=== design 1 ===
### Cell sizes after repair, design 1

Drawn at 8 px/micron.
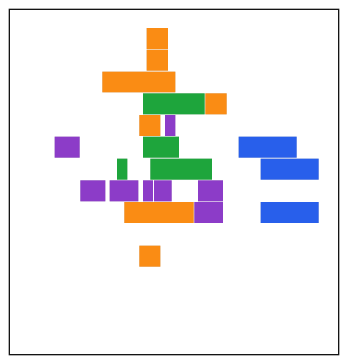
### Clock wires, drivers and flops, design 1

Drawn at 12 px/micron.
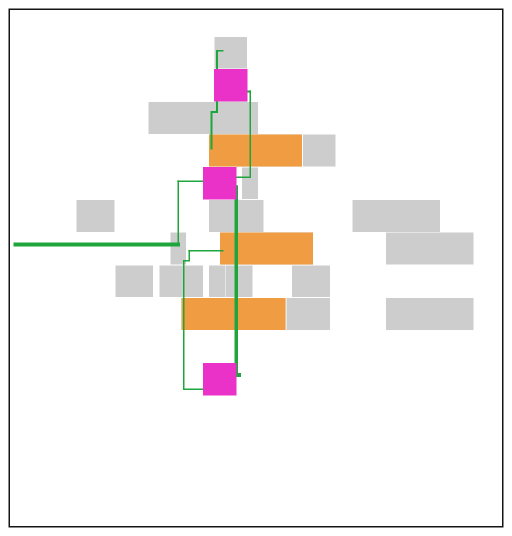
**config.mk**
```make
export PLATFORM = sky130hd
export DESIGN_NAME = half_subtractor_nand
export DESIGN_NICKNAME = d
export VERILOG_FILES = /design/src/rtl/half_sub_pkg.sv /design/src/rtl/hs_nand_lane.sv /design/src/rtl/half_subtractor_nand.sv
export SDC_FILE = /design/constraint.sdc
export NUM_CORES = 1
export LEC_CHECK = 0
export CAP_MARGIN = 20
export CORE_AREA = 2 2 39 41
export CTS_BUF_LIST = sky130_fd_sc_hd__clkbuf_2 sky130_fd_sc_hd__clkbuf_4 sky130_fd_sc_hd__clkbuf_8
export CTS_CLUSTER_SIZE = 28
export DETAILED_ROUTE_END_ITERATION = 16
export DIE_AREA = 0 0 41 43
export GPL_ROUTABILITY_DRIVEN = 1
export GPL_TIMING_DRIVEN = 0
export HOLD_SLACK_MARGIN = 0.03
export PLACE_DENSITY = 0.39
export SYNTH_ARGS = -nofsm -noshare
export SYNTH_HDL_FRONTEND = slang
export SYNTH_SLANG_ARGS = --single-unit
```
**constraint.sdc**
```tcl
create_clock -name clk -period 0.95 [get_ports clk]
set_clock_uncertainty 0.1 [all_clocks]
set_input_delay 0.19 -clock clk [delete_from_list [all_inputs] [get_ports clk]]
set_output_delay 0.19 -clock clk [all_outputs]
set_load 0.1 [all_outputs]
```
**src/rtl/half_sub_pkg.sv**
```systemverilog
// ============================================================================
// Module   : half_sub_pkg
// Purpose  : Shared constants for the NAND-only half-subtractor block.
//            Optional macro HALF_SUB_PIPE2_EN selects a two-stage output pipe.
// Revision : 1.0  initial release
// ============================================================================
`default_nettype none

package half_sub_pkg;

    localparam int HS_DEFAULT_WIDTH = 1;

`ifdef HALF_SUB_PIPE2_EN
    localparam int HS_LATENCY = 2;
`else
    localparam int HS_LATENCY = 1;
`endif

    // Number of NAND2 cells spent per lane; kept here so netlist audits agree.
    localparam int HS_NANDS_PER_LANE = 5;

endpackage : half_sub_pkg

`default_nettype wire

```
**src/rtl/hs_nand_lane.sv**
```systemverilog
// ============================================================================
// Module   : hs_nand_lane
// Purpose  : One-bit combinational half subtractor from five 2-input NANDs.
// Revision : 1.0  initial release
// ============================================================================
`default_nettype none

module hs_nand_lane (
    input  logic a,
    input  logic b,
    output logic diff,
    output logic bout
);

    wire w_n1;
    wire w_n2;
    wire w_n3;

    nand u_n1 (w_n1, a,    b);
    nand u_n2 (w_n2, a,    w_n1);
    nand u_n3 (w_n3, b,    w_n1);
    nand u_n4 (diff, w_n2, w_n3);
    // w_n3 = ~(b & ~a); inverting it via a tied NAND yields ~a & b.
    nand u_n5 (bout, w_n3, w_n3);

endmodule : hs_nand_lane

`default_nettype wire

```
**src/rtl/half_subtractor_nand.sv**
```systemverilog
// ============================================================================
// Module   : half_subtractor_nand
// Purpose  : Registered lane-parallel NAND-only half subtractor with valid.
//            Macro HALF_SUB_PIPE2_EN adds a second register stage.
// Revision : 1.0  initial release
// ============================================================================
`default_nettype none

module half_subtractor_nand
    import half_sub_pkg::*;
#(
    parameter int WIDTH = HS_DEFAULT_WIDTH
) (
    input  logic             clk,
    input  logic             rst,
    input  logic             in_valid,
    input  logic [WIDTH-1:0] a,
    input  logic [WIDTH-1:0] b,
    output logic             out_valid,
    output logic [WIDTH-1:0] diff,
    output logic [WIDTH-1:0] bout
);

    logic [WIDTH-1:0] w_diff;
    logic [WIDTH-1:0] w_bout;

    logic             r_s1_valid;
    logic [WIDTH-1:0] r_s1_diff;
    logic [WIDTH-1:0] r_s1_bout;

    genvar gi;
    generate
        for (gi = 0; gi < WIDTH; gi = gi + 1) begin : g_lane
            hs_nand_lane u_lane (
                .a    (a[gi]),
                .b    (b[gi]),
                .diff (w_diff[gi]),
                .bout (w_bout[gi])
            );
        end
    endgenerate

    // Data is only captured under in_valid so idle-cycle garbage never lands.
    always_ff @(posedge clk) begin
        if (rst) begin
            r_s1_valid <= 1'b0;
            r_s1_diff  <= '0;
            r_s1_bout  <= '0;
        end else if (in_valid) begin
            r_s1_valid <= 1'b1;
            r_s1_diff  <= w_diff;
            r_s1_bout  <= w_bout;
        end else begin
            r_s1_valid <= 1'b0;
        end
    end

`ifdef HALF_SUB_PIPE2_EN
    logic             r_s2_valid;
    logic [WIDTH-1:0] r_s2_diff;
    logic [WIDTH-1:0] r_s2_bout;

    always_ff @(posedge clk) begin
        if (rst) begin
            r_s2_valid <= 1'b0;
            r_s2_diff  <= '0;
            r_s2_bout  <= '0;
        end else if (r_s1_valid) begin
            r_s2_valid <= 1'b1;
            r_s2_diff  <= r_s1_diff;
            r_s2_bout  <= r_s1_bout;
        end else begin
            r_s2_valid <= 1'b0;
        end
    end

    assign out_valid = r_s2_valid;
    assign diff      = r_s2_diff;
    assign bout      = r_s2_bout;
`else
    assign out_valid = r_s1_valid;
    assign diff      = r_s1_diff;
    assign bout      = r_s1_bout;
`endif

endmodule : half_subtractor_nand

`default_nettype wire

```
==> flow_metrics.tcl <==
# yosys + openroad results
set metrics [dict create \
    crit_end "diff" \
    status "complete, but fails checks" \
    yosys.area_share.adder_pct 11.6 \
    dpl_worst_slack_ns -0.782 \
    drc 0 \
    dr.max_layer_used "met4" \
    layout_top_cells "clkbuf_4 (4), dlygate4sd2_1 (3), buf_12 (3)" \
    grt_busiest_layer "met4" \
    yosys_warnings 0 \
    yosys_area_sq_um 108 \
    rows 14 \
    synthFlopType "dfxtp_1" \
    grt_start_max_net_pins 5 \
    cp_cell_sequence "buf_12" \
    setup_viol 3 \
    grt_pass1_wl_microns 503 \
    violations "setup timing" \
    timing.final.ws_setup_ns -0.0894 \
]
Notes on 'Cell sizes after repair' of design 1 above:
colour	size	cells	share
purple	drive 1 or less	8	36%
blue	drive 6 and up	3	14%
orange	drive 3 to 4	7	32%
green	drive 2	4	18%

Notes on 'Clock wires, drivers and flops' of design 1 above:
[magenta] cells driving clock nets | count: 3
[green] clock wires | length: 81.9 microns
[orange] flip-flops | count: 3
routed clock nets	4
Power Clock: 0.000255 W
clock share of power: 48.9%
Clock Latency Late Sink: 0.23 ns

[sequential cells by signal, summed over array words and instances (netlist names)]
signal / flops
bout: 1
out_valid: 1
diff: 1
[cell type report]
class	instances	area, sq um	share of cell area, %
clock buffer	4	30.0	10.5
inverter	1	3.75	1.32
multi-input combinational	6	61.3	21.5
sequential	3	66.3	23.2
tap	16	20.0	7.02
timing repair buffer	8	104	36.4
[metrics by stage]
| stage | instance area, sq um | total power (W) | utilization, % | TNS, ns |
|---|---|---|---|---|
| floorplan | 114 | 0.000203 | - | -0.140 |
| global placement | 204 | 0.000237 | 14.7 | -3.09 |
| detailed placement | 204 | 0.000239 | 14.7 | -3.17 |
| CTS | 278 | 0.000523 | 20.1 | -0.279 |
| global route | 285 | 0.000537 | 20.6 | -0.294 |
| finish | 285 | 0.000521 | 20.6 | -0.252 |
[cell families (layout without fill, tap and decap cells)]
kind of cell | after synthesis | after routing
buffers and inverters | 1 | 13
muxes | 1 | 1
adders and majority gates | 1 | 1
AOI/OAI and AO/OA | 1 | 1
DFF | 3 | 3
and+or+nand+nor | 3 | 3

=== design 2 ===
**src/rtl/reg_serial_tx_pkg.sv**
```systemverilog
// reg_serial_tx_pkg: shared state encodings and sizing helper for the serial readout path
package reg_serial_tx_pkg;

    typedef enum logic [1:0] {
        IDLE  = 2'd0,
        SHIFT = 2'd1,
        HOLD  = 2'd2
    } state_t;

    function automatic int clog2(input int v);
        int r;
        for (r = 0; (1 << r) < v; r++) begin
        end
        return r;
    endfunction

endpackage

```
**src/rtl/reg_serial_tx_tick_div.sv**
```systemverilog
// reg_serial_tx_tick_div: DIV-cycle counter, tick on the last cycle of each half-period
module reg_serial_tx_tick_div
    import reg_serial_tx_pkg::*;
#(
    parameter int DIV = 4
) (
    input  logic clk,
    input  logic clr,
    input  logic run,
    output logic tick
);

    localparam int W = clog2(DIV) > 1 ? clog2(DIV) : 1;

    logic [W-1:0] cnt;

    assign tick = run && cnt == W'(DIV - 1);

    always_ff @(posedge clk or posedge clr)
        if (clr)
            cnt <= '0;
        else
            cnt <= (!run || tick) ? '0 : cnt + W'(1);

endmodule

```
**src/rtl/reg_serial_tx.sv**
```systemverilog
// reg_serial_tx: captures an N-bit word and shifts it out MSB-first on cs_n/sclk/sdo
module reg_serial_tx
    import reg_serial_tx_pkg::*;
#(
    parameter int N   = 8,
    parameter int DIV = 4
) (
    input  logic         clk,
    input  logic         clr,
    input  logic         start,
    input  logic [N-1:0] d,
    output logic         busy,
    output logic         done,
    output logic         cs_n,
    output logic         sclk,
    output logic         sdo
);

    localparam int BW = clog2(N);

    state_t        state, state_n;
    logic [N-1:0]  sr, sr_n;
    logic [BW-1:0] bc, bc_n;
    logic          sclk_n, tick;

    reg_serial_tx_tick_div #(.DIV(DIV)) u_div (
        .clk  (clk),
        .clr  (clr),
        .run  (state != IDLE),
        .tick (tick)
    );

    // The final shift leaves sr all-zero, so sdo drops to 0 for HOLD and IDLE
    assign sdo  = sr[N-1];
    assign cs_n = ~busy;

    always_comb begin
        state_n = state;
        sr_n    = sr;
        bc_n    = bc;
        sclk_n  = sclk;
        case (state)
            IDLE: if (start) begin
                state_n = SHIFT;
                sr_n    = d;
                bc_n    = '0;
                sclk_n  = 1'b0;
            end
            SHIFT: if (tick) begin
                sclk_n = ~sclk;
                if (sclk) begin
                    sr_n    = sr << 1;
                    bc_n    = bc == BW'(N - 1) ? bc : bc + BW'(1);
                    state_n = bc == BW'(N - 1) ? HOLD : SHIFT;
                end
            end
            HOLD: begin
                sclk_n  = 1'b0;
                state_n = tick ? IDLE : HOLD;
            end
            default: state_n = IDLE;
        endcase
    end

    always_ff @(posedge clk or posedge clr)
        if (clr) begin
            state <= IDLE;
            sr    <= '0;
            bc    <= '0;
            sclk  <= 1'b0;
            busy  <= 1'b0;
            done  <= 1'b0;
        end else begin
            state <= state_n;
            sr    <= sr_n;
            bc    <= bc_n;
            sclk  <= sclk_n;
            busy  <= state_n != IDLE;
            done  <= state == HOLD && tick;
        end

endmodule

```
**config.mk**
```make
export PLATFORM = sky130hd
export DESIGN_NAME = reg_serial_tx
export DESIGN_NICKNAME = d
export VERILOG_FILES = /design/src/rtl/reg_serial_tx_pkg.sv /design/src/rtl/reg_serial_tx_tick_div.sv /design/src/rtl/reg_serial_tx.sv
export SDC_FILE = /design/constraint.sdc
export NUM_CORES = 1
export LEC_CHECK = 0
export CORE_MARGIN = 5
export CORE_UTILIZATION = 45
export DETAILED_ROUTE_END_ITERATION = 12
export GPL_ROUTABILITY_DRIVEN = 1
export PLACE_DENSITY = 0.69
export RECOVER_POWER = 25
export SYNTH_ARGS = -nofsm -noshare
export SYNTH_HDL_FRONTEND = slang
export SYNTH_SLANG_ARGS = --single-unit
```
**constraint.sdc**
```tcl
create_clock -name clk -period 1.6 [get_ports clk]
set_input_delay 0.32 -clock clk [delete_from_list [all_inputs] [get_ports clk]]
set_output_delay 0.32 -clock clk [all_outputs]
set_load 0.02 [all_outputs]
```
### Floorplan with the power grid, design 2

Drawn at 6 px/micron. Pins as bars on the die edge.
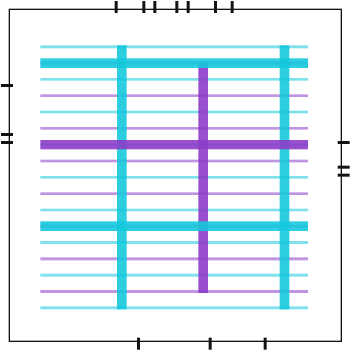
colour	net
cyan	VSS
purple	VDD
met5 straps	3
signal pins	16
rows	16

### Clock wires, drivers and flops, design 2

Drawn at 10 px/micron.
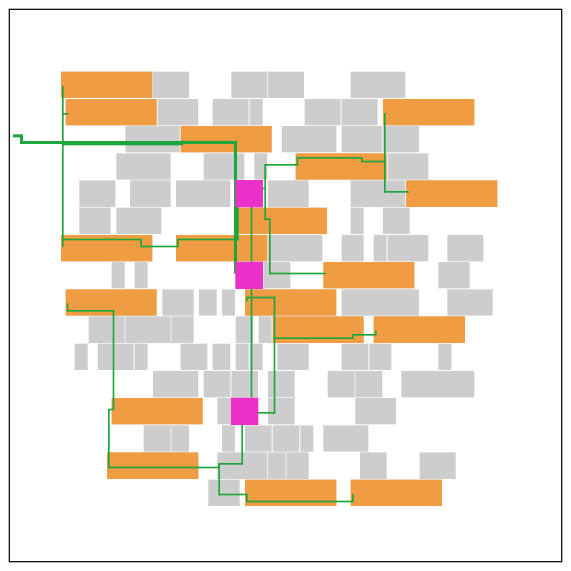
[green] clock wires | length: 239 microns
[orange] flip-flops | count: 18
[magenta] cells driving clock nets | count: 3
routed clock nets	4

### Where the registers sit, design 2

Drawn at 8 px/micron.
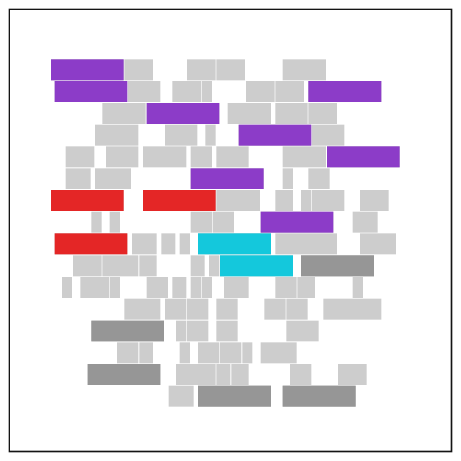
colour	signal	flops
red	bc	3
purple	sr	8
cyan	state	2

==> flow_metrics.tcl <==
# yosys + openroad results
set metrics [dict create \
    status "complete, no violations" \
    internal_power_w 0.00119 \
    syn_inst 74 \
    cpPeakStageDelay_ns 0.59 \
    timing.final.ws_setup_ns 0.0595 \
    p_switching_w 0.000562 \
    crit_end "done" \
    die-area_sq_um 3030 \
    cp.arrival_ns 1.22 \
    top_area_share_pct 49.2 \
    port_buffers 15 \
    ys_types 26 \
    power.density_nw_per_um2 1460 \
    num_antenna_cells 0 \
    yosys_area_sq_um 915 \
    netlist_area_sq_um 915 \
    whs_path_depth 4 \
    inv_count 8 \
    dpl_worst_slack_ns -0.238 \
    cts.sinks 18 \
    rows 16 \
    dr.max_layer_used "met4" \
    layout.cells.most_common "dfrtp_1" \
    whs_ns 0.438 \
    fp-utilization_pct 47.1 \
    cpMaxStageDelayCell "clkdlybuf4s50_1" \
    grt_start_max_net_pins 19 \
    routed_wl_mm 1.66 \
    rr_startpoint "state[1]$_DFF_PP0_" \
    design.seq.count 18 \
    drt_first_pass_iters 4 \
    sh_comb_area_pct 34.4 \
    clkPwrFrac_pct 16.2 \
    crit_path_max_fanout 1 \
    rsz0062_at_grt "no" \
    relSlewSlack_pct 33.1 \
    grt-ovfl-total 0 \
    seqPwrFrac_pct 39.6 \
    synthFlopType "dfrtp_1" \
    path_class "reg2out" \
    buf_share_pct 19.6 \
    core_area_sq_um 1940 \
]
## per-layer routing
metal / vias to the layer above / GRT usage, %
li1: 310 / -
met1: 312 / 17.4
met4: 0 / 6.07
met5: - / 0
met3: 2 / 2.68
met2: 13 / 20.5
## power groups by stage
| stage | clock network, W | logic (W) | registers, W |
|---|---|---|---|
| detailed placement | 0 | 0.000740 | 0.000710 |
| global placement | 0 | 0.000711 | 0.000704 |
| CTS | 0.000293 | 0.000762 | 0.000701 |
| finish | 0.000283 | 0.000777 | 0.000694 |
| global route | 0.000307 | 0.000864 | 0.000713 |
| floorplan | 0 | 0.000517 | 0.000725 |
## state kept, by name, indices dropped and copies added, names as in the netlist
register	flops
bc	3
busy	1
done	1
sclk	1
sr	8
state	2
u_div.cnt	2
## what timing repair did
item | CTS | global route
resized | 3 | 3
setup endpoints to repair | 10 | 6
setup buffers | 1 | 1
pin swaps | 1 | 1
## kinds of logic after synthesis
kind of cell,Yosys count,share of synthesized area [%]
flip-flops,18,49.2
AND/OR/NAND/NOR,17,10.1
multiplexers,16,22.3
buffers and inverters,11,5.88
AND-OR/OR-AND,9,8.35
adder cells (fa/ha/maj),3,4.10

=== design 3 ===
### Routing congestion map, design 3

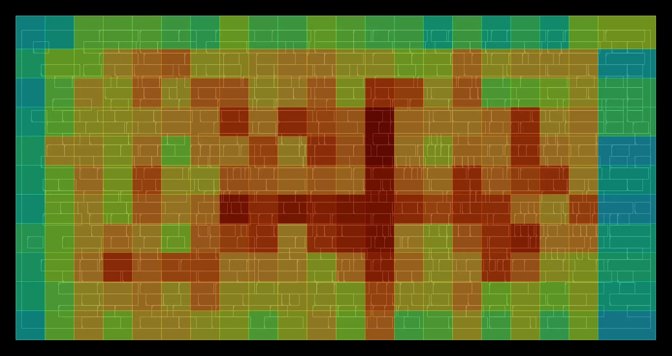
### Where the registers sit, design 3

Drawn at 4 px/micron.
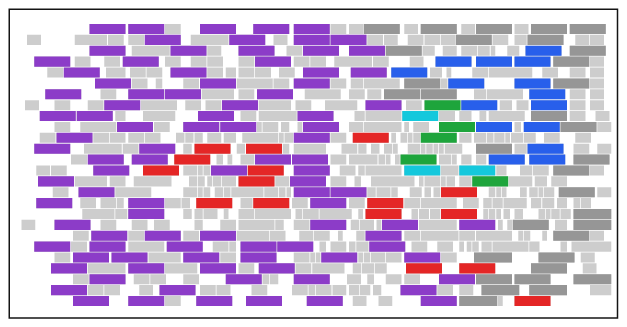
[src/rtl/adc_spi_responder.sv]
// SPI responder that streams a per-channel sample to an ADC SPI master and captures its control word.
// Optional build macro: ADC_RESP_RAMP_EN (reported table entry auto-increments at frame completion).
module adc_spi_responder (
  input  logic        clk_clk,
  input  logic        reset_reset_n,
  input  logic        adc_sclk,
  input  logic        adc_cs_n,
  input  logic        adc_din,
  output logic        adc_dout,
  input  logic        ch_wr_en,
  input  logic [2:0]  ch_wr_addr,
  input  logic [11:0] ch_wr_data,
  output logic [15:0] ctrl_word,
  output logic        ctrl_valid,
  output logic        frame_err,
  output logic        busy
);

  typedef enum logic [1:0] {
    IDLE  = 2'd0,
    SHIFT = 2'd1,
    DONE  = 2'd2
  } state_t;

  logic        cs_meta_r, cs_sync_r, cs_prev_r;
  logic        sclk_meta_r, sclk_sync_r, sclk_prev_r;
  logic        din_meta_r, din_sync_r;
  logic [2:0]  prime_r;
  state_t      state_r, state_n;
  logic [15:0] tx_shift_r, tx_n;
  logic [15:0] rx_shift_r, rx_n;
  logic [4:0]  bit_cnt_r, cnt_n;
  logic [2:0]  cur_addr_r, cur_n;
  logic [2:0]  frame_addr_r, faddr_n;
  logic [15:0] word_n, rx_word_s;
  logic        valid_n, err_n, dout_n;
  logic        settled_s, cs_fall_s, cs_rise_s, sclk_fall_s, ramp_s;
  logic [11:0] chan_tab_r [8];

  // Input synchronizers plus previous-sample flops for edge detection.
  always_ff @(posedge clk_clk or negedge reset_reset_n) begin
    if (!reset_reset_n) begin
      cs_meta_r   <= 1'b1;
      cs_sync_r   <= 1'b1;
      cs_prev_r   <= 1'b1;
      sclk_meta_r <= 1'b1;
      sclk_sync_r <= 1'b1;
      sclk_prev_r <= 1'b1;
      din_meta_r  <= 1'b0;
      din_sync_r  <= 1'b0;
      prime_r     <= 3'b000;
    end else begin
      cs_meta_r   <= adc_cs_n;
      cs_sync_r   <= cs_meta_r;
      cs_prev_r   <= cs_sync_r;
      sclk_meta_r <= adc_sclk;
      sclk_sync_r <= sclk_meta_r;
      sclk_prev_r <= sclk_sync_r;
      din_meta_r  <= adc_din;
      din_sync_r  <= din_meta_r;
      prime_r     <= {prime_r[1:0], 1'b1};
    end
  end

  // The synchronizers hold reset values, not pin samples, until three clocks after reset;
  // prime_r keeps those fake levels from being read as edges or as a released cs_n.
  assign settled_s   = prime_r[2];
  assign cs_fall_s   = cs_prev_r & ~cs_sync_r;
  assign cs_rise_s   = ~cs_prev_r & cs_sync_r;
  assign sclk_fall_s = sclk_prev_r & ~sclk_sync_r;
  assign rx_word_s   = {rx_shift_r[14:0], din_sync_r};

  // Next-state and datapath decisions for the frame FSM.
  always_comb begin
    state_n = state_r;
    tx_n    = tx_shift_r;
    rx_n    = rx_shift_r;
    cnt_n   = bit_cnt_r;
    cur_n   = cur_addr_r;
    faddr_n = frame_addr_r;
    word_n  = ctrl_word;
    valid_n = 1'b0;
    err_n   = 1'b0;
    case (state_r)
      IDLE: begin
        if (settled_s && cs_fall_s) begin
          state_n = SHIFT;
          tx_n    = {1'b0, cur_addr_r, chan_tab_r[cur_addr_r]};
          rx_n    = 16'h0000;
          cnt_n   = 5'd0;
          faddr_n = cur_addr_r;
        end else begin
          state_n = IDLE;
        end
      end
      SHIFT: begin
        if (cs_rise_s) begin
          state_n = IDLE;
          err_n   = 1'b1;
          rx_n    = 16'h0000;
          tx_n    = 16'h0000;
          cnt_n   = 5'd0;
        end else if (sclk_fall_s) begin
          rx_n  = rx_word_s;
          tx_n  = {tx_shift_r[14:0], 1'b0};
          cnt_n = bit_cnt_r + 5'd1;
          if (bit_cnt_r == 5'd15) begin
            state_n = DONE;
            word_n  = rx_word_s;
            valid_n = 1'b1;
            if (rx_word_s[15]) begin
              cur_n = rx_word_s[12:10];
            end else begin
              cur_n = cur_addr_r;
            end
          end else begin
            state_n = SHIFT;
          end
        end else begin
          state_n = SHIFT;
        end
      end
      DONE: begin
        // Level rather than edge: a cs_n already high when reset releases still reaches IDLE.
        if (settled_s && cs_sync_r) begin
          state_n = IDLE;
        end else begin
          state_n = DONE;
        end
      end
      default: begin
        state_n = DONE;
      end
    endcase
    dout_n = ((state_n == SHIFT) && !cs_sync_r) ? tx_n[15] : 1'b0;
  end

`ifdef ADC_RESP_RAMP_EN
  assign ramp_s = valid_n;
`else
  assign ramp_s = 1'b0;
`endif

  // FSM, shift registers and registered outputs.
  always_ff @(posedge clk_clk or negedge reset_reset_n) begin
    if (!reset_reset_n) begin
      state_r      <= DONE;
      tx_shift_r   <= 16'h0000;
      rx_shift_r   <= 16'h0000;
      bit_cnt_r    <= 5'd0;
      cur_addr_r   <= 3'd0;
      frame_addr_r <= 3'd0;
      ctrl_word    <= 16'h0000;
      ctrl_valid   <= 1'b0;
      frame_err    <= 1'b0;
      busy         <= 1'b0;
      adc_dout     <= 1'b0;
    end else begin
      state_r      <= state_n;
      tx_shift_r   <= tx_n;
      rx_shift_r   <= rx_n;
      bit_cnt_r    <= cnt_n;
      cur_addr_r   <= cur_n;
      frame_addr_r <= faddr_n;
      ctrl_word    <= word_n;
      ctrl_valid   <= valid_n;
      frame_err    <= err_n;
      busy         <= (state_n == SHIFT);
      adc_dout     <= dout_n;
    end
  end

  // Channel table: host writes win over the ramp increment on the same entry.
  always_ff @(posedge clk_clk or negedge reset_reset_n) begin
    if (!reset_reset_n) begin
      for (int i = 0; i < 8; i++) begin
        chan_tab_r[i] <= 12'h000;
      end
    end else begin
      for (int i = 0; i < 8; i++) begin
        if (ch_wr_en && (ch_wr_addr == 3'(i))) begin
          chan_tab_r[i] <= ch_wr_data;
        end else if (ramp_s && (frame_addr_r == 3'(i))) begin
          chan_tab_r[i] <= chan_tab_r[i] + 12'd1;
        end
      end
    end
  end

endmodule

[config.mk]
export PLATFORM = sky130hd
export DESIGN_NAME = adc_spi_responder
export DESIGN_NICKNAME = d
export VERILOG_FILES = /design/src/rtl/adc_spi_responder.sv
export SDC_FILE = /design/constraint.sdc
export NUM_CORES = 1
export LEC_CHECK = 0
export CAP_MARGIN = 5
export CORE_ASPECT_RATIO = 0.5
export CORE_UTILIZATION = 64
export CTS_CLUSTER_DIAMETER = 30
export DETAILED_ROUTE_END_ITERATION = 12
export GPL_TIMING_DRIVEN = 0
export MAX_ROUTING_LAYER = met4
export PLACE_DENSITY = 0.85
export SYNTH_ARGS = -nofsm -noshare
export SYNTH_HDL_FRONTEND = slang
export SYNTH_SLANG_ARGS = --single-unit
[constraint.sdc]
create_clock -name clk_clk -period 5.55 [get_ports clk_clk]
set_input_delay 0.555 -clock clk_clk [delete_from_list [all_inputs] [get_ports clk_clk]]
set_output_delay 0.555 -clock clk_clk [all_outputs]
set_load 0.005 [all_outputs]
==> flow_metrics.tcl <==
# yosys + openroad results
set metrics [dict create \
    numCtsBuffers 17 \
    crit_path_end_kind "flip-flop" \
    whs_ns 0.0162 \
    r2r_cells 5 \
    cp_num_buf_inv 2 \
    fp-utilization_pct 68.0 \
    fp_nets 498 \
    core_area_sq_um 10500 \
    place_inst 656 \
    holdBufCountCts 0 \
    crit_path_max_fanout 10 \
    layout.cells.most_common "dfrtp_1" \
    grt_start_max_net_pins 124 \
    yosys_area_sq_um 7170 \
    reg2reg_to "tx_shift_r[7]$_DFFE_PN0P_" \
    timing.final.ws_setup_ns 3.17 \
    cp_cell_sequence "clkdlybuf4s50_1 > nand2b_1 > nor3b_1 > buf_2 > mux2_2" \
    grt_busiest_layer "met2" \
    buf_share_pct 7.01 \
    status "complete, no violations" \
    area_delta_synth_final_pct 16.7 \
    seqCellArea_sq_um 4210 \
    cp.arrival_ns 2.69 \
    cts_max_level 4 \
    finalHoldViolations 0 \
    sh_seq_area_pct 50.4 \
    cts_root_buffer "clkbuf_16" \
]
About 'Routing congestion map' of design 3:
final design utilization: 79.4%
grt met1 use: 41.1%
grt met2 use: 43.5%
Global Route Usage Sum: 29.5%

About 'Where the registers sit' of design 3:
colour	signal	flops
cyan	cur_addr_r	3
blue	rx_shift_r	15
purple	chan_tab_r	96
green	bit_cnt_r	5
red	tx_shift_r	16
not coloured	33

==> cells in the mapped netlist, drive strengths merged <==
master	number	share of area, %
a211oi	1	0.10
a21o	2	0.21
a21oi	3	0.26
a22o	18	2.2
a22oi	2	0.21
and3	1	0.087
and3b	1	0.12
buf	19	1.8
clkbuf	7	0.37
conb	1	0.052
dfrtp	161	56
dfstp	7	2.6
ha	2	0.35
inv	7	0.37
mux2	115	18
mux4	24	8.1
nand2	5	0.26
nand2b	3	0.30
nand3	4	0.28
nand3b	4	0.42
nand4	1	0.087
nand4b	3	0.37
nor2	17	0.89
nor2b	24	2.1
nor3	7	0.65
nor3b	3	0.31
o21ai	19	1.5
o31ai	1	0.10
o32a	11	1.5
o32ai	1	0.12
or2	1	0.087
==> per-stage QoR <==
stage | total power (W) | TNS (ns)
floorplan | 0.00180 | 0
global placement | 0.00191 | -442.09
detailed placement | 0.00194 | 0
CTS | 0.00312 | 0
global route | 0.00323 | 0
finish | 0.00311 | 0
==> power by group <==
part	leakage, nW	internal (W)	switching (W)
sequential	2.10	0.00142	0.000107
clock	0.278	0.000681	0.000497
combinational	1.22	0.000241	0.000166
total	3.59	0.00234	0.000770

=== design 4 ===
**config.mk**
```make
export PLATFORM = sky130hd
export DESIGN_NAME = ahb_split_arbiter
export DESIGN_NICKNAME = d
export VERILOG_FILES = /design/src/rtl/ahb_split_arbiter.sv
export SDC_FILE = /design/constraint.sdc
export NUM_CORES = 1
export LEC_CHECK = 0
export ABC_CLOCK_PERIOD_IN_PS = 3450
export CAP_MARGIN = 20
export CORE_AREA = 2 2 61 86
export DETAILED_ROUTE_END_ITERATION = 16
export DIE_AREA = 0 0 63 88
export PLACE_DENSITY = 0.74
export SETUP_SLACK_MARGIN = 0.1
export SLEW_MARGIN = 40
export SYNTH_ARGS = -nofsm -noshare
export SYNTH_HDL_FRONTEND = slang
export SYNTH_SLANG_ARGS = --single-unit
```
**constraint.sdc**
```tcl
create_clock -name hclk -period 3.45 [get_ports hclk]
set_clock_uncertainty 0.1 [all_clocks]
set_input_delay 0.5175 -clock hclk [delete_from_list [all_inputs] [get_ports hclk]]
set_output_delay 0.5175 -clock hclk [all_outputs]
set_load 0.02 [all_outputs]
```
**src/rtl/ahb_split_arbiter.sv**
```systemverilog
// Purpose : three-master AHB arbiter: round-robin, locked transfers, SPLIT/RETRY, burst hold limit.
// Latency : grant registered one hclk after request; hmaster one hready edge later, hmaster_d one more.
// Backpressure: hready=0 freezes grant and the owner pipeline, except that SPLIT/RETRY forces a rearbitration.
// Ports   : hbusreq*/hlock*/htrans* per-master requests; hready/hresp muxed slave response;
//           hsplit1..4 slave split-release vectors; hgrant* one-hot grants; hmaster/hmaster_d
//           address/data-phase owner (0 = dummy); hmastlock marks a locked address phase.
module ahb_split_arbiter #(
    parameter int DEF_MASTER = 1,
    parameter int MAX_HOLD   = 16
) (
    input  logic        hclk,
    input  logic        hreset,
    input  logic        hbusreq1,
    input  logic        hbusreq2,
    input  logic        hbusreq3,
    input  logic        hlock1,
    input  logic        hlock2,
    input  logic        hlock3,
    input  logic [1:0]  htrans1,
    input  logic [1:0]  htrans2,
    input  logic [1:0]  htrans3,
    input  logic        hready,
    input  logic [1:0]  hresp,
    input  logic [15:0] hsplit1,
    input  logic [15:0] hsplit2,
    input  logic [15:0] hsplit3,
    input  logic [15:0] hsplit4,
    output logic        hgrant1,
    output logic        hgrant2,
    output logic        hgrant3,
    output logic [1:0]  hmaster,
    output logic [1:0]  hmaster_d,
    output logic        hmastlock
);

    localparam logic [1:0] DEF_IDX  = 2'(DEF_MASTER);
    localparam logic [3:1] DEF_OH   = 3'(1 << (DEF_MASTER - 1));
    localparam logic [7:0] HOLD_MAX = 8'(MAX_HOLD);

    localparam logic [1:0] T_IDLE   = 2'b00;
    localparam logic [1:0] T_NONSEQ = 2'b10;
    localparam logic [1:0] R_RETRY  = 2'b10;
    localparam logic [1:0] R_SPLIT  = 2'b11;

    logic [3:1]  grant;
    logic [3:1]  split_mask;
    logic [1:0]  rr_ptr;
    logic [7:0]  hold_cnt;

    logic [15:0] split_rel_all;
    logic        unused_split;
    logic [3:0]  req_v;
    logic [3:0]  split_set;
    logic [3:0]  eff_mask;
    logic [3:0]  elig;
    logic        split_first;
    logic        retry_first;
    logic        hold_hit;
    logic        normal_ok;
    logic        rearb;
    logic        others;
    logic [1:0]  owner_idx;
    logic [1:0]  owner_trans;
    logic        owner_req;
    logic        owner_lock;
    logic [1:0]  start_ptr;
    logic [2:0]  cand;
    logic [1:0]  pick;
    logic [1:0]  next_idx;
    logic [3:1]  next_grant;

    // Only bits [3:1] of the release vectors name real masters.
    assign split_rel_all = hsplit1 | hsplit2 | hsplit3 | hsplit4;
    assign unused_split  = ^{split_rel_all[15:4], split_rel_all[0]};

    // Vectors are indexed by master number; bit 0 is a permanent zero.
    assign req_v = {hbusreq3, hbusreq2, hbusreq1, 1'b0};

    // Only the first (hready=0) cycle of the two-cycle response acts.
    assign split_first = (hresp == R_SPLIT) && !hready;
    assign retry_first = (hresp == R_RETRY) && !hready;

    // A SPLIT excludes its master already on the edge that parks it.
    assign split_set = (split_first && hmaster_d != 2'd0) ? (4'd1 << hmaster_d) : 4'd0;
    assign eff_mask  = {split_mask, 1'b0} | split_set;
    assign elig      = req_v & ~eff_mask;
    assign others    = |(elig & ~{grant, 1'b0});
    assign hold_hit  = (hold_cnt == HOLD_MAX);

    always_comb begin
        owner_idx   = 2'd0;
        owner_trans = T_IDLE;
        owner_req   = 1'b0;
        owner_lock  = 1'b0;
        case (grant)
            3'b001: begin
                owner_idx   = 2'd1;
                owner_trans = htrans1;
                owner_req   = hbusreq1;
                owner_lock  = hlock1;
            end
            3'b010: begin
                owner_idx   = 2'd2;
                owner_trans = htrans2;
                owner_req   = hbusreq2;
                owner_lock  = hlock2;
            end
            3'b100: begin
                owner_idx   = 2'd3;
                owner_trans = htrans3;
                owner_req   = hbusreq3;
                owner_lock  = hlock3;
            end
            default: ;
        endcase
    end

    // Lock pins the owner unless the slave itself pushes it off with SPLIT/RETRY.
    assign normal_ok = (owner_idx == 2'd0) ||
                       (!owner_lock && ((owner_trans == T_IDLE) || !owner_req ||
                                        (hold_hit && owner_trans == T_NONSEQ)));
    assign rearb     = split_first || retry_first || (hready && normal_ok);

    // The retrying master becomes the round-robin reference, so it ranks last.
    assign start_ptr = (retry_first && hmaster_d != 2'd0) ? hmaster_d : rr_ptr;

    // Scan from furthest to nearest so the nearest eligible master wins.
    always_comb begin
        pick = 2'd0;
        cand = 3'd0;
        for (int k = 3; k >= 1; k--) begin
            cand = {1'b0, start_ptr} + 3'(k);
            if (cand > 3'd3) begin
                cand = cand - 3'd3;
            end
            if (elig[cand[1:0]]) begin
                pick = cand[1:0];
            end
        end
        if (pick == 2'd0 && !eff_mask[DEF_MASTER]) begin
            pick = DEF_IDX;
        end
    end

    assign next_idx = rearb ? pick : owner_idx;

    always_comb begin
        next_grant = 3'b000;
        case (next_idx)
            2'd1:    next_grant = 3'b001;
            2'd2:    next_grant = 3'b010;
            2'd3:    next_grant = 3'b100;
            default: next_grant = 3'b000;
        endcase
    end

    always_ff @(posedge hclk) begin
        if (hreset) begin
            grant      <= DEF_OH;
            split_mask <= 3'b000;
            rr_ptr     <= DEF_IDX;
            hold_cnt   <= 8'd0;
            hmaster    <= DEF_IDX;
            hmaster_d  <= 2'd0;
            hmastlock  <= 1'b0;
        end else begin
            grant      <= next_grant;
            // Set takes priority over a release of the same bit.
            split_mask <= (split_mask & ~split_rel_all[3:1]) | split_set[3:1];

            if (next_idx != owner_idx) begin
                hold_cnt <= 8'd0;
                if (next_idx != 2'd0) begin
                    rr_ptr <= next_idx;
                end
            end else if (retry_first && hmaster_d != 2'd0) begin
                rr_ptr <= hmaster_d;
            end else if (hready) begin
                if (!others) begin
                    hold_cnt <= 8'd0;
                end else if (!hold_hit) begin
                    hold_cnt <= hold_cnt + 8'd1;
                end
            end

            if (hready) begin
                hmaster   <= owner_idx;
                hmastlock <= owner_lock;
                hmaster_d <= hmaster;
            end
        end
    end

    assign hgrant1 = grant[1];
    assign hgrant2 = grant[2];
    assign hgrant3 = grant[3];

endmodule

```
### Cell classes on the final placement, design 4

Drawn at 6 px/micron. Fill, decap, tap and diode cells in grey.
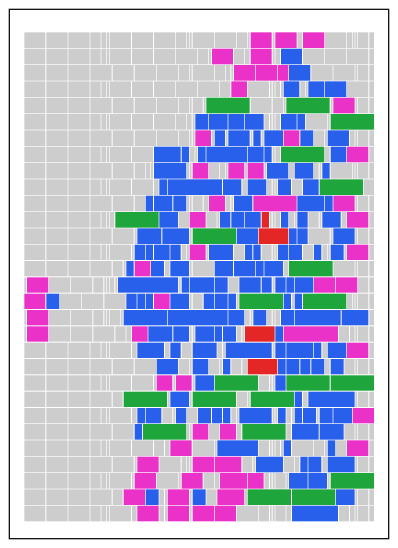
colour	class	cells	share of their area
blue	all other logic	152	55%
magenta	other buffers and delay cells	55	24%
green	flip-flops	21	19%
red	clock drivers and dummy loads	4	2.0%

==> flow_metrics.tcl <==
# yosys + openroad results
set metrics [dict create \
    status "complete, no violations" \
    leakage_nw 0.834 \
    num_antenna_cells 0 \
    antenna_left 0 \
    wl_met3_microns 148 \
    startpoint "hready" \
    layout.cells.most_common "clkdlybuf4s50_1" \
    switching_share_pct 42.0 \
    top_cells_by_count "dfxtp_1 (21), nor2_1 (19), nand2_1 (13), a21oi_1 (8), inv_1 (8)" \
    holdCritPathClass "reg2reg" \
    drv_cap 0 \
    synthAoiAreaFrac_pct 23.1 \
    yosys.area_share.adder_pct 3.90 \
    critical_path.top_delay_family "simple AND/OR/NAND/NOR gates" \
    area_delta_synth_final_pct 43.1 \
    crit_path_end_kind "flip-flop" \
    met2_usage_pct 32.2 \
    cpPeakStageDelay_ns 0.31 \
    p_seq_w 0.000369 \
    clk_latency_ns 0.26 \
    synth-edff-count 0 \
    port_buffers 36 \
    cts.sinks 21 \
    peakVddDrop_v 0.000265 \
    whs_path_depth 2 \
    layout_top_cells "clkdlybuf4s50_1 (32), dfxtp_1 (21), nor2_1 (19)" \
    async_flop_share_pct 0 \
    netlist_area_sq_um 1600 \
    die_w_microns 63 \
    ys_sh_xor_pct 5.46 \
    cts.reportedPaths.clkPinSlew_ns 0.07 \
    synthFlopType "dfxtp_1" \
    combPwrFrac_pct 68.1 \
    reg.largest.list "hold_cnt: 8 flops, grant: 3 flops, split_mask: 3 flops" \
    avgViaCountPerCell 5.32 \
    layout-drive-gt1-share_pct 24.1 \
    largest_reg_flops 8 \
    fp_nets 267 \
    relSlewSlack_pct 50.7 \
]
-- cells by family (layout without fill, tap and decap cells) --
logic type | count (synthesis) | count (layout)
AOI/OAI and AO/OA | 45 | 45
xor gates and xnor gates | 10 | 10
adders and majority gates | 5 | 5
buffers and inverters | 16 | 67
DFF | 21 | 21
muxes | 3 | 3
and+or+nand+nor | 81 | 81
-- metrics by stage --
stage / instance area (sq um) / instances / setup WS [ns] / setup TNS [ns] / hold WS, ns
finish: 2290 / 296 / 0.409 / 0 / 0.384
detailed placement: 2110 / 290 / -0.297 / -3.21 / 0.364
global placement: 2110 / 290 / -0.295 / -3.14 / 0.363
global route: 2290 / 296 / 0.195 / 0 / 0.413
CTS: 2170 / 294 / 0.102 / 0 / 0.376
floorplan: 1600 / 181 / 0.191 / 0 / 0.340
-- final cells by class --
cell class / instances / area [sq um] / area share, %
Clock buffer: 4 / 45.0 / 1.96
Inverter: 8 / 30.0 / 1.31
Multi-Input combinational cell: 144 / 1180 / 51.6
Sequential cell: 21 / 420 / 18.3
Tap cell: 64 / 80.1 / 3.49
Timing Repair Buffer: 55 / 536 / 23.3

=== design 5 ===
$ cat src/rtl/mem_arbiter.sv
// mem_arbiter: two-requester round-robin arbiter with lock in front of the
// single-port unified memory. Requester 0 is the core, requester 1 a loader/DMA.
// Ports: clk, reset (sync, active low); per requester i: req/we/lock/addr/wdata
// in, gnt (comb), rvalid/rdata out; memory side: writeEnable, address,
// dataToMemory out, dataFromMemory in (valid one cycle after address).
// Option: ARB_FIXED_PRIO_EN gives OPEN-state ties to requester 0 always.
module mem_arbiter #(
  parameter int ADDR_W = 16,
  parameter int DATA_W = 16
) (
  input  logic              clk,
  input  logic              reset,
  input  logic              req0,
  input  logic              req1,
  input  logic              we0,
  input  logic              we1,
  input  logic              lock0,
  input  logic              lock1,
  input  logic [ADDR_W-1:0] addr0,
  input  logic [ADDR_W-1:0] addr1,
  input  logic [DATA_W-1:0] wdata0,
  input  logic [DATA_W-1:0] wdata1,
  output logic              gnt0,
  output logic              gnt1,
  output logic              rvalid0,
  output logic              rvalid1,
  output logic [DATA_W-1:0] rdata0,
  output logic [DATA_W-1:0] rdata1,
  output logic              writeEnable,
  output logic [ADDR_W-1:0] address,
  output logic [DATA_W-1:0] dataToMemory,
  input  logic [DATA_W-1:0] dataFromMemory
);

  typedef enum logic [1:0] {
    OPEN  = 2'd0,
    LOCK0 = 2'd1,
    LOCK1 = 2'd2
  } state_e;

  state_e state_q, state_d;
  logic   last_q, last_d;

  logic              we_q, we_d;
  logic [ADDR_W-1:0] addr_q, addr_d;
  logic [DATA_W-1:0] wd_q, wd_d;

  // read pipeline: issue stage (pend/own) and return stage (rvalid/rdata)
  logic              pend_q, pend_d;
  logic              own_q, own_d;
  logic              rv0_q, rv0_d;
  logic              rv1_q, rv1_d;
  logic [DATA_W-1:0] rd0_q, rd0_d;
  logic [DATA_W-1:0] rd1_q, rd1_d;

  logic              acc0, acc1, acc;
  logic              sel_we;
  logic [ADDR_W-1:0] sel_addr;
  logic [DATA_W-1:0] sel_wdata;

  always_comb begin
    gnt0 = 1'b0;
    gnt1 = 1'b0;
    unique case (state_q)
      OPEN: begin
        if (req0 && req1) begin
`ifdef ARB_FIXED_PRIO_EN
          gnt0 = 1'b1;
`else
          // the requester that did not win last time goes now
          gnt0 = last_q;
          gnt1 = !last_q;
`endif
        end else begin
          gnt0 = req0;
          gnt1 = req1;
        end
      end
      LOCK0: gnt0 = req0;
      LOCK1: gnt1 = req1;
      default: ;
    endcase
  end

  assign acc0 = req0 && gnt0;
  assign acc1 = req1 && gnt1;
  assign acc  = acc0 || acc1;

  assign sel_we    = acc1 ? we1    : we0;
  assign sel_addr  = acc1 ? addr1  : addr0;
  assign sel_wdata = acc1 ? wdata1 : wdata0;

  always_comb begin
    state_d = state_q;
    last_d  = last_q;
    if (acc0) begin
      last_d  = 1'b0;
      state_d = lock0 ? LOCK0 : OPEN;
    end else if (acc1) begin
      last_d  = 1'b1;
      state_d = lock1 ? LOCK1 : OPEN;
    end else if (state_q == LOCK0 && !req0) begin
      // owner dropped its request: release
      state_d = OPEN;
    end else if (state_q == LOCK1 && !req1) begin
      state_d = OPEN;
    end
  end

  always_comb begin
    we_d   = acc && sel_we;
    addr_d = acc ? sel_addr : addr_q;
    wd_d   = (acc && sel_we) ? sel_wdata : wd_q;
    pend_d = acc && !sel_we;
    own_d  = acc1;
    rv0_d  = pend_q && !own_q;
    rv1_d  = pend_q && own_q;
    rd0_d  = rv0_d ? dataFromMemory : rd0_q;
    rd1_d  = rv1_d ? dataFromMemory : rd1_q;
  end

  always_ff @(posedge clk) begin
    if (!reset) begin
      state_q <= OPEN;
      last_q  <= 1'b1;
      we_q    <= 1'b0;
      addr_q  <= '0;
      wd_q    <= '0;
      pend_q  <= 1'b0;
      own_q   <= 1'b0;
      rv0_q   <= 1'b0;
      rv1_q   <= 1'b0;
      rd0_q   <= '0;
      rd1_q   <= '0;
    end else begin
      state_q <= state_d;
      last_q  <= last_d;
      we_q    <= we_d;
      addr_q  <= addr_d;
      wd_q    <= wd_d;
      pend_q  <= pend_d;
      own_q   <= own_d;
      rv0_q   <= rv0_d;
      rv1_q   <= rv1_d;
      rd0_q   <= rd0_d;
      rd1_q   <= rd1_d;
    end
  end

  assign writeEnable  = we_q;
  assign address      = addr_q;
  assign dataToMemory = wd_q;
  assign rvalid0      = rv0_q;
  assign rvalid1      = rv1_q;
  assign rdata0       = rd0_q;
  assign rdata1       = rd1_q;

endmodule

$ cat config.mk
export PLATFORM = sky130hd
export DESIGN_NAME = mem_arbiter
export DESIGN_NICKNAME = d
export VERILOG_FILES = /design/src/rtl/mem_arbiter.sv
export SDC_FILE = /design/constraint.sdc
export NUM_CORES = 1
export LEC_CHECK = 0
export ABC_AREA = 0
export CORE_ASPECT_RATIO = 2
export CORE_MARGIN = 3
export CORE_UTILIZATION = 41
export CTS_BUF_LIST = sky130_fd_sc_hd__clkbuf_2
export DETAILED_ROUTE_END_ITERATION = 6
export PLACE_DENSITY = 0.82
export SLEW_MARGIN = 5
export SYNTH_ARGS = -nofsm -noshare
export SYNTH_HDL_FRONTEND = slang
export SYNTH_SLANG_ARGS = --single-unit
$ cat constraint.sdc
create_clock -name clk -period 1.6 [get_ports clk]
set_input_delay 0.16 -clock clk [delete_from_list [all_inputs] [get_ports clk]]
set_output_delay 0.16 -clock clk [all_outputs]
set_load 0.005 [all_outputs]
### Cell classes on the final placement, design 5

Drawn at 4 px/micron. Fill, decap, tap and diode cells in grey.
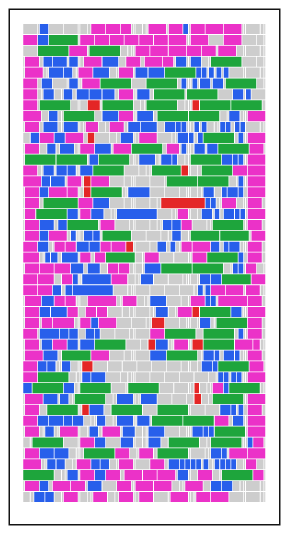
colour	class	cells	share of their area
blue	all other logic	224	30%
red	clock drivers and dummy loads	16	2.2%
magenta	other buffers and delay cells	190	38%
green	flip-flops	72	29%

### Floorplan with the power grid, design 5

Drawn at 4 px/micron. Pins as bars on the die edge.
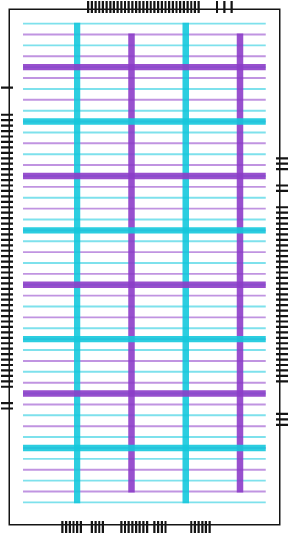
colour	net
cyan	VSS
purple	VDD
met5 straps	8
met1 rails	45
met4 straps	4
signal pins	157

-- worst paths after layout --
path | cells past startpoint | slack (ns) | startpoint | end
hold / removal | 3 | 0.1 | reset | last_q$_SDFFE_PN1P_
setup / recovery | 3 | -0.05 | state_q[0]$_SDFFE_PN0P_ | gnt0
hold reg to reg | 2 | 0.47 | rdata0[9]$_SDFFE_PN0P_ | rdata0[9]$_SDFFE_PN0P_
setup reg to reg | 5 | 0.06 | state_q[0]$_SDFFE_PN0P_ | dataToMemory[5]$_SDFFE_PN0P_
-- cell usage after synthesis --
cell       count
a21boi_0      48
a21boi_1       2
a21oi_1        1
and2_1         4
and3_1        18
and3b_1        2
buf_2         11
buf_4          1
buf_6          1
clkbuf_1      19
dfxtp_1       72
inv_1          1
nand2_1       69
nand2b_1       1
nand3_1        2
nand3b_1       1
nand3b_2       1
nor2_2         1
nor2b_1        3
o21ai_0        1
o221a_1        9
o221a_2        7
o221ai_1       1
o2bb2ai_4      1
o311a_1       16
o31a_1        16
or3_1         16
or3b_4         1
-- logic make-up after synthesis --
logic type	Yosys count	share of synthesized area, %
AOI/OAI and AO/OA	102	29.3
buffers and inverters	33	4.84
DFF	72	46.8
and+or+nand+nor	119	19.0
==> flow_metrics.tcl <==
# yosys + openroad results
set metrics [dict create \
    status "complete, but fails checks" \
    violations "setup timing" \
    combPwrFrac_pct 24.3 \
    grt_start_max_net_pins 73 \
    seqCellArea_sq_um 1520 \
    finalHoldViolations 0 \
    cpPeakStageDelay_ns 0.39 \
    route.met2.wl_mm 5.63 \
    die-area_sq_um 8650 \
    finalNetCount 585 \
    setup_viol 2 \
    yosys_warnings 0 \
    largest_cell_class "non-clock buffers" \
    sh_comb_area_pct 29.3 \
    fp-utilization_pct 42.4 \
    sh_seq_area_pct 28.7 \
    drt_iter0_markers 135 \
    fmax_mhz 605 \
    critPathRequiredTime_ns 1.44 \
    rows 44 \
    port_buffers 156 \
    core_area_sq_um 7270 \
    peakVddDrop_v 0.000505 \
    holdBufCountCts 0 \
    die_height_microns 129 \
    dpl_worst_slack_ns -0.229 \
    clk_latency_ns 0.48 \
    timing.final.ws_setup_ns -0.0520 \
    dr.max_layer_used "met4" \
    grtUsageMet3_pct 7.25 \
    signal_buffers 190 \
    instances_no_fill 594 \
    layout_top_cells "clkdlybuf4s50_1 (97), nand2_1 (68), dfxtp_2 (63)" \
    cts_root_buffer "clkbuf_2" \
    cp.arrival_ns 1.49 \
    netlist_area_sq_um 3080 \
    ios 157 \
    crit_path_max_fanout 2 \
    n_clock_buffer 9 \
    design.seq.count 72 \
    path_class "reg2out" \
    seqPwrFrac_pct 50.3 \
    leakage_nw 2.88 \
    numCtsBuffers 9 \
    layout.cells.most_common "clkdlybuf4s50_1" \
]

=== design 6 ===
### Where the registers sit, design 6

Drawn at 2 px/micron.
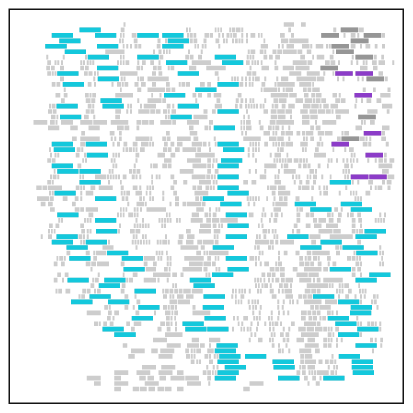
### Floorplan with the power grid, design 6

Drawn at 2 px/micron. Pins as bars on the die edge.
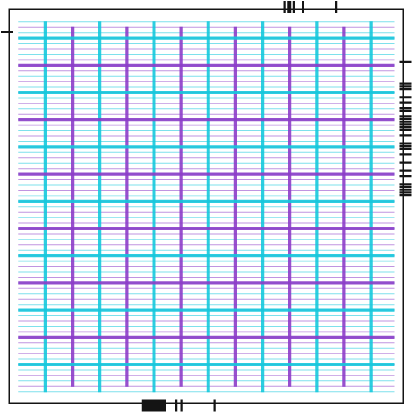
### Cell classes on the final placement, design 6

Drawn at 2 px/micron. Fill, decap, tap and diode cells in grey.
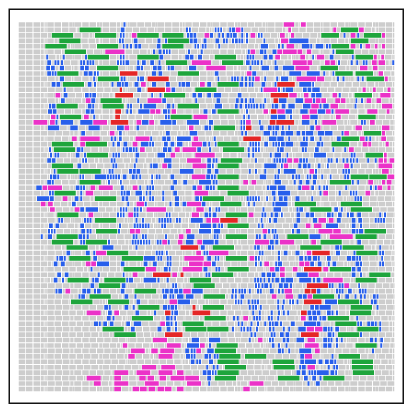
==> src/rtl/tdpram_pkg.sv <==
// -----------------------------------------------------------------------------
// tdpram_pkg
// Shared types and elaboration helpers for the single-clock true dual-port RAM.
//   state_t          : controller state (INIT = clear sweep, RUN = normal)
//   depth_of()       : number of words for a given address width
//   read_latency_ok(): legal READ_LATENCY values (1 or 2)
// -----------------------------------------------------------------------------
package tdpram_pkg;

  typedef enum logic {
    INIT = 1'b0,
    RUN  = 1'b1
  } state_t;

  function automatic int unsigned depth_of(input int unsigned addr_width);
    return 32'd1 << addr_width;
  endfunction

  function automatic bit read_latency_ok(input int unsigned lat);
    return (lat == 1) || (lat == 2);
  endfunction

endpackage

==> src/rtl/tdpram_rd_pipe.sv <==
// -----------------------------------------------------------------------------
// tdpram_rd_pipe
// Per-port read pipeline: turns an accepted read (rd_en + the addressed word)
// into rvalid/dout exactly READ_LATENCY cycles later. dout only loads when the
// final stage is valid, so it holds between reads. Asynchronous reset clears
// every stage, dropping any in-flight read.
// Ports:
//   clk, reset_n         : clock, asynchronous active-low reset
//   rd_en, rd_data       : accepted read strobe and the word read from memory
//   rvalid, dout         : read-valid pulse and held read data
// -----------------------------------------------------------------------------
module tdpram_rd_pipe #(
  parameter int DATA_WIDTH   = 8,
  parameter int READ_LATENCY = 1
) (
  input  logic                  clk,
  input  logic                  reset_n,
  input  logic                  rd_en,
  input  logic [DATA_WIDTH-1:0] rd_data,
  output logic                  rvalid,
  output logic [DATA_WIDTH-1:0] dout
);

  logic                  vld_q, vld_d;
  logic [DATA_WIDTH-1:0] dout_q, dout_d;

  generate
    if (READ_LATENCY == 2) begin : g_lat2
      logic                  s1_vld_q, s1_vld_d;
      logic [DATA_WIDTH-1:0] s1_data_q, s1_data_d;

      always_comb begin
        s1_vld_d  = rd_en;
        s1_data_d = rd_en ? rd_data : s1_data_q;
        vld_d     = s1_vld_q;
        dout_d    = s1_vld_q ? s1_data_q : dout_q;
      end

      always_ff @(posedge clk or negedge reset_n) begin
        if (!reset_n) begin
          s1_vld_q  <= 1'b0;
          s1_data_q <= '0;
        end else begin
          s1_vld_q  <= s1_vld_d;
          s1_data_q <= s1_data_d;
        end
      end
    end else begin : g_lat1
      always_comb begin
        vld_d  = rd_en;
        dout_d = rd_en ? rd_data : dout_q;
      end
    end
  endgenerate

  always_ff @(posedge clk or negedge reset_n) begin
    if (!reset_n) begin
      vld_q  <= 1'b0;
      dout_q <= '0;
    end else begin
      vld_q  <= vld_d;
      dout_q <= dout_d;
    end
  end

  assign rvalid = vld_q;
  assign dout   = dout_q;

endmodule

==> src/rtl/tdpram_sync.sv <==
// -----------------------------------------------------------------------------
// tdpram_sync
// Single-clock true dual-port RAM. Two symmetric read/write ports, read-first
// across ports, port A wins a same-address write/write collision.
// Optional feature macro: TDPRAM_INIT_CLEAR_EN -- after reset, sweep zeros
// into every address (one per cycle) before accepting requests.
// Ports:
//   clk, reset_n                      : clock, asynchronous active-low reset
//   we_x, re_x, addr_x, din_x (x=a,b) : write/read enables, address, write data
//   dout_x, rvalid_x                  : held read data, one-cycle read-valid
//   collision                         : pulse after both ports wrote one address
//   init_done                         : requests are accepted while high
// -----------------------------------------------------------------------------
module tdpram_sync
  import tdpram_pkg::*;
#(
  parameter int DATA_WIDTH   = 8,
  parameter int ADDR_WIDTH   = 4,
  parameter int READ_LATENCY = 1
) (
  input  logic                  clk,
  input  logic                  reset_n,
  input  logic                  we_a,
  input  logic                  re_a,
  input  logic [ADDR_WIDTH-1:0] addr_a,
  input  logic [DATA_WIDTH-1:0] din_a,
  output logic [DATA_WIDTH-1:0] dout_a,
  output logic                  rvalid_a,
  input  logic                  we_b,
  input  logic                  re_b,
  input  logic [ADDR_WIDTH-1:0] addr_b,
  input  logic [DATA_WIDTH-1:0] din_b,
  output logic [DATA_WIDTH-1:0] dout_b,
  output logic                  rvalid_b,
  output logic                  collision,
  output logic                  init_done
);

  localparam int DEPTH = int'(depth_of(ADDR_WIDTH));

  generate
    if (!read_latency_ok(READ_LATENCY)) begin : g_bad_latency
      $error("tdpram_sync: READ_LATENCY must be 1 or 2");
    end
  endgenerate

  logic [DATA_WIDTH-1:0] mem [DEPTH];

  state_t          state_q, state_d;
  logic            collision_q, collision_d;
  logic            run, wr_a, wr_b_req, wr_b, rd_a, rd_b;
  logic            sweep_we;
  logic [ADDR_WIDTH-1:0] sweep_addr;

`ifdef TDPRAM_INIT_CLEAR_EN
  localparam state_t RESET_STATE = INIT;
  localparam logic [ADDR_WIDTH:0] CNT_ONE = 1;

  // Extra MSB marks "every address written"; RUN is entered one cycle later.
  logic [ADDR_WIDTH:0] clr_cnt_q, clr_cnt_d;

  always_comb begin
    state_d    = state_q;
    clr_cnt_d  = clr_cnt_q;
    sweep_we   = 1'b0;
    sweep_addr = clr_cnt_q[ADDR_WIDTH-1:0];
    if (state_q == INIT) begin
      if (clr_cnt_q[ADDR_WIDTH]) begin
        state_d = RUN;
      end else begin
        sweep_we  = 1'b1;
        clr_cnt_d = clr_cnt_q + CNT_ONE;
      end
    end
  end

  always_ff @(posedge clk or negedge reset_n) begin
    if (!reset_n) clr_cnt_q <= '0;
    else          clr_cnt_q <= clr_cnt_d;
  end
`else
  localparam state_t RESET_STATE = RUN;

  always_comb begin
    state_d    = state_q;
    sweep_we   = 1'b0;
    sweep_addr = '0;
  end
`endif

  // Request qualification and write arbitration.
  always_comb begin
    run         = (state_q == RUN);
    wr_a        = run & we_a;
    wr_b_req    = run & we_b;
    wr_b        = wr_b_req & ~(wr_a & (addr_a == addr_b));
    rd_a        = run & re_a & ~we_a;   // same-port write drops the read
    rd_b        = run & re_b & ~we_b;
    collision_d = wr_a & wr_b_req & (addr_a == addr_b);
  end

  always_ff @(posedge clk or negedge reset_n) begin
    if (!reset_n) begin
      state_q     <= RESET_STATE;
      collision_q <= 1'b0;
    end else begin
      state_q     <= state_d;
      collision_q <= collision_d;
    end
  end

  // Storage: no reset; cleared only by the sweep.
  always_ff @(posedge clk) begin
    if (sweep_we) mem[sweep_addr] <= '0;
    if (wr_a)     mem[addr_a]     <= din_a;
    if (wr_b)     mem[addr_b]     <= din_b;
  end

  // The read pipes capture the pre-write word at the clock edge: read-first.
  tdpram_rd_pipe #(.DATA_WIDTH(DATA_WIDTH), .READ_LATENCY(READ_LATENCY)) u_rd_a (
    .clk(clk), .reset_n(reset_n), .rd_en(rd_a), .rd_data(mem[addr_a]),
    .rvalid(rvalid_a), .dout(dout_a)
  );

  tdpram_rd_pipe #(.DATA_WIDTH(DATA_WIDTH), .READ_LATENCY(READ_LATENCY)) u_rd_b (
    .clk(clk), .reset_n(reset_n), .rd_en(rd_b), .rd_data(mem[addr_b]),
    .rvalid(rvalid_b), .dout(dout_b)
  );

  assign collision = collision_q;
  assign init_done = run;

endmodule

==> config.mk <==
export PLATFORM = sky130hd
export DESIGN_NAME = tdpram_sync
export DESIGN_NICKNAME = d
export VERILOG_FILES = /design/src/rtl/tdpram_pkg.sv /design/src/rtl/tdpram_rd_pipe.sv /design/src/rtl/tdpram_sync.sv
export SDC_FILE = /design/constraint.sdc
export NUM_CORES = 1
export LEC_CHECK = 0
export ABC_AREA = 1
export CAP_MARGIN = 20
export CORE_MARGIN = 4
export CORE_UTILIZATION = 28
export CTS_CLUSTER_DIAMETER = 40
export DETAILED_ROUTE_END_ITERATION = 10
export PLACE_DENSITY_LB_ADDON = 0.05
export SYNTH_ARGS = -nofsm -noshare
export SYNTH_HDL_FRONTEND = slang
export SYNTH_SLANG_ARGS = --single-unit
==> constraint.sdc <==
create_clock -name clk -period 1.1 [get_ports clk]
set_clock_uncertainty 0.15 [all_clocks]
set_input_delay 0.22 -clock clk [delete_from_list [all_inputs] [get_ports clk]]
set_output_delay 0.22 -clock clk [all_outputs]
set_load 0.005 [all_outputs]
==> flow_metrics.tcl <==
# yosys + openroad results
set metrics [dict create \
    ys_seq_share_pct 43.5 \
    yosys_area_sq_um 9930 \
    instances_no_fill 2067 \
    syn_inst 1417 \
    startpoint "mem[8][5]$_DFFE_PP_" \
    drt_first_pass_iters 5 \
    antenna_left 0 \
    cts.sinks 147 \
    cpPeakStageDelay_ns 0.44 \
    timing.final.ws_setup_ns -0.348 \
    fmax_mhz 690 \
    use_met1_pct 32.2 \
    status "complete, but fails checks" \
    critPathLaunchType "flip-flop" \
    whs_ns 0.214 \
    maxPowerGroup "sequential cells" \
    seqCellArea_sq_um 4320 \
    fin_tns_setup_ns -67.33 \
    cts_resized 284 \
    grtUsageMet3_pct 3.83 \
    cts.reportedPaths.clkPinSlew_ns 0.07 \
    synth-cells-yosys 1417 \
    setup_viol 291 \
    cpMaxStageDelayCell "edfxtp_1" \
    wl_met1_mm 20.7 \
    largest_cell_class "logic gates" \
    cp.arrival_ns 1.63 \
    cp.depth 7 \
    top_area_share_pct 38.7 \
    violations "setup timing" \
    cp_cell_sequence "buf_6 > nand3_2 > nand4_1 > nand2_2 > nand2_2 > nor2_4 > nor2_2" \
    sh_seq_area_pct 29.4 \
    die-area_sq_um 38500 \
    met2_usage_pct 40.1 \
    grt-ovfl-total 0 \
    cts_tree "yes" \
    dpl_worst_slack_ns -1.29 \
    largest_reg_flops 128 \
    design.seq.count 147 \
    path_class "reg2reg" \
    r2r_setup_slack_ns -0.35 \
    holdBufCountCts 1 \
    well_tap_count 455 \
]
About 'Where the registers sit' of design 6:
colour	signal	flops
cyan	mem	128
purple	u_rd_b.dout	8
not coloured	11

About 'Floorplan with the power grid' of design 6:
colour	net
purple	VDD
cyan	VSS
met1 rails	69
met5 straps	13

About 'Cell classes on the final placement' of design 6:
colour	class	cells	share of their area
green	flip-flops	147	31%
blue	all other logic	1,165	44%
red	clock drivers and dummy loads	32	4.1%
magenta	other buffers and delay cells	268	21%

[kinds of logic after synthesis]
kind of cell	synth area share, %
buffers and inverters	6.53
AND-OR/OR-AND	1.39
other	0.0378
AND/OR/NAND/NOR	48.4
flip-flops	43.5
XOR/XNOR	0.176
[Yosys cell counts]
library cell	instances
nand3_4	10
o21ai_1	6
nor2_2	12
buf_8	1
buf_4	12
dfrtp_1	19
nand2_1	765
buf_6	1
inv_1	26
nand3_2	6
inv_4	1
conb_1	1
nor2_4	7
o21ai_0	20
a21boi_0	1
edfxtp_1	128
buf_2	30
xor2_1	1
buf_1	27
clkbuf_1	40
nand4_1	138
inv_2	7
xnor2_1	1
nor2_1	91
nand2_2	4
nand3_1	62
[how the worst min path moves through the flow]
stage,from,to,slack [ns]
4_1_cts,we_b,collision$_DFF_PN0_,0.18
2_1_floorplan,reset_n,collision$_DFF_PN0_,-0.23
6_report,we_b,collision$_DFF_PN0_,0.21
3_5_place_dp,u_rd_b.dout[0]$_DFFE_PN0P_,u_rd_b.dout[0]$_DFFE_PN0P_,0.36
3_3_place_gp,u_rd_b.dout[0]$_DFFE_PN0P_,u_rd_b.dout[0]$_DFFE_PN0P_,0.35
5_1_grt,we_b,collision$_DFF_PN0_,0.20

=== design 7 ===
$ cat src/rtl/cpu_isa_pkg.sv
// cpu_isa_pkg
// Shared ISA definitions for the instruction loader and the instruction
// type decoder: opcode values, format classes, loader state encoding and
// the opcode-to-class / legality helpers.
package cpu_isa_pkg;

    localparam logic [3:0] OP_RTYPE = 4'b0001;
    localparam logic [3:0] OP_ITYPE = 4'b0010;
    localparam logic [3:0] OP_JMP   = 4'b0011;
    localparam logic [3:0] OP_BR    = 4'b0100;
    localparam logic [3:0] OP_LD    = 4'b0101;
    localparam logic [3:0] OP_ST    = 4'b0110;
    localparam logic [3:0] OP_CALL  = 4'b0111;
    localparam logic [3:0] OP_RET   = 4'b1000;
    localparam logic [3:0] OP_EXT0  = 4'b1001;
    localparam logic [3:0] OP_EXT1  = 4'b1010;
    localparam logic [3:0] OP_EXT2  = 4'b1011;

    typedef enum logic [1:0] {
        CLS_RMEM = 2'b00,
        CLS_I    = 2'b01,
        CLS_J    = 2'b10,
        CLS_B    = 2'b11
    } fmt_class_e;

    typedef enum logic [1:0] {
        ST_IDLE,
        ST_ACCEPT,
        ST_WRITE,
        ST_FULL
    } load_state_e;

    // 0000 and 1100-1111 are unassigned.
    function automatic logic op_is_legal(input logic [3:0] op);
        return !((op == 4'b0000) || (op >= 4'b1100));
    endfunction

    // Illegal opcodes fall into CLS_RMEM; callers gate with op_is_legal.
    function automatic fmt_class_e op_class(input logic [3:0] op);
        fmt_class_e cls;
        case (op)
            OP_ITYPE:                 cls = CLS_I;
            OP_JMP, OP_CALL, OP_RET:  cls = CLS_J;
            OP_BR:                    cls = CLS_B;
            default:                  cls = CLS_RMEM;
        endcase
        return cls;
    endfunction

endpackage

$ cat src/rtl/instr_pack.sv
// instr_pack
// Combinational encoder: packs symbolic instruction fields into a 16-bit
// word and flags illegal opcodes and immediates that do not fit the format.
// Ports:
//   opcode, fa, fb, fc : 4-bit symbolic fields
//   imm                : 12-bit immediate / target / branch offset
//   word               : packed 16-bit instruction
//   illegal            : opcode unassigned
//   range_err          : immediate not representable in its field
module instr_pack
    import cpu_isa_pkg::*;
(
    input  logic [3:0]  opcode,
    input  logic [3:0]  fa,
    input  logic [3:0]  fb,
    input  logic [3:0]  fc,
    input  logic [11:0] imm,
    output logic [15:0] word,
    output logic        illegal,
    output logic        range_err
);

    always_comb begin
        word      = '0;
        range_err = 1'b0;
        illegal   = !op_is_legal(opcode);
        case (op_class(opcode))
            CLS_RMEM: word = {opcode, fa, fb, fc};
            CLS_I: begin
                word      = {opcode, fa, imm[7:0]};
                // signed-8: upper bits must replicate bit 7
                range_err = (imm[11:8] != {4{imm[7]}});
            end
            CLS_J: word = {opcode, imm};
            CLS_B: begin
                word      = {opcode, fa, fb, imm[3:0]};
                // signed-4: upper bits must replicate bit 3
                range_err = (imm[11:4] != {8{imm[3]}});
            end
            default: word = '0;
        endcase
    end

endmodule

$ cat src/rtl/instr_encode_loader.sv
// instr_encode_loader
// Accepts instruction fields over valid/ready, encodes them with instr_pack
// and writes the words sequentially into instruction memory over a req/ack
// port. Sessions are bracketed by start/finish pulses.
// Ports:
//   clk, rst_n                 : clock, synchronous active-low reset
//   start, finish              : session control pulses
//   in_valid/in_ready, in_*    : instruction field handshake
//   imem_req/addr/wdata/ack    : memory write port
//   wr_count, busy, full, done : session status
//   err_illegal, err_range     : sticky reject flags (cleared on start)
module instr_encode_loader
    import cpu_isa_pkg::*;
#(
    parameter int unsigned ADDR_W    = 8,
    parameter int unsigned BASE_ADDR = 0,
    parameter int unsigned DEPTH     = 256
) (
    input  logic              clk,
    input  logic              rst_n,
    input  logic              start,
    input  logic              finish,
    input  logic              in_valid,
    output logic              in_ready,
    input  logic [3:0]        in_opcode,
    input  logic [3:0]        in_fa,
    input  logic [3:0]        in_fb,
    input  logic [3:0]        in_fc,
    input  logic [11:0]       in_imm,
    output logic              imem_req,
    output logic [ADDR_W-1:0] imem_addr,
    output logic [15:0]       imem_wdata,
    input  logic              imem_ack,
    output logic [ADDR_W:0]   wr_count,
    output logic              busy,
    output logic              full,
    output logic              done,
    output logic              err_illegal,
    output logic              err_range
);

    localparam logic [ADDR_W-1:0] BASE      = ADDR_W'(BASE_ADDR);
    localparam logic [ADDR_W:0]   DEPTH_CNT = (ADDR_W + 1)'(DEPTH);

    load_state_e       state_q, state_d;
    logic [ADDR_W-1:0] ptr_q, ptr_d;
    logic [ADDR_W-1:0] addr_q, addr_d;
    logic [15:0]       wdata_q, wdata_d;
    logic [ADDR_W:0]   count_q, count_d;
    logic              done_q, done_d;
    logic              fin_pend_q, fin_pend_d;
    logic              err_ill_q, err_ill_d;
    logic              err_rng_q, err_rng_d;

    logic [15:0] pk_word;
    logic        pk_illegal;
    logic        pk_range;

    instr_pack u_pack (
        .opcode    (in_opcode),
        .fa        (in_fa),
        .fb        (in_fb),
        .fc        (in_fc),
        .imm       (in_imm),
        .word      (pk_word),
        .illegal   (pk_illegal),
        .range_err (pk_range)
    );

    always_comb begin
        state_d    = state_q;
        ptr_d      = ptr_q;
        addr_d     = addr_q;
        wdata_d    = wdata_q;
        count_d    = count_q;
        done_d     = 1'b0;
        fin_pend_d = fin_pend_q;
        err_ill_d  = err_ill_q;
        err_rng_d  = err_rng_q;

        case (state_q)
            ST_IDLE: begin
                if (start) begin
                    state_d    = ST_ACCEPT;
                    ptr_d      = BASE;
                    count_d    = '0;
                    err_ill_d  = 1'b0;
                    err_rng_d  = 1'b0;
                    fin_pend_d = 1'b0;
                end
            end
            ST_ACCEPT: begin
                // finish beats both restart and a same-cycle transfer
                if (finish) begin
                    state_d = ST_IDLE;
                    done_d  = 1'b1;
                end else if (start) begin
                    ptr_d      = BASE;
                    count_d    = '0;
                    err_ill_d  = 1'b0;
                    err_rng_d  = 1'b0;
                    fin_pend_d = 1'b0;
                end else if (in_valid) begin
                    if (pk_illegal) begin
                        err_ill_d = 1'b1;
                    end else if (pk_range) begin
                        err_rng_d = 1'b1;
                    end else begin
                        addr_d     = ptr_q;
                        wdata_d    = pk_word;
                        fin_pend_d = 1'b0;
                        state_d    = ST_WRITE;
                    end
                end
            end
            ST_WRITE: begin
                if (finish) begin
                    fin_pend_d = 1'b1;
                end
                if (imem_ack) begin
                    ptr_d      = ptr_q + 1'b1;
                    count_d    = count_q + 1'b1;
                    fin_pend_d = 1'b0;
                    // a finish seen anywhere in this write, including the
                    // ack cycle itself, ends the session after the word
                    if (fin_pend_q || finish) begin
                        state_d = ST_IDLE;
                        done_d  = 1'b1;
                    end else if ((count_q + 1'b1) == DEPTH_CNT) begin
                        state_d = ST_FULL;
                    end else begin
                        state_d = ST_ACCEPT;
                    end
                end
            end
            ST_FULL: begin
                if (finish) begin
                    state_d = ST_IDLE;
                    done_d  = 1'b1;
                end else if (start) begin
                    state_d    = ST_ACCEPT;
                    ptr_d      = BASE;
                    count_d    = '0;
                    err_ill_d  = 1'b0;
                    err_rng_d  = 1'b0;
                    fin_pend_d = 1'b0;
                end
            end
            default: state_d = ST_IDLE;
        endcase
    end

    always_ff @(posedge clk) begin
        if (!rst_n) begin
            state_q    <= ST_IDLE;
            ptr_q      <= BASE;
            addr_q     <= '0;
            wdata_q    <= '0;
            count_q    <= '0;
            done_q     <= 1'b0;
            fin_pend_q <= 1'b0;
            err_ill_q  <= 1'b0;
            err_rng_q  <= 1'b0;
        end else begin
            state_q    <= state_d;
            ptr_q      <= ptr_d;
            addr_q     <= addr_d;
            wdata_q    <= wdata_d;
            count_q    <= count_d;
            done_q     <= done_d;
            fin_pend_q <= fin_pend_d;
            err_ill_q  <= err_ill_d;
            err_rng_q  <= err_rng_d;
        end
    end

    assign in_ready    = (state_q == ST_ACCEPT);
    assign imem_req    = (state_q == ST_WRITE);
    assign imem_addr   = addr_q;
    assign imem_wdata  = wdata_q;
    assign wr_count    = count_q;
    assign busy        = (state_q != ST_IDLE);
    assign full        = (state_q == ST_FULL);
    assign done        = done_q;
    assign err_illegal = err_ill_q;
    assign err_range   = err_rng_q;

endmodule
$ cat config.mk
export PLATFORM = sky130hd
export DESIGN_NAME = instr_encode_loader
export DESIGN_NICKNAME = d
export VERILOG_FILES = /design/src/rtl/cpu_isa_pkg.sv /design/src/rtl/instr_pack.sv /design/src/rtl/instr_encode_loader.sv
export SDC_FILE = /design/constraint.sdc
export NUM_CORES = 1
export LEC_CHECK = 0
export CORE_ASPECT_RATIO = 1.2
export CORE_MARGIN = 5
export CORE_UTILIZATION = 52
export DETAILED_ROUTE_END_ITERATION = 10
export MAX_ROUTING_LAYER = met4
export PLACE_DENSITY = 0.9
export SYNTH_ARGS = -nofsm -noshare
export SYNTH_HDL_FRONTEND = slang
export SYNTH_SLANG_ARGS = --single-unit
export TNS_END_PERCENT = 5
$ cat constraint.sdc
create_clock -name clk -period 4.41 [get_ports clk]
set_clock_uncertainty 0.05 [all_clocks]
set_input_delay 0.6615 -clock clk [delete_from_list [all_inputs] [get_ports clk]]
set_output_delay 0.6615 -clock clk [all_outputs]
set_load 0.005 [all_outputs]
### Cell classes on the final placement, design 7

Drawn at 6 px/micron. Fill, decap, tap and diode cells in grey.
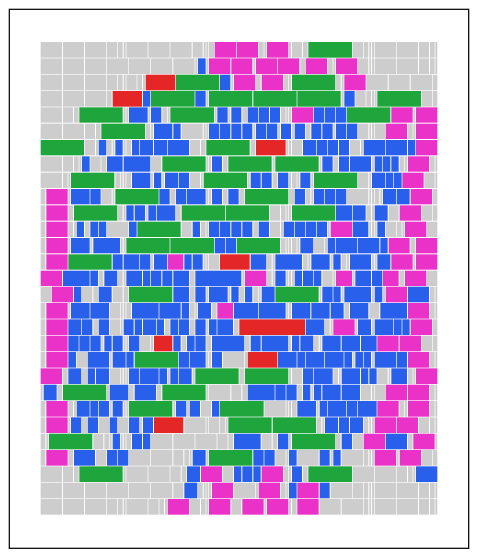
colour	class	cells	share of their area
red	clock drivers and dummy loads	8	3.5%
magenta	other buffers and delay cells	77	22%
blue	all other logic	280	48%
green	flip-flops	47	27%
# rows: 29
total core area: 5230 sq um
final instance area: 3590 sq um
Seq/total area: 26.2%

==> flow_metrics.tcl <==
# yosys + openroad results
set metrics [dict create \
    top_area_share_pct 34.3 \
    internal_power_w 0.000687 \
    ys_seq_share_pct 34.3 \
    startpoint "in_opcode[1]" \
    r2r_cells 5 \
    inv_count 17 \
    cts_root_buffer "clkbuf_8" \
    use_met1_pct 26.9 \
    die_w_microns 76.3 \
    syn_inst 351 \
    holdBufCountCts 0 \
    r2r_setup_slack_ns 2.24 \
    synthFlopType "dfxtp_1" \
    ios 74 \
    cts_tree "yes" \
    wl_per_cell_microns 16.1 \
    warnings 27 \
    antenna_left 0 \
    fp_nets 388 \
    peakVddDrop_v 0.000166 \
    p_switching_w 0.000244 \
    die_height_microns 89.6 \
    logic_gate_count 263 \
    place_inst 466 \
    grt-ovfl-total 0 \
    yosys-top-cells-area "dfxtp_1 (34%), a21oi_1 (7.1%), nand3_1 (4.9%), nor2_1 (4.6%), o21ai_1 (3.8%)" \
    antenna_found_initial 0 \
    cts_buffer_depth 2 \
    area_delta_synth_final_pct 30.8 \
    die-area_sq_um 6840 \
    holdCritPathClass "reg2reg" \
    fin_tns_setup_ns 0 \
    signal_buffers 77 \
    status "complete, no violations" \
    wl_met1_mm 3.20 \
    layout_top_cells "clkdlybuf4s50_1 (73), dfxtp_1 (47), a21oi_1 (39)" \
    whs_path_depth 2 \
    fmax_mhz 316 \
    reg2reg_to "wr_count[6]$_SDFFE_PN0P_" \
    rr_startpoint "state_q[1]$_SDFFE_PN0P_" \
    fp-utilization_pct 52.5 \
    crit_end "imem_wdata[11]$_SDFFE_PN0P_" \
    dp_hpwl_mm 5.44 \
]
## power groups by stage
stage	clock, W	sequential [W]	combinational (W)
after floorplan	0	0.000444	0.0000899
after global placement	0	0.000447	0.000150
after detailed placement	0	0.000447	0.000154
after CTS	0.000344	0.000437	0.000155
after global routing	0.000362	0.000438	0.000170
final	0.000338	0.000437	0.000156
## cells by family (layout without fill, tap and decap cells)
family	count (synthesis)	after routing	synth area share, %
AND-OR/OR-AND	116	116	27.6
XOR/XNOR	10	10	3.19
adder cells (fa/ha/maj)	3	3	1.37
buffers and inverters	41	102	6.84
flip-flops	47	47	34.3
multiplexers	6	6	2.19
AND/OR/NAND/NOR	128	128	24.6
## through the flow
stage / worst slack [ns] / total power, W / area [sq um]
3_5_place_dp: 0.970 / 0.000601 / 3470
4_1_cts: 1.29 / 0.000936 / 3590
3_3_place_gp: 1.10 / 0.000597 / 3470
5_1_grt: 1.14 / 0.000971 / 3590
6_report: 1.25 / 0.000931 / 3590
2_1_floorplan: 2.20 / 0.000533 / 2750
## critical path, stage by stage
cell	delay [ns]
clkdlybuf4s50_1	0.82
or4b_1	0.67
o21bai_1	0.20
o22a_1	0.51
a21oi_1	0.33
a211oi_2	0.07

=== design 8 ===
### Where the registers sit, design 8

Drawn at 6 px/micron.
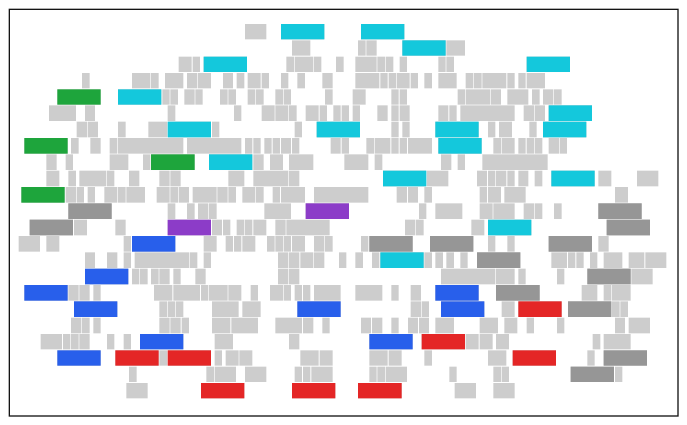
### Clock wires, drivers and flops, design 8

Drawn at 6 px/micron.
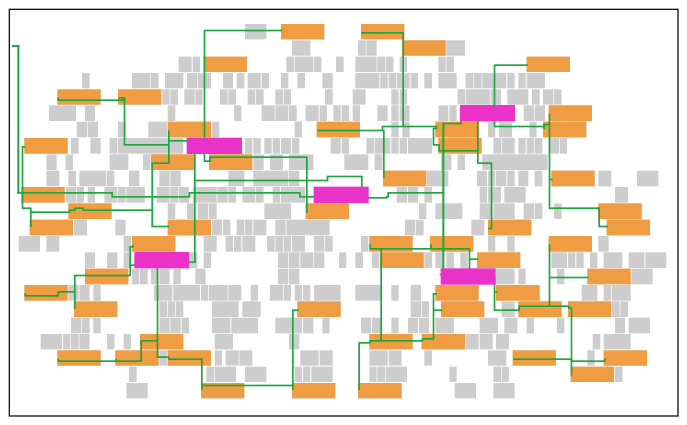
### Cell classes on the final placement, design 8

Drawn at 6 px/micron. Fill, decap, tap and diode cells in grey.
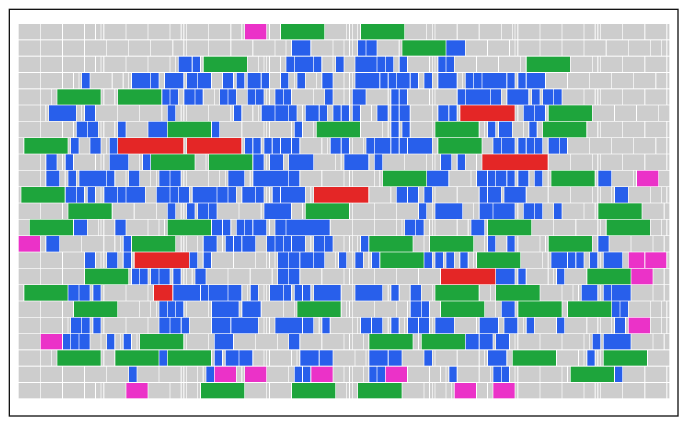
### config.mk
export PLATFORM = sky130hd
export DESIGN_NAME = ps2_key_receiver
export DESIGN_NICKNAME = d
export VERILOG_FILES = /design/src/rtl/ps2_key_receiver.sv
export SDC_FILE = /design/constraint.sdc
export NUM_CORES = 1
export LEC_CHECK = 0
export ABC_AREA = 1
export CAP_MARGIN = 20
export CORE_ASPECT_RATIO = 0.6
export CORE_UTILIZATION = 40
export DETAILED_ROUTE_END_ITERATION = 8
export PLACE_DENSITY_LB_ADDON = 0.12
export SYNTH_ARGS = -nofsm -noshare
export SYNTH_HDL_FRONTEND = slang
export SYNTH_SLANG_ARGS = --single-unit
### constraint.sdc
create_clock -name clk -period 3.9 [get_ports clk]
set_input_delay 0.78 -clock clk [delete_from_list [all_inputs] [get_ports clk]]
set_output_delay 0.78 -clock clk [all_outputs]
set_load 0.01 [all_outputs]
### src/rtl/ps2_key_receiver.sv
// -----------------------------------------------------------------------------
// ps2_key_receiver
//
// Purpose:
//   Decodes the PS/2 keyboard serial line into 8-bit scan codes for the
//   Pac-Man direction controller. Each key-press (make) event produces a
//   one-cycle ps2_ready strobe together with the scan code and a flag telling
//   whether the code was E0-prefixed (arrow keys: E0 6B/74/75/72). E0 and F0
//   prefix bytes are consumed internally; break (release) sequences never
//   strobe. Malformed frames and stalled frames raise a one-cycle frame_err.
//
// Ports:
//   clk           in   1  system clock
//   rst           in   1  synchronous reset, active-high
//   ps2_clk       in   1  raw PS/2 clock pin, asynchronous
//   ps2_data      in   1  raw PS/2 data pin, asynchronous
//   keyboardCode  out  8  last accepted make code
//   ps2_ready     out  1  one-cycle strobe: new make code valid
//   ps2_extended  out  1  1 if last make code was E0-prefixed
//   frame_err     out  1  one-cycle strobe on start/parity/stop error/timeout
//
// Parameters:
//   FILTER_LEN      consecutive equal synchronized ps2_clk samples needed
//                   before the filtered clock changes level
//   TIMEOUT_CYCLES  idle clk cycles inside a frame before it is aborted
//
// Optional feature (macro PS2_TYPEMATIC_FILTER_EN):
//   When defined, auto-repeat make codes of the key currently held down are
//   suppressed until a matching break sequence is seen. When undefined every
//   make event strobes, including typematic repeats.
// -----------------------------------------------------------------------------
module ps2_key_receiver #(
  parameter int FILTER_LEN     = 8,
  parameter int TIMEOUT_CYCLES = 100000
) (
  input  logic       clk,
  input  logic       rst,
  input  logic       ps2_clk,
  input  logic       ps2_data,
  output logic [7:0] keyboardCode,
  output logic       ps2_ready,
  output logic       ps2_extended,
  output logic       frame_err
);

  localparam int FW = $clog2(FILTER_LEN + 1);
  localparam int TW = $clog2(TIMEOUT_CYCLES);

  localparam logic [7:0] BYTE_EXT   = 8'hE0;
  localparam logic [7:0] BYTE_BREAK = 8'hF0;
  localparam logic [7:0] BYTE_PAUSE = 8'hE1;

  typedef enum logic [1:0] {
    S_IDLE,
    S_RECV,
    S_CHECK,
    S_DECODE
  } state_t;

  // ---------------------------------------------------------------------------
  // Input path: synchronizers, clock glitch filter, falling-edge detect
  // ---------------------------------------------------------------------------
  logic          r_clk_meta, r_clk_sync;
  logic          r_data_meta, r_data_sync;
  logic          r_filt_clk, r_filt_clk_d;
  logic [FW-1:0] r_filt_cnt;
  logic          w_fe;

  // Lines idle high, so the synchronizers and the filter reset to 1; this
  // keeps a reset from looking like a falling clock edge.
  // NOTE: sequential state is written only with non-blocking (<=)
  // assignments so every flop samples its inputs from before the edge.
  always_ff @(posedge clk) begin
    if (rst) begin
      r_clk_meta   <= 1'b1;
      r_clk_sync   <= 1'b1;
      r_data_meta  <= 1'b1;
      r_data_sync  <= 1'b1;
      r_filt_clk   <= 1'b1;
      r_filt_clk_d <= 1'b1;
      r_filt_cnt   <= '0;
    end else begin
      r_clk_meta   <= ps2_clk;
      r_clk_sync   <= r_clk_meta;
      r_data_meta  <= ps2_data;
      r_data_sync  <= r_data_meta;
      r_filt_clk_d <= r_filt_clk;
      // Count consecutive samples that disagree with the filtered level;
      // any agreeing sample restarts the count, so short glitches vanish.
      if (r_clk_sync == r_filt_clk) begin
        r_filt_cnt <= '0;
      end else if (r_filt_cnt == FW'(FILTER_LEN - 1)) begin
        r_filt_clk <= r_clk_sync;
        r_filt_cnt <= '0;
      end else begin
        r_filt_cnt <= r_filt_cnt + 1'b1;
      end
    end
  end

  assign w_fe = r_filt_clk_d & ~r_filt_clk;

  // ---------------------------------------------------------------------------
  // Frame FSM and decode state
  // ---------------------------------------------------------------------------
  state_t        r_state, w_state_nx;
  logic [3:0]    r_bitcnt, w_bitcnt_nx;
  // Bits after the start bit, shifted in from the top: after ten shifts
  // [7:0]=D7..D0, [8]=parity, [9]=stop.
  logic [9:0]    r_shift, w_shift_nx;
  logic [TW-1:0] r_to_cnt, w_to_cnt_nx;
  logic          r_ext_pend, w_ext_pend_nx;
  logic          r_brk_pend, w_brk_pend_nx;
  logic [7:0]    r_code, w_code_nx;
  logic          r_ext, w_ext_nx;
  logic          w_ready;
  logic          w_err;
  logic [7:0]    w_byte;
  logic          w_frame_ok;

`ifdef PS2_TYPEMATIC_FILTER_EN
  logic          r_held_valid, w_held_valid_nx;
  logic [8:0]    r_held_key,   w_held_key_nx;
  logic          w_is_held;
`endif

  assign w_byte     = r_shift[7:0];
  // Odd parity: data bits plus parity bit must contain an odd number of ones.
  assign w_frame_ok = (^r_shift[8:0]) & r_shift[9];

`ifdef PS2_TYPEMATIC_FILTER_EN
  assign w_is_held = r_held_valid && (r_held_key == {r_ext_pend, w_byte});
`endif

  always_ff @(posedge clk) begin
    if (rst) begin
      r_state    <= S_IDLE;
      r_bitcnt   <= '0;
      r_shift    <= '0;
      r_to_cnt   <= '0;
      r_ext_pend <= 1'b0;
      r_brk_pend <= 1'b0;
      r_code     <= 8'h00;
      r_ext      <= 1'b0;
`ifdef PS2_TYPEMATIC_FILTER_EN
      r_held_valid <= 1'b0;
      r_held_key   <= '0;
`endif
    end else begin
      r_state    <= w_state_nx;
      r_bitcnt   <= w_bitcnt_nx;
      r_shift    <= w_shift_nx;
      r_to_cnt   <= w_to_cnt_nx;
      r_ext_pend <= w_ext_pend_nx;
      r_brk_pend <= w_brk_pend_nx;
      r_code     <= w_code_nx;
      r_ext      <= w_ext_nx;
`ifdef PS2_TYPEMATIC_FILTER_EN
      r_held_valid <= w_held_valid_nx;
      r_held_key   <= w_held_key_nx;
`endif
    end
  end

  always_comb begin
    // NOTE: every signal assigned here gets a default first, so no path
    // through the case can leave one unassigned and infer a latch.
    w_state_nx    = r_state;
    w_bitcnt_nx   = r_bitcnt;
    w_shift_nx    = r_shift;
    w_to_cnt_nx   = r_to_cnt;
    w_ext_pend_nx = r_ext_pend;
    w_brk_pend_nx = r_brk_pend;
    w_code_nx     = r_code;
    w_ext_nx      = r_ext;
    w_ready       = 1'b0;
    w_err         = 1'b0;
`ifdef PS2_TYPEMATIC_FILTER_EN
    w_held_valid_nx = r_held_valid;
    w_held_key_nx   = r_held_key;
`endif

    unique case (r_state)
      S_IDLE: begin
        w_to_cnt_nx = '0;
        w_bitcnt_nx = '0;
        if (w_fe) begin
          if (!r_data_sync) begin
            w_state_nx  = S_RECV;
            w_bitcnt_nx = 4'd1;
          end else begin
            // A clock edge with data high cannot be a start bit.
            w_err = 1'b1;
          end
        end
      end

      S_RECV: begin
        if (w_fe) begin
          w_shift_nx  = {r_data_sync, r_shift[9:1]};
          w_bitcnt_nx = r_bitcnt + 4'd1;
          w_to_cnt_nx = '0;
          if (r_bitcnt == 4'd10) begin
            w_state_nx  = S_CHECK;
            w_bitcnt_nx = '0;
          end
        end else if (r_to_cnt == TW'(TIMEOUT_CYCLES - 1)) begin
          // Keyboard stopped clocking mid-frame: abandon the byte and any
          // prefix context, since the sequence it belonged to is lost.
          w_state_nx    = S_IDLE;
          w_err         = 1'b1;
          w_ext_pend_nx = 1'b0;
          w_brk_pend_nx = 1'b0;
          w_to_cnt_nx   = '0;
          w_bitcnt_nx   = '0;
        end else begin
          w_to_cnt_nx = r_to_cnt + 1'b1;
        end
      end

      S_CHECK: begin
        if (w_frame_ok) begin
          w_state_nx = S_DECODE;
        end else begin
          w_state_nx    = S_IDLE;
          w_err         = 1'b1;
          w_ext_pend_nx = 1'b0;
          w_brk_pend_nx = 1'b0;
        end
      end

      S_DECODE: begin
        w_state_nx = S_IDLE;
        if (w_byte == BYTE_EXT) begin
          w_ext_pend_nx = 1'b1;
        end else if (w_byte == BYTE_BREAK) begin
          w_brk_pend_nx = 1'b1;
        end else if (w_byte == BYTE_PAUSE) begin
          // Pause sequence prefix: not used by the controller, drop it.
        end else if (r_brk_pend) begin
          // Release of a key: closes the sequence, never strobes.
          w_ext_pend_nx = 1'b0;
          w_brk_pend_nx = 1'b0;
`ifdef PS2_TYPEMATIC_FILTER_EN
          if (w_is_held) begin
            w_held_valid_nx = 1'b0;
          end
`endif
        end else begin
          w_ext_pend_nx = 1'b0;
`ifdef PS2_TYPEMATIC_FILTER_EN
          // Auto-repeat of the key already held down is swallowed.
          if (!w_is_held) begin
            w_code_nx       = w_byte;
            w_ext_nx        = r_ext_pend;
            w_ready         = 1'b1;
            w_held_valid_nx = 1'b1;
            w_held_key_nx   = {r_ext_pend, w_byte};
          end
`else
          w_code_nx = w_byte;
          w_ext_nx  = r_ext_pend;
          w_ready   = 1'b1;
`endif
        end
      end

      default: begin
        w_state_nx = S_IDLE;
      end
    endcase
  end

  // The code/extended outputs present the value being loaded, so they change
  // in the same cycle as the ready strobe and then hold in r_code/r_ext.
  // All outputs are functions of registers only; no pin reaches them
  // combinationally.
  assign keyboardCode = w_code_nx;
  assign ps2_extended = w_ext_nx;
  assign ps2_ready    = w_ready;
  assign frame_err    = w_err;

endmodule

==> flow_metrics.tcl <==
# yosys + openroad results
set metrics [dict create \
    cts_resized 0 \
    worst_slew_pin_slew_ns 0.765 \
    cts_root_buffer "clkbuf_16" \
    yosys_warnings 0 \
    final_max_slew_viol_count 0 \
    routed_wl_mm 5.91 \
    layout.cells.most_common "nand2_1" \
    p_seq_w 0.000554 \
    drc 2 \
    crit_path_max_fanout 21 \
    status "complete, but fails checks" \
    ios 15 \
    final_cell_area_sq_um 3270 \
    critical_path.top_delay_family "flip-flops" \
    path_class "reg2out" \
    whs_ns 0.410 \
    fin_tns_setup_ns 0 \
    placed_area_sq_um 3070 \
    warnings 29 \
    cp.arrival_ns 2.67 \
    violations "DRC" \
    avgSynthCellArea_sq_um 7.40 \
    fp_nets 401 \
    post_cts_buffers 0 \
]
## Picture notes: 'Where the registers sit' of design 8
colour	signal	flops
purple	r_state	2
blue	r_shift	10
green	r_bitcnt	4
cyan	r_to_cnt	17
red	r_code	8
not coloured	13

## Picture notes: 'Clock wires, drivers and flops' of design 8
[magenta] cells driving clock nets | count: 5
[orange] flip-flops | count: 54
[green] clock wires | length: 731 microns
flops lie	widely spread
routed clock nets	6

## Picture notes: 'Cell classes on the final placement' of design 8
colour	class	cells	share of their area
green	flip-flops	54	34%
blue	all other logic	324	55%
red	clock drivers and dummy loads	8	6.1%
magenta	other buffers and delay cells	15	4.7%

-- layout make-up --
class / count / area [sq um]
Inverter: 55 / 209
Multi-Input combinational cell: 269 / 1530
Timing Repair Buffer: 15 / 148
Clock inverter: 3 / 68.8
Clock buffer: 5 / 125
Tap cell: 87 / 109
Fill cell: 693 / 3520
Sequential cell: 54 / 1080
-- cells by family after synthesis --
| family | after synthesis | share of synthesized area, % |
|---|---|---|
| flops | 54 | 37.8 |
| simple gates | 180 | 31.3 |
| compound gates | 76 | 16.7 |
| xor+xnor | 3 | 0.918 |
| buf+inv | 64 | 8.92 |
| fa+ha+maj | 10 | 4.37 |
-- registers in the layout (all words and copies together), names as in the netlist, 2 cells and up --
signal	count
r_code	8
r_state	2
r_filt_cnt	4
r_shift	10
r_bitcnt	4
r_to_cnt	17
-- per-stage QoR --
stage | power [W] | worst slack, ns
floorplan | 0.000578 | 1.63
detailed placement | 0.000586 | 0.759
CTS | 0.00117 | 0.414
finish | 0.00115 | 0.450
global placement | 0.000585 | 0.812
global route | 0.00119 | 0.248

=== design 9 ===
$ cat src/rtl/id_ex_control_stage.sv
// MIPS main-control decoder and ID/EX pipeline register with stall, flush and load-use bubbling.
// Optional sticky unsupported-opcode trap enabled by defining ILLEGAL_OP_TRAP_EN.
module id_ex_control_stage #(
  parameter int DATA_W        = 32,
  parameter bit ZERO_RS_GUARD = 1'b1
) (
  input  logic              clk,
  input  logic              rst,
  input  logic [31:0]       id_instr,
  input  logic              id_valid,
  input  logic              flush,
  input  logic              ex_stall,
  output logic              hazard_stall,
  output logic              ex_valid,
  output logic [1:0]        ex_alu_op,
  output logic [5:0]        ex_funct,
  output logic              ex_reg_dst,
  output logic              ex_alu_src,
  output logic              ex_mem_read,
  output logic              ex_mem_write,
  output logic              ex_mem_to_reg,
  output logic              ex_reg_write,
  output logic              ex_branch,
  output logic              ex_jump,
  output logic [4:0]        ex_rs,
  output logic [4:0]        ex_rt,
  output logic [4:0]        ex_rd,
  output logic [DATA_W-1:0] ex_imm,
  output logic              illegal_op
);

  localparam logic [5:0] OP_R    = 6'b000000;
  localparam logic [5:0] OP_LW   = 6'b100011;
  localparam logic [5:0] OP_SW   = 6'b101011;
  localparam logic [5:0] OP_BEQ  = 6'b000100;
  localparam logic [5:0] OP_ADDI = 6'b001000;
  localparam logic [5:0] OP_J    = 6'b000010;

  // ctrl bit order, MSB first: reg_dst, alu_src, mem_read, mem_write, mem_to_reg, reg_write, branch, jump
  typedef struct packed {
    logic              valid;
    logic [1:0]        alu_op;
    logic [5:0]        funct;
    logic [7:0]        ctrl;
    logic [4:0]        rs;
    logic [4:0]        rt;
    logic [4:0]        rd;
    logic [DATA_W-1:0] imm;
  } ex_t;

  logic [5:0] w_op;
  logic       w_legal;
  logic       w_rt_use;
  logic [1:0] w_alu_op;
  logic [7:0] w_ctrl;
  logic       w_rt_hit;
  logic       w_zero_ok;
  logic       w_load;
  ex_t        w_dec;
  ex_t        r_ex;

  assign w_op = id_instr[31:26];

  always_comb begin
    w_legal  = 1'b1;
    w_rt_use = 1'b0;
    w_alu_op = 2'b00;
    w_ctrl   = 8'b0000_0000;
    case (w_op)
      OP_R:    begin w_alu_op = 2'b10; w_ctrl = 8'b1000_0100; w_rt_use = 1'b1; end
      OP_LW:   begin w_alu_op = 2'b00; w_ctrl = 8'b0110_1100; end
      OP_SW:   begin w_alu_op = 2'b00; w_ctrl = 8'b0101_0000; w_rt_use = 1'b1; end
      OP_BEQ:  begin w_alu_op = 2'b01; w_ctrl = 8'b0000_0010; w_rt_use = 1'b1; end
      OP_ADDI: begin w_alu_op = 2'b00; w_ctrl = 8'b0100_0100; end
      OP_J:    begin w_alu_op = 2'b00; w_ctrl = 8'b0000_0001; end
      default: w_legal = 1'b0;
    endcase
  end

  always_comb begin
    w_dec        = '0;
    w_dec.valid  = 1'b1;
    w_dec.alu_op = w_alu_op;
    w_dec.funct  = id_instr[5:0];
    w_dec.ctrl   = w_ctrl;
    w_dec.rs     = id_instr[25:21];
    w_dec.rt     = id_instr[20:16];
    w_dec.rd     = id_instr[15:11];
    w_dec.imm    = {{(DATA_W-16){id_instr[15]}}, id_instr[15:0]};
  end

  // Load-use: the load in EX writes ex_rt, which the ID instruction reads as rs or (if used) rt
  assign w_rt_hit  = (r_ex.rt == id_instr[25:21]) | (w_rt_use & (r_ex.rt == id_instr[20:16]));
  assign w_zero_ok = ZERO_RS_GUARD ? (r_ex.rt != 5'd0) : 1'b1;
  assign hazard_stall = r_ex.valid & r_ex.ctrl[5] & id_valid & w_rt_hit & w_zero_ok;
  assign w_load = id_valid & w_legal;

  always_ff @(posedge clk or posedge rst) begin
    if (rst) begin
      r_ex <= '0;
    end else if (flush) begin
      r_ex <= '0;
    end else if (ex_stall) begin
      r_ex <= r_ex;
    end else if (hazard_stall || !w_load) begin
      r_ex <= '0;
    end else begin
      r_ex <= w_dec;
    end
  end

`ifdef ILLEGAL_OP_TRAP_EN
  logic r_illegal;
  always_ff @(posedge clk or posedge rst) begin
    if (rst) begin
      r_illegal <= 1'b0;
    end else if (!flush && !ex_stall && !hazard_stall && id_valid && !w_legal) begin
      r_illegal <= 1'b1;
    end
  end
  assign illegal_op = r_illegal;
`else
  assign illegal_op = 1'b0;
`endif

  assign ex_valid      = r_ex.valid;
  assign ex_alu_op     = r_ex.alu_op;
  assign ex_funct      = r_ex.funct;
  assign ex_reg_dst    = r_ex.ctrl[7];
  assign ex_alu_src    = r_ex.ctrl[6];
  assign ex_mem_read   = r_ex.ctrl[5];
  assign ex_mem_write  = r_ex.ctrl[4];
  assign ex_mem_to_reg = r_ex.ctrl[3];
  assign ex_reg_write  = r_ex.ctrl[2];
  assign ex_branch     = r_ex.ctrl[1];
  assign ex_jump       = r_ex.ctrl[0];
  assign ex_rs         = r_ex.rs;
  assign ex_rt         = r_ex.rt;
  assign ex_rd         = r_ex.rd;
  assign ex_imm        = r_ex.imm;

endmodule
$ cat config.mk
export PLATFORM = sky130hd
export DESIGN_NAME = id_ex_control_stage
export DESIGN_NICKNAME = d
export VERILOG_FILES = /design/src/rtl/id_ex_control_stage.sv
export SDC_FILE = /design/constraint.sdc
export NUM_CORES = 1
export LEC_CHECK = 0
export ABC_AREA = 0
export ABC_CLOCK_PERIOD_IN_PS = 2410
export CORE_AREA = 2 2 73 75
export CTS_CLUSTER_DIAMETER = 80
export DETAILED_ROUTE_END_ITERATION = 7
export DIE_AREA = 0 0 75 77
export HOLD_SLACK_MARGIN = 0.06
export PLACE_DENSITY = 0.79
export SETUP_SLACK_MARGIN = 0.4
export SLEW_MARGIN = 20
export SYNTH_ARGS = -nofsm -noshare
export SYNTH_HDL_FRONTEND = slang
export SYNTH_SLANG_ARGS = --single-unit
$ cat constraint.sdc
create_clock -name clk -period 2.41 [get_ports clk]
set_clock_uncertainty 0.1 [all_clocks]
set_input_delay 0.482 -clock clk [delete_from_list [all_inputs] [get_ports clk]]
set_output_delay 0.482 -clock clk [all_outputs]
set_load 0.005 [all_outputs]
### Routing congestion map, design 9

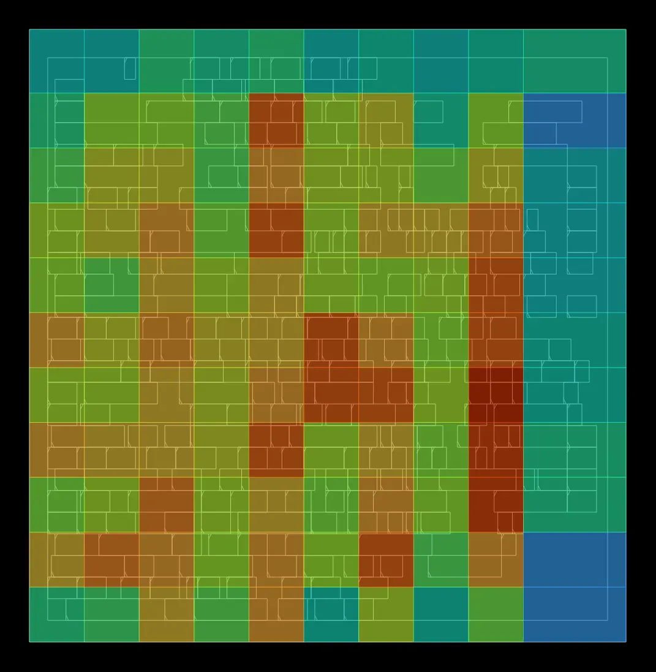
routed length per instance: 15.5 microns
gr busiest metal: met2
Global Route Usage Sum: 19.9%
met3 global-route usage: 7.62%
grt met1 use: 25.4%

==> flow_metrics.tcl <==
# yosys + openroad results
set metrics [dict create \
    layout_top_cells "clkdlybuf4s50_1 (86), buf_4 (45), dfrtp_1 (34)" \
    fill_cells 400 \
    yosys_warnings 0 \
    syn_inst 173 \
    grt_pass1_wl_mm 8.85 \
    cts_resized 37 \
    drc 0 \
    placed_area_sq_um 3020 \
    cts_tree "yes" \
    critPathLaunchType "flip-flop" \
    layout_worst_path_cycle_share_pct 97.9 \
    ys_sh_xor_pct 4.64 \
    crit_end "hazard_stall" \
    fin_crit_ns 2.36 \
    cpMaxStageDelayCell "or4_4" \
    critPathRequiredTime_ns 1.83 \
    inv_count 4 \
    path_class "reg2out" \
    rows 26 \
    seqCellArea_sq_um 877 \
    finalHoldViolations 0 \
    logic_family "AND-OR/OR-AND gates" \
    numCtsBuffers 5 \
    port_buffers 101 \
    cpPeakStageDelay_ns 0.56 \
    cts_root_buffer "clkbuf_8" \
    async_flop_share_pct 100 \
    n_clock_buffer 5 \
    cp.arrival_ns 1.78 \
    via_count 1843 \
    layout.cells.most_common "clkdlybuf4s50_1" \
    final_max_slew_viol_count 0 \
    top_cells_by_count "dfrtp_1 (35), buf_4 (32), a32o_1 (24), o21ai_1 (14), nand2_1 (10)" \
    post_cts_buffers 6 \
    setup_viol 0 \
    r2r_setup_slack_ns 0.18 \
    final-clk-cell-share_pct 4.09 \
    yosys.area_share.simple_pct 10.3 \
    status "complete, no violations" \
    holdPathEnd "ex_rs[0]$_DFFE_PP0P_" \
    cts_max_level 2 \
    ios 103 \
    signal_buffers 153 \
]
### Cell classes on the final placement, design 9

Drawn at 6 px/micron. Fill, decap, tap and diode cells in grey.
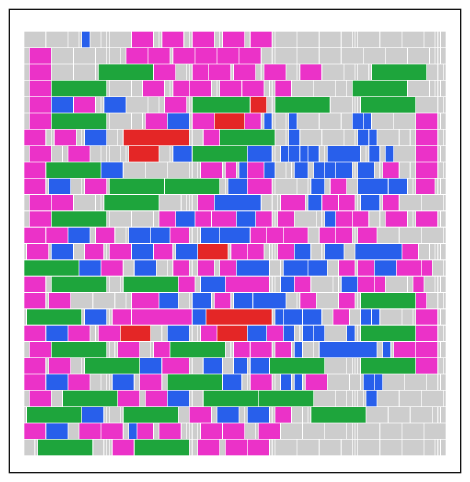
colour	class	cells	share of their area
red	clock drivers and dummy loads	8	4.2%
green	flip-flops	35	27%
magenta	other buffers and delay cells	153	44%
blue	all other logic	99	25%

==> where the power goes <==
part | internal [W] | switching, W
Clock | 0.000413 | 0.000226
Sequential | 0.000591 | 0.00000319
Combinational | 0.000100 | 0.0000724
Total | 0.00110 | 0.000301
==> stage by stage <==
stage                     setup WS, ns  setup TNS (ns)  hold slack, ns  std cells  util [%]
after floorplan                  0.178               0           0.379        173         -
after CTS                       0.0669               0           0.392        356      64.8
after global placement          -0.683           -6.28           0.368        341      60.6
after global routing           -0.0451         -0.0451           0.413        365      67.0
final                           0.0497               0           0.389        365      67.0
after detailed placement        -0.731           -7.69           0.375        341      60.6
==> sequential cells by signal, indices dropped and copies added (netlist names) <==
signal        count
ex_mem_write      1
ex_rd             4
ex_valid          1
ex_rs             5
ex_alu_op         2
ex_branch         1
ex_reg_write      1
ex_rt             5
ex_jump           1
ex_alu_src        1
ex_mem_read       1
ex_funct          5
ex_imm            7
==> routing by layer <==
layer / share of wire, % / up-vias / global-route usage, %
met1: 41 / 897 / 25.4
met5: 0 / - / 0
met4: 1.4 / 0 / 5.18
met3: 8.3 / 7 / 7.62
li1: - / 869 / -
met2: 50 / 70 / 31.3

=== design 10 ===
### Where the registers sit, design 10

Drawn at 3 px/micron.
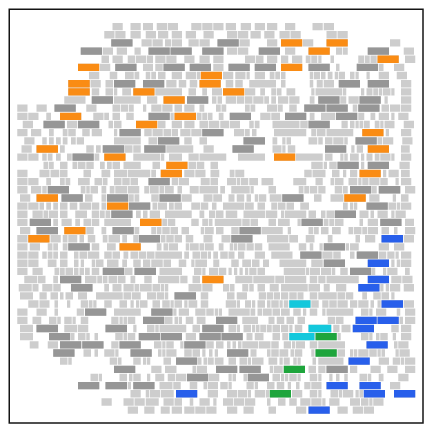
### Routing congestion map, design 10

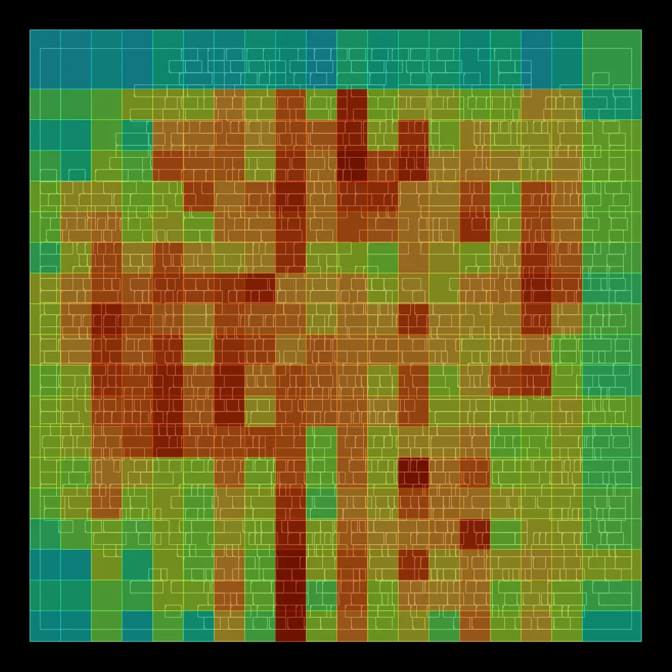
### config.mk
export PLATFORM = sky130hd
export DESIGN_NAME = operand_fetch
export DESIGN_NICKNAME = d
export VERILOG_FILES = /design/src/rtl/operand_fetch.sv
export SDC_FILE = /design/constraint.sdc
export NUM_CORES = 1
export LEC_CHECK = 0
export CORE_MARGIN = 2
export CORE_UTILIZATION = 42
export CTS_CLUSTER_DIAMETER = 40
export DETAILED_ROUTE_END_ITERATION = 6
export MAX_ROUTING_LAYER = met4
export PLACE_DENSITY = 0.77
export SLEW_MARGIN = 5
export SYNTH_ARGS = -nofsm -noshare
export SYNTH_HDL_FRONTEND = slang
export SYNTH_SLANG_ARGS = --single-unit
### constraint.sdc
create_clock -name clk -period 1.92 [get_ports clk]
set_input_delay 0.384 -clock clk [delete_from_list [all_inputs] [get_ports clk]]
set_output_delay 0.384 -clock clk [all_outputs]
set_load 0.02 [all_outputs]
### src/rtl/operand_fetch.sv
// rtl/operand_fetch.sv - register-read stage: sequences up to three source reads over one RF port
module operand_fetch #(
    parameter int DATA_W = 32,
    parameter int ADDR_W = 4,
    parameter int CTRL_W = 16
) (
    input  logic              clk,
    input  logic              rst_n,
    input  logic              flush,
    input  logic              in_valid,
    output logic              in_ready,
    input  logic [ADDR_W-1:0] in_rn,
    input  logic [ADDR_W-1:0] in_rm,
    input  logic [ADDR_W-1:0] in_rs,
    input  logic              in_use_rn,
    input  logic              in_use_rm,
    input  logic              in_use_rs,
    input  logic [DATA_W-1:0] in_pc,
    input  logic [CTRL_W-1:0] in_ctrl,
    output logic [ADDR_W-1:0] rf_read_addr,
    input  logic [DATA_W-1:0] rf_read_data,
    output logic              out_valid,
    input  logic              out_ready,
    output logic [DATA_W-1:0] out_op_a,
    output logic [DATA_W-1:0] out_op_b,
    output logic [DATA_W-1:0] out_op_c,
    output logic [DATA_W-1:0] out_pc,
    output logic [CTRL_W-1:0] out_ctrl
);

    typedef enum logic [2:0] {IDLE, RD_RN, RD_RM, RD_RS, DONE} state_t;

    localparam logic [ADDR_W-1:0] PC_REG = ADDR_W'(15);

    state_t            state, state_nxt, first_state;
    logic [ADDR_W-1:0] rn_q, rm_q, rs_q;
    logic              use_rn_q, use_rm_q, use_rs_q;
    logic [DATA_W-1:0] pc_q, op_a_q, op_b_q, op_c_q;
    logic [CTRL_W-1:0] ctrl_q;
    logic              accept;
    logic              need_rm_q, need_rs_q;
    logic              in_need_rn, in_need_rm, in_need_rs;
    logic [DATA_W-1:0] pc_plus8;

    // r15 is served from the PC, so it never counts as a port read
    assign need_rm_q  = use_rm_q && (rm_q != PC_REG);
    assign need_rs_q  = use_rs_q && (rs_q != PC_REG);
    assign in_need_rn = in_use_rn && (in_rn != PC_REG);
    assign in_need_rm = in_use_rm && (in_rm != PC_REG);
    assign in_need_rs = in_use_rs && (in_rs != PC_REG);
    assign pc_plus8   = in_pc + DATA_W'(8);

    always_comb begin
        first_state = DONE;
        if (in_need_rn)      first_state = RD_RN;
        else if (in_need_rm) first_state = RD_RM;
        else if (in_need_rs) first_state = RD_RS;
    end

    always_comb begin
        state_nxt    = state;
        rf_read_addr = '0;
        in_ready     = rst_n && !flush && ((state == IDLE) || ((state == DONE) && out_ready));
        accept       = in_valid && in_ready;
        out_valid    = rst_n && !flush && (state == DONE);
        case (state)
            IDLE: begin
                if (accept) state_nxt = first_state;
            end
            RD_RN: begin
                rf_read_addr = rn_q;
                if (need_rm_q)      state_nxt = RD_RM;
                else if (need_rs_q) state_nxt = RD_RS;
                else                state_nxt = DONE;
            end
            RD_RM: begin
                rf_read_addr = rm_q;
                state_nxt    = need_rs_q ? RD_RS : DONE;
            end
            RD_RS: begin
                rf_read_addr = rs_q;
                state_nxt    = DONE;
            end
            DONE: begin
                if (accept)         state_nxt = first_state;
                else if (out_ready) state_nxt = IDLE;
            end
            default: state_nxt = IDLE;
        endcase
        if (flush) state_nxt = IDLE;
    end

    always_ff @(posedge clk) begin
        if (!rst_n) begin
            state    <= IDLE;
            rn_q     <= '0;
            rm_q     <= '0;
            rs_q     <= '0;
            use_rn_q <= 1'b0;
            use_rm_q <= 1'b0;
            use_rs_q <= 1'b0;
            pc_q     <= '0;
            ctrl_q   <= '0;
            op_a_q   <= '0;
            op_b_q   <= '0;
            op_c_q   <= '0;
        end else begin
            state <= state_nxt;
            if (accept) begin
                rn_q     <= in_rn;
                rm_q     <= in_rm;
                rs_q     <= in_rs;
                use_rn_q <= in_use_rn;
                use_rm_q <= in_use_rm;
                use_rs_q <= in_use_rs;
                pc_q     <= in_pc;
                ctrl_q   <= in_ctrl;
                // unused operands are delivered as zero
                op_a_q   <= (in_use_rn && in_rn == PC_REG) ? pc_plus8 : '0;
                op_b_q   <= (in_use_rm && in_rm == PC_REG) ? pc_plus8 : '0;
                op_c_q   <= (in_use_rs && in_rs == PC_REG) ? pc_plus8 : '0;
            end else begin
                case (state)
                    RD_RN:   op_a_q <= rf_read_data;
                    RD_RM:   op_b_q <= rf_read_data;
                    RD_RS:   op_c_q <= rf_read_data;
                    default: ;
                endcase
            end
        end
    end

    assign out_op_a = op_a_q;
    assign out_op_b = op_b_q;
    assign out_op_c = op_c_q;
    assign out_pc   = pc_q;
    assign out_ctrl = ctrl_q;

endmodule

==> flow_metrics.tcl <==
# yosys + openroad results
set metrics [dict create \
    drt_first_pass_iters 5 \
    antenna_left 0 \
    sh_comb_area_pct 34.8 \
    avgViaCountPerCell 5.74 \
    rr_startpoint "state[0]$_SDFFE_PP0P_" \
    die_height_microns 137 \
    seqPwrFrac_pct 42.5 \
    finalNetCount 1334 \
    synthAoiAreaFrac_pct 32.6 \
    critPathRequiredTime_ns 1.54 \
    worst_slew_pin_slew_ns 1.10 \
    critPathLaunchType "flip-flop" \
    synth-cells-yosys 908 \
    internal_power_w 0.00625 \
    critical_path.top_delay_family "flip-flops" \
    timing.final.ws_setup_ns -0.0794 \
    async_flop_share_pct 0 \
    holdBufCountCts 0 \
    netlist_area_sq_um 7480 \
    layout_worst_path_cycle_share_pct 104 \
    inv_count 4 \
    die-area_sq_um 18900 \
    top_area_share_pct 43.1 \
    setup_viol 19 \
    min_from "rst_n" \
    status "complete, but fails checks" \
    well_tap_count 225 \
    violations "setup timing" \
    fin_skew_ns 0.00653 \
    r2r_setup_slack_ns -0.07 \
    syn_inst 908 \
    antenna_found_initial 3 \
    switching_share_pct 26.7 \
    cp.arrival_ns 1.62 \
    p_switching_w 0.00228 \
    powerComb_w 0.00161 \
    cp_num_buf_inv 2 \
    whs_ns 0.394 \
    ys_seq_share_pct 43.1 \
]
Notes on 'Where the registers sit' of design 10 above:
colour	signal	flops
orange	out_op_c	32
blue	out_ctrl	16
green	rn_q	4
cyan	state	3
Sequential cell area: 3230 sq um
sequential power: 0.00363 W
final design utilization: 69.4%
Seq/total area: 26.8%

Notes on 'Routing congestion map' of design 10 above:
met3 global-route usage: 5.85%
gr busiest metal: met2
Global Route Usage Sum: 28.9%
grt met1 use: 35.6%
routed length per instance: 19.3 microns

## routing by layer
metal  up-vias  share of wire (%)  track usage, %
met2       453                 47            47.4
met4         0                3.3            9.51
met5         -                  0               -
met3        74                9.5            5.85
met1      3982                 40            35.6
li1       3940                  -               -
## stage by stage
stage | total power [W] | std cells | worst slack, ns | cell area [sq um]
final | 0.00853 | 1473 | -0.0794 | 12000
after global placement | 0.00522 | 1425 | -0.705 | 11000
after CTS | 0.00851 | 1461 | -0.0358 | 11700
after floorplan | 0.00432 | 908 | 0.00855 | 7500
after detailed placement | 0.00523 | 1425 | -0.755 | 11000
after global routing | 0.00883 | 1473 | -0.177 | 12000
## timing repair
action / 4_1_cts / 5_1_grt
setup buffers: 4 / 5
setup endpoints to repair: 70 / 102
gates resized: 71 / 58
gates cloned: 1 / 5
hold endpoints to repair: 0 / 0
pin swaps: 14 / 30
## worst paths after layout
path / end / cells past startpoint
hold / removal: state[0]$_SDFFE_PP0P_ / 4
hold reg to reg: out_pc[29]$_SDFFE_PN0N_ / 2
setup reg to reg: out_op_a[7]$_SDFFE_PN0P_ / 7
setup / recovery: rf_read_addr[0] / 5

=== design 11 ===
### Clock wires, drivers and flops, design 11

Drawn at 2 px/micron.
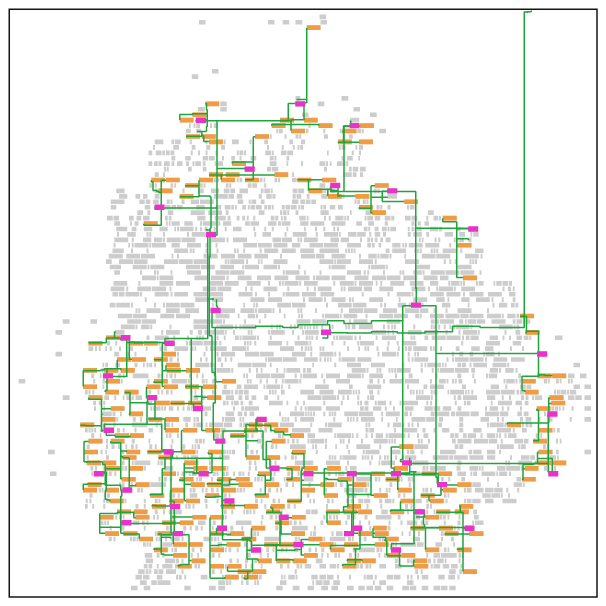
### Floorplan with the power grid, design 11

Drawn at 1 px/micron. Pins as bars on the die edge.
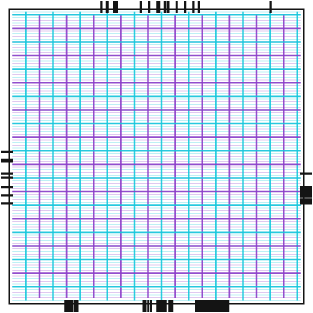
### Where the registers sit, design 11

Drawn at 1.5 px/micron.
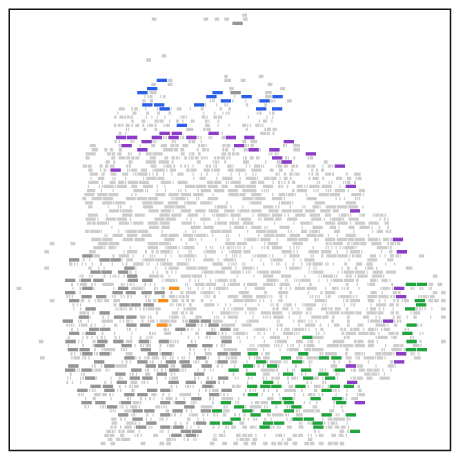
## src/rtl/eeg_band_recombiner_if.sv

```systemverilog
// Band-sample / gain-programming / result bus of the EEG band recombiner.
// master drives samples and gain writes, slave is the recombiner itself.
interface eeg_band_recombiner_if #(
  parameter int DATA_W = 16,
  parameter int GAIN_W = 16
);
  logic signed [DATA_W-1:0] band_delta_in;
  logic signed [DATA_W-1:0] band_theta_in;
  logic signed [DATA_W-1:0] band_alpha_in;
  logic signed [DATA_W-1:0] band_beta_in;
  logic                     in_valid;
  logic                     in_ready;
  logic                     gain_wr_en;
  logic [1:0]               gain_wr_sel;
  logic signed [GAIN_W-1:0] gain_wr_data;
  logic signed [DATA_W-1:0] signal_out;
  logic                     out_valid;
  logic                     sat_flag;

  modport master (
    output band_delta_in, band_theta_in, band_alpha_in, band_beta_in,
    output in_valid, gain_wr_en, gain_wr_sel, gain_wr_data,
    input  in_ready, signal_out, out_valid, sat_flag
  );

  modport slave (
    input  band_delta_in, band_theta_in, band_alpha_in, band_beta_in,
    input  in_valid, gain_wr_en, gain_wr_sel, gain_wr_data,
    output in_ready, signal_out, out_valid, sat_flag
  );
endinterface

```

## src/rtl/eeg_band_recombiner.sv

```systemverilog
// Weighted recombination of the four EEG bands with one time-multiplexed MAC:
// each accepted sample set takes four MAC steps plus a round/saturate step.
module eeg_band_recombiner #(
  parameter int DATA_W    = 16,
  parameter int GAIN_W    = 16,
  parameter int GAIN_FRAC = 14,
  parameter int ACC_W     = DATA_W + GAIN_W + 2
) (
  input logic                  clk_slow,
  input logic                  rst,
  eeg_band_recombiner_if.slave bus
);

  localparam logic [2:0] S_IDLE = 3'd0;
  localparam logic [2:0] S_MAC0 = 3'd1;
  localparam logic [2:0] S_MAC1 = 3'd2;
  localparam logic [2:0] S_MAC2 = 3'd3;
  localparam logic [2:0] S_MAC3 = 3'd4;
  localparam logic [2:0] S_OUT  = 3'd5;

  localparam int PROD_W = DATA_W + GAIN_W;
  localparam logic signed [GAIN_W-1:0] GAIN_UNITY = GAIN_W'(1 << GAIN_FRAC);
  localparam logic signed [ACC_W-1:0]  ROUND_HALF = ACC_W'(1) << (GAIN_FRAC - 1);
  localparam logic signed [ACC_W-1:0]  SAT_MAX =
    {{(ACC_W-DATA_W+1){1'b0}}, {(DATA_W-1){1'b1}}};
  localparam logic signed [ACC_W-1:0]  SAT_MIN =
    {{(ACC_W-DATA_W+1){1'b1}}, {(DATA_W-1){1'b0}}};

  logic [2:0]               state_q, state_d;
  logic signed [DATA_W-1:0] sample_q [4];
  logic signed [DATA_W-1:0] sample_d [4];
  logic signed [GAIN_W-1:0] gain_q [4];
  logic signed [GAIN_W-1:0] gain_d [4];
  logic signed [GAIN_W-1:0] snap_q [4];
  logic signed [GAIN_W-1:0] snap_d [4];
  logic signed [ACC_W-1:0]  acc_q, acc_d;
  logic signed [DATA_W-1:0] signal_out_q, signal_out_d;
  logic                     out_valid_q, out_valid_d;
  logic                     sat_q, sat_d;

  logic                     accept;
  logic [1:0]               mac_idx;
  logic signed [DATA_W-1:0] mac_sample;
  logic signed [GAIN_W-1:0] mac_gain;
  logic signed [PROD_W-1:0] product;
  logic signed [ACC_W-1:0]  product_ext;
  logic signed [ACC_W-1:0]  rounded;
  logic signed [ACC_W-1:0]  shifted;

  assign accept = bus.in_valid && (state_q == S_IDLE);

  // MAC0..MAC3 are consecutive codes, so the band index is the offset from MAC0.
  assign mac_idx     = 2'(state_q - S_MAC0);
  assign mac_sample  = sample_q[mac_idx];
  assign mac_gain    = snap_q[mac_idx];
  assign product     = mac_sample * mac_gain;
  assign product_ext = {{(ACC_W-PROD_W){product[PROD_W-1]}}, product};
  assign rounded     = acc_q + ROUND_HALF;
  assign shifted     = rounded >>> GAIN_FRAC;

  always_comb begin
    state_d      = state_q;
    sample_d     = sample_q;
    gain_d       = gain_q;
    snap_d       = snap_q;
    acc_d        = acc_q;
    signal_out_d = signal_out_q;
    out_valid_d  = 1'b0;
    sat_d        = 1'b0;

    // The snapshot below reads gain_q, so a write on the acceptance edge lands too late for it.
    if (bus.gain_wr_en) gain_d[bus.gain_wr_sel] = bus.gain_wr_data;

    case (state_q)
      S_IDLE: begin
        if (accept) begin
          sample_d[0] = bus.band_delta_in;
          sample_d[1] = bus.band_theta_in;
          sample_d[2] = bus.band_alpha_in;
          sample_d[3] = bus.band_beta_in;
          snap_d      = gain_q;
          acc_d       = '0;
          state_d     = S_MAC0;
        end
      end
      S_MAC0, S_MAC1, S_MAC2: begin
        acc_d   = acc_q + product_ext;
        state_d = state_q + 3'd1;
      end
      S_MAC3: begin
        acc_d   = acc_q + product_ext;
        state_d = S_OUT;
      end
      S_OUT: begin
        if (shifted > SAT_MAX) begin
          signal_out_d = SAT_MAX[DATA_W-1:0];
          sat_d        = 1'b1;
        end else if (shifted < SAT_MIN) begin
          signal_out_d = SAT_MIN[DATA_W-1:0];
          sat_d        = 1'b1;
        end else begin
          signal_out_d = shifted[DATA_W-1:0];
        end
        out_valid_d = 1'b1;
        state_d     = S_IDLE;
      end
      default: state_d = S_IDLE;
    endcase
  end

  always_ff @(posedge clk_slow) begin
    if (rst) begin
      state_q      <= S_IDLE;
      acc_q        <= '0;
      signal_out_q <= '0;
      out_valid_q  <= 1'b0;
      sat_q        <= 1'b0;
      for (int i = 0; i < 4; i++) begin
        sample_q[i] <= '0;
        gain_q[i]   <= GAIN_UNITY;
        snap_q[i]   <= GAIN_UNITY;
      end
    end else begin
      state_q      <= state_d;
      acc_q        <= acc_d;
      signal_out_q <= signal_out_d;
      out_valid_q  <= out_valid_d;
      sat_q        <= sat_d;
      sample_q     <= sample_d;
      gain_q       <= gain_d;
      snap_q       <= snap_d;
    end
  end

  assign bus.in_ready   = (state_q == S_IDLE);
  assign bus.signal_out = signal_out_q;
  assign bus.out_valid  = out_valid_q;
  assign bus.sat_flag   = sat_q;

endmodule

```

## src/flat_wrapper.sv

```systemverilog
// flat-port wrapper written by rule: the top's interface ports become plain ports
module eeg_band_recombiner_flat 
#(
  parameter int DATA_W    = 16,
  parameter int GAIN_W    = 16,
  parameter int GAIN_FRAC = 14,
  parameter int ACC_W     = DATA_W + GAIN_W + 2
)
  (clk_slow, rst, bus_band_delta_in, bus_band_theta_in, bus_band_alpha_in, bus_band_beta_in, bus_in_valid, bus_gain_wr_en, bus_gain_wr_sel, bus_gain_wr_data, bus_in_ready, bus_signal_out, bus_out_valid, bus_sat_flag);
  eeg_band_recombiner_if #(.DATA_W(DATA_W), .GAIN_W(GAIN_W)) bus_i ();
  input logic clk_slow;
  input logic rst;
  input wire logic [$bits(bus_i.band_delta_in)-1:0] bus_band_delta_in;
  input wire logic [$bits(bus_i.band_theta_in)-1:0] bus_band_theta_in;
  input wire logic [$bits(bus_i.band_alpha_in)-1:0] bus_band_alpha_in;
  input wire logic [$bits(bus_i.band_beta_in)-1:0] bus_band_beta_in;
  input wire logic [$bits(bus_i.in_valid)-1:0] bus_in_valid;
  input wire logic [$bits(bus_i.gain_wr_en)-1:0] bus_gain_wr_en;
  input wire logic [$bits(bus_i.gain_wr_sel)-1:0] bus_gain_wr_sel;
  input wire logic [$bits(bus_i.gain_wr_data)-1:0] bus_gain_wr_data;
  output wire logic [$bits(bus_i.in_ready)-1:0] bus_in_ready;
  output wire logic [$bits(bus_i.signal_out)-1:0] bus_signal_out;
  output wire logic [$bits(bus_i.out_valid)-1:0] bus_out_valid;
  output wire logic [$bits(bus_i.sat_flag)-1:0] bus_sat_flag;
  assign bus_i.band_delta_in = bus_band_delta_in;
  assign bus_i.band_theta_in = bus_band_theta_in;
  assign bus_i.band_alpha_in = bus_band_alpha_in;
  assign bus_i.band_beta_in = bus_band_beta_in;
  assign bus_i.in_valid = bus_in_valid;
  assign bus_i.gain_wr_en = bus_gain_wr_en;
  assign bus_i.gain_wr_sel = bus_gain_wr_sel;
  assign bus_i.gain_wr_data = bus_gain_wr_data;
  assign bus_in_ready = bus_i.in_ready;
  assign bus_signal_out = bus_i.signal_out;
  assign bus_out_valid = bus_i.out_valid;
  assign bus_sat_flag = bus_i.sat_flag;
  eeg_band_recombiner #(.DATA_W(DATA_W), .GAIN_W(GAIN_W), .GAIN_FRAC(GAIN_FRAC), .ACC_W(ACC_W)) u_core (.clk_slow(clk_slow), .rst(rst), .bus(bus_i));
endmodule
```

## config.mk

```make
export PLATFORM = sky130hd
export DESIGN_NAME = eeg_band_recombiner_flat
export DESIGN_NICKNAME = d
export VERILOG_FILES = /design/src/rtl/eeg_band_recombiner_if.sv /design/src/rtl/eeg_band_recombiner.sv /design/src/flat_wrapper.sv
export SDC_FILE = /design/constraint.sdc
export NUM_CORES = 1
export LEC_CHECK = 0
export CAP_MARGIN = 40
export CORE_MARGIN = 2
export CORE_UTILIZATION = 25
export CTS_BUF_LIST = sky130_fd_sc_hd__clkbuf_4 sky130_fd_sc_hd__clkbuf_8
export CTS_CLUSTER_SIZE = 24
export DETAILED_ROUTE_END_ITERATION = 10
export PLACE_DENSITY_LB_ADDON = 0.3
export SETUP_SLACK_MARGIN = 0.05
export SYNTH_ARGS = -nofsm -noshare
export SYNTH_HDL_FRONTEND = slang
export SYNTH_SLANG_ARGS = --single-unit
```

## constraint.sdc

```tcl
create_clock -name clk_slow -period 10.8 [get_ports clk_slow]
set_input_delay 1.08 -clock clk_slow [delete_from_list [all_inputs] [get_ports clk_slow]]
set_output_delay 1.08 -clock clk_slow [all_outputs]
set_load 0.03 [all_outputs]
```

==> flow_metrics.tcl <==
# yosys + openroad results
set metrics [dict create \
    final-clk-cell-share_pct 4.03 \
    yosys-top-cells-area "fa_1 (29%), dfxtp_1 (24%), nand2_1 (10%), inv_1 (6.7%), ha_1 (6.5%)" \
    layout_top_cells "nand2_1 (553), inv_1 (371), fa_1 (305)" \
    design.seq.count 247 \
    cp_num_buf_inv 6 \
    holdCritPathClass "reg2reg" \
    met2_usage_pct 24.6 \
    maxPowerGroup "combinational logic" \
    drv_cap 0 \
    crit_end "u_core.acc_q[33]$_SDFFE_PP0P_" \
    synthFlopType "dfxtp_1" \
    cts_root_buffer "clkbuf_8" \
    rows 106 \
    sh_comb_area_pct 58.5 \
    critPathLaunchType "flip-flop" \
    powerComb_w 0.00114 \
    layout.cells.most_common "nand2_1" \
    ios 105 \
    status "complete, no violations" \
    yosys_area_sq_um 20900 \
]
## Picture notes: 'Clock wires, drivers and flops' of design 11
[green] clock wires | length: 4,280 microns
[magenta] cells driving clock nets | count: 46
[orange] flip-flops | count: 247
routed clock nets	47

## Picture notes: 'Floorplan with the power grid' of design 11
colour	net
purple	VDD
cyan	VSS
met4 straps	21
met5 straps	21
rows	106
total core area: 83,200 sq um
chip height: 293 microns
Peak VDD IR: 0.0000662 V
die width: 293 microns

## Picture notes: 'Where the registers sit' of design 11
colour	signal	flops
blue	u_core.bus.signal_out	16
purple	u_core.acc_q	34
green	u_core.sample_q	64
orange	u_core.state_q	3
not coloured	130
Sequential cell area: 4950 sq um
Seq/total area: 20.5%

synthesized netlist by cell type, types with 8 or more instances:
library cell / n
nand3b_1: 10
nor3_1: 8
xnor2_1: 26
o22ai_1: 15
mux4_2: 21
nand3_1: 13
and2_1: 49
xor2_1: 23
nand2_1: 554
nand2b_1: 9
inv_1: 371
ha_1: 108
mux2_2: 9
o21ai_0: 12
a211oi_1: 8
fa_1: 305
o21ai_1: 28
a22oi_1: 13
buf_2: 11
nor2b_1: 10
mux2i_1: 9
a21oi_1: 221
clkbuf_1: 107
dfxtp_1: 247
nor2_1: 145
kinds of logic (layout without fill, tap and decap cells):
kind of cell / count (synthesis) / after routing / synth area share, %
AOI/OAI and AO/OA: 346 / 346 / 9.37
xor gates and xnor gates: 52 / 52 / 2.29
and+or+nand+nor: 830 / 830 / 16.6
buffers and inverters: 493 / 582 / 8.97
DFF: 247 / 247 / 23.7
muxes: 41 / 41 / 3.43
other: 0 / 1 / 0
adders and majority gates: 413 / 413 / 35.7
state kept, by name, indices dropped and copies added (netlist names):
signal and count:
u_core.acc_q 34, u_core.bus.out_valid 1, u_core.bus.sat_flag 1, u_core.bus.signal_out 16
u_core.gain_q 64, u_core.sample_q 64, u_core.snap_q 64, u_core.state_q 3

=== design 12 ===
<file path="src/rtl/enemy_step_engine_pkg.sv">
// Shared game definitions: cell codes, grid-size defaults and the enemy stepper's FSM encoding.
// Imported by the renderer, the map loader and the enemy step engine.
package enemy_step_engine_pkg;

   localparam int unsigned DEF_GRID_W    = 64;
   localparam int unsigned DEF_GRID_H    = 32;
   localparam int unsigned DEF_X_BITS    = 6;
   localparam int unsigned DEF_Y_BITS    = 5;
   localparam int unsigned DEF_CELL_BITS = 3;
   localparam int unsigned DEF_ATK_BITS  = 4;

   localparam logic [2:0] CELL_EMPTY  = 3'd0;
   localparam logic [2:0] CELL_WALL   = 3'd1;
   localparam logic [2:0] CELL_PLAYER = 3'd2;
   localparam logic [2:0] CELL_ITEM   = 3'd3;
   localparam logic [2:0] CELL_ENEMY  = 3'd4;
   localparam logic [2:0] CELL_MOVED  = 3'd5;

   typedef enum logic [3:0] {
      ST_IDLE   = 4'd0,
      ST_P1_RD  = 4'd1,
      ST_P1_CHK = 4'd2,
      ST_T1_RD  = 4'd3,
      ST_T1_CHK = 4'd4,
      ST_T2_RD  = 4'd5,
      ST_T2_CHK = 4'd6,
      ST_W_DST  = 4'd7,
      ST_W_SRC  = 4'd8,
      ST_P2_RD  = 4'd9,
      ST_P2_CHK = 4'd10,
      ST_P2_FIX = 4'd11,
      ST_DONE   = 4'd12
   } step_state_e;

endpackage

</file>
<file path="src/rtl/enemy_step_engine_grid_scan_counter.sv">
// Row-major grid walker: x runs fastest, wraps to 0 and bumps y; flags the final cell.
// Exposes the successor position so the owner can register the next address in advance.
module grid_scan_counter
   import enemy_step_engine_pkg::*;
#(
   parameter int unsigned GRID_W = DEF_GRID_W,
   parameter int unsigned GRID_H = DEF_GRID_H,
   parameter int unsigned X_BITS = DEF_X_BITS,
   parameter int unsigned Y_BITS = DEF_Y_BITS
) (
   input  logic              clock,
   input  logic              rst_n,
   input  logic              clr,
   input  logic              inc,
   output logic [X_BITS-1:0] x,
   output logic [Y_BITS-1:0] y,
   output logic [X_BITS-1:0] nxt_x,
   output logic [Y_BITS-1:0] nxt_y,
   output logic              last
);

   logic [X_BITS-1:0] x_q, x_d;
   logic [Y_BITS-1:0] y_q, y_d;
   logic              x_end_s, y_end_s;

   // Successor position and counter update
   always_comb begin
      x_end_s = (x_q == X_BITS'(GRID_W - 1));
      y_end_s = (y_q == Y_BITS'(GRID_H - 1));
      if (x_end_s) begin
         nxt_x = {X_BITS{1'b0}};
         nxt_y = y_end_s ? {Y_BITS{1'b0}} : (y_q + Y_BITS'(1));
      end else begin
         nxt_x = x_q + X_BITS'(1);
         nxt_y = y_q;
      end
      if (clr) begin
         x_d = {X_BITS{1'b0}};
         y_d = {Y_BITS{1'b0}};
      end else if (inc) begin
         x_d = nxt_x;
         y_d = nxt_y;
      end else begin
         x_d = x_q;
         y_d = y_q;
      end
   end

   // Position registers
   always_ff @(posedge clock or negedge rst_n) begin
      if (!rst_n) begin
         x_q <= {X_BITS{1'b0}};
         y_q <= {Y_BITS{1'b0}};
      end else begin
         x_q <= x_d;
         y_q <= y_d;
      end
   end

   assign x    = x_q;
   assign y    = y_q;
   assign last = x_end_s && y_end_s;

endmodule

</file>
<file path="src/rtl/enemy_step_engine.sv">
// Per-frame enemy updater: pass 1 steps each enemy toward the player (marking it MOVED),
// pass 2 turns MOVED markers back into enemies. Drives the shared grid port only while busy.
module enemy_step_engine
   import enemy_step_engine_pkg::*;
#(
   parameter int unsigned GRID_W    = DEF_GRID_W,
   parameter int unsigned GRID_H    = DEF_GRID_H,
   parameter int unsigned X_BITS    = DEF_X_BITS,
   parameter int unsigned Y_BITS    = DEF_Y_BITS,
   parameter int unsigned CELL_BITS = DEF_CELL_BITS,
   parameter logic [CELL_BITS-1:0] EMPTY_CODE = CELL_BITS'(CELL_EMPTY),
   parameter logic [CELL_BITS-1:0] ENEMY_CODE = CELL_BITS'(CELL_ENEMY),
   parameter logic [CELL_BITS-1:0] MOVED_CODE = CELL_BITS'(CELL_MOVED),
   parameter int unsigned ATK_BITS  = DEF_ATK_BITS
) (
   input  logic                 clock,
   input  logic                 reset,
   input  logic                 start,
   input  logic [X_BITS-1:0]    player_x,
   input  logic [Y_BITS-1:0]    player_y,
   output logic                 busy,
   output logic                 done,
   output logic [ATK_BITS-1:0]  attacks,
   output logic [X_BITS-1:0]    grid_x,
   output logic [Y_BITS-1:0]    grid_y,
   input  logic [CELL_BITS-1:0] grid_out,
   output logic                 grid_write,
   output logic [CELL_BITS-1:0] grid_in
);

   localparam int D   = ((X_BITS > Y_BITS) ? int'(X_BITS) : int'(Y_BITS)) + 1;
   localparam int XW1 = X_BITS + 1;
   localparam int YW1 = Y_BITS + 1;
   localparam logic [X_BITS:0] X_LIM = XW1'(GRID_W);
   localparam logic [Y_BITS:0] Y_LIM = YW1'(GRID_H);

   step_state_e state_q, state_d, nxt_p1_s, nxt_p2_s;

   logic [X_BITS-1:0]    px_q, px_d, gx_q, gx_d;
   logic [Y_BITS-1:0]    py_q, py_d, gy_q, gy_d;
   logic [ATK_BITS-1:0]  atk_q, atk_d, attacks_q, attacks_d;
   logic [CELL_BITS-1:0] gin_q, gin_d;
   logic                 busy_q, busy_d, done_q, done_d, wr_q, wr_d;

   logic [X_BITS-1:0] scan_x_s, scan_nx_s;
   logic [Y_BITS-1:0] scan_y_s, scan_ny_s;
   logic              scan_clr_s, scan_inc_s, scan_last_s;

   logic [D-1:0]      diff_x_s, diff_y_s, mag_x_s, mag_y_s;
   logic              dx_zero_s, dy_zero_s, x_primary_s, sec_valid_s, off_grid_s, hits_player_s;
   logic [X_BITS-1:0] step_x_s, prim_x_s, sec_x_s;
   logic [Y_BITS-1:0] step_y_s, prim_y_s, sec_y_s;

   grid_scan_counter #(
      .GRID_W (GRID_W),
      .GRID_H (GRID_H),
      .X_BITS (X_BITS),
      .Y_BITS (Y_BITS)
   ) u_scan (
      .clock (clock),
      .rst_n (reset),
      .clr   (scan_clr_s),
      .inc   (scan_inc_s),
      .x     (scan_x_s),
      .y     (scan_y_s),
      .nxt_x (scan_nx_s),
      .nxt_y (scan_ny_s),
      .last  (scan_last_s)
   );

   // Target selection: the MSB of each zero-extended difference is its sign
   always_comb begin
      diff_x_s    = D'(px_q) - D'(scan_x_s);
      diff_y_s    = D'(py_q) - D'(scan_y_s);
      mag_x_s     = diff_x_s[D-1] ? (~diff_x_s + D'(1)) : diff_x_s;
      mag_y_s     = diff_y_s[D-1] ? (~diff_y_s + D'(1)) : diff_y_s;
      dx_zero_s   = (diff_x_s == {D{1'b0}});
      dy_zero_s   = (diff_y_s == {D{1'b0}});
      x_primary_s = (mag_x_s >= mag_y_s);
      step_x_s    = dx_zero_s ? scan_x_s :
                    (diff_x_s[D-1] ? (scan_x_s - X_BITS'(1)) : (scan_x_s + X_BITS'(1)));
      step_y_s    = dy_zero_s ? scan_y_s :
                    (diff_y_s[D-1] ? (scan_y_s - Y_BITS'(1)) : (scan_y_s + Y_BITS'(1)));
      prim_x_s    = x_primary_s ? step_x_s : scan_x_s;
      prim_y_s    = x_primary_s ? scan_y_s : step_y_s;
      sec_x_s     = x_primary_s ? scan_x_s : step_x_s;
      sec_y_s     = x_primary_s ? step_y_s : scan_y_s;
      sec_valid_s = x_primary_s ? !dy_zero_s : !dx_zero_s;
      // An enemy already on the player also lands here: its primary step is a no-op
      hits_player_s = (prim_x_s == px_q) && (prim_y_s == py_q);
      off_grid_s    = ({1'b0, px_q} >= X_LIM) || ({1'b0, py_q} >= Y_LIM);
   end

   // Next-state logic plus player latch, attack counter and scan control
   always_comb begin
      state_d    = state_q;
      px_d       = px_q;
      py_d       = py_q;
      atk_d      = atk_q;
      scan_clr_s = 1'b0;
      scan_inc_s = 1'b0;
      nxt_p1_s   = scan_last_s ? ST_P2_RD : ST_P1_RD;
      nxt_p2_s   = scan_last_s ? ST_DONE : ST_P2_RD;
      case (state_q)
         ST_IDLE: begin
            if (start) begin
               state_d    = ST_P1_RD;
               px_d       = player_x;
               py_d       = player_y;
               atk_d      = {ATK_BITS{1'b0}};
               scan_clr_s = 1'b1;
            end else begin
               state_d = ST_IDLE;
            end
         end
         ST_P1_RD: state_d = ST_P1_CHK;
         ST_P1_CHK: begin
            if ((grid_out == ENEMY_CODE) && !off_grid_s && !hits_player_s) begin
               state_d = ST_T1_RD;
            end else begin
               if ((grid_out == ENEMY_CODE) && !off_grid_s &&
                   (atk_q != {ATK_BITS{1'b1}})) begin
                  atk_d = atk_q + ATK_BITS'(1);
               end else begin
                  atk_d = atk_q;
               end
               scan_inc_s = 1'b1;
               state_d    = nxt_p1_s;
            end
         end
         ST_T1_RD: state_d = ST_T1_CHK;
         ST_T1_CHK: begin
            if (grid_out == EMPTY_CODE) begin
               state_d = ST_W_DST;
            end else if (sec_valid_s) begin
               state_d = ST_T2_RD;
            end else begin
               scan_inc_s = 1'b1;
               state_d    = nxt_p1_s;
            end
         end
         ST_T2_RD: state_d = ST_T2_CHK;
         ST_T2_CHK: begin
            if (grid_out == EMPTY_CODE) begin
               state_d = ST_W_DST;
            end else begin
               scan_inc_s = 1'b1;
               state_d    = nxt_p1_s;
            end
         end
         ST_W_DST: state_d = ST_W_SRC;
         ST_W_SRC: begin
            scan_inc_s = 1'b1;
            state_d    = nxt_p1_s;
         end
         ST_P2_RD: state_d = ST_P2_CHK;
         ST_P2_CHK: begin
            if (grid_out == MOVED_CODE) begin
               state_d = ST_P2_FIX;
            end else begin
               scan_inc_s = 1'b1;
               state_d    = nxt_p2_s;
            end
         end
         ST_P2_FIX: begin
            scan_inc_s = 1'b1;
            state_d    = nxt_p2_s;
         end
         ST_DONE: state_d = ST_IDLE;
         default: state_d = ST_IDLE;
      endcase
   end

   // Output decode from the upcoming state so every port pin comes straight from a flop
   always_comb begin
      busy_d    = (state_d != ST_IDLE);
      done_d    = (state_d == ST_DONE);
      wr_d      = 1'b0;
      gx_d      = gx_q;
      gy_d      = gy_q;
      gin_d     = gin_q;
      attacks_d = attacks_q;
      case (state_d)
         ST_P1_RD, ST_P2_RD: begin
            if (scan_clr_s) begin
               gx_d = {X_BITS{1'b0}};
               gy_d = {Y_BITS{1'b0}};
            end else begin
               gx_d = scan_nx_s;
               gy_d = scan_ny_s;
            end
         end
         ST_T1_RD: begin
            gx_d = prim_x_s;
            gy_d = prim_y_s;
         end
         ST_T2_RD: begin
            gx_d = sec_x_s;
            gy_d = sec_y_s;
         end
         ST_W_DST: begin
            if (state_q == ST_T1_CHK) begin
               gx_d = prim_x_s;
               gy_d = prim_y_s;
            end else begin
               gx_d = sec_x_s;
               gy_d = sec_y_s;
            end
            gin_d = MOVED_CODE;
            wr_d  = 1'b1;
         end
         ST_W_SRC: begin
            gx_d  = scan_x_s;
            gy_d  = scan_y_s;
            gin_d = EMPTY_CODE;
            wr_d  = 1'b1;
         end
         ST_P2_FIX: begin
            gx_d  = scan_x_s;
            gy_d  = scan_y_s;
            gin_d = ENEMY_CODE;
            wr_d  = 1'b1;
         end
         ST_DONE: attacks_d = atk_q;
         default: wr_d = 1'b0;
      endcase
   end

   // State, datapath and output registers
   always_ff @(posedge clock or negedge reset) begin
      if (!reset) begin
         state_q   <= ST_IDLE;
         px_q      <= {X_BITS{1'b0}};
         py_q      <= {Y_BITS{1'b0}};
         atk_q     <= {ATK_BITS{1'b0}};
         attacks_q <= {ATK_BITS{1'b0}};
         gx_q      <= {X_BITS{1'b0}};
         gy_q      <= {Y_BITS{1'b0}};
         gin_q     <= {CELL_BITS{1'b0}};
         busy_q    <= 1'b0;
         done_q    <= 1'b0;
         wr_q      <= 1'b0;
      end else begin
         state_q   <= state_d;
         px_q      <= px_d;
         py_q      <= py_d;
         atk_q     <= atk_d;
         attacks_q <= attacks_d;
         gx_q      <= gx_d;
         gy_q      <= gy_d;
         gin_q     <= gin_d;
         busy_q    <= busy_d;
         done_q    <= done_d;
         wr_q      <= wr_d;
      end
   end

   assign busy       = busy_q;
   assign done       = done_q;
   assign attacks    = attacks_q;
   assign grid_x     = gx_q;
   assign grid_y     = gy_q;
   assign grid_in    = gin_q;
   assign grid_write = wr_q;

endmodule
</file>
<file path="config.mk">
export PLATFORM = sky130hd
export DESIGN_NAME = enemy_step_engine
export DESIGN_NICKNAME = d
export VERILOG_FILES = /design/src/rtl/enemy_step_engine_pkg.sv /design/src/rtl/enemy_step_engine_grid_scan_counter.sv /design/src/rtl/enemy_step_engine.sv
export SDC_FILE = /design/constraint.sdc
export NUM_CORES = 1
export LEC_CHECK = 0
export CAP_MARGIN = 20
export CORE_UTILIZATION = 45
export CTS_CLUSTER_DIAMETER = 100
export DETAILED_ROUTE_END_ITERATION = 6
export GPL_ROUTABILITY_DRIVEN = 0
export GPL_TIMING_DRIVEN = 0
export HOLD_SLACK_MARGIN = 0.05
export SKIP_CTS_REPAIR_TIMING = 1
export SYNTH_ARGS = -nofsm -noshare
export SYNTH_HDL_FRONTEND = slang
export SYNTH_HIERARCHICAL = 1
export SYNTH_SLANG_ARGS = --single-unit
</file>
<file path="constraint.sdc">
create_clock -name clock -period 7 [get_ports clock]
set_clock_uncertainty 0.1 [all_clocks]
set_input_delay 1.4 -clock clock [delete_from_list [all_inputs] [get_ports clock]]
set_output_delay 1.4 -clock clock [all_outputs]
set_load 0.005 [all_outputs]
</file>
==> flow_metrics.tcl <==
# yosys + openroad results
set metrics [dict create \
    via_count 4343 \
    die_height_microns 103 \
    warnings 26 \
    r2r_cells 26 \
    r2r_setup_slack_ns 0.65 \
    ys.flops 50 \
    grt_pass1_wl_mm 20.7 \
    whs_path_depth 2 \
    synth-edff-count 0 \
    logic_gate_count 465 \
    avgViaCountPerCell 5.85 \
    top_cell "nand2_1" \
    ys_sh_xor_pct 7.82 \
    placed_area_sq_um 5130 \
    yosys.area_share.simple_pct 24.8 \
    avgSynthCellArea_sq_um 8.13 \
    fp_nets 617 \
    syn_inst 565 \
    layout_top_cells "nand2_1 (77), dfrtp_1 (50), nor2_1 (47)" \
    layout-drive-gt1-share_pct 7.38 \
    crit_path_end_kind "flip-flop" \
    status "complete, no violations" \
    layout.cells.most_common "nand2_1" \
    fin_crit_ns 6.35 \
    ys_types 77 \
    wl_per_cell_microns 17.1 \
    final_max_slew_viol_count 0 \
    synth-cells-yosys 565 \
    top_area_share_pct 27.3 \
    crit_end "u_scan/y[3]$_DFFE_PN0P_" \
    yosys_area_sq_um 4590 \
    die_w_microns 103 \
    worst_slew_pin_slew_ns 0.837 \
    cts_root_buffer "clkbuf_8" \
    die-area_sq_um 10600 \
    buf_share_pct 9.45 \
    num_antenna_cells 0 \
    fill_cells 976 \
    cts_buffer_depth 2 \
    sh_comb_area_pct 59.2 \
    setup_viol 0 \
    finalHoldViolations 0 \
    ys_seq_share_pct 27.3 \
]
## registers in the layout (all words and copies together), names as in the netlist
name        cells
grid_in         2
u_scan/y        5
u_scan/x        6
grid_write      1
grid_y          5
busy            1
px_q            6
done            1
attacks         4
atk_q           4
py_q            5
grid_x          6
state_q         4
## metrics by stage
stage | setup WS (ns) | util, % | hold slack [ns]
final | 0.648 | 53.5 | 0.378
after global routing | 0.141 | 53.5 | 0.421
after CTS | 0.680 | 53.5 | 0.386
after detailed placement | 0.718 | 52.3 | 0.362
after global placement | 0.790 | 52.1 | 0.359
after floorplan | 1.66 | - | 0.370
## per-layer routing
metal | vias up | global-route usage [%] | routed length, microns | part of all wire [%]
met2 | 119 | 44.6 | 6070 | 48
met3 | 20 | 2.64 | 586 | 4.6
li1 | 2128 | - | - | -
met4 | 0 | 5.85 | 219 | 1.7
met5 | - | 0 | 0 | 0
met1 | 2076 | 33.9 | 5810 | 46
### Cell classes on the final placement, design 12

Drawn at 4 px/micron. Fill, decap, tap and diode cells in grey.
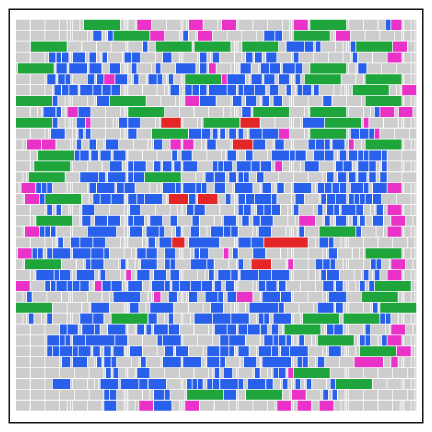
colour	class	cells	share of their area
blue	all other logic	494	63%
red	clock drivers and dummy loads	8	2.4%
green	flip-flops	50	25%
magenta	other buffers and delay cells	58	9.8%
final design utilization: 53.5%
total core area: 9820 sq um
# rows: 36
Seq/total area: 23.8%
final instance area: 5250 sq um

### Clock wires, drivers and flops, design 12

Drawn at 6 px/micron.
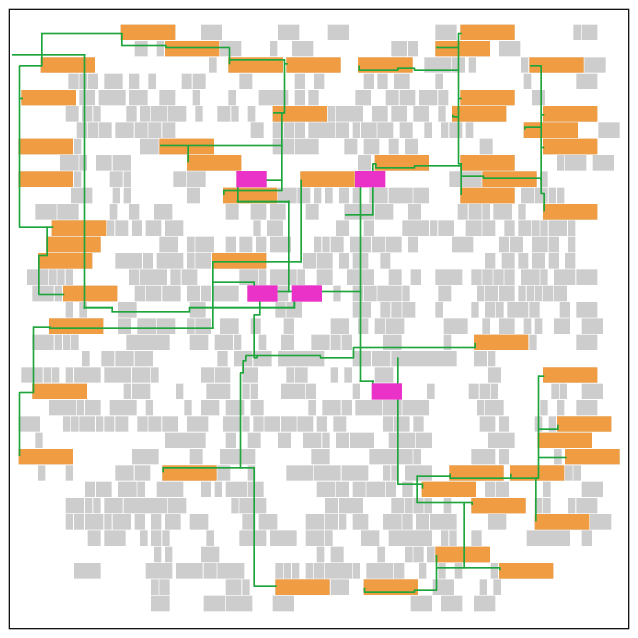
[magenta] cells driving clock nets | count: 5
[orange] flip-flops | count: 50
[green] clock wires | length: 822 microns
routed clock nets	6
Clock Latency Late Sink: 0.33 ns


=== design 13 ===
### Where the registers sit, design 13

Drawn at 1 px/micron.
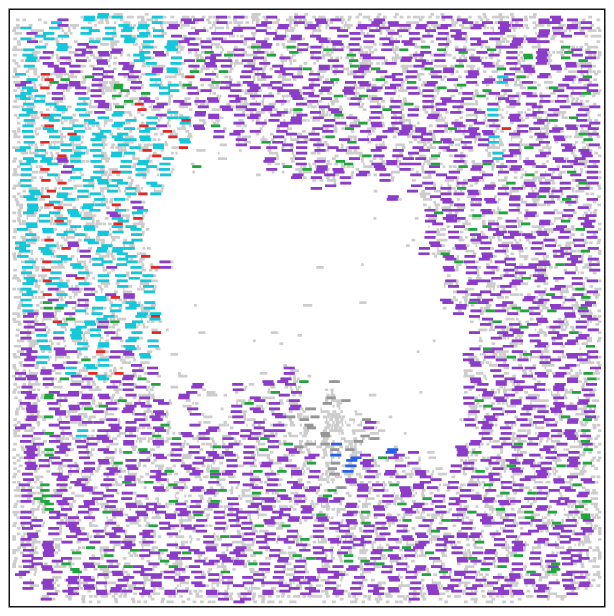
--- config.mk ---
export PLATFORM = sky130hd
export DESIGN_NAME = orde_resp_arb
export DESIGN_NICKNAME = d
export VERILOG_FILES = /design/src/rtl/orde_resp_arb.sv
export SDC_FILE = /design/constraint.sdc
export NUM_CORES = 2
export LEC_CHECK = 0
export ABC_CLOCK_PERIOD_IN_PS = 13000
export CAP_MARGIN = 20
export CORE_AREA = 2 2 592 594
export CTS_CLUSTER_SIZE = 8
export DETAILED_ROUTE_END_ITERATION = 12
export DIE_AREA = 0 0 594 596
export GPL_ROUTABILITY_DRIVEN = 0
export PLACE_DENSITY_LB_ADDON = 0.12
export SETUP_SLACK_MARGIN = 0.05
export SKIP_CTS_REPAIR_TIMING = 1
export SKIP_LAST_GASP = 1
export SLEW_MARGIN = 20
export SYNTH_ARGS = -nofsm -noshare
export SYNTH_HDL_FRONTEND = slang
export SYNTH_SLANG_ARGS = --single-unit
--- constraint.sdc ---
create_clock -name clk -period 13 [get_ports clk]
set_input_delay 2.6 -clock clk [delete_from_list [all_inputs] [get_ports clk]]
set_output_delay 2.6 -clock clk [all_outputs]
set_load 0.01 [all_outputs]
--- src/rtl/orde_resp_arb.sv ---
// orde_resp_arb: round-robin arbiter that merges NUM_REQ channel read-response
// streams into the single ordering-buffer response input.
//
// Ports:
//   clk, rst        clock and asynchronous active-high reset
//   in_valid/in_rdy per-requester beat handshake (in_rdy = skid FIFO not full)
//   in_meta/in_data per-requester beat payload, requester i at [i*W +: W]
//   in_last         beat closes its burst (1 for single-beat responses)
//   out_valid/rdy   registered output beat handshake towards the buffer
//   out_meta/data   registered copy of the granted beat
//   out_ch/out_last granted requester index and its last flag
//   arb_locked      grant held by an unfinished multi-beat burst
module orde_resp_arb #(
    parameter int NUM_REQ    = 4,
    parameter int META_W     = 48,
    parameter int DATA_W     = 256,
    parameter int FIFO_DEPTH = 2
) (
    input  logic                       clk,
    input  logic                       rst,
    input  logic [NUM_REQ-1:0]         in_valid,
    output logic [NUM_REQ-1:0]         in_rdy,
    input  logic [NUM_REQ*META_W-1:0]  in_meta,
    input  logic [NUM_REQ*DATA_W-1:0]  in_data,
    input  logic [NUM_REQ-1:0]         in_last,
    output logic                       out_valid,
    output logic [META_W-1:0]          out_meta,
    output logic [DATA_W-1:0]          out_data,
    output logic [$clog2(NUM_REQ)-1:0] out_ch,
    output logic                       out_last,
    input  logic                       out_rdy,
    output logic                       arb_locked
);

    localparam int CHW = $clog2(NUM_REQ);
    localparam int PW  = $clog2(FIFO_DEPTH);
    localparam int CW  = $clog2(FIFO_DEPTH + 1);

    typedef enum logic {
        IDLE,
        LOCKED
    } state_t;

    // Skid FIFO storage, one ring per requester.
    logic [META_W-1:0] fifo_meta [NUM_REQ][FIFO_DEPTH];
    logic [DATA_W-1:0] fifo_data [NUM_REQ][FIFO_DEPTH];
    logic              fifo_last [NUM_REQ][FIFO_DEPTH];

    logic [PW-1:0] wr_ptr [NUM_REQ];
    logic [PW-1:0] rd_ptr [NUM_REQ];
    logic [CW-1:0] cnt    [NUM_REQ];

    logic [NUM_REQ-1:0] push;
    logic [NUM_REQ-1:0] pop;
    logic [NUM_REQ-1:0] full;
    logic [NUM_REQ-1:0] not_empty;

    logic [META_W-1:0] head_meta [NUM_REQ];
    logic [DATA_W-1:0] head_data [NUM_REQ];
    logic              head_last [NUM_REQ];

    state_t         state;
    logic [CHW-1:0] rr_ptr;
    logic [CHW-1:0] lock_ch;

    logic           win_vld;
    logic [CHW-1:0] win_idx;
    logic [CHW-1:0] scan;
    logic           load_en;
    logic           load;

    function automatic logic [CHW-1:0] nxt_ch(input logic [CHW-1:0] c);
        return (c == CHW'(NUM_REQ - 1)) ? '0 : c + CHW'(1);
    endfunction

    // Full/empty come from registered occupancy only, so a pop in the
    // same cycle never opens room for a push.
    always_comb begin
        for (int i = 0; i < NUM_REQ; i++) begin
            full[i]      = (cnt[i] == CW'(FIFO_DEPTH));
            not_empty[i] = (cnt[i] != '0);
            push[i]      = in_valid[i] && !full[i];
            head_meta[i] = fifo_meta[i][rd_ptr[i]];
            head_data[i] = fifo_data[i][rd_ptr[i]];
            head_last[i] = fifo_last[i][rd_ptr[i]];
        end
    end

    assign in_rdy = ~full;

    always_ff @(posedge clk) begin
        for (int i = 0; i < NUM_REQ; i++) begin
            if (push[i]) begin
                fifo_meta[i][wr_ptr[i]] <= in_meta[i*META_W +: META_W];
                fifo_data[i][wr_ptr[i]] <= in_data[i*DATA_W +: DATA_W];
                fifo_last[i][wr_ptr[i]] <= in_last[i];
            end
        end
    end

    always_ff @(posedge clk or posedge rst) begin
        if (rst) begin
            for (int i = 0; i < NUM_REQ; i++) begin
                wr_ptr[i] <= '0;
                rd_ptr[i] <= '0;
                cnt[i]    <= '0;
            end
        end else begin
            for (int i = 0; i < NUM_REQ; i++) begin
                if (push[i]) begin
                    wr_ptr[i] <= wr_ptr[i] + PW'(1);
                end
                if (pop[i]) begin
                    rd_ptr[i] <= rd_ptr[i] + PW'(1);
                end
                unique case ({push[i], pop[i]})
                    2'b10:   cnt[i] <= cnt[i] + CW'(1);
                    2'b01:   cnt[i] <= cnt[i] - CW'(1);
                    default: cnt[i] <= cnt[i];
                endcase
            end
        end
    end

    // Winner select. While locked only the burst owner may win, even if
    // its FIFO is momentarily empty; that produces a bubble rather than
    // letting another requester interleave into the burst.
    always_comb begin
        win_vld = 1'b0;
        win_idx = '0;
        scan    = rr_ptr;
        if (state == LOCKED) begin
            win_vld = not_empty[lock_ch];
            win_idx = lock_ch;
        end else begin
            for (int k = 0; k < NUM_REQ; k++) begin
                if (!win_vld && not_empty[scan]) begin
                    win_vld = 1'b1;
                    win_idx = scan;
                end
                scan = nxt_ch(scan);
            end
        end
    end

    assign load_en = !out_valid || out_rdy;
    assign load    = load_en && win_vld;

    always_comb begin
        for (int i = 0; i < NUM_REQ; i++) begin
            pop[i] = load && (win_idx == CHW'(i));
        end
    end

    // Output register and grant FSM.
    always_ff @(posedge clk or posedge rst) begin
        if (rst) begin
            out_valid <= 1'b0;
            out_meta  <= '0;
            out_data  <= '0;
            out_ch    <= '0;
            out_last  <= 1'b0;
            rr_ptr    <= '0;
            lock_ch   <= '0;
            state     <= IDLE;
        end else if (load) begin
            out_valid <= 1'b1;
            out_meta  <= head_meta[win_idx];
            out_data  <= head_data[win_idx];
            out_ch    <= win_idx;
            out_last  <= head_last[win_idx];
            if (head_last[win_idx]) begin
                rr_ptr <= nxt_ch(win_idx);
                state  <= IDLE;
            end else begin
                lock_ch <= win_idx;
                state   <= LOCKED;
            end
        end else if (out_rdy) begin
            out_valid <= 1'b0;
        end
    end

    assign arb_locked = (state == LOCKED);

endmodule

==> flow_metrics.tcl <==
# yosys + openroad results
set metrics [dict create \
    fmax_mhz 174 \
    cts_root_buffer "clkbuf_16" \
    p_switching_w 0.0134 \
    warnings 71 \
    top_area_share_pct 69.3 \
    rsz0062_at_grt "no" \
    combPwrFrac_pct 36.8 \
    cp.arrival_ns 6.59 \
    fp-utilization_pct 30.4 \
    layout.cells.most_common "edfxtp_1" \
    grt-ovfl-total 0 \
    status "complete, no violations" \
    powerComb_w 0.0133 \
    fill_cells 31900 \
    clk_latency_ns 0.95 \
]
Notes on 'Where the registers sit' of design 13 above:
colour	signal	flops
green	out_data	256
blue	fifo_last	8
cyan	fifo_meta	384
red	out_meta	48
purple	fifo_data	2,048
not coloured	25
Sequential cell area: 81,500 sq um
Seq/total area: 59.2%
sequential power: 0.0133 W

==> kinds of logic after synthesis <==
logic type,synth area share [%]
adders and majority gates,0.0710
DFF,77.1
and+or+nand+nor,3.89
AOI/OAI and AO/OA,11.0
xor gates and xnor gates,0.166
buffers and inverters,1.93
muxes,5.90
==> cell type report <==
cell class / instances / area, sq um / area share [%]
clock inverter: 26 / 423 / 0.307
timing repair buffer: 1653 / 16600 / 12.1
antenna: 99 / 248 / 0.180
inverter: 5 / 26.3 / 0.0191
multi-input combinational: 2863 / 22300 / 16.2
tap: 4599 / 5750 / 4.18
sequential: 2769 / 81500 / 59.2
clock buffer: 654 / 10800 / 7.82
==> metal layers <==
metal | wire length (microns) | vias up
met5 | 1440 | -
met4 | 11700 | 226
met3 | 33300 | 833
met2 | 197000 | 2240
met1 | 152000 | 32400
li1 | - | 28000
==> per-stage QoR <==
step	cell area [sq um]	setup WS, ns	power (W)	utilization [%]	std cells
detailed placement	126000	6.33	0.0271	36.3	11900
global placement	126000	5.48	0.0270	36.3	11900
finish	138000	7.25	0.0360	39.6	12700
floorplan	106000	1.29	0.0216	-	6086
global route	138000	7.21	0.0378	39.5	12600
CTS	137000	7.31	0.0367	39.5	12600

=== design 14 ===
### Cell classes on the final placement, design 14

Drawn at 12 px/micron. Fill, decap, tap and diode cells in grey.
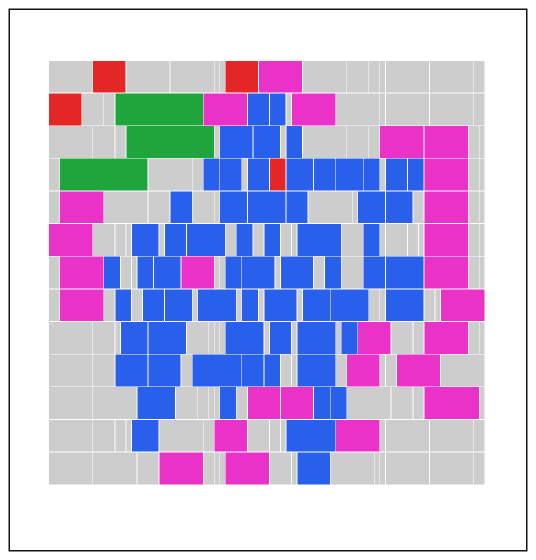
### Routing congestion map, design 14

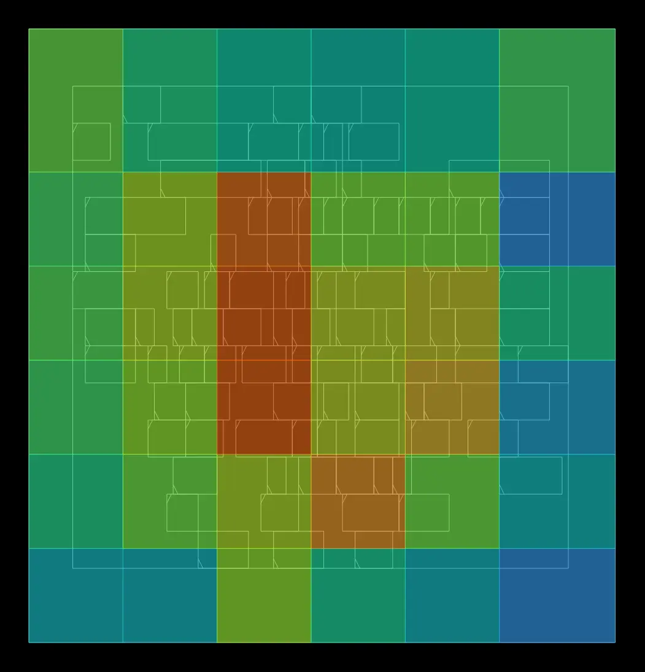
File: config.mk
export PLATFORM = sky130hd
export DESIGN_NAME = multicycle_sequencer_flat
export DESIGN_NICKNAME = d
export VERILOG_FILES = /design/src/rtl/core_pkg.sv /design/src/rtl/multicycle_sequencer_if.sv /design/src/rtl/perf_counters.sv /design/src/rtl/multicycle_sequencer.sv /design/src/flat_wrapper.sv
export SDC_FILE = /design/constraint.sdc
export NUM_CORES = 1
export LEC_CHECK = 0
export ABC_AREA = 0
export CORE_AREA = 3 3 40 42
export DETAILED_ROUTE_END_ITERATION = 10
export DIE_AREA = 0 0 43 45
export PLACE_DENSITY = 0.81
export SKIP_CTS_REPAIR_TIMING = 1
export SLEW_MARGIN = 20
export SYNTH_ARGS = -nofsm -noshare
export SYNTH_HDL_FRONTEND = slang
export SYNTH_SLANG_ARGS = --single-unit
File: constraint.sdc
create_clock -name clk -period 2.9 [get_ports clk]
set_input_delay 0.435 -clock clk [delete_from_list [all_inputs] [get_ports clk]]
set_output_delay 0.435 -clock clk [all_outputs]
set_load 0.03 [all_outputs]
File: src/rtl/core_pkg.sv
// core_pkg: opcode, sequencer state and PC-source encodings shared by the control path.
package core_pkg;
    typedef enum logic [3:0] {
        NOPE = 4'd0, LOADI = 4'd1, LOAD = 4'd2, STORE = 4'd3,
        INC = 4'd4, DEC = 4'd5, SNIB = 4'd6, SNIE = 4'd7,
        MOVE = 4'd8, BUN = 4'd9, HALT = 4'd10, SNIEV = 4'd11,
        SNIOD = 4'd12, RESET = 4'd13, ADD = 4'd14, SNIZ = 4'd15
    } op_e;

    typedef enum logic [2:0] {
        FETCH = 3'd0, DECODE = 3'd1, EXEC = 3'd2, MEM = 3'd3, WB = 3'd4, HALTED = 3'd5
    } state_e;

    typedef enum logic [1:0] {
        PC_INC = 2'd0, PC_SKIP = 2'd1, PC_BRANCH = 2'd2
    } pc_src_e;

    function automatic logic is_skip(op_e op);
        return op inside {SNIB, SNIE, SNIEV, SNIOD, SNIZ};
    endfunction
endpackage

File: src/rtl/multicycle_sequencer_if.sv
// multicycle_sequencer_if: request/ack handshake between the sequencer and the shared memory.
interface multicycle_sequencer_if;
    logic mem_req;
    logic mem_we;
    logic addr_sel;
    logic mem_ack;
    modport master (output mem_req, mem_we, addr_sel, input mem_ack);
    modport slave  (input mem_req, mem_we, addr_sel, output mem_ack);
endinterface

File: src/rtl/perf_counters.sv
// perf_counters: free-running active-cycle and retired-instruction counters, wrapping.
module perf_counters #(
    parameter int PERF_WIDTH = 32
) (
    input  logic                  clk,
    input  logic                  rst,
    input  logic                  active,
    input  logic                  retire,
    output logic [PERF_WIDTH-1:0] cycle_cnt,
    output logic [PERF_WIDTH-1:0] retired_cnt
);
    always_ff @(posedge clk) begin
        if (rst) begin
            cycle_cnt   <= '0;
            retired_cnt <= '0;
        end else begin
            if (active) cycle_cnt <= cycle_cnt + PERF_WIDTH'(1);
            if (retire) retired_cnt <= retired_cnt + PERF_WIDTH'(1);
        end
    end
endmodule

File: src/rtl/multicycle_sequencer.sv
// multicycle_sequencer: FETCH/DECODE/EXEC/MEM/WB control FSM for the 16-opcode accumulator core.
// Define MULTICYCLE_SEQUENCER_PERF_EN to add the cycle_cnt/retired_cnt counters.
module multicycle_sequencer
    import core_pkg::*;
#(
    parameter int OPCODE_WIDTH = 4,
    parameter int PERF_WIDTH   = 32
) (
    input  logic                    clk,
    input  logic                    rst,
    input  logic [OPCODE_WIDTH-1:0] opcode,
    input  logic                    skip_cond,
    multicycle_sequencer_if.master  mem,
    output logic                    ir_load,
    output logic                    pc_en,
    output logic [1:0]              pc_src,
    output logic                    reg_we,
    output logic                    mem_to_reg,
    output logic                    immediate_en,
    output logic                    halted,
    output logic [2:0]              state_o
`ifdef MULTICYCLE_SEQUENCER_PERF_EN
    ,
    output logic [PERF_WIDTH-1:0]   cycle_cnt,
    output logic [PERF_WIDTH-1:0]   retired_cnt
`endif
);
    state_e state, state_n;
    op_e    op;

    // opcodes beyond the 16 defined ones behave as NOPE
    assign op = ((opcode >> 4) != '0) ? NOPE : op_e'(opcode[3:0]);

    always_ff @(posedge clk) begin
        if (rst) state <= FETCH;
        else     state <= state_n;
    end

    always_comb begin
        state_n      = state;
        mem.mem_req  = 1'b0;
        mem.mem_we   = 1'b0;
        mem.addr_sel = 1'b0;
        ir_load      = 1'b0;
        pc_en        = 1'b0;
        pc_src       = PC_INC;
        reg_we       = 1'b0;
        mem_to_reg   = 1'b0;
        immediate_en = 1'b0;
        halted       = 1'b0;
        state_o      = state;
        case (state)
            FETCH: begin
                mem.mem_req = 1'b1;
                if (mem.mem_ack) begin
                    ir_load = 1'b1;
                    state_n = DECODE;
                end
            end
            DECODE: begin
                pc_en   = (op == NOPE);
                state_n = (op == HALT) ? HALTED : (op == NOPE) ? FETCH : EXEC;
            end
            EXEC: begin
                if (op inside {LOAD, STORE}) begin
                    state_n = MEM;
                end else if (op == BUN) begin
                    pc_en   = 1'b1;
                    pc_src  = PC_BRANCH;
                    state_n = FETCH;
                end else if (is_skip(op)) begin
                    pc_en   = 1'b1;
                    pc_src  = skip_cond ? PC_SKIP : PC_INC;
                    state_n = FETCH;
                end else begin
                    state_n = WB;
                end
            end
            MEM: begin
                mem.mem_req  = 1'b1;
                mem.addr_sel = 1'b1;
                mem.mem_we   = (op == STORE);
                if (mem.mem_ack) begin
                    pc_en   = (op == STORE);
                    state_n = (op == STORE) ? FETCH : WB;
                end
            end
            WB: begin
                reg_we       = 1'b1;
                mem_to_reg   = op inside {LOAD, LOADI};
                immediate_en = (op == LOADI);
                pc_en        = 1'b1;
                state_n      = FETCH;
            end
            HALTED: halted = 1'b1;
            default: state_n = FETCH;
        endcase
        // reset silences every output in the same cycle, abandoning any open request
        if (rst) begin
            state_n      = FETCH;
            mem.mem_req  = 1'b0;
            mem.mem_we   = 1'b0;
            mem.addr_sel = 1'b0;
            ir_load      = 1'b0;
            pc_en        = 1'b0;
            pc_src       = PC_INC;
            reg_we       = 1'b0;
            mem_to_reg   = 1'b0;
            immediate_en = 1'b0;
            halted       = 1'b0;
            state_o      = FETCH;
        end
    end

`ifdef MULTICYCLE_SEQUENCER_PERF_EN
    perf_counters #(.PERF_WIDTH(PERF_WIDTH)) u_perf (
        .clk        (clk),
        .rst        (rst),
        .active     (state != HALTED),
        .retire     (pc_en),
        .cycle_cnt  (cycle_cnt),
        .retired_cnt(retired_cnt)
    );
`else
    localparam int unused_perf_width = PERF_WIDTH;
`endif
endmodule

File: src/flat_wrapper.sv
// flat-port wrapper written by rule: the top's interface ports become plain ports
module multicycle_sequencer_flat import core_pkg::*;
#(
    parameter int OPCODE_WIDTH = 4,
    parameter int PERF_WIDTH   = 32
)
  (clk, rst, opcode, skip_cond, ir_load, pc_en, pc_src, reg_we, mem_to_reg, immediate_en, halted, state_o, mem_mem_req, mem_mem_we, mem_addr_sel, mem_mem_ack);
  multicycle_sequencer_if mem_i ();
  input  logic clk;
  input  logic rst;
  input  logic [OPCODE_WIDTH-1:0] opcode;
  input  logic skip_cond;
  output logic ir_load;
  output logic pc_en;
  output logic [1:0] pc_src;
  output logic reg_we;
  output logic mem_to_reg;
  output logic immediate_en;
  output logic halted;
  output logic [2:0] state_o;
  output wire logic [$bits(mem_i.mem_req)-1:0] mem_mem_req;
  output wire logic [$bits(mem_i.mem_we)-1:0] mem_mem_we;
  output wire logic [$bits(mem_i.addr_sel)-1:0] mem_addr_sel;
  input wire logic [$bits(mem_i.mem_ack)-1:0] mem_mem_ack;
  assign mem_mem_req = mem_i.mem_req;
  assign mem_mem_we = mem_i.mem_we;
  assign mem_addr_sel = mem_i.addr_sel;
  assign mem_i.mem_ack = mem_mem_ack;
  multicycle_sequencer #(.OPCODE_WIDTH(OPCODE_WIDTH), .PERF_WIDTH(PERF_WIDTH)) u_core (.clk(clk), .rst(rst), .opcode(opcode), .skip_cond(skip_cond), .mem(mem_i), .ir_load(ir_load), .pc_en(pc_en), .pc_src(pc_src), .reg_we(reg_we), .mem_to_reg(mem_to_reg), .immediate_en(immediate_en), .halted(halted), .state_o(state_o));
endmodule
==> flow_metrics.tcl <==
# yosys + openroad results
set metrics [dict create \
    yosys.area_share.adder_pct 0 \
    grt_pass1_vias 531 \
    p_seq_w 0.0000558 \
    route.met2.wl_microns 620 \
    critPathRequiredTime_ns 2.47 \
    setup_viol 0 \
    cpMaxStageDelayCell "clkdlybuf4s50_1" \
    sh_comb_area_pct 51.4 \
    power.density_nw_per_um2 298 \
    yosys_warnings 0 \
    final-clk-cell-share_pct 3.55 \
    cts.sinks 3 \
    async_flop_share_pct 0 \
    avgSynthCellArea_sq_um 6.58 \
    top_area_share_pct 12.3 \
    well_tap_count 15 \
    combPwrFrac_pct 42.0 \
    relSlewSlack_pct 68.2 \
    cts_root_buffer "clkbuf_4" \
    p_switching_w 0.0000811 \
    final_cell_area_sq_um 741 \
    grt_use_total_pct 15.5 \
    fin_tns_setup_ns 0 \
    yosys_area_sq_um 487 \
    final_max_slew_viol_count 0 \
    inv_count 2 \
    critPathLaunchType "primary input" \
    antenna_left 0 \
    grt_busiest_layer "met2" \
    finalHoldViolations 0 \
    dp_hpwl_mm 1.06 \
    status "complete, no violations" \
    internal_power_w 0.000140 \
    routed_wl_mm 1.40 \
    n_clock_buffer 4 \
    numCtsBuffers 3 \
    crit_path_frequent_cell "clkdlybuf4s50_1" \
    cp_cell_sequence "clkdlybuf4s50_1 > or2_2 > nor4b_1 > clkdlybuf4s50_1" \
    fmax_mhz 362 \
    top_cell "nor2_1" \
    logic_gate_count 62 \
    core_area_sq_um 1280 \
    finalNetCount 106 \
]
## Picture notes: 'Cell classes on the final placement' of design 14
colour	class	cells	share of their area
red	clock drivers and dummy loads	4	3.6%
green	flip-flops	3	8.3%
blue	all other logic	64	54%
magenta	other buffers and delay cells	26	34%

## Picture notes: 'Routing congestion map' of design 14
met3 global-route usage: 5.58%
grt met1 use: 19.4%

layout by cell type (no fill, tap or decap), drive strengths merged, types with 2 or more instances in the layout:
master	count
nand2b	6
nand2	8
buf	6
a21oi	5
nor4b	4
dfxtp	3
o21ai	3
clkdlybuf4s50	19
nor3	3
nor2	10
nor2b	3
clkbuf	4
inv	2
nand3	2
worst paths after layout:
kind | startpoint | to | slack [ns]
worst max-delay path | rst | ir_load | 0.14
worst min-delay path | u_core.state[2]$_SDFFE_PP0P_ | u_core.state[0]$_SDFFE_PP0P_ | 0.65
worst max register to register | u_core.state[1]$_SDFFE_PP0P_ | u_core.state[2]$_SDFFE_PP0P_ | 1.44
worst min register to register | u_core.state[2]$_SDFFE_PP0P_ | u_core.state[0]$_SDFFE_PP0P_ | 0.65
through the flow:
stage	std cells	util [%]	power (W)	worst slack, ns
2_1_floorplan	74	-	0.000113	0.493
3_3_place_gp	108	55.4	0.000147	0.155
3_5_place_dp	108	55.4	0.000148	0.130
4_1_cts	112	57.4	0.000224	0.129
5_1_grt	112	57.6	0.000237	0.0263
6_report	112	57.6	0.000221	0.141

=== design 15 ===
===== src/rtl/rf_arb_pkg.sv =====
// Shared widths and the queued write entry type for the register write arbiter.
// Latency: n/a (types only).
// Backpressure: n/a.
package rf_arb_pkg;
  localparam int ADDR_W = 5;
  localparam int DATA_W = 32;
  localparam logic [ADDR_W-1:0] ZERO_REG = '0;

  typedef struct packed {
    logic [ADDR_W-1:0] addr;
    logic [DATA_W-1:0] data;
  } rf_wr_entry_t;
endpackage


===== src/rtl/reg_wr_arbiter_if.sv =====
// Writeback / long-latency / scoreboard / register-array signal bundle for reg_wr_arbiter.
// Latency: n/a (wires only).
// Backpressure: lu_ready from the arbiter throttles lu_valid.
interface reg_wr_arbiter_if #(
  parameter int DATA_W = 32,
  parameter int ADDR_W = 5,
  parameter int DEPTH  = 4
);
  localparam int CNT_W = $clog2(DEPTH + 1);

  logic              wb_valid;
  logic [ADDR_W-1:0] wb_addr;
  logic [DATA_W-1:0] wb_data;
  logic              lu_valid;
  logic              lu_ready;
  logic [ADDR_W-1:0] lu_addr;
  logic [DATA_W-1:0] lu_data;
  logic              iss_valid;
  logic [ADDR_W-1:0] iss_addr;
  logic [ADDR_W-1:0] chk_addr_a;
  logic [ADDR_W-1:0] chk_addr_b;
  logic              hazard_a;
  logic              hazard_b;
  logic              stall_req;
  logic              rf_enable;
  logic [ADDR_W-1:0] rf_addr_w;
  logic [DATA_W-1:0] rf_data_w;
  logic [CNT_W-1:0]  fifo_count;

  modport master (
    output wb_valid, wb_addr, wb_data, lu_valid, lu_addr, lu_data,
           iss_valid, iss_addr, chk_addr_a, chk_addr_b,
    input  lu_ready, hazard_a, hazard_b, stall_req,
           rf_enable, rf_addr_w, rf_data_w, fifo_count
  );

  modport slave (
    input  wb_valid, wb_addr, wb_data, lu_valid, lu_addr, lu_data,
           iss_valid, iss_addr, chk_addr_a, chk_addr_b,
    output lu_ready, hazard_a, hazard_b, stall_req,
           rf_enable, rf_addr_w, rf_data_w, fifo_count
  );
endinterface


===== src/rtl/rf_arb_fifo.sv =====
// Circular buffer holding long-latency results until a free write slot.
// Latency: push visible at head the next cycle; head is a combinational read.
// Backpressure: caller must not push when count==DEPTH nor pop when empty.
module rf_arb_fifo
  import rf_arb_pkg::*;
#(
  parameter int DEPTH = 4
) (
  input  logic                       clock,
  input  logic                       reset,
  input  logic                       push,
  input  rf_wr_entry_t               push_dat,
  input  logic                       pop,
  output rf_wr_entry_t               head,
  output logic [$clog2(DEPTH+1)-1:0] count
);
  localparam int PTR_W = $clog2(DEPTH);
  localparam int CNT_W = $clog2(DEPTH + 1);

  rf_wr_entry_t     mem [DEPTH];
  logic [PTR_W-1:0] rd_ptr;
  logic [PTR_W-1:0] wr_ptr;

  // DEPTH is a power of two, so pointers wrap by natural overflow.
  always_ff @(posedge clock) begin
    if (reset) begin
      rd_ptr <= '0;
      wr_ptr <= '0;
      count  <= '0;
    end else begin
      if (push) wr_ptr <= wr_ptr + 1'b1;
      if (pop)  rd_ptr <= rd_ptr + 1'b1;
      count <= count + CNT_W'(push) - CNT_W'(pop);
    end
  end

  always_ff @(posedge clock) begin
    if (push) mem[wr_ptr] <= push_dat;
  end

  assign head = mem[rd_ptr];
endmodule


===== src/rtl/reg_wr_arbiter.sv =====
// Shares the register-array write port: writeback wins, long-latency results drain from a FIFO.
// Latency: wb written same cycle; queued result written >=1 cycle after push. Macro RF_ARB_STARVE_EN adds stall_req.
// Backpressure: lu_ready = FIFO not full (registered state only); stall_req asks the pipeline for a bubble.
module reg_wr_arbiter #(
  parameter int DEPTH        = 4,
  parameter int STARVE_LIMIT = 8,
  parameter int DATA_W       = 32,
  parameter int ADDR_W       = 5
) (
  input  logic           clock,
  input  logic           reset,
  reg_wr_arbiter_if.slave bus
);
  import rf_arb_pkg::*;

  localparam int CNT_W = $clog2(DEPTH + 1);
  localparam int NREG  = 1 << ADDR_W;

  rf_wr_entry_t     push_dat;
  rf_wr_entry_t     head;
  logic             push;
  logic             pop;
  logic             wb_req;
  logic             fifo_nonempty;
  logic [CNT_W-1:0] count;
  logic [NREG-1:0]  busy;

  assign wb_req        = bus.wb_valid && (bus.wb_addr != ZERO_REG);
  assign fifo_nonempty = (count != '0);
  assign bus.lu_ready  = (count < CNT_W'(DEPTH));
  assign push          = bus.lu_valid && bus.lu_ready;
  assign push_dat      = '{addr: bus.lu_addr, data: bus.lu_data};
  assign bus.fifo_count = count;

  rf_arb_fifo #(.DEPTH(DEPTH)) u_fifo (
    .clock    (clock),
    .reset    (reset),
    .push     (push),
    .push_dat (push_dat),
    .pop      (pop),
    .head     (head),
    .count    (count)
  );

  always_comb begin
    pop           = 1'b0;
    bus.rf_enable = 1'b0;
    bus.rf_addr_w = ZERO_REG;
    bus.rf_data_w = {DATA_W{1'b0}};
    if (wb_req) begin
      bus.rf_enable = 1'b1;
      bus.rf_addr_w = bus.wb_addr;
      bus.rf_data_w = bus.wb_data;
    end else if (fifo_nonempty) begin
      // A head entry for $0 still pops; it just never reaches the array.
      pop           = 1'b1;
      bus.rf_enable = (head.addr != ZERO_REG);
      bus.rf_addr_w = head.addr;
      bus.rf_data_w = head.data;
    end
    if (reset) bus.rf_enable = 1'b0;
  end

  // Issue is applied after the pop clear so a same-address set wins.
  always_ff @(posedge clock) begin
    if (reset) begin
      busy <= '0;
    end else begin
      if (pop) busy[head.addr] <= 1'b0;
      if (bus.iss_valid && (bus.iss_addr != ZERO_REG)) busy[bus.iss_addr] <= 1'b1;
    end
  end

  assign bus.hazard_a = (bus.chk_addr_a != ZERO_REG) && busy[bus.chk_addr_a];
  assign bus.hazard_b = (bus.chk_addr_b != ZERO_REG) && busy[bus.chk_addr_b];

`ifdef RF_ARB_STARVE_EN
  localparam int WAIT_W = $clog2(STARVE_LIMIT + 1);

  logic [WAIT_W-1:0] wait_cnt;
  logic              stall_q;

  always_ff @(posedge clock) begin
    if (reset) begin
      wait_cnt <= '0;
      stall_q  <= 1'b0;
    end else begin
      if (pop || !fifo_nonempty)                     wait_cnt <= '0;
      else if (wait_cnt != WAIT_W'(STARVE_LIMIT))    wait_cnt <= wait_cnt + 1'b1;
      stall_q <= (wait_cnt == WAIT_W'(STARVE_LIMIT)) && !pop;
    end
  end

  assign bus.stall_req = stall_q;
`else
  // Limit only matters when the wait counter is built; this folds to 0.
  assign bus.stall_req = (STARVE_LIMIT < 0);
`endif
endmodule


===== src/flat_wrapper.sv =====
// flat-port wrapper written by rule: the top's interface ports become plain ports
module reg_wr_arbiter_flat import rf_arb_pkg::*;
#(
  parameter int DEPTH        = 4,
  parameter int STARVE_LIMIT = 8,
  parameter int DATA_W       = 32,
  parameter int ADDR_W       = 5
)
  (clock, reset, bus_wb_valid, bus_wb_addr, bus_wb_data, bus_lu_valid, bus_lu_addr, bus_lu_data, bus_iss_valid, bus_iss_addr, bus_chk_addr_a, bus_chk_addr_b, bus_lu_ready, bus_hazard_a, bus_hazard_b, bus_stall_req, bus_rf_enable, bus_rf_addr_w, bus_rf_data_w, bus_fifo_count);
  reg_wr_arbiter_if #(.DATA_W(DATA_W), .ADDR_W(ADDR_W), .DEPTH(DEPTH)) bus_i ();
  input  logic clock;
  input  logic reset;
  input wire logic [$bits(bus_i.wb_valid)-1:0] bus_wb_valid;
  input wire logic [$bits(bus_i.wb_addr)-1:0] bus_wb_addr;
  input wire logic [$bits(bus_i.wb_data)-1:0] bus_wb_data;
  input wire logic [$bits(bus_i.lu_valid)-1:0] bus_lu_valid;
  input wire logic [$bits(bus_i.lu_addr)-1:0] bus_lu_addr;
  input wire logic [$bits(bus_i.lu_data)-1:0] bus_lu_data;
  input wire logic [$bits(bus_i.iss_valid)-1:0] bus_iss_valid;
  input wire logic [$bits(bus_i.iss_addr)-1:0] bus_iss_addr;
  input wire logic [$bits(bus_i.chk_addr_a)-1:0] bus_chk_addr_a;
  input wire logic [$bits(bus_i.chk_addr_b)-1:0] bus_chk_addr_b;
  output wire logic [$bits(bus_i.lu_ready)-1:0] bus_lu_ready;
  output wire logic [$bits(bus_i.hazard_a)-1:0] bus_hazard_a;
  output wire logic [$bits(bus_i.hazard_b)-1:0] bus_hazard_b;
  output wire logic [$bits(bus_i.stall_req)-1:0] bus_stall_req;
  output wire logic [$bits(bus_i.rf_enable)-1:0] bus_rf_enable;
  output wire logic [$bits(bus_i.rf_addr_w)-1:0] bus_rf_addr_w;
  output wire logic [$bits(bus_i.rf_data_w)-1:0] bus_rf_data_w;
  output wire logic [$bits(bus_i.fifo_count)-1:0] bus_fifo_count;
  assign bus_i.wb_valid = bus_wb_valid;
  assign bus_i.wb_addr = bus_wb_addr;
  assign bus_i.wb_data = bus_wb_data;
  assign bus_i.lu_valid = bus_lu_valid;
  assign bus_i.lu_addr = bus_lu_addr;
  assign bus_i.lu_data = bus_lu_data;
  assign bus_i.iss_valid = bus_iss_valid;
  assign bus_i.iss_addr = bus_iss_addr;
  assign bus_i.chk_addr_a = bus_chk_addr_a;
  assign bus_i.chk_addr_b = bus_chk_addr_b;
  assign bus_lu_ready = bus_i.lu_ready;
  assign bus_hazard_a = bus_i.hazard_a;
  assign bus_hazard_b = bus_i.hazard_b;
  assign bus_stall_req = bus_i.stall_req;
  assign bus_rf_enable = bus_i.rf_enable;
  assign bus_rf_addr_w = bus_i.rf_addr_w;
  assign bus_rf_data_w = bus_i.rf_data_w;
  assign bus_fifo_count = bus_i.fifo_count;
  reg_wr_arbiter #(.DEPTH(DEPTH), .STARVE_LIMIT(STARVE_LIMIT), .DATA_W(DATA_W), .ADDR_W(ADDR_W)) u_core (.clock(clock), .reset(reset), .bus(bus_i));
endmodule

===== config.mk =====
export PLATFORM = sky130hd
export DESIGN_NAME = reg_wr_arbiter_flat
export DESIGN_NICKNAME = d
export VERILOG_FILES = /design/src/rtl/rf_arb_pkg.sv /design/src/rtl/reg_wr_arbiter_if.sv /design/src/rtl/rf_arb_fifo.sv /design/src/rtl/reg_wr_arbiter.sv /design/src/flat_wrapper.sv
export SDC_FILE = /design/constraint.sdc
export NUM_CORES = 1
export LEC_CHECK = 0
export CAP_MARGIN = 20
export CORE_MARGIN = 4
export CORE_UTILIZATION = 59
export CTS_BUF_LIST = sky130_fd_sc_hd__clkbuf_4
export DETAILED_ROUTE_END_ITERATION = 7
export GPL_ROUTABILITY_DRIVEN = 0
export PLACE_DENSITY = 0.88
export SKIP_CTS_REPAIR_TIMING = 1
export SYNTH_ARGS = -nofsm -noshare
export SYNTH_HDL_FRONTEND = slang
export SYNTH_SLANG_ARGS = --single-unit

===== constraint.sdc =====
create_clock -name clock -period 4.71 [get_ports clock]
set_input_delay 0.471 -clock clock [delete_from_list [all_inputs] [get_ports clock]]
set_output_delay 0.471 -clock clock [all_outputs]
set_load 0.02 [all_outputs]

### Routing congestion map, design 15

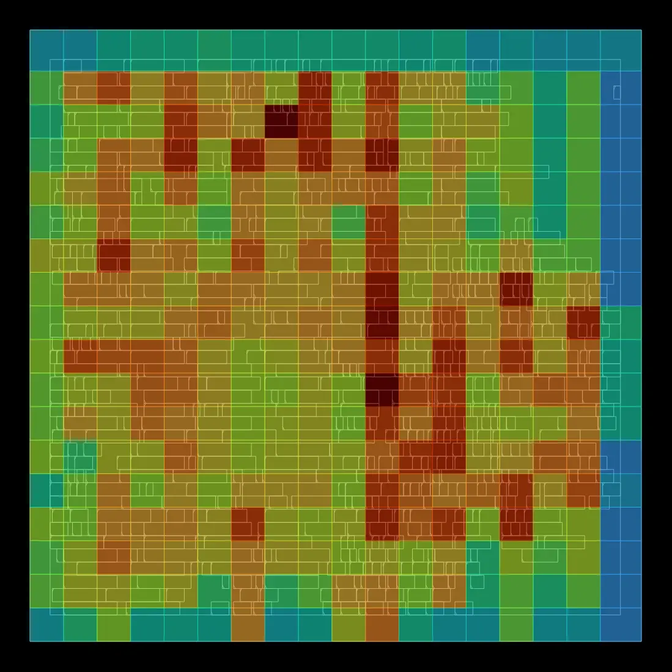
final design utilization: 74.0%
grt met2 use: 41.8%
routed length per instance: 21.1 microns
grt met1 use: 30.4%

### Floorplan with the power grid, design 15

Drawn at 3 px/micron. Pins as bars on the die edge.
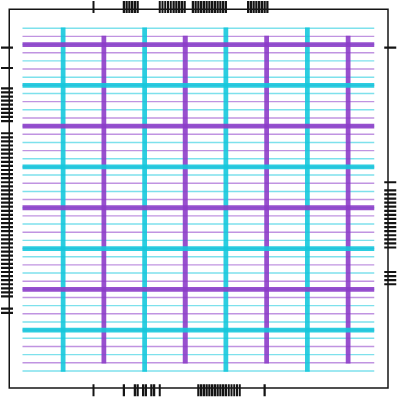
colour	net
purple	VDD
cyan	VSS
rows	42
met1 rails	43
met5 straps	8
die width: 126 microns
Peak VDD IR: 0.000257 V
total core area: 13,400 sq um

### Where the registers sit, design 15

Drawn at 4 px/micron.
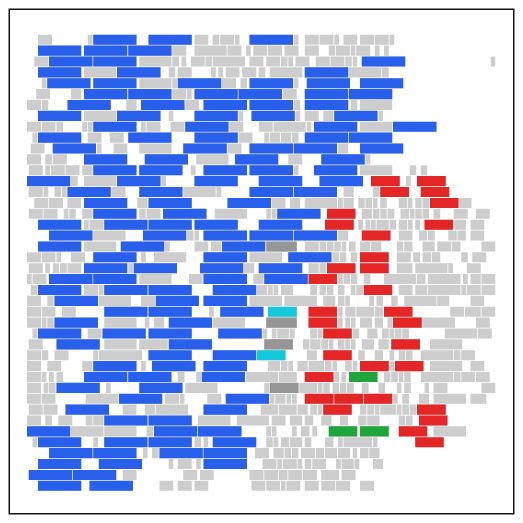
colour	signal	flops
green	u_core.u_fifo.count	3
red	u_core.busy	32
blue	u_core.u_fifo.mem	148
cyan	u_core.u_fifo.rd_ptr	2
not coloured	4
Seq/total area: 53.1%
Sequential cell area: 5270 sq um
sequential power: 0.00206 W

==> flow_metrics.tcl <==
# yosys + openroad results
set metrics [dict create \
    dp_hpwl_mm 12.8 \
    status "complete, no violations" \
    yosys_area_sq_um 8180 \
    antenna_found_initial 0 \
    cp_cell_sequence "buf_4 > mux4_2 > or3_4 > nor4_2 > nor3_1 > clkdlybuf4s50_1" \
    design.seq.count 189 \
    holdCritPathClass "reg2reg" \
    internal_power_w 0.00282 \
    routed_wl_mm 19.0 \
    grt_use_total_pct 24.4 \
    min_from "u_core.busy[0]$_SDFF_PP0_" \
    grtUsageMet3_pct 6.86 \
    instances_no_fill 899 \
    p_switching_w 0.00134 \
    num_antenna_cells 1 \
    synthAoiAreaFrac_pct 7.34 \
    via_count 5491 \
    buf_share_pct 14.3 \
]
==> registers in the layout, indices dropped and copies added, names as in the netlist, named ones only <==
signal and flops:
u_core.u_fifo.count 3, u_core.busy 32, u_core.u_fifo.mem 148, u_core.u_fifo.rd_ptr 2, u_core.u_fifo.wr_ptr 2
==> cells in the final DEF, fill, tap and decap left out, types with 4 or more instances in the layout <==
cell	Yosys	layout
edfxtp_1	148	148
clkdlybuf4s50_1	0	137
nand2_1	106	106
o21ai_0	54	54
mux4_2	50	50
dfxtp_1	41	39
a21oi_1	34	34
nor2_1	17	17
clkbuf_4	0	17
o21ai_1	13	13
nor2b_1	8	8
inv_1	6	6
mux2i_1	6	6
nand3_1	5	5
xnor2_1	5	5
nor3b_1	5	5
ha_1	5	5
and2_2	0	4
clkinvlp_4	0	4
buf_4	1	4
==> layer usage <==
metal | part of all wire, % | wire (microns)
met5 | 0 | 0
met3 | 8.2 | 1560
met1 | 38 | 7290
met2 | 51 | 9730
met4 | 2.1 | 392
==> through the flow <==
stage	setup WS (ns)	hold slack [ns]
2_1_floorplan	2.27	0.453
4_1_cts	0.843	0.486
5_1_grt	0.666	0.482
3_5_place_dp	1.03	0.467
6_report	0.907	0.486
3_3_place_gp	1.18	0.469

=== design 16 ===
$ cat config.mk
export PLATFORM = sky130hd
export DESIGN_NAME = weight_column_loader
export DESIGN_NICKNAME = d
export VERILOG_FILES = /design/src/rtl/weight_column_loader.sv
export SDC_FILE = /design/constraint.sdc
export NUM_CORES = 1
export LEC_CHECK = 0
export ABC_AREA = 1
export CORE_ASPECT_RATIO = 1.75
export CORE_MARGIN = 2
export CORE_UTILIZATION = 52
export DETAILED_ROUTE_END_ITERATION = 10
export PLACE_DENSITY = 0.82
export SETUP_SLACK_MARGIN = 0.3
export SYNTH_ARGS = -nofsm -noshare
export SYNTH_HDL_FRONTEND = slang
export SYNTH_SLANG_ARGS = --single-unit
$ cat constraint.sdc
create_clock -name clock -period 4 [get_ports clock]
set_input_delay 0.8 -clock clock [delete_from_list [all_inputs] [get_ports clock]]
set_output_delay 0.8 -clock clock [all_outputs]
set_load 0.01 [all_outputs]
$ cat src/rtl/weight_column_loader.sv
// Column-write side of weightRAM: gathers ROWS streamed weights into one column,
// writes it at colAddressWrite, and pulses loadDone after COLS columns.
module weight_column_loader #(
    parameter int ROWS          = 32,
    parameter int COLS          = 4,
    parameter int QN            = 6,
    parameter int QM            = 11,
    parameter int BITWIDTH      = QN + QM + 1,
    parameter int ADDR_BITWIDTH = (COLS > 1) ? $clog2(COLS) : 1
) (
    input  logic                       clock,
    input  logic                       reset,
    input  logic                       loadStart,
    input  logic [BITWIDTH-1:0]        wordIn,
    input  logic                       wordValid,
    output logic                       wordReady,
    output logic [ADDR_BITWIDTH-1:0]   colAddressWrite,
    output logic                       writeEn,
    output logic [ROWS*BITWIDTH-1:0]   weightMemInput,
    output logic                       busy,
    output logic                       loadDone
);

    localparam int ROW_W = (ROWS > 1) ? $clog2(ROWS) : 1;

    localparam logic [1:0] S_IDLE  = 2'd0;
    localparam logic [1:0] S_FILL  = 2'd1;
    localparam logic [1:0] S_WRITE = 2'd2;
    localparam logic [1:0] S_DONE  = 2'd3;

    localparam logic [ROW_W-1:0]         LAST_ROW = ROW_W'(ROWS - 1);
    localparam logic [ADDR_BITWIDTH-1:0] LAST_COL = ADDR_BITWIDTH'(COLS - 1);

    logic [1:0]               r_state;
    logic [ROW_W-1:0]         r_rowCnt;
    logic [ADDR_BITWIDTH-1:0] r_colCnt;
    logic                     r_wordReady;
    logic                     r_writeEn;
    logic [ADDR_BITWIDTH-1:0] r_colAddr;
    logic [ROWS*BITWIDTH-1:0] r_mem;
    logic                     r_busy;
    logic                     r_loadDone;
    logic                     w_accept;

    assign w_accept = (r_state == S_FILL) && wordValid && r_wordReady;

    // Outputs are registered, so each transition also loads the flags of the next state.
    always_ff @(posedge clock) begin
        if (reset) begin
            r_state     <= S_IDLE;
            r_rowCnt    <= '0;
            r_colCnt    <= '0;
            r_wordReady <= 1'b0;
            r_writeEn   <= 1'b0;
            r_colAddr   <= '0;
            r_mem       <= '0;
            r_busy      <= 1'b0;
            r_loadDone  <= 1'b0;
        end else begin
            case (r_state)
                S_IDLE: begin
                    if (loadStart) begin
                        r_rowCnt    <= '0;
                        r_colCnt    <= '0;
                        r_wordReady <= 1'b1;
                        r_busy      <= 1'b1;
                        r_state     <= S_FILL;
                    end
                end
                S_FILL: begin
                    if (w_accept) begin
                        r_mem[int'(r_rowCnt)*BITWIDTH +: BITWIDTH] <= wordIn;
                        if (r_rowCnt == LAST_ROW) begin
                            r_wordReady <= 1'b0;
                            r_writeEn   <= 1'b1;
                            r_colAddr   <= r_colCnt;
                            r_state     <= S_WRITE;
                        end else begin
                            r_rowCnt <= r_rowCnt + 1'b1;
                        end
                    end
                end
                S_WRITE: begin
                    r_writeEn <= 1'b0;
                    if (r_colCnt == LAST_COL) begin
                        r_loadDone <= 1'b1;
                        r_state    <= S_DONE;
                    end else begin
                        r_colCnt    <= r_colCnt + 1'b1;
                        r_rowCnt    <= '0;
                        r_wordReady <= 1'b1;
                        r_state     <= S_FILL;
                    end
                end
                S_DONE: begin
                    r_loadDone <= 1'b0;
                    r_busy     <= 1'b0;
                    r_state    <= S_IDLE;
                end
                default: r_state <= S_IDLE;
            endcase
        end
    end

    assign wordReady       = r_wordReady;
    assign writeEn         = r_writeEn;
    assign colAddressWrite = r_colAddr;
    assign weightMemInput  = r_mem;
    assign busy            = r_busy;
    assign loadDone        = r_loadDone;

endmodule

### Routing congestion map, design 16

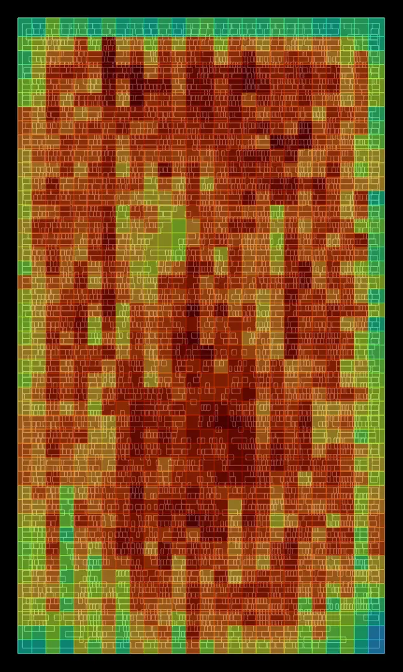
gr busiest metal: met2
final design utilization: 71.9%

### Where the registers sit, design 16

Drawn at 2 px/micron.
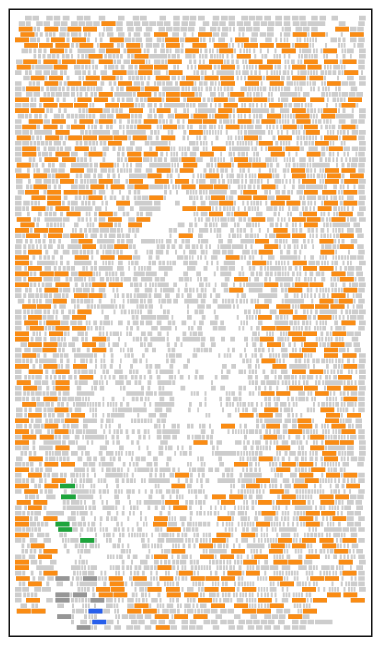
colour	signal	flops
green	r_rowCnt	5
orange	weightMemInput	576
blue	colAddressWrite	2
not coloured	8

==> flow_metrics.tcl <==
# yosys + openroad results
set metrics [dict create \
    cp_cell_sequence "ha_4 > ha_4 > inv_2 > fa_2 > inv_2 > nor2_2 > nand3_2 > nor2_2 > buf_4 > nand3_4 > inv_2 > o21ai_0 > nand3_1 > nand3_1 > nand3_1 > nor2_1 > a21oi_1 > nor2_1" \
    cts_tree "yes" \
    top_area_share_pct 41.8 \
    p_switching_w 0.00788 \
    clkPwrFrac_pct 28.9 \
    critPathLaunchType "flip-flop" \
    holdCritPathClass "reg2reg" \
    crit_path_max_fanout 10 \
    yosys-top-cells-area "dfxtp_1 (42%), nand2_1 (12%), a21oi_1 (7.7%), inv_1 (7.4%), nor2_1 (7.4%)" \
    cts_root_buffer "clkbuf_16" \
    r2r_setup_slack_ns 0.39 \
    clk_latency_ns 0.64 \
    cp.arrival_ns 4.11 \
    startpoint "r_rowCnt[1]$_SDFFE_PP0P_" \
    critical_path.top_delay_family "simple AND/OR/NAND/NOR gates" \
    power.density_nw_per_um2 474 \
    routabilityCongestion 1.03 \
    fin_skew_ns 0.0377 \
    drt_first_pass_iters 8 \
    status "complete, no violations" \
    r2r_cells 18 \
    die_height_microns 313 \
    grt_use_total_pct 42.6 \
    netlist_area_sq_um 28300 \
    port_buffers 603 \
    top_cell "nand2_1" \
    routed_wl_mm 127 \
    worst_slew_pin_slew_ns 1.01 \
    avgViaCountPerCell 5.82 \
    internal_power_w 0.0105 \
]
[layout make-up]
class | count | area (sq um)
Antenna cell | 1 | 2.50
Clock buffer | 78 | 1570
Clock inverter | 16 | 216
Fill cell | 4529 | 15200
Inverter | 573 | 2200
Multi-Input combinational cell | 2924 | 14200
Sequential cell | 591 | 11800
Tap cell | 690 | 863
Timing Repair Buffer | 799 | 7950
[through the flow]
| step | area (sq um) | std cells | power [W] | worst slack (ns) |
|---|---|---|---|---|
| after floorplan | 28300 | 4307 | 0.00959 | 0.384 |
| after global placement | 35700 | 5532 | 0.0123 | 0.0157 |
| after detailed placement | 35700 | 5532 | 0.0123 | -0.0278 |
| after CTS | 38000 | 5646 | 0.0178 | 0.271 |
| after global routing | 38800 | 5671 | 0.0188 | 0.273 |
| final | 38800 | 5672 | 0.0184 | 0.394 |
[state kept, by name (all words and copies together) (netlist names)]
name	cells
weightMemInput	576
r_rowCnt	5
colAddressWrite	2
r_colCnt	2
r_state	2
busy	1
loadDone	1
wordReady	1
writeEn	1

=== design 17 ===
$ cat src/rtl/alu_pkg.sv
// Shared definitions for the execute-stage ALU sequencer: ALU opcodes,
// RV32I major opcodes, FSM states, and the small decode select types.
package alu_pkg;

  localparam int XLEN = 32;

  localparam logic [4:0] ALU_ADD  = 5'd0;
  localparam logic [4:0] ALU_SUB  = 5'd1;
  localparam logic [4:0] ALU_SLL  = 5'd2;
  localparam logic [4:0] ALU_SLT  = 5'd3;
  localparam logic [4:0] ALU_SLTU = 5'd4;
  localparam logic [4:0] ALU_XOR  = 5'd5;
  localparam logic [4:0] ALU_SRL  = 5'd6;
  localparam logic [4:0] ALU_SRA  = 5'd7;
  localparam logic [4:0] ALU_OR   = 5'd8;
  localparam logic [4:0] ALU_AND  = 5'd9;

  localparam logic [6:0] OPC_RTYPE  = 7'b0110011;
  localparam logic [6:0] OPC_IALU   = 7'b0010011;
  localparam logic [6:0] OPC_LUI    = 7'b0110111;
  localparam logic [6:0] OPC_AUIPC  = 7'b0010111;
  localparam logic [6:0] OPC_LOAD   = 7'b0000011;
  localparam logic [6:0] OPC_STORE  = 7'b0100011;
  localparam logic [6:0] OPC_BRANCH = 7'b1100011;
  localparam logic [6:0] OPC_JAL    = 7'b1101111;
  localparam logic [6:0] OPC_JALR   = 7'b1100111;

  typedef enum logic [1:0] {ST_IDLE, ST_PASS1, ST_PASS2, ST_HOLD} state_e;
  typedef enum logic [1:0] {ASEL_ZERO, ASEL_RS1, ASEL_PC} asel_e;
  typedef enum logic [1:0] {BSEL_RS2, BSEL_IMM, BSEL_SHAMT, BSEL_FOUR} bsel_e;
  typedef enum logic [1:0] {KIND_ALU, KIND_BRANCH, KIND_JAL, KIND_JALR} kind_e;
  typedef enum logic [1:0] {COND_EQ, COND_NE, COND_LT, COND_GE} cond_e;

  // funct3 to ALU op; alt selects SUB/SRA on the 000/101 slots.
  function automatic logic [4:0] funct3_to_op(input logic [2:0] f3, input logic alt);
    logic [4:0] op;
    case (f3)
      3'b000:  op = alt ? ALU_SUB : ALU_ADD;
      3'b001:  op = ALU_SLL;
      3'b010:  op = ALU_SLT;
      3'b011:  op = ALU_SLTU;
      3'b100:  op = ALU_XOR;
      3'b101:  op = alt ? ALU_SRA : ALU_SRL;
      3'b110:  op = ALU_OR;
      3'b111:  op = ALU_AND;
      default: op = ALU_ADD;
    endcase
    return op;
  endfunction

  // funct7 is 0000000, or 0100000 only where an alternate op exists.
  function automatic logic funct7_legal(input logic [2:0] f3, input logic [6:0] f7);
    return (f7 == 7'b0000000) ||
           ((f7 == 7'b0100000) && ((f3 == 3'b000) || (f3 == 3'b101)));
  endfunction

endpackage

$ cat src/rtl/rv32_alu_decode.sv
// Combinational decode of opcode/funct fields into the first ALU pass,
// operand selects, pass count, branch condition and legality.
module rv32_alu_decode
  import alu_pkg::*;
(
  input  logic [6:0] opcode_i,
  input  logic [2:0] funct3_i,
  input  logic [6:0] funct7_i,
  output logic [4:0] op_o,
  output asel_e      a_sel_o,
  output bsel_e      b_sel_o,
  output kind_e      kind_o,
  output cond_e      cond_o,
  output logic       two_pass_o,
  output logic       illegal_o
);

  // Field decode; defaults describe an illegal instruction.
  always_comb begin
    op_o       = ALU_ADD;
    a_sel_o    = ASEL_ZERO;
    b_sel_o    = BSEL_IMM;
    kind_o     = KIND_ALU;
    cond_o     = COND_EQ;
    two_pass_o = 1'b0;
    illegal_o  = 1'b1;
    case (opcode_i)
      OPC_RTYPE: begin
        op_o      = funct3_to_op(funct3_i, funct7_i[5]);
        a_sel_o   = ASEL_RS1;
        b_sel_o   = BSEL_RS2;
        illegal_o = !funct7_legal(funct3_i, funct7_i);
      end
      OPC_IALU: begin
        a_sel_o = ASEL_RS1;
        if ((funct3_i == 3'b001) || (funct3_i == 3'b101)) begin
          op_o      = funct3_to_op(funct3_i, funct7_i[5]);
          b_sel_o   = BSEL_SHAMT;
          illegal_o = !funct7_legal(funct3_i, funct7_i);
        end else begin
          // funct7 here is immediate payload, so ADDI never uses SUB.
          op_o      = funct3_to_op(funct3_i, 1'b0);
          illegal_o = 1'b0;
        end
      end
      OPC_LUI: begin
        illegal_o = 1'b0;
      end
      OPC_AUIPC: begin
        a_sel_o   = ASEL_PC;
        illegal_o = 1'b0;
      end
      OPC_LOAD, OPC_STORE: begin
        a_sel_o   = ASEL_RS1;
        illegal_o = 1'b0;
      end
      OPC_BRANCH: begin
        a_sel_o    = ASEL_RS1;
        b_sel_o    = BSEL_RS2;
        kind_o     = KIND_BRANCH;
        two_pass_o = 1'b1;
        illegal_o  = 1'b0;
        case (funct3_i)
          3'b000:  begin op_o = ALU_SUB;  cond_o = COND_EQ; end
          3'b001:  begin op_o = ALU_SUB;  cond_o = COND_NE; end
          3'b100:  begin op_o = ALU_SLT;  cond_o = COND_LT; end
          3'b101:  begin op_o = ALU_SLT;  cond_o = COND_GE; end
          3'b110:  begin op_o = ALU_SLTU; cond_o = COND_LT; end
          3'b111:  begin op_o = ALU_SLTU; cond_o = COND_GE; end
          default: illegal_o = 1'b1;
        endcase
      end
      OPC_JAL: begin
        a_sel_o    = ASEL_PC;
        b_sel_o    = BSEL_FOUR;
        kind_o     = KIND_JAL;
        two_pass_o = 1'b1;
        illegal_o  = 1'b0;
      end
      OPC_JALR: begin
        a_sel_o    = ASEL_PC;
        b_sel_o    = BSEL_FOUR;
        kind_o     = KIND_JALR;
        two_pass_o = 1'b1;
        illegal_o  = (funct3_i != 3'b000);
      end
      default: illegal_o = 1'b1;
    endcase
  end

endmodule

$ cat src/rtl/alu_issue_ctrl.sv
// Execute-stage sequencer: accepts a decoded instruction, runs one or two
// passes through the shared ALU, and holds result/branch/target until taken.
module alu_issue_ctrl
  import alu_pkg::*;
#(
  parameter int XLEN_P = XLEN
) (
  input  logic            clk,
  input  logic            rst_n,
  input  logic            in_valid,
  output logic            in_ready,
  input  logic [6:0]      in_opcode,
  input  logic [2:0]      in_funct3,
  input  logic [6:0]      in_funct7,
  input  logic [XLEN_P-1:0] in_rs1,
  input  logic [XLEN_P-1:0] in_rs2,
  input  logic [XLEN_P-1:0] in_imm,
  input  logic [XLEN_P-1:0] in_pc,
  output logic [XLEN_P-1:0] alu_a,
  output logic [XLEN_P-1:0] alu_b,
  output logic [4:0]      alu_op,
  input  logic [XLEN_P-1:0] alu_y,
  input  logic            alu_zero,
  output logic            out_valid,
  input  logic            out_ready,
  output logic [XLEN_P-1:0] out_result,
  output logic            out_branch_taken,
  output logic [XLEN_P-1:0] out_target,
  output logic            out_illegal
);

  state_e      state_q, state_d;
  logic [31:0] pc_q, pc_d, rs1_q, rs1_d, imm_q, imm_d;
  kind_e       kind_q, kind_d;
  cond_e       cond_q, cond_d;
  logic        two_pass_q, two_pass_d;
  logic [31:0] alu_a_q, alu_a_d, alu_b_q, alu_b_d;
  logic [4:0]  alu_op_q, alu_op_d;
  logic        in_ready_q, in_ready_d, out_valid_q, out_valid_d;
  logic [31:0] res_q, res_d, target_q, target_d;
  logic        taken_q, taken_d, illegal_q, illegal_d;

  logic [4:0]  dec_op_s;
  asel_e       dec_asel_s;
  bsel_e       dec_bsel_s;
  kind_e       dec_kind_s;
  cond_e       dec_cond_s;
  logic        dec_two_pass_s, dec_illegal_s;
  logic [31:0] opa_s, opb_s;
  logic        cond_true_s;

  rv32_alu_decode u_decode (
    .opcode_i   (in_opcode),
    .funct3_i   (in_funct3),
    .funct7_i   (in_funct7),
    .op_o       (dec_op_s),
    .a_sel_o    (dec_asel_s),
    .b_sel_o    (dec_bsel_s),
    .kind_o     (dec_kind_s),
    .cond_o     (dec_cond_s),
    .two_pass_o (dec_two_pass_s),
    .illegal_o  (dec_illegal_s)
  );

  // First-pass operand muxes from the incoming instruction fields.
  always_comb begin
    case (dec_asel_s)
      ASEL_RS1: opa_s = in_rs1;
      ASEL_PC:  opa_s = in_pc;
      default:  opa_s = 32'd0;
    endcase
    case (dec_bsel_s)
      BSEL_RS2:   opb_s = in_rs2;
      BSEL_SHAMT: opb_s = {27'd0, in_imm[4:0]};
      BSEL_FOUR:  opb_s = 32'd4;
      default:    opb_s = in_imm;
    endcase
  end

  // Branch outcome from the PASS1 comparison result.
  always_comb begin
    case (cond_q)
      COND_EQ: cond_true_s = alu_zero;
      COND_NE: cond_true_s = !alu_zero;
      COND_LT: cond_true_s = alu_y[0];
      default: cond_true_s = !alu_y[0];
    endcase
  end

  // Next-state and output-register logic; ALU operands default to zero.
  always_comb begin
    state_d    = state_q;
    pc_d       = pc_q;
    rs1_d      = rs1_q;
    imm_d      = imm_q;
    kind_d     = kind_q;
    cond_d     = cond_q;
    two_pass_d = two_pass_q;
    res_d      = res_q;
    target_d   = target_q;
    taken_d    = taken_q;
    illegal_d  = illegal_q;
    alu_a_d    = 32'd0;
    alu_b_d    = 32'd0;
    alu_op_d   = ALU_ADD;
    case (state_q)
      ST_IDLE: begin
        if (in_valid) begin
          pc_d       = in_pc;
          rs1_d      = in_rs1;
          imm_d      = in_imm;
          kind_d     = dec_kind_s;
          cond_d     = dec_cond_s;
          two_pass_d = dec_two_pass_s;
          res_d      = 32'd0;
          taken_d    = 1'b0;
          if (dec_illegal_s) begin
            state_d   = ST_HOLD;
            target_d  = 32'd0;
            illegal_d = 1'b1;
          end else begin
            state_d   = ST_PASS1;
            target_d  = in_pc + 32'd4;
            illegal_d = 1'b0;
            alu_a_d   = opa_s;
            alu_b_d   = opb_s;
            alu_op_d  = dec_op_s;
          end
        end else begin
          state_d = ST_IDLE;
        end
      end
      ST_PASS1: begin
        if (two_pass_q) begin
          state_d  = ST_PASS2;
          alu_op_d = ALU_ADD;
          alu_b_d  = imm_q;
          if (kind_q == KIND_BRANCH) begin
            taken_d = cond_true_s;
            alu_a_d = pc_q;
            alu_b_d = cond_true_s ? imm_q : 32'd4;
          end else begin
            taken_d = 1'b1;
            res_d   = alu_y;
            alu_a_d = (kind_q == KIND_JALR) ? rs1_q : pc_q;
          end
        end else begin
          state_d = ST_HOLD;
          res_d   = alu_y;
        end
      end
      ST_PASS2: begin
        state_d  = ST_HOLD;
        target_d = (kind_q == KIND_JALR) ? (alu_y & 32'hFFFF_FFFE) : alu_y;
      end
      ST_HOLD: begin
        if (out_ready) begin
          state_d = ST_IDLE;
        end else begin
          state_d = ST_HOLD;
        end
      end
      default: state_d = ST_IDLE;
    endcase
    in_ready_d  = (state_d == ST_IDLE);
    out_valid_d = (state_d == ST_HOLD);
  end

  // State and output registers with synchronous active-low reset.
  always_ff @(posedge clk) begin
    if (!rst_n) begin
      state_q     <= ST_IDLE;
      pc_q        <= 32'd0;
      rs1_q       <= 32'd0;
      imm_q       <= 32'd0;
      kind_q      <= KIND_ALU;
      cond_q      <= COND_EQ;
      two_pass_q  <= 1'b0;
      alu_a_q     <= 32'd0;
      alu_b_q     <= 32'd0;
      alu_op_q    <= ALU_ADD;
      in_ready_q  <= 1'b1;
      out_valid_q <= 1'b0;
      res_q       <= 32'd0;
      target_q    <= 32'd0;
      taken_q     <= 1'b0;
      illegal_q   <= 1'b0;
    end else begin
      state_q     <= state_d;
      pc_q        <= pc_d;
      rs1_q       <= rs1_d;
      imm_q       <= imm_d;
      kind_q      <= kind_d;
      cond_q      <= cond_d;
      two_pass_q  <= two_pass_d;
      alu_a_q     <= alu_a_d;
      alu_b_q     <= alu_b_d;
      alu_op_q    <= alu_op_d;
      in_ready_q  <= in_ready_d;
      out_valid_q <= out_valid_d;
      res_q       <= res_d;
      target_q    <= target_d;
      taken_q     <= taken_d;
      illegal_q   <= illegal_d;
    end
  end

  assign in_ready         = in_ready_q;
  assign alu_a            = alu_a_q;
  assign alu_b            = alu_b_q;
  assign alu_op           = alu_op_q;
  assign out_valid        = out_valid_q;
  assign out_result       = res_q;
  assign out_branch_taken = taken_q;
  assign out_target       = target_q;
  assign out_illegal      = illegal_q;

endmodule
$ cat config.mk
export PLATFORM = sky130hd
export DESIGN_NAME = alu_issue_ctrl
export DESIGN_NICKNAME = d
export VERILOG_FILES = /design/src/rtl/alu_pkg.sv /design/src/rtl/rv32_alu_decode.sv /design/src/rtl/alu_issue_ctrl.sv
export SDC_FILE = /design/constraint.sdc
export NUM_CORES = 1
export LEC_CHECK = 0
export CAP_MARGIN = 25
export CORE_MARGIN = 1.5
export CORE_UTILIZATION = 35
export DETAILED_ROUTE_END_ITERATION = 10
export GPL_TIMING_DRIVEN = 0
export RECOVER_POWER = 100
export SLEW_MARGIN = 20
export SYNTH_ARGS = -nofsm -noshare
export SYNTH_HDL_FRONTEND = slang
export SYNTH_HIERARCHICAL = 1
export SYNTH_SLANG_ARGS = --single-unit
$ cat constraint.sdc
create_clock -name clk -period 4.05 [get_ports clk]
set_clock_uncertainty 0.1 [all_clocks]
set_input_delay 0.81 -clock clk [delete_from_list [all_inputs] [get_ports clk]]
set_output_delay 0.81 -clock clk [all_outputs]
set_load 0.01 [all_outputs]
==> flow_metrics.tcl <==
# yosys + openroad results
set metrics [dict create \
    status "complete, no violations" \
    netlist_area_sq_um 10500 \
    fp-utilization_pct 35.5 \
    yosys_warnings 6 \
    holdPathEnd "alu_b[21]$_SDFF_PN0_" \
    cts_buffer_depth 3 \
    cts_tree "yes" \
    die_w_microns 176 \
    crit_end "alu_b[4]$_SDFF_PN0_" \
    switching_share_pct 25.8 \
    fin_tns_setup_ns 0 \
    synthAoiAreaFrac_pct 21.4 \
    layout_worst_path_cycle_share_pct 95.0 \
    fp_nets 1426 \
    power.density_nw_per_um2 388 \
    antenna_found_initial 4 \
    p_seq_w 0.00253 \
    crit_path_max_fanout 10 \
    post-route-util_pct 50.7 \
    finalNetCount 1764 \
    ios 319 \
    instances_no_fill 1986 \
    synth-cells-yosys 1237 \
    worst_slew_pin_slew_ns 0.834 \
    fmax_mhz 260 \
    grt_pass1_vias 9939 \
    maxPowerGroup "sequential cells" \
    drt_iter0_markers 847 \
    critPathLaunchType "primary input" \
    rows 63 \
    avgViaCountPerCell 5.22 \
    r2r_setup_slack_ns 1.12 \
    mux_share_pct 6.00 \
    seqCellArea_sq_um 4800 \
]
state kept, by name, summed over array words and instances, names as in the netlist, 5 cells and up:
| name | cells |
|---|---|
| out_result | 32 |
| rs1_q | 32 |
| out_target | 32 |
| alu_op | 5 |
| pc_q | 32 |
| alu_b | 32 |
| imm_q | 32 |
| alu_a | 32 |
area by class of cell:
class | count | share of cell area, %
diodes | 4 | 0.0667
plain buffers | 107 | 2.98
clock buffers | 40 | 5.30
clock inverters | 6 | 0.559
inverters | 12 | 0.300
multi-input cells | 878 | 34.9
flip-flops and latches | 240 | 32.0
well taps | 390 | 3.25
repair buffers | 309 | 20.6
worst max-delay path, delay by kind of cell:
kind            cells  cell delay (ns)
buf+inv             5             1.44
fa+ha+maj           1             0.19
simple gates        4             1.04
compound gates      2             0.72
routing by layer:
metal	vias up	global-route usage, %	share of wire (%)
li1	5074	-	-
met1	4857	32.5	44
met2	384	40.2	47
met3	56	4.01	7.2
met4	0	7.09	2.6
met5	-	0	0
### Cell classes on the final placement, design 17

Drawn at 3 px/micron. Fill, decap, tap and diode cells in grey.
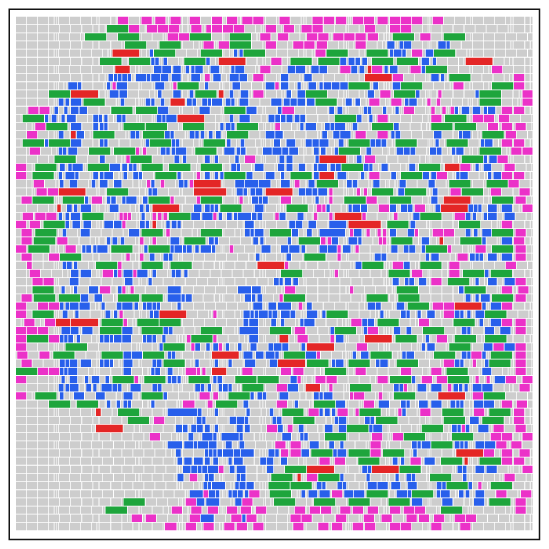
colour	class	cells	share of their area
green	flip-flops	240	33%
blue	all other logic	890	36%
red	clock drivers and dummy loads	46	6.1%
magenta	other buffers and delay cells	416	24%
total core area: 29,600 sq um
final instance area: 15,000 sq um


=== design 18 ===
### Where the registers sit, design 18

Drawn at 2 px/micron.
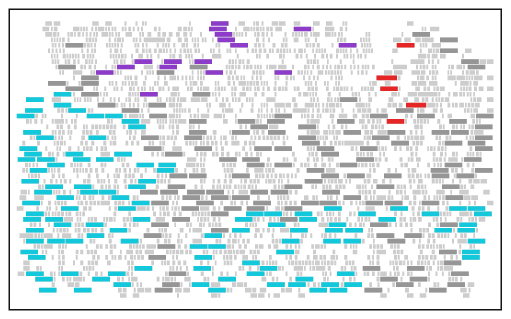
### Clock wires, drivers and flops, design 18

Drawn at 3 px/micron.
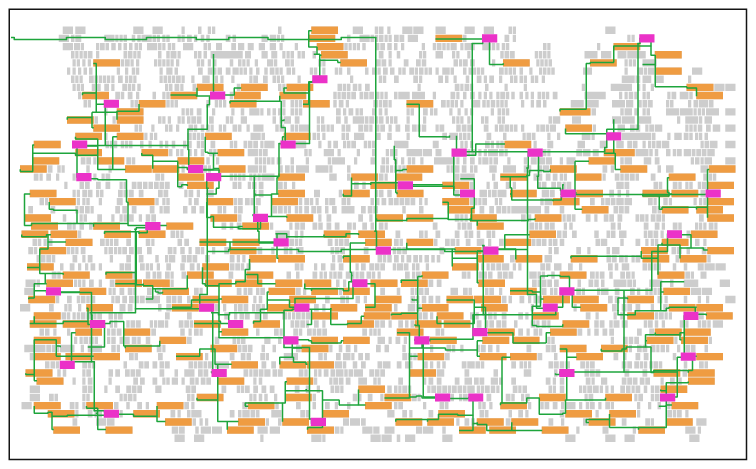
### Cell classes on the final placement, design 18

Drawn at 2 px/micron. Fill, decap, tap and diode cells in grey.
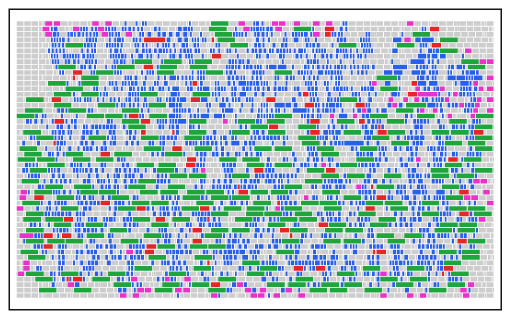
`config.mk`:
```
export PLATFORM = sky130hd
export DESIGN_NAME = rob_multi_commit
export DESIGN_NICKNAME = d
export VERILOG_FILES = /design/src/rtl/rob_multi_commit_pkg.sv /design/src/rtl/rob_commit_select.sv /design/src/rtl/rob_multi_commit.sv
export SDC_FILE = /design/constraint.sdc
export NUM_CORES = 1
export LEC_CHECK = 0
export ABC_AREA = 1
export ABC_CLOCK_PERIOD_IN_PS = 8800
export CAP_MARGIN = 20
export CORE_ASPECT_RATIO = 0.6
export CORE_MARGIN = 3
export CORE_UTILIZATION = 50
export CTS_BUF_LIST = sky130_fd_sc_hd__clkbuf_8
export CTS_CLUSTER_DIAMETER = 40
export DETAILED_ROUTE_END_ITERATION = 10
export HOLD_SLACK_MARGIN = 0.15
export PLACE_DENSITY = 0.67
export SETUP_SLACK_MARGIN = 0.5
export SLEW_MARGIN = 0
export SYNTH_ARGS = -nofsm -noshare
export SYNTH_HDL_FRONTEND = slang
export SYNTH_SLANG_ARGS = --single-unit
```
`constraint.sdc`:
```
create_clock -name clk -period 8.8 [get_ports clk]
set_clock_uncertainty 0.1 [all_clocks]
set_input_delay 1.76 -clock clk [delete_from_list [all_inputs] [get_ports clk]]
set_output_delay 1.76 -clock clk [all_outputs]
set_load 0.01 [all_outputs]
```
`src/rtl/rob_multi_commit_pkg.sv`:
```
// rob_multi_commit_pkg: shared reorder-buffer types.
// p_reg, ROB row format and commit slot format.
package rob_multi_commit_pkg;

  localparam int P_REG_W = 7;

  typedef logic [P_REG_W-1:0] p_reg;

  typedef struct packed {
    logic valid;
    p_reg PRegAddrDst;
    p_reg OldPRegAddrDst;
    logic complete;
  } rob_row_struct;

  typedef struct packed {
    logic valid;
    p_reg PRegAddrDst;
    p_reg OldPRegAddrDst;
  } commit_slot_struct;

  function automatic int rob_idx_w(input int depth);
    return $clog2(depth);
  endfunction

endpackage

```
`src/rtl/rob_commit_select.sv`:
```
// rob_commit_select: picks the contiguous run of
// valid+complete rows starting at the ROB head.
module rob_commit_select #(
  parameter int DEPTH        = 16,
  parameter int COMMIT_WIDTH = 2,
  localparam int IDX_W       = $clog2(DEPTH),
  localparam int CNT_W       = IDX_W + 1,
  localparam int NUM_W       = $clog2(COMMIT_WIDTH + 1)
)(
  input  logic [IDX_W-1:0]        head,
  input  logic [CNT_W-1:0]        count,
  input  logic [DEPTH-1:0]        row_valid,
  input  logic [DEPTH-1:0]        row_cpl,
  output logic [COMMIT_WIDTH-1:0] retire_mask,
  output logic [NUM_W-1:0]        retire_num
);

  // Walk from head; the first row not ready ends the run.
  always_comb begin
    logic             run;
    logic [IDX_W-1:0] row;
    retire_mask = '0;
    retire_num  = '0;
    run         = 1'b1;
    row         = head;
    for (int k = 0; k < COMMIT_WIDTH; k++) begin
      row = head + IDX_W'(k);
      if (run && (CNT_W'(k) < count) &&
          row_valid[row] && row_cpl[row]) begin
        retire_mask[k] = 1'b1;
        retire_num     = retire_num + NUM_W'(1);
      end else begin
        run = 1'b0;
      end
    end
  end

endmodule

```
`src/rtl/rob_multi_commit.sv`:
```
// rob_multi_commit: parametrised ROB, in-order alloc,
// any-order completion, up to COMMIT_WIDTH retires/cycle.
// Optional flush port: ROB_MULTI_COMMIT_FLUSH_EN.
module rob_multi_commit
  import rob_multi_commit_pkg::*;
#(
  parameter int DEPTH        = 16,
  parameter int NUM_CPL      = 3,
  parameter int COMMIT_WIDTH = 2,
  parameter int PREG_W       = P_REG_W,
  localparam int ROB_IDX_W   = $clog2(DEPTH)
)(
  input  logic                           clk,
  input  logic                           reset,
  input  logic                           disp_valid,
  output logic                           disp_ready,
  input  logic [PREG_W-1:0]              disp_preg_dst,
  input  logic [PREG_W-1:0]              disp_old_preg_dst,
  output logic [ROB_IDX_W-1:0]           disp_rob_idx,
  input  logic [NUM_CPL-1:0]             cpl_valid,
  input  logic [NUM_CPL*ROB_IDX_W-1:0]   cpl_idx,
  output logic [COMMIT_WIDTH-1:0]        commit_valid,
  output logic [COMMIT_WIDTH*PREG_W-1:0] commit_preg_dst,
  output logic [COMMIT_WIDTH*PREG_W-1:0] commit_old_preg_dst,
  output logic                           rob_empty
`ifdef ROB_MULTI_COMMIT_FLUSH_EN
  ,
  input  logic                           flush
`endif
);

  localparam int PTR_W = ROB_IDX_W + 1;
  localparam int NUM_W = $clog2(COMMIT_WIDTH + 1);

  logic [PTR_W-1:0]        head;
  logic [PTR_W-1:0]        tail;
  logic [PTR_W-1:0]        count;
  logic [ROB_IDX_W-1:0]    head_idx;
  logic [ROB_IDX_W-1:0]    tail_idx;
  logic [DEPTH-1:0]        row_valid;
  logic [DEPTH-1:0]        row_cpl;
  logic [PREG_W-1:0]       row_dst [DEPTH];
  logic [PREG_W-1:0]       row_old [DEPTH];
  logic [COMMIT_WIDTH-1:0] sel_mask;
  logic [COMMIT_WIDTH-1:0] ret_mask;
  logic [NUM_W-1:0]        sel_num;
  logic [NUM_W-1:0]        ret_num;
  logic                    kill;
  logic                    alloc;

  assign count        = tail - head;
  assign head_idx     = head[ROB_IDX_W-1:0];
  assign tail_idx     = tail[ROB_IDX_W-1:0];
  assign disp_ready   = (count != PTR_W'(DEPTH));
  assign disp_rob_idx = tail_idx;
  assign rob_empty    = (head == tail);

`ifdef ROB_MULTI_COMMIT_FLUSH_EN
  assign kill = flush;
`else
  assign kill = 1'b0;
`endif

  assign alloc        = disp_valid && disp_ready && !kill;
  assign ret_mask     = kill ? '0 : sel_mask;
  assign ret_num      = kill ? '0 : sel_num;
  assign commit_valid = ret_mask;

  rob_commit_select #(
    .DEPTH        (DEPTH),
    .COMMIT_WIDTH (COMMIT_WIDTH)
  ) u_sel (
    .head        (head_idx),
    .count       (count),
    .row_valid   (row_valid),
    .row_cpl     (row_cpl),
    .retire_mask (sel_mask),
    .retire_num  (sel_num)
  );

  // Head advances by retires; tail by alloc or snaps to head.
  always_ff @(posedge clk or posedge reset) begin
    if (reset) begin
      head <= '0;
      tail <= '0;
    end else begin
      head <= head + PTR_W'(ret_num);
      if (kill)
        tail <= head;
      else if (alloc)
        tail <= tail + PTR_W'(1);
    end
  end

  // Row status: completions set, retires clear, alloc opens.
  always_ff @(posedge clk or posedge reset) begin
    if (reset) begin
      row_valid <= '0;
      row_cpl   <= '0;
    end else if (kill) begin
      row_valid <= '0;
      row_cpl   <= '0;
    end else begin
      for (int p = 0; p < NUM_CPL; p++) begin
        if (cpl_valid[p] &&
            row_valid[cpl_idx[p*ROB_IDX_W +: ROB_IDX_W]])
          row_cpl[cpl_idx[p*ROB_IDX_W +: ROB_IDX_W]] <= 1'b1;
      end
      for (int k = 0; k < COMMIT_WIDTH; k++) begin
        if (ret_mask[k]) begin
          row_valid[head_idx + ROB_IDX_W'(k)] <= 1'b0;
          row_cpl[head_idx + ROB_IDX_W'(k)]   <= 1'b0;
        end
      end
      if (alloc) begin
        row_valid[tail_idx] <= 1'b1;
        row_cpl[tail_idx]   <= 1'b0;
      end
    end
  end

  // Capture register mapping of each dispatched entry.
  always_ff @(posedge clk or posedge reset) begin
    if (reset) begin
      for (int i = 0; i < DEPTH; i++) begin
        row_dst[i] <= '0;
        row_old[i] <= '0;
      end
    end else if (alloc) begin
      row_dst[tail_idx] <= disp_preg_dst;
      row_old[tail_idx] <= disp_old_preg_dst;
    end
  end

  // Present retiring rows per slot; idle slots read zero.
  always_comb begin
    logic [ROB_IDX_W-1:0] r;
    commit_preg_dst     = '0;
    commit_old_preg_dst = '0;
    r                   = head_idx;
    for (int k = 0; k < COMMIT_WIDTH; k++) begin
      r = head_idx + ROB_IDX_W'(k);
      if (ret_mask[k]) begin
        commit_preg_dst[k*PREG_W +: PREG_W]     = row_dst[r];
        commit_old_preg_dst[k*PREG_W +: PREG_W] = row_old[r];
      end
    end
  end

endmodule

```
==> flow_metrics.tcl <==
# yosys + openroad results
set metrics [dict create \
    status "complete, no violations" \
    avgViaCountPerCell 5.72 \
    syn_inst 2557 \
    cts_resized 0 \
    finalNetCount 2570 \
    worst_slew_pin_slew_ns 1.14 \
    ios 68 \
    wl_met3_mm 7.98 \
    timing.final.ws_setup_ns 1.52 \
    cts.sinks 266 \
    grt_pass1_wl_mm 90.7 \
    ys.flops 266 \
    fin_crit_ns 7.28 \
    area_delta_synth_final_pct 8.59 \
    seqCellArea_sq_um 6660 \
    fmax_mhz 137 \
    power.density_nw_per_um2 477 \
    path_class "reg2out" \
    layout_top_cells "nand2_1 (627), o21ai_0 (458), nor2_1 (296)" \
    largest_cell_class "logic gates" \
    comb_area_sq_um 8670 \
    rsz0062_at_grt "no" \
    synthFlopType "dfrtp_1" \
    synth-edff-count 0 \
    buf_share_pct 5.06 \
    dp_hpwl_mm 37.6 \
    core_area_sq_um 33100 \
    relSlewSlack_pct 24.2 \
    final_cell_area_sq_um 18600 \
    total_power_w 0.00890 \
    yosys-top-cells-area "dfrtp_1 (39%), nand2_1 (14%), o21ai_0 (13%), a21oi_1 (6.6%), nor2_1 (6.5%)" \
    die-area_sq_um 36700 \
    ys_types 37 \
    grt_start_max_net_pins 156 \
    ys_seq_share_pct 38.8 \
    final-clk-cell-share_pct 4.70 \
    die_w_microns 245 \
    layout_worst_path_cycle_share_pct 82.7 \
    sh_seq_area_pct 35.7 \
    fill_cells 3238 \
]
About 'Where the registers sit' of design 18:
colour	signal	flops
red	head	5
purple	row_cpl	16
cyan	row_old	112

About 'Clock wires, drivers and flops' of design 18:
[green] clock wires | length: 4,110 microns
[orange] flip-flops | count: 266
[magenta] cells driving clock nets | count: 44
routed clock nets	45
clock share of power: 12.7%
Power Clock: 0.00113 W
Clock Latency Late Sink: 0.58 ns

About 'Cell classes on the final placement' of design 18:
colour	class	cells	share of their area
red	clock drivers and dummy loads	75	4.8%
magenta	other buffers and delay cells	99	5.2%
blue	all other logic	2,107	53%
green	flip-flops	266	37%

[path summary, 6_finish.rpt]
| check | startpoint | slack, ns | cells past startpoint | endpoint |
|---|---|---|---|---|
| min in group asynchronous | reset | 1.62 | 2 | row_old[103]$_DFFE_PP0P_ |
| setup reg to reg | head[0]$_DFF_PP0_ | 3.25 | 17 | head[4]$_DFF_PP0_ |
| setup / recovery | head[0]$_DFF_PP0_ | 1.52 | 13 | commit_preg_dst[13] |
| max in group asynchronous | reset | 5.47 | 3 | head[1]$_DFF_PP0_ |
| hold reg to reg | row_old[3]$_DFFE_PP0P_ | 0.39 | 2 | row_old[3]$_DFFE_PP0P_ |
| hold / removal | row_old[3]$_DFFE_PP0P_ | 0.39 | 2 | row_old[3]$_DFFE_PP0P_ |
[registers in the layout, indices dropped and copies added, names as in the netlist]
| signal | cells |
|---|---|
| head | 5 |
| row_cpl | 16 |
| row_dst | 112 |
| row_old | 112 |
| row_valid | 16 |
| tail | 5 |
[where the power goes]
group	internal, W	switching, W
sequential	0.00178	0.000575
clock	0.000586	0.000545
combinational	0.00181	0.00360
total	0.00418	0.00472

=== design 19 ===
### Where the registers sit, design 19

Drawn at 3 px/micron.
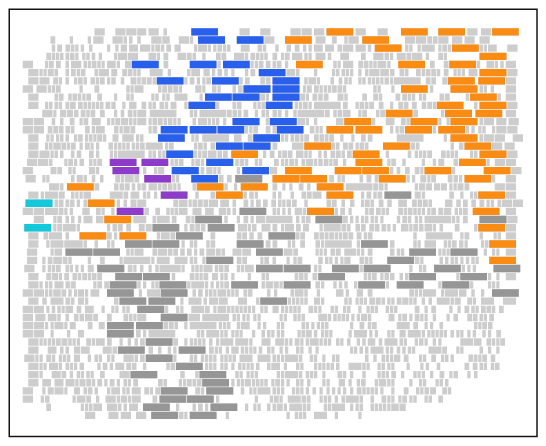
### Clock wires, drivers and flops, design 19

Drawn at 3 px/micron.
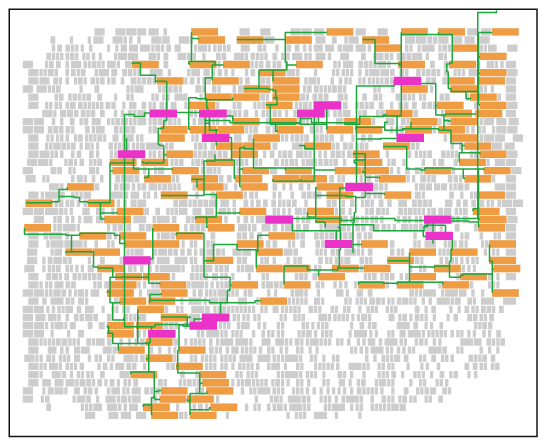
### Floorplan with the power grid, design 19

Drawn at 2 px/micron. Pins as bars on the die edge.
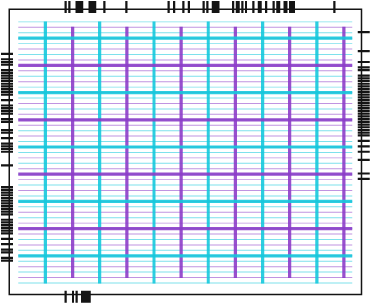
`config.mk`:
```
export PLATFORM = sky130hd
export DESIGN_NAME = div_unit
export DESIGN_NICKNAME = d
export VERILOG_FILES = /design/src/rtl/div_unit.sv
export SDC_FILE = /design/constraint.sdc
export NUM_CORES = 1
export LEC_CHECK = 0
export ABC_AREA = 1
export CAP_MARGIN = 20
export CORE_ASPECT_RATIO = 0.8
export CORE_MARGIN = 4
export CORE_UTILIZATION = 59
export DETAILED_ROUTE_END_ITERATION = 7
export PLACE_DENSITY = 0.82
export SLEW_MARGIN = 20
export SYNTH_ARGS = -nofsm -noshare
export SYNTH_HDL_FRONTEND = slang
export SYNTH_SLANG_ARGS = --single-unit
```
`constraint.sdc`:
```
create_clock -name clk -period 7.5 [get_ports clk]
set_clock_uncertainty 0.2 [all_clocks]
set_input_delay 1.5 -clock clk [delete_from_list [all_inputs] [get_ports clk]]
set_output_delay 1.5 -clock clk [all_outputs]
set_load 0.1 [all_outputs]
```
`src/rtl/div_unit.sv`:
```
// Iterative radix-2 restoring divider for DIV/DIVU.
// Returns {remainder, quotient} for the HI/LO write; EX stalls until ready_o.
module div_unit #(
  parameter int DATA_W = 32
) (
  input  logic                  clk,
  input  logic                  rst,
  input  logic                  signed_div_i,
  input  logic [DATA_W-1:0]     opdata1_i,
  input  logic [DATA_W-1:0]     opdata2_i,
  input  logic                  start_i,
  input  logic                  annul_i,
  output logic [2*DATA_W-1:0]   result_o,
  output logic                  ready_o
);

  localparam int CW = $clog2(DATA_W + 1);
  localparam logic [CW-1:0] LAST = CW'(DATA_W);

  typedef enum logic [1:0] {
    S_FREE,
    S_BYZERO,
    S_ON,
    S_END
  } state_t;

  state_t              state;
  logic [CW-1:0]       cnt;
  logic [DATA_W-1:0]   dvd;
  logic [DATA_W-1:0]   dvs;
  logic [DATA_W-1:0]   rem;
  logic                neg_q;
  logic                neg_r;

  logic [DATA_W+1:0]   trial;
  logic                borrow;
  logic                sgn1;
  logic                sgn2;
  logic [DATA_W-1:0]   mag1;
  logic [DATA_W-1:0]   mag2;
  logic [DATA_W-1:0]   q_fix;
  logic [DATA_W-1:0]   r_fix;

  // Shifted remainder needs DATA_W+1 bits when the divisor exceeds 2^(W-1);
  // the extra top bit of the trial is the borrow.
  assign trial  = {1'b0, rem, dvd[DATA_W-1]} - {2'b00, dvs};
  assign borrow = trial[DATA_W+1];

  assign sgn1  = signed_div_i & opdata1_i[DATA_W-1];
  assign sgn2  = signed_div_i & opdata2_i[DATA_W-1];
  assign mag1  = sgn1 ? -opdata1_i : opdata1_i;
  assign mag2  = sgn2 ? -opdata2_i : opdata2_i;

  // dvd holds the quotient once all bits are shifted in.
  assign q_fix = neg_q ? -dvd : dvd;
  assign r_fix = neg_r ? -rem : rem;

  always_ff @(posedge clk or posedge rst) begin
    if (rst) begin
      state    <= S_FREE;
      cnt      <= '0;
      dvd      <= '0;
      dvs      <= '0;
      rem      <= '0;
      neg_q    <= 1'b0;
      neg_r    <= 1'b0;
      result_o <= '0;
      ready_o  <= 1'b0;
    end else begin
      case (state)
        S_FREE: begin
          ready_o  <= 1'b0;
          result_o <= '0;
          if (start_i && !annul_i) begin
            if (opdata2_i == '0) begin
              state <= S_BYZERO;
            end else begin
              state <= S_ON;
              cnt   <= '0;
              dvd   <= mag1;
              dvs   <= mag2;
              rem   <= '0;
              neg_q <= sgn1 ^ sgn2;
              neg_r <= sgn1;
            end
          end
        end
        S_BYZERO: begin
          state    <= S_END;
          result_o <= '0;
          ready_o  <= 1'b1;
        end
        S_ON: begin
          if (annul_i) begin
            state    <= S_FREE;
            ready_o  <= 1'b0;
            result_o <= '0;
          end else if (cnt != LAST) begin
            if (!borrow) begin
              rem <= trial[DATA_W-1:0];
            end else begin
              rem <= {rem[DATA_W-2:0], dvd[DATA_W-1]};
            end
            dvd <= {dvd[DATA_W-2:0], ~borrow};
            cnt <= cnt + 1'b1;
          end else begin
            state    <= S_END;
            result_o <= {r_fix, q_fix};
            ready_o  <= 1'b1;
          end
        end
        S_END: begin
          if (!start_i) begin
            state    <= S_FREE;
            ready_o  <= 1'b0;
            result_o <= '0;
          end
        end
        default: begin
          state <= S_FREE;
        end
      endcase
    end
  end

endmodule

```
==> flow_metrics.tcl <==
# yosys + openroad results
set metrics [dict create \
    placed_area_sq_um 14700 \
    synthAoiAreaFrac_pct 10.8 \
    cpMaxStageDelayCell "clkinv_2" \
    via_count 14100 \
    grt_pass1_wl_mm 65.1 \
    maxPowerGroup "combinational logic" \
    drc 0 \
    cts.sinks 171 \
    instances_no_fill 2507 \
    dpl_worst_slack_ns 2.03 \
    grt_use_total_pct 32.7 \
    fp-utilization_pct 60.7 \
    logic_gate_count 1559 \
    status "complete, no violations" \
    synth-cells-yosys 2098 \
    critPathRequiredTime_ns 7.58 \
    combPwrFrac_pct 53.3 \
]
Notes on 'Where the registers sit' of design 19 above:
colour	signal	flops
blue	dvd	32
purple	cnt	6
cyan	state	2
orange	result_o	64
final design utilization: 70.1%
Sequential cell area: 4280 sq um
sequential power: 0.00138 W
Seq/total area: 28.0%

Notes on 'Clock wires, drivers and flops' of design 19 above:
[orange] flip-flops | count: 171
[magenta] cells driving clock nets | count: 17
[green] clock wires | length: 2,150 microns
flops lie	widely spread
Clock Latency Late Sink: 0.44 ns
clock share of power: 18.1%
Power Clock: 0.000874 W

Notes on 'Floorplan with the power grid' of design 19 above:
colour	net
cyan	VSS
purple	VDD
met5 straps	9
signal pins	134
rows	48
met1 rails	49
met4 straps	12

[layer usage]
metal | track usage [%] | vias up | wire (microns)
met4 | 7.47 | 0 | 839
met1 | 51.4 | 6408 | 18700
met3 | 8.05 | 68 | 5100
met5 | 0 | - | 0
li1 | - | 6835 | -
met2 | 45.3 | 739 | 16400
[final timing paths]
| path | startpoint | end | slack [ns] | depth (start not counted) |
|---|---|---|---|---|
| worst min-delay path | result_o[60]$_DFFE_PP0P_ | result_o[60]$_DFFE_PP0P_ | 0.28 | 2 |
| worst min register to register | result_o[60]$_DFFE_PP0P_ | result_o[60]$_DFFE_PP0P_ | 0.28 | 2 |
| max in group asynchronous | rst | dvs[18]$_DFFE_PP0P_ | 4.53 | 3 |
| min in group asynchronous | rst | result_o[9]$_DFFE_PP0P_ | 1.24 | 2 |
| worst max-delay path | opdata2_i[0] | dvd[21]$_DFFE_PP0P_ | 2.14 | 14 |
| worst max register to register | state[0]$_DFFE_PP0P_ | result_o[50]$_DFFE_PP0P_ | 2.83 | 15 |
[state kept, by name, summed over array words and instances, names as in the netlist]
register	flops
cnt	6
neg_q	1
dvs	32
rem	32
dvd	32
neg_r	1
ready_o	1
state	2
result_o	64

=== design 20 ===
### Floorplan with the power grid, design 20

Drawn at 4 px/micron. Pins as bars on the die edge.
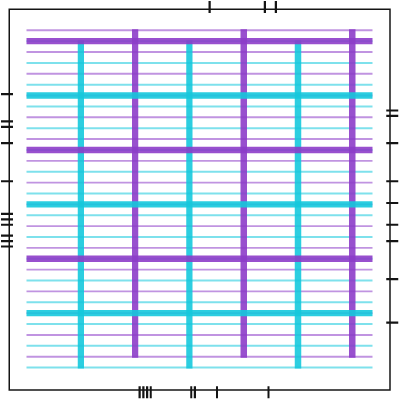
### Where the registers sit, design 20

Drawn at 4 px/micron.
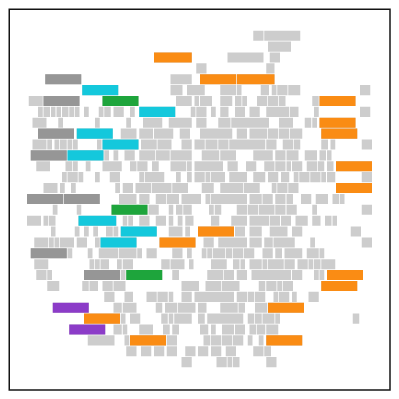
`config.mk`:
```
export PLATFORM = sky130hd
export DESIGN_NAME = square_nbit_seq_flat
export DESIGN_NICKNAME = d
export VERILOG_FILES = /design/src/rtl/square_pkg.sv /design/src/rtl/square_nbit_seq_if.sv /design/src/rtl/square_abs.sv /design/src/rtl/square_nbit_seq.sv /design/src/flat_wrapper.sv
export SDC_FILE = /design/constraint.sdc
export NUM_CORES = 1
export LEC_CHECK = 0
export CORE_MARGIN = 4
export CORE_UTILIZATION = 35
export DETAILED_ROUTE_END_ITERATION = 7
export SLEW_MARGIN = 15
export SYNTH_ARGS = -nofsm -noshare
export SYNTH_HDL_FRONTEND = slang
export SYNTH_SLANG_ARGS = --single-unit
```
`constraint.sdc`:
```
create_clock -name clk -period 2.7 [get_ports clk]
set_clock_uncertainty 0.2 [all_clocks]
set_input_delay 0.405 -clock clk [delete_from_list [all_inputs] [get_ports clk]]
set_output_delay 0.405 -clock clk [all_outputs]
set_load 0.1 [all_outputs]
```
`src/rtl/square_pkg.sv`:
```
// Shared types and helpers for the sequential squarer.
package square_pkg;

  typedef enum logic [1:0] {
    IDLE = 2'd0,
    CALC = 2'd1,
    DONE = 2'd2
  } state_e;

  // Bit counter width; never narrower than one bit.
  function automatic int cnt_width(input int width);
    return (width < 2) ? 1 : $clog2(width);
  endfunction

endpackage

```
`src/rtl/square_nbit_seq_if.sv`:
```
// Valid/ready operand and result channels of the sequential squarer.
interface square_nbit_seq_if #(
  parameter int WIDTH = 8
);
  logic                 in_valid;
  logic                 in_ready;
  logic [WIDTH-1:0]     in;
  logic                 out_valid;
  logic                 out_ready;
  logic [2*WIDTH-1:0]   out;
  logic                 busy;

  modport master (
    output in_valid, in, out_ready,
    input  in_ready, out_valid, out, busy
  );

  modport slave (
    input  in_valid, in, out_ready,
    output in_ready, out_valid, out, busy
  );
endinterface

```
`src/rtl/square_abs.sv`:
```
// Operand conditioning: two's-complement magnitude when SIGNED, else pass-through.
module square_abs #(
  parameter int WIDTH  = 8,
  parameter bit SIGNED = 1'b0
) (
  input  logic [WIDTH-1:0] in,
  output logic [WIDTH-1:0] mag
);

  // The most negative value negates to itself, which read unsigned is 2^(WIDTH-1).
  always_comb begin
    mag = in;
    if (SIGNED && in[WIDTH-1]) begin
      mag = ~in + {{(WIDTH-1){1'b0}}, 1'b1};
    end
  end

endmodule

```
`src/rtl/square_nbit_seq.sv`:
```
// Radix-2 shift-add squarer: one multiplier bit per cycle, valid/ready on both sides.
module square_nbit_seq
  import square_pkg::*;
#(
  parameter int WIDTH  = 8,
  parameter bit SIGNED = 1'b0
) (
  input  logic                clk,
  input  logic                rst_n,
  square_nbit_seq_if.slave    bus
);

  localparam int CW = cnt_width(WIDTH);
  localparam int PW = 2 * WIDTH;

  state_e           state_q, state_d;
  logic [CW-1:0]    count_q, count_d;
  logic [WIDTH-1:0] mcand_q, mcand_d;
  logic [WIDTH-1:0] mplier_q, mplier_d;
  logic [PW-1:0]    acc_q, acc_d;
  logic [WIDTH-1:0] mag;

  square_abs #(
    .WIDTH  (WIDTH),
    .SIGNED (SIGNED)
  ) u_abs (
    .in  (bus.in),
    .mag (mag)
  );

  always_ff @(posedge clk or negedge rst_n) begin
    if (!rst_n) begin
      state_q  <= IDLE;
      count_q  <= '0;
      mcand_q  <= '0;
      mplier_q <= '0;
      acc_q    <= '0;
    end else begin
      state_q  <= state_d;
      count_q  <= count_d;
      mcand_q  <= mcand_d;
      mplier_q <= mplier_d;
      acc_q    <= acc_d;
    end
  end

  always_comb begin
    state_d  = state_q;
    count_d  = count_q;
    mcand_d  = mcand_q;
    mplier_d = mplier_q;
    acc_d    = acc_q;
    case (state_q)
      IDLE: begin
        if (bus.in_valid) begin
          mcand_d  = mag;
          mplier_d = mag;
          count_d  = '0;
          acc_d    = '0;
          state_d  = CALC;
        end
      end
      CALC: begin
        // Partial product for this bit is the multiplicand weighted by its position.
        if (mplier_q[0]) begin
          acc_d = acc_q + ({{WIDTH{1'b0}}, mcand_q} << count_q);
        end
        mplier_d = mplier_q >> 1;
        count_d  = count_q + CW'(1);
        if (count_q == CW'(WIDTH - 1)) begin
          state_d = DONE;
        end
      end
      DONE: begin
        if (bus.out_ready) begin
          state_d = IDLE;
        end
      end
      default: state_d = IDLE;
    endcase
  end

  assign bus.in_ready  = (state_q == IDLE);
  assign bus.out_valid = (state_q == DONE);
  assign bus.busy      = (state_q != IDLE);
  assign bus.out       = acc_q;

endmodule
```
`src/flat_wrapper.sv`:
```
// flat-port wrapper written by rule: the top's interface ports become plain ports
module square_nbit_seq_flat import square_pkg::*;
#(
  parameter int WIDTH  = 8,
  parameter bit SIGNED = 1'b0
)
  (clk, rst_n, bus_in_valid, bus_in, bus_out_ready, bus_in_ready, bus_out_valid, bus_out, bus_busy);
  square_nbit_seq_if #(.WIDTH(WIDTH)) bus_i ();
  input  logic clk;
  input  logic rst_n;
  input wire logic [$bits(bus_i.in_valid)-1:0] bus_in_valid;
  input wire logic [$bits(bus_i.in)-1:0] bus_in;
  input wire logic [$bits(bus_i.out_ready)-1:0] bus_out_ready;
  output wire logic [$bits(bus_i.in_ready)-1:0] bus_in_ready;
  output wire logic [$bits(bus_i.out_valid)-1:0] bus_out_valid;
  output wire logic [$bits(bus_i.out)-1:0] bus_out;
  output wire logic [$bits(bus_i.busy)-1:0] bus_busy;
  assign bus_i.in_valid = bus_in_valid;
  assign bus_i.in = bus_in;
  assign bus_i.out_ready = bus_out_ready;
  assign bus_in_ready = bus_i.in_ready;
  assign bus_out_valid = bus_i.out_valid;
  assign bus_out = bus_i.out;
  assign bus_busy = bus_i.busy;
  square_nbit_seq #(.WIDTH(WIDTH), .SIGNED(SIGNED)) u_core (.clk(clk), .rst_n(rst_n), .bus(bus_i));
endmodule
```
==> flow_metrics.tcl <==
# yosys + openroad results
set metrics [dict create \
    status "complete, but fails checks" \
    violations "setup timing" \
    crit_path_frequent_cell "and3_4" \
    dpl_worst_slack_ns -0.316 \
    antenna_found_initial 0 \
    setup_viol 8 \
    placed_area_sq_um 3400 \
    worst_slew_pin_slew_ns 0.868 \
    avgSynthCellArea_sq_um 8.40 \
    finalNetCount 436 \
    critical_path.top_delay_family "AND-OR/OR-AND gates" \
    wl_met1_mm 3.33 \
    path_class "reg2reg" \
    timing.final.ws_setup_ns -0.169 \
    r2r_setup_slack_ns -0.17 \
]
Notes on 'Floorplan with the power grid' of design 20 above:
colour	net
purple	VDD
cyan	VSS
signal pins	31
met5 straps	6
rows	31

Notes on 'Where the registers sit' of design 20 above:
colour	signal	flops
green	u_core.count_q	3
cyan	u_core.mcand_q	8
orange	u_core.bus.out	16
purple	u_core.state_q	2
Sequential cell area: 930 sq um
final design utilization: 52.7%
Seq/total area: 24.2%

[cell type report]
cell class                      count  area, sq um
Multi-Input combinational cell    253         1880
Sequential cell                    37          930
Clock inverter                      3         21.3
Tap cell                           99          124
Fill cell                         697         3450
Clock buffer                        5         68.8
Timing Repair Buffer               98          777
Inverter                           11         41.3
[cell families after synthesis]
| group | after synthesis | share of synthesized area (%) |
|---|---|---|
| adder cells (fa/ha/maj) | 18 | 8.82 |
| flip-flops | 37 | 35.1 |
| multiplexers | 15 | 5.93 |
| buffers and inverters | 24 | 3.94 |
| AND/OR/NAND/NOR | 143 | 25.6 |
| AND-OR/OR-AND | 73 | 19.3 |
| XOR/XNOR | 4 | 1.33 |

=== design 21 ===
### Floorplan with the power grid, design 21

Drawn at 3 px/micron. Pins as bars on the die edge.
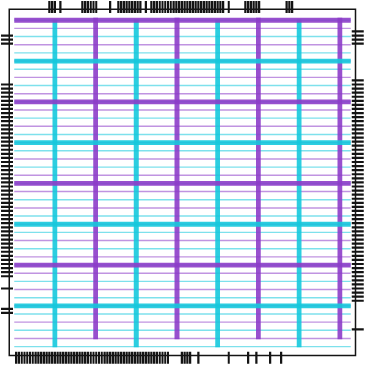
$ cat config.mk
export PLATFORM = sky130hd
export DESIGN_NAME = lsp_decode_buf_flat
export DESIGN_NICKNAME = d
export VERILOG_FILES = /design/src/rtl/lsp_decode_buf_pkg.sv /design/src/rtl/lsp_decode_buf_if.sv /design/src/rtl/lsp_decode_buf.sv /design/src/flat_wrapper.sv
export SDC_FILE = /design/constraint.sdc
export NUM_CORES = 1
export LEC_CHECK = 0
export ABC_CLOCK_PERIOD_IN_PS = 2200
export CORE_UTILIZATION = 42
export CTS_CLUSTER_SIZE = 40
export DETAILED_ROUTE_END_ITERATION = 16
export GPL_TIMING_DRIVEN = 1
export PLACE_DENSITY_LB_ADDON = 0.05
export SETUP_SLACK_MARGIN = 0.3
export SKIP_LAST_GASP = 1
export SLEW_MARGIN = 10
export SYNTH_ARGS = -nofsm -noshare
export SYNTH_HDL_FRONTEND = slang
export SYNTH_SLANG_ARGS = --single-unit
$ cat constraint.sdc
create_clock -name clk -period 2.2 [get_ports clk]
set_input_delay 0.44 -clock clk [delete_from_list [all_inputs] [get_ports clk]]
set_output_delay 0.44 -clock clk [all_outputs]
set_load 0.05 [all_outputs]
$ cat src/rtl/lsp_decode_buf_pkg.sv
// Shared constants for the decoder LSP rebuild: ROM/scratch bases, LSP order and expansion gaps.
package lsp_decode_buf_pkg;

   localparam int unsigned M  = 10;
   localparam int unsigned NC = 5;

   localparam logic [15:0] GAP1 = 16'd10;
   localparam logic [15:0] GAP2 = 16'd5;

   // LSPCB1 spans {code0, j} (11 bits); LSPCB2 spans {code, j} (9 bits).
   localparam logic [11:0] LSPCB1         = 12'h000;
   localparam logic [11:0] LSPCB2         = 12'h800;
   localparam logic [11:0] LSP_DECODE_BUF = 12'h040;

endpackage

$ cat src/rtl/lsp_decode_buf_if.sv
// Request, memory and shared-ALU signals of lsp_decode_buf; slave is the decoder side.
interface lsp_decode_buf_if;

   logic        start;
   logic [6:0]  code0;
   logic [4:0]  code1;
   logic [4:0]  code2;
   logic [31:0] memIn;
   logic [11:0] memWriteAddr;
   logic        memWriteEn;
   logic [31:0] memOut;
   logic [11:0] constMemAddr;
   logic [31:0] constMemIn;
   logic [15:0] addOutA;
   logic [15:0] addOutB;
   logic [15:0] addIn;
   logic [15:0] subOutA;
   logic [15:0] subOutB;
   logic [15:0] subIn;
   logic        done;

   modport master (
      output start, code0, code1, code2, memIn, constMemIn, addIn, subIn,
      input  memWriteAddr, memWriteEn, memOut, constMemAddr,
      input  addOutA, addOutB, subOutA, subOutB, done
   );

   modport slave (
      input  start, code0, code1, code2, memIn, constMemIn, addIn, subIn,
      output memWriteAddr, memWriteEn, memOut, constMemAddr,
      output addOutA, addOutB, subOutA, subOutB, done
   );

endinterface

$ cat src/rtl/lsp_decode_buf.sv
// Rebuilds buf[j] = lspcb1[code0][j] + lspcb2[code1/2][j], then runs two spacing passes (GAP1, GAP2).
module lsp_decode_buf
   import lsp_decode_buf_pkg::*;
(
   input logic              clk,
   input logic              reset,
   lsp_decode_buf_if.slave  bus
);

   typedef enum logic [3:0] {
      StInit,
      StCbRd1,
      StCbRd2,
      StCbAdd,
      StExpRd1,
      StExpRd2,
      StExpCalc,
      StExpTmp,
      StExpUpd1,
      StExpUpd2,
      StExpNext
   } state_e;

   localparam logic [3:0] LastJ = 4'(M - 1);

   state_e      state_q, state_d;
   logic [3:0]  j_q, j_d;
   logic        pass_q, pass_d;
   logic [6:0]  code0_q, code0_d;
   logic [4:0]  code1_q, code1_d;
   logic [4:0]  code2_q, code2_d;
   logic [15:0] cb1_q, cb1_d;
   logic [15:0] a_q, a_d;
   logic [15:0] b_q, b_d;
   logic [15:0] diff_q, diff_d;
   logic [15:0] tmp_q, tmp_d;

   logic [4:0]  sel;
   logic [11:0] buf_j;
   logic [11:0] buf_jm1;
   logic        tmp_pos;
   logic        unused_hi;

   assign sel       = (32'(j_q) < NC) ? code1_q : code2_q;
   assign buf_j     = LSP_DECODE_BUF + {8'd0, j_q};
   assign buf_jm1   = LSP_DECODE_BUF + {8'd0, j_q - 4'd1};
   assign tmp_pos   = !tmp_q[15] && (tmp_q != 16'd0);
   assign unused_hi = ^{bus.memIn[31:16], bus.constMemIn[31:16]};

   always_ff @(posedge clk) begin
      if (reset) begin
         state_q <= StInit;
         j_q     <= '0;
         pass_q  <= 1'b0;
         code0_q <= '0;
         code1_q <= '0;
         code2_q <= '0;
         cb1_q   <= '0;
         a_q     <= '0;
         b_q     <= '0;
         diff_q  <= '0;
         tmp_q   <= '0;
      end else begin
         state_q <= state_d;
         j_q     <= j_d;
         pass_q  <= pass_d;
         code0_q <= code0_d;
         code1_q <= code1_d;
         code2_q <= code2_d;
         cb1_q   <= cb1_d;
         a_q     <= a_d;
         b_q     <= b_d;
         diff_q  <= diff_d;
         tmp_q   <= tmp_d;
      end
   end

   always_comb begin
      state_d = state_q;
      j_d     = j_q;
      pass_d  = pass_q;
      code0_d = code0_q;
      code1_d = code1_q;
      code2_d = code2_q;
      cb1_d   = cb1_q;
      a_d     = a_q;
      b_d     = b_q;
      diff_d  = diff_q;
      tmp_d   = tmp_q;

      bus.memWriteAddr = '0;
      bus.memWriteEn   = 1'b0;
      bus.memOut       = '0;
      bus.constMemAddr = '0;
      bus.addOutA      = '0;
      bus.addOutB      = '0;
      bus.subOutA      = '0;
      bus.subOutB      = '0;
      bus.done         = 1'b0;

      unique case (state_q)
         StInit: begin
            if (bus.start) begin
               code0_d = bus.code0;
               code1_d = bus.code1;
               code2_d = bus.code2;
               j_d     = '0;
               state_d = StCbRd1;
            end
         end
         StCbRd1: begin
            bus.constMemAddr = LSPCB1 + {1'b0, code0_q, j_q};
            state_d          = StCbRd2;
         end
         StCbRd2: begin
            cb1_d            = bus.constMemIn[15:0];
            bus.constMemAddr = LSPCB2 + {3'b000, sel, j_q};
            state_d          = StCbAdd;
         end
         StCbAdd: begin
            bus.addOutA      = cb1_q;
            bus.addOutB      = bus.constMemIn[15:0];
            bus.memWriteAddr = buf_j;
            bus.memWriteEn   = 1'b1;
            bus.memOut       = {16'd0, bus.addIn};
            j_d              = j_q + 4'd1;
            state_d          = StCbRd1;
            if (j_q == LastJ) begin
               pass_d  = 1'b0;
               j_d     = 4'd1;
               state_d = StExpRd1;
            end
         end
         StExpRd1: begin
            bus.memWriteAddr = buf_jm1;
            state_d          = StExpRd2;
         end
         StExpRd2: begin
            a_d              = bus.memIn[15:0];
            bus.memWriteAddr = buf_j;
            state_d          = StExpCalc;
         end
         StExpCalc: begin
            b_d         = bus.memIn[15:0];
            bus.subOutA = a_q;
            bus.subOutB = bus.memIn[15:0];
            diff_d      = bus.subIn;
            state_d     = StExpTmp;
         end
         StExpTmp: begin
            bus.addOutA = diff_q;
            bus.addOutB = pass_q ? GAP2 : GAP1;
            tmp_d       = {bus.addIn[15], bus.addIn[15:1]};
            state_d     = StExpUpd1;
         end
         StExpUpd1: begin
            state_d = StExpNext;
            if (tmp_pos) begin
               bus.subOutA      = a_q;
               bus.subOutB      = tmp_q;
               bus.memWriteAddr = buf_jm1;
               bus.memWriteEn   = 1'b1;
               bus.memOut       = {16'd0, bus.subIn};
               state_d          = StExpUpd2;
            end
         end
         StExpUpd2: begin
            bus.addOutA      = b_q;
            bus.addOutB      = tmp_q;
            bus.memWriteAddr = buf_j;
            bus.memWriteEn   = 1'b1;
            bus.memOut       = {16'd0, bus.addIn};
            state_d          = StExpNext;
         end
         StExpNext: begin
            if (j_q < LastJ) begin
               j_d     = j_q + 4'd1;
               state_d = StExpRd1;
            end else if (!pass_q) begin
               pass_d  = 1'b1;
               j_d     = 4'd1;
               state_d = StExpRd1;
            end else begin
               bus.done = 1'b1;
               state_d  = StInit;
            end
         end
         default: state_d = StInit;
      endcase
   end

endmodule
$ cat src/flat_wrapper.sv
// flat-port wrapper written by rule: the top's interface ports become plain ports
module lsp_decode_buf_flat import lsp_decode_buf_pkg::*;
  (clk, reset, bus_start, bus_code0, bus_code1, bus_code2, bus_memIn, bus_constMemIn, bus_addIn, bus_subIn, bus_memWriteAddr, bus_memWriteEn, bus_memOut, bus_constMemAddr, bus_addOutA, bus_addOutB, bus_subOutA, bus_subOutB, bus_done);
  lsp_decode_buf_if bus_i ();
  input logic clk;
  input logic reset;
  input wire logic [$bits(bus_i.start)-1:0] bus_start;
  input wire logic [$bits(bus_i.code0)-1:0] bus_code0;
  input wire logic [$bits(bus_i.code1)-1:0] bus_code1;
  input wire logic [$bits(bus_i.code2)-1:0] bus_code2;
  input wire logic [$bits(bus_i.memIn)-1:0] bus_memIn;
  input wire logic [$bits(bus_i.constMemIn)-1:0] bus_constMemIn;
  input wire logic [$bits(bus_i.addIn)-1:0] bus_addIn;
  input wire logic [$bits(bus_i.subIn)-1:0] bus_subIn;
  output wire logic [$bits(bus_i.memWriteAddr)-1:0] bus_memWriteAddr;
  output wire logic [$bits(bus_i.memWriteEn)-1:0] bus_memWriteEn;
  output wire logic [$bits(bus_i.memOut)-1:0] bus_memOut;
  output wire logic [$bits(bus_i.constMemAddr)-1:0] bus_constMemAddr;
  output wire logic [$bits(bus_i.addOutA)-1:0] bus_addOutA;
  output wire logic [$bits(bus_i.addOutB)-1:0] bus_addOutB;
  output wire logic [$bits(bus_i.subOutA)-1:0] bus_subOutA;
  output wire logic [$bits(bus_i.subOutB)-1:0] bus_subOutB;
  output wire logic [$bits(bus_i.done)-1:0] bus_done;
  assign bus_i.start = bus_start;
  assign bus_i.code0 = bus_code0;
  assign bus_i.code1 = bus_code1;
  assign bus_i.code2 = bus_code2;
  assign bus_i.memIn = bus_memIn;
  assign bus_i.constMemIn = bus_constMemIn;
  assign bus_i.addIn = bus_addIn;
  assign bus_i.subIn = bus_subIn;
  assign bus_memWriteAddr = bus_i.memWriteAddr;
  assign bus_memWriteEn = bus_i.memWriteEn;
  assign bus_memOut = bus_i.memOut;
  assign bus_constMemAddr = bus_i.constMemAddr;
  assign bus_addOutA = bus_i.addOutA;
  assign bus_addOutB = bus_i.addOutB;
  assign bus_subOutA = bus_i.subOutA;
  assign bus_subOutB = bus_i.subOutB;
  assign bus_done = bus_i.done;
  lsp_decode_buf u_core (.clk(clk), .reset(reset), .bus(bus_i));
endmodule
==> flow_metrics.tcl <==
# yosys + openroad results
set metrics [dict create \
    r2r_setup_slack_ns -0.05 \
    holdPathEnd "u_core.a_q[9]$_SDFFE_PP0P_" \
    leakage_nw 4.25 \
    violations "setup timing" \
    syn_inst 720 \
    cts_root_buffer "clkbuf_16" \
    yosys_area_sq_um 5360 \
    status "complete, but fails checks" \
    switching_share_pct 33.0 \
    antenna_left 0 \
    reg2reg_to "u_core.j_q[2]$_SDFFE_PP0P_" \
    cpPeakStageDelay_ns 0.44 \
    wl_per_cell_microns 25.3 \
    cp_cell_sequence "buf_6 > and4bb_4 > buf_6 > buf_16 > a222oi_1 > inv_2 > buf_12" \
    drc 0 \
    wl_met1_mm 10.0 \
    internal_power_w 0.00361 \
    mux_share_pct 0.934 \
    final_max_slew_viol_count 0 \
    ys_sh_xor_pct 0.654 \
    port_buffers 182 \
    timing.final.ws_setup_ns -0.475 \
    yosys.area_share.simple_pct 26.6 \
    setup_viol 99 \
    grt-ovfl-total 0 \
    ios 238 \
    cts.reportedPaths.clkPinSlew_ns 0.09 \
]
About 'Floorplan with the power grid' of design 21:
colour	net
purple	VDD
cyan	VSS
signal pins	238
met5 straps	8

## stage by stage
stage / area (sq um) / worst slack [ns] / instances / utilization (%)
2_1_floorplan: 5970 / 0.118 / 742 / -
3_3_place_gp: 8910 / -0.174 / 1066 / 73.0
3_5_place_dp: 8910 / -0.198 / 1066 / 73.0
4_1_cts: 10500 / -0.334 / 1145 / 86.0
5_1_grt: 11000 / -0.422 / 1165 / 90.2
6_report: 11000 / -0.475 / 1165 / 90.2
## power groups by stage
stage	logic (W)	clock network, W	registers, W
final	0.00162	0.00174	0.00202
after global routing	0.00167	0.00181	0.00203
after CTS	0.00143	0.00166	0.00201
after detailed placement	0.00112	0	0.00204
after global placement	0.00110	0	0.00203
after floorplan	0.000655	0	0.00203
## layout make-up
class                   count  area (sq um)  area share (%)
clock buffers              10           229            2.08
flip-flops and latches    105          2120            19.3
multi-input cells         537          4020            36.5
clock inverters             6          72.6           0.659
repair buffers            314          4250            38.6
well taps                 168           210            1.91
inverters                  25           109           0.989
## logic make-up after synthesis
kind of cell	after synthesis
AOI/OAI and AO/OA	186
xor gates and xnor gates	4
adders and majority gates	3
buffers and inverters	102
DFF	105
muxes	5
other	1
and+or+nand+nor	314


## Gallery

Clock wires, drivers and flops.
image #1
Drawn at 2 px/micron.
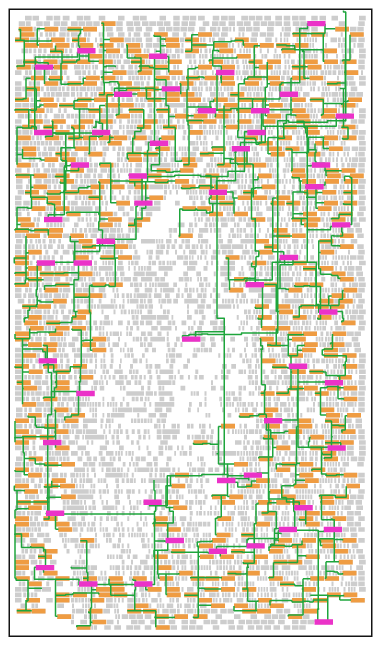
image #2
Drawn at 4 px/micron.
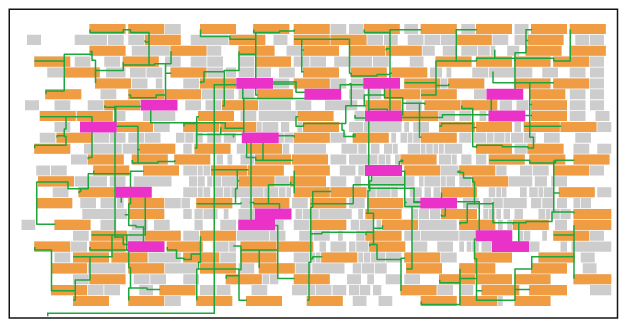
image #3
Drawn at 8 px/micron.
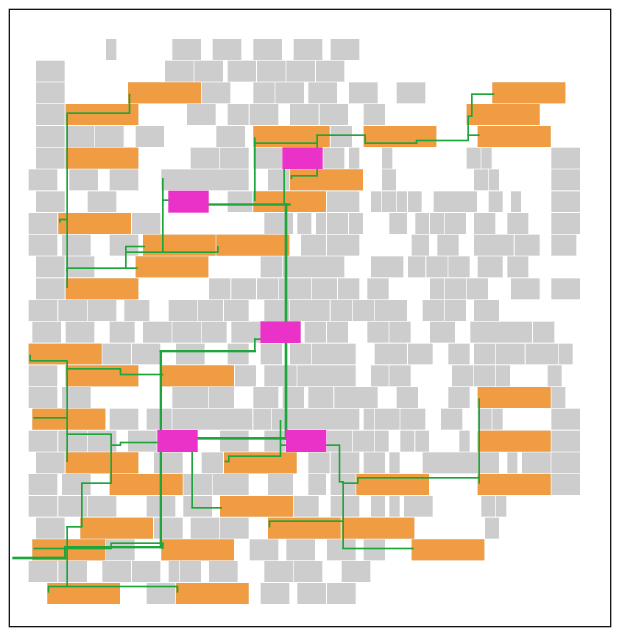
image #4
Drawn at 12 px/micron.
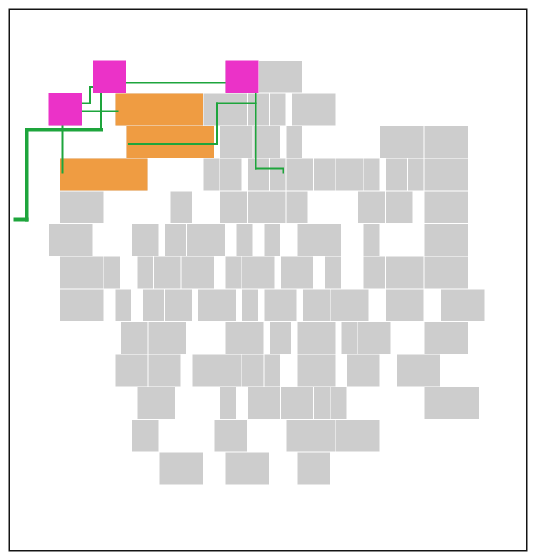
image #5
Drawn at 3 px/micron.
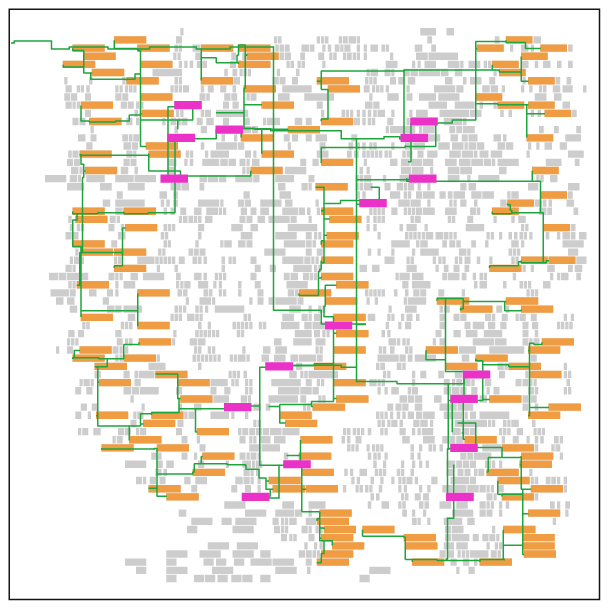
image #6
Drawn at 4 px/micron.
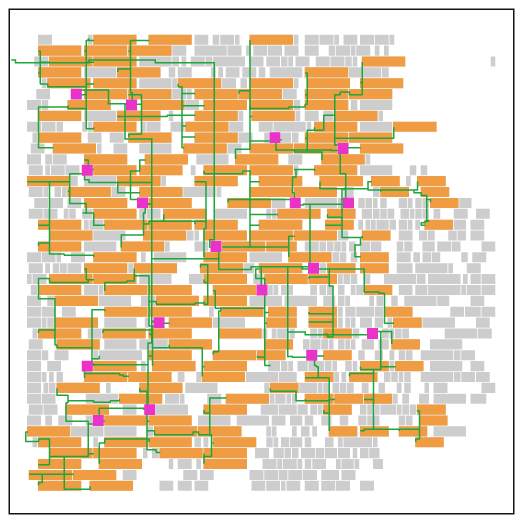
image #1 -> design 16
image #4 -> design 14
image #3 -> design 9
image #5 -> design 6
image #2 -> design 3
image #6 -> design 15


==> screenshots <==
Cell classes on the final placement.
Plate I
Drawn at 1 px/micron. Fill, decap, tap and diode cells in grey.
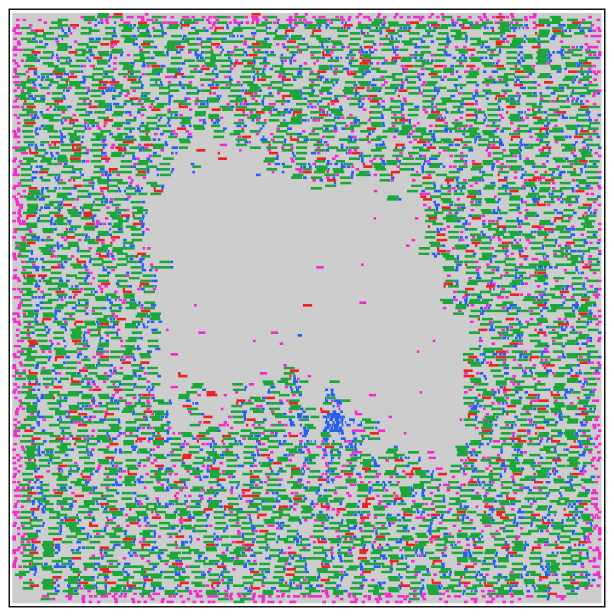
Plate II
Drawn at 4 px/micron. Fill, decap, tap and diode cells in grey.
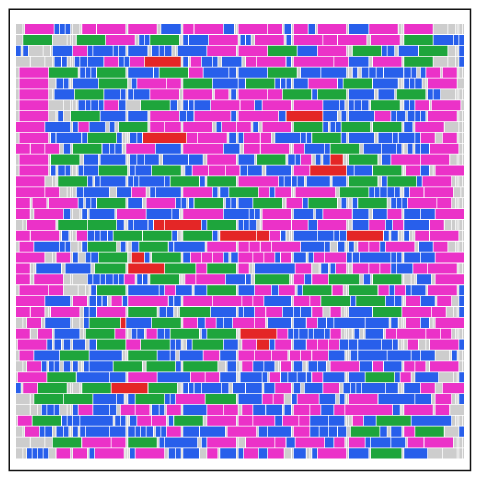
Plate III
Drawn at 3 px/micron. Fill, decap, tap and diode cells in grey.
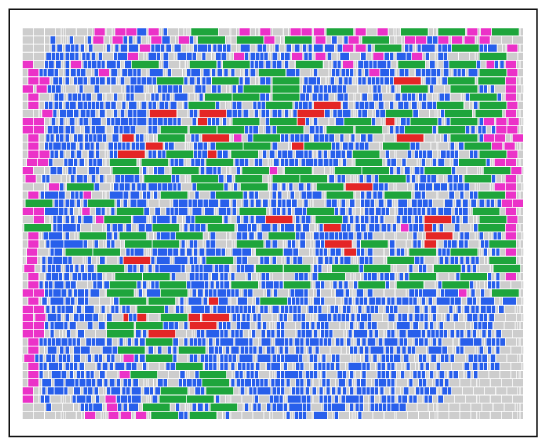
Plate IV
Drawn at 4 px/micron. Fill, decap, tap and diode cells in grey.
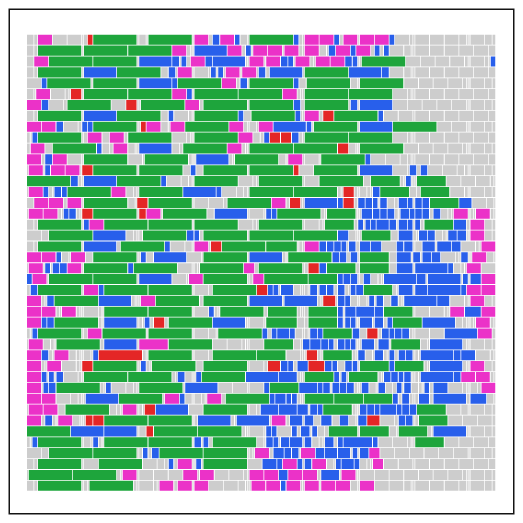
Plate V
Drawn at 1.5 px/micron. Fill, decap, tap and diode cells in grey.
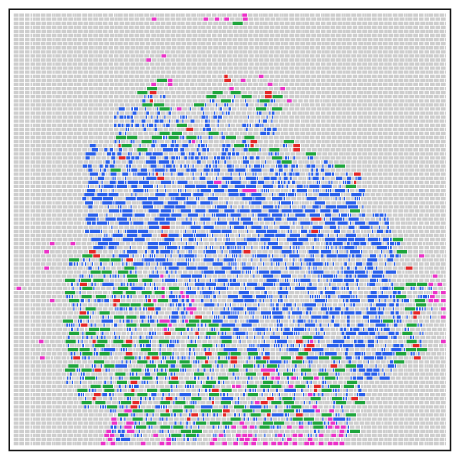
Plate VI
Drawn at 8 px/micron. Fill, decap, tap and diode cells in grey.
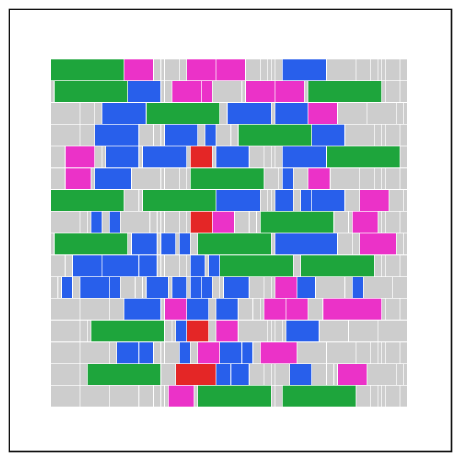
Of these, lowest utilization: Plate V
Of these, fewest cells: Plate VI
- design 13 = Plate I
- design 21 = Plate II
- design 19 = Plate III
- design 11 = Plate V
- design 15 = Plate IV
- design 2 = Plate VI

Key to Plate II:
colour	class	cells	share of their area
red	clock drivers and dummy loads	16	2.8%
blue	all other logic	562	38%
green	flip-flops	105	20%
magenta	other buffers and delay cells	314	39%

Power is estimated from default activity; no workload was simulated.
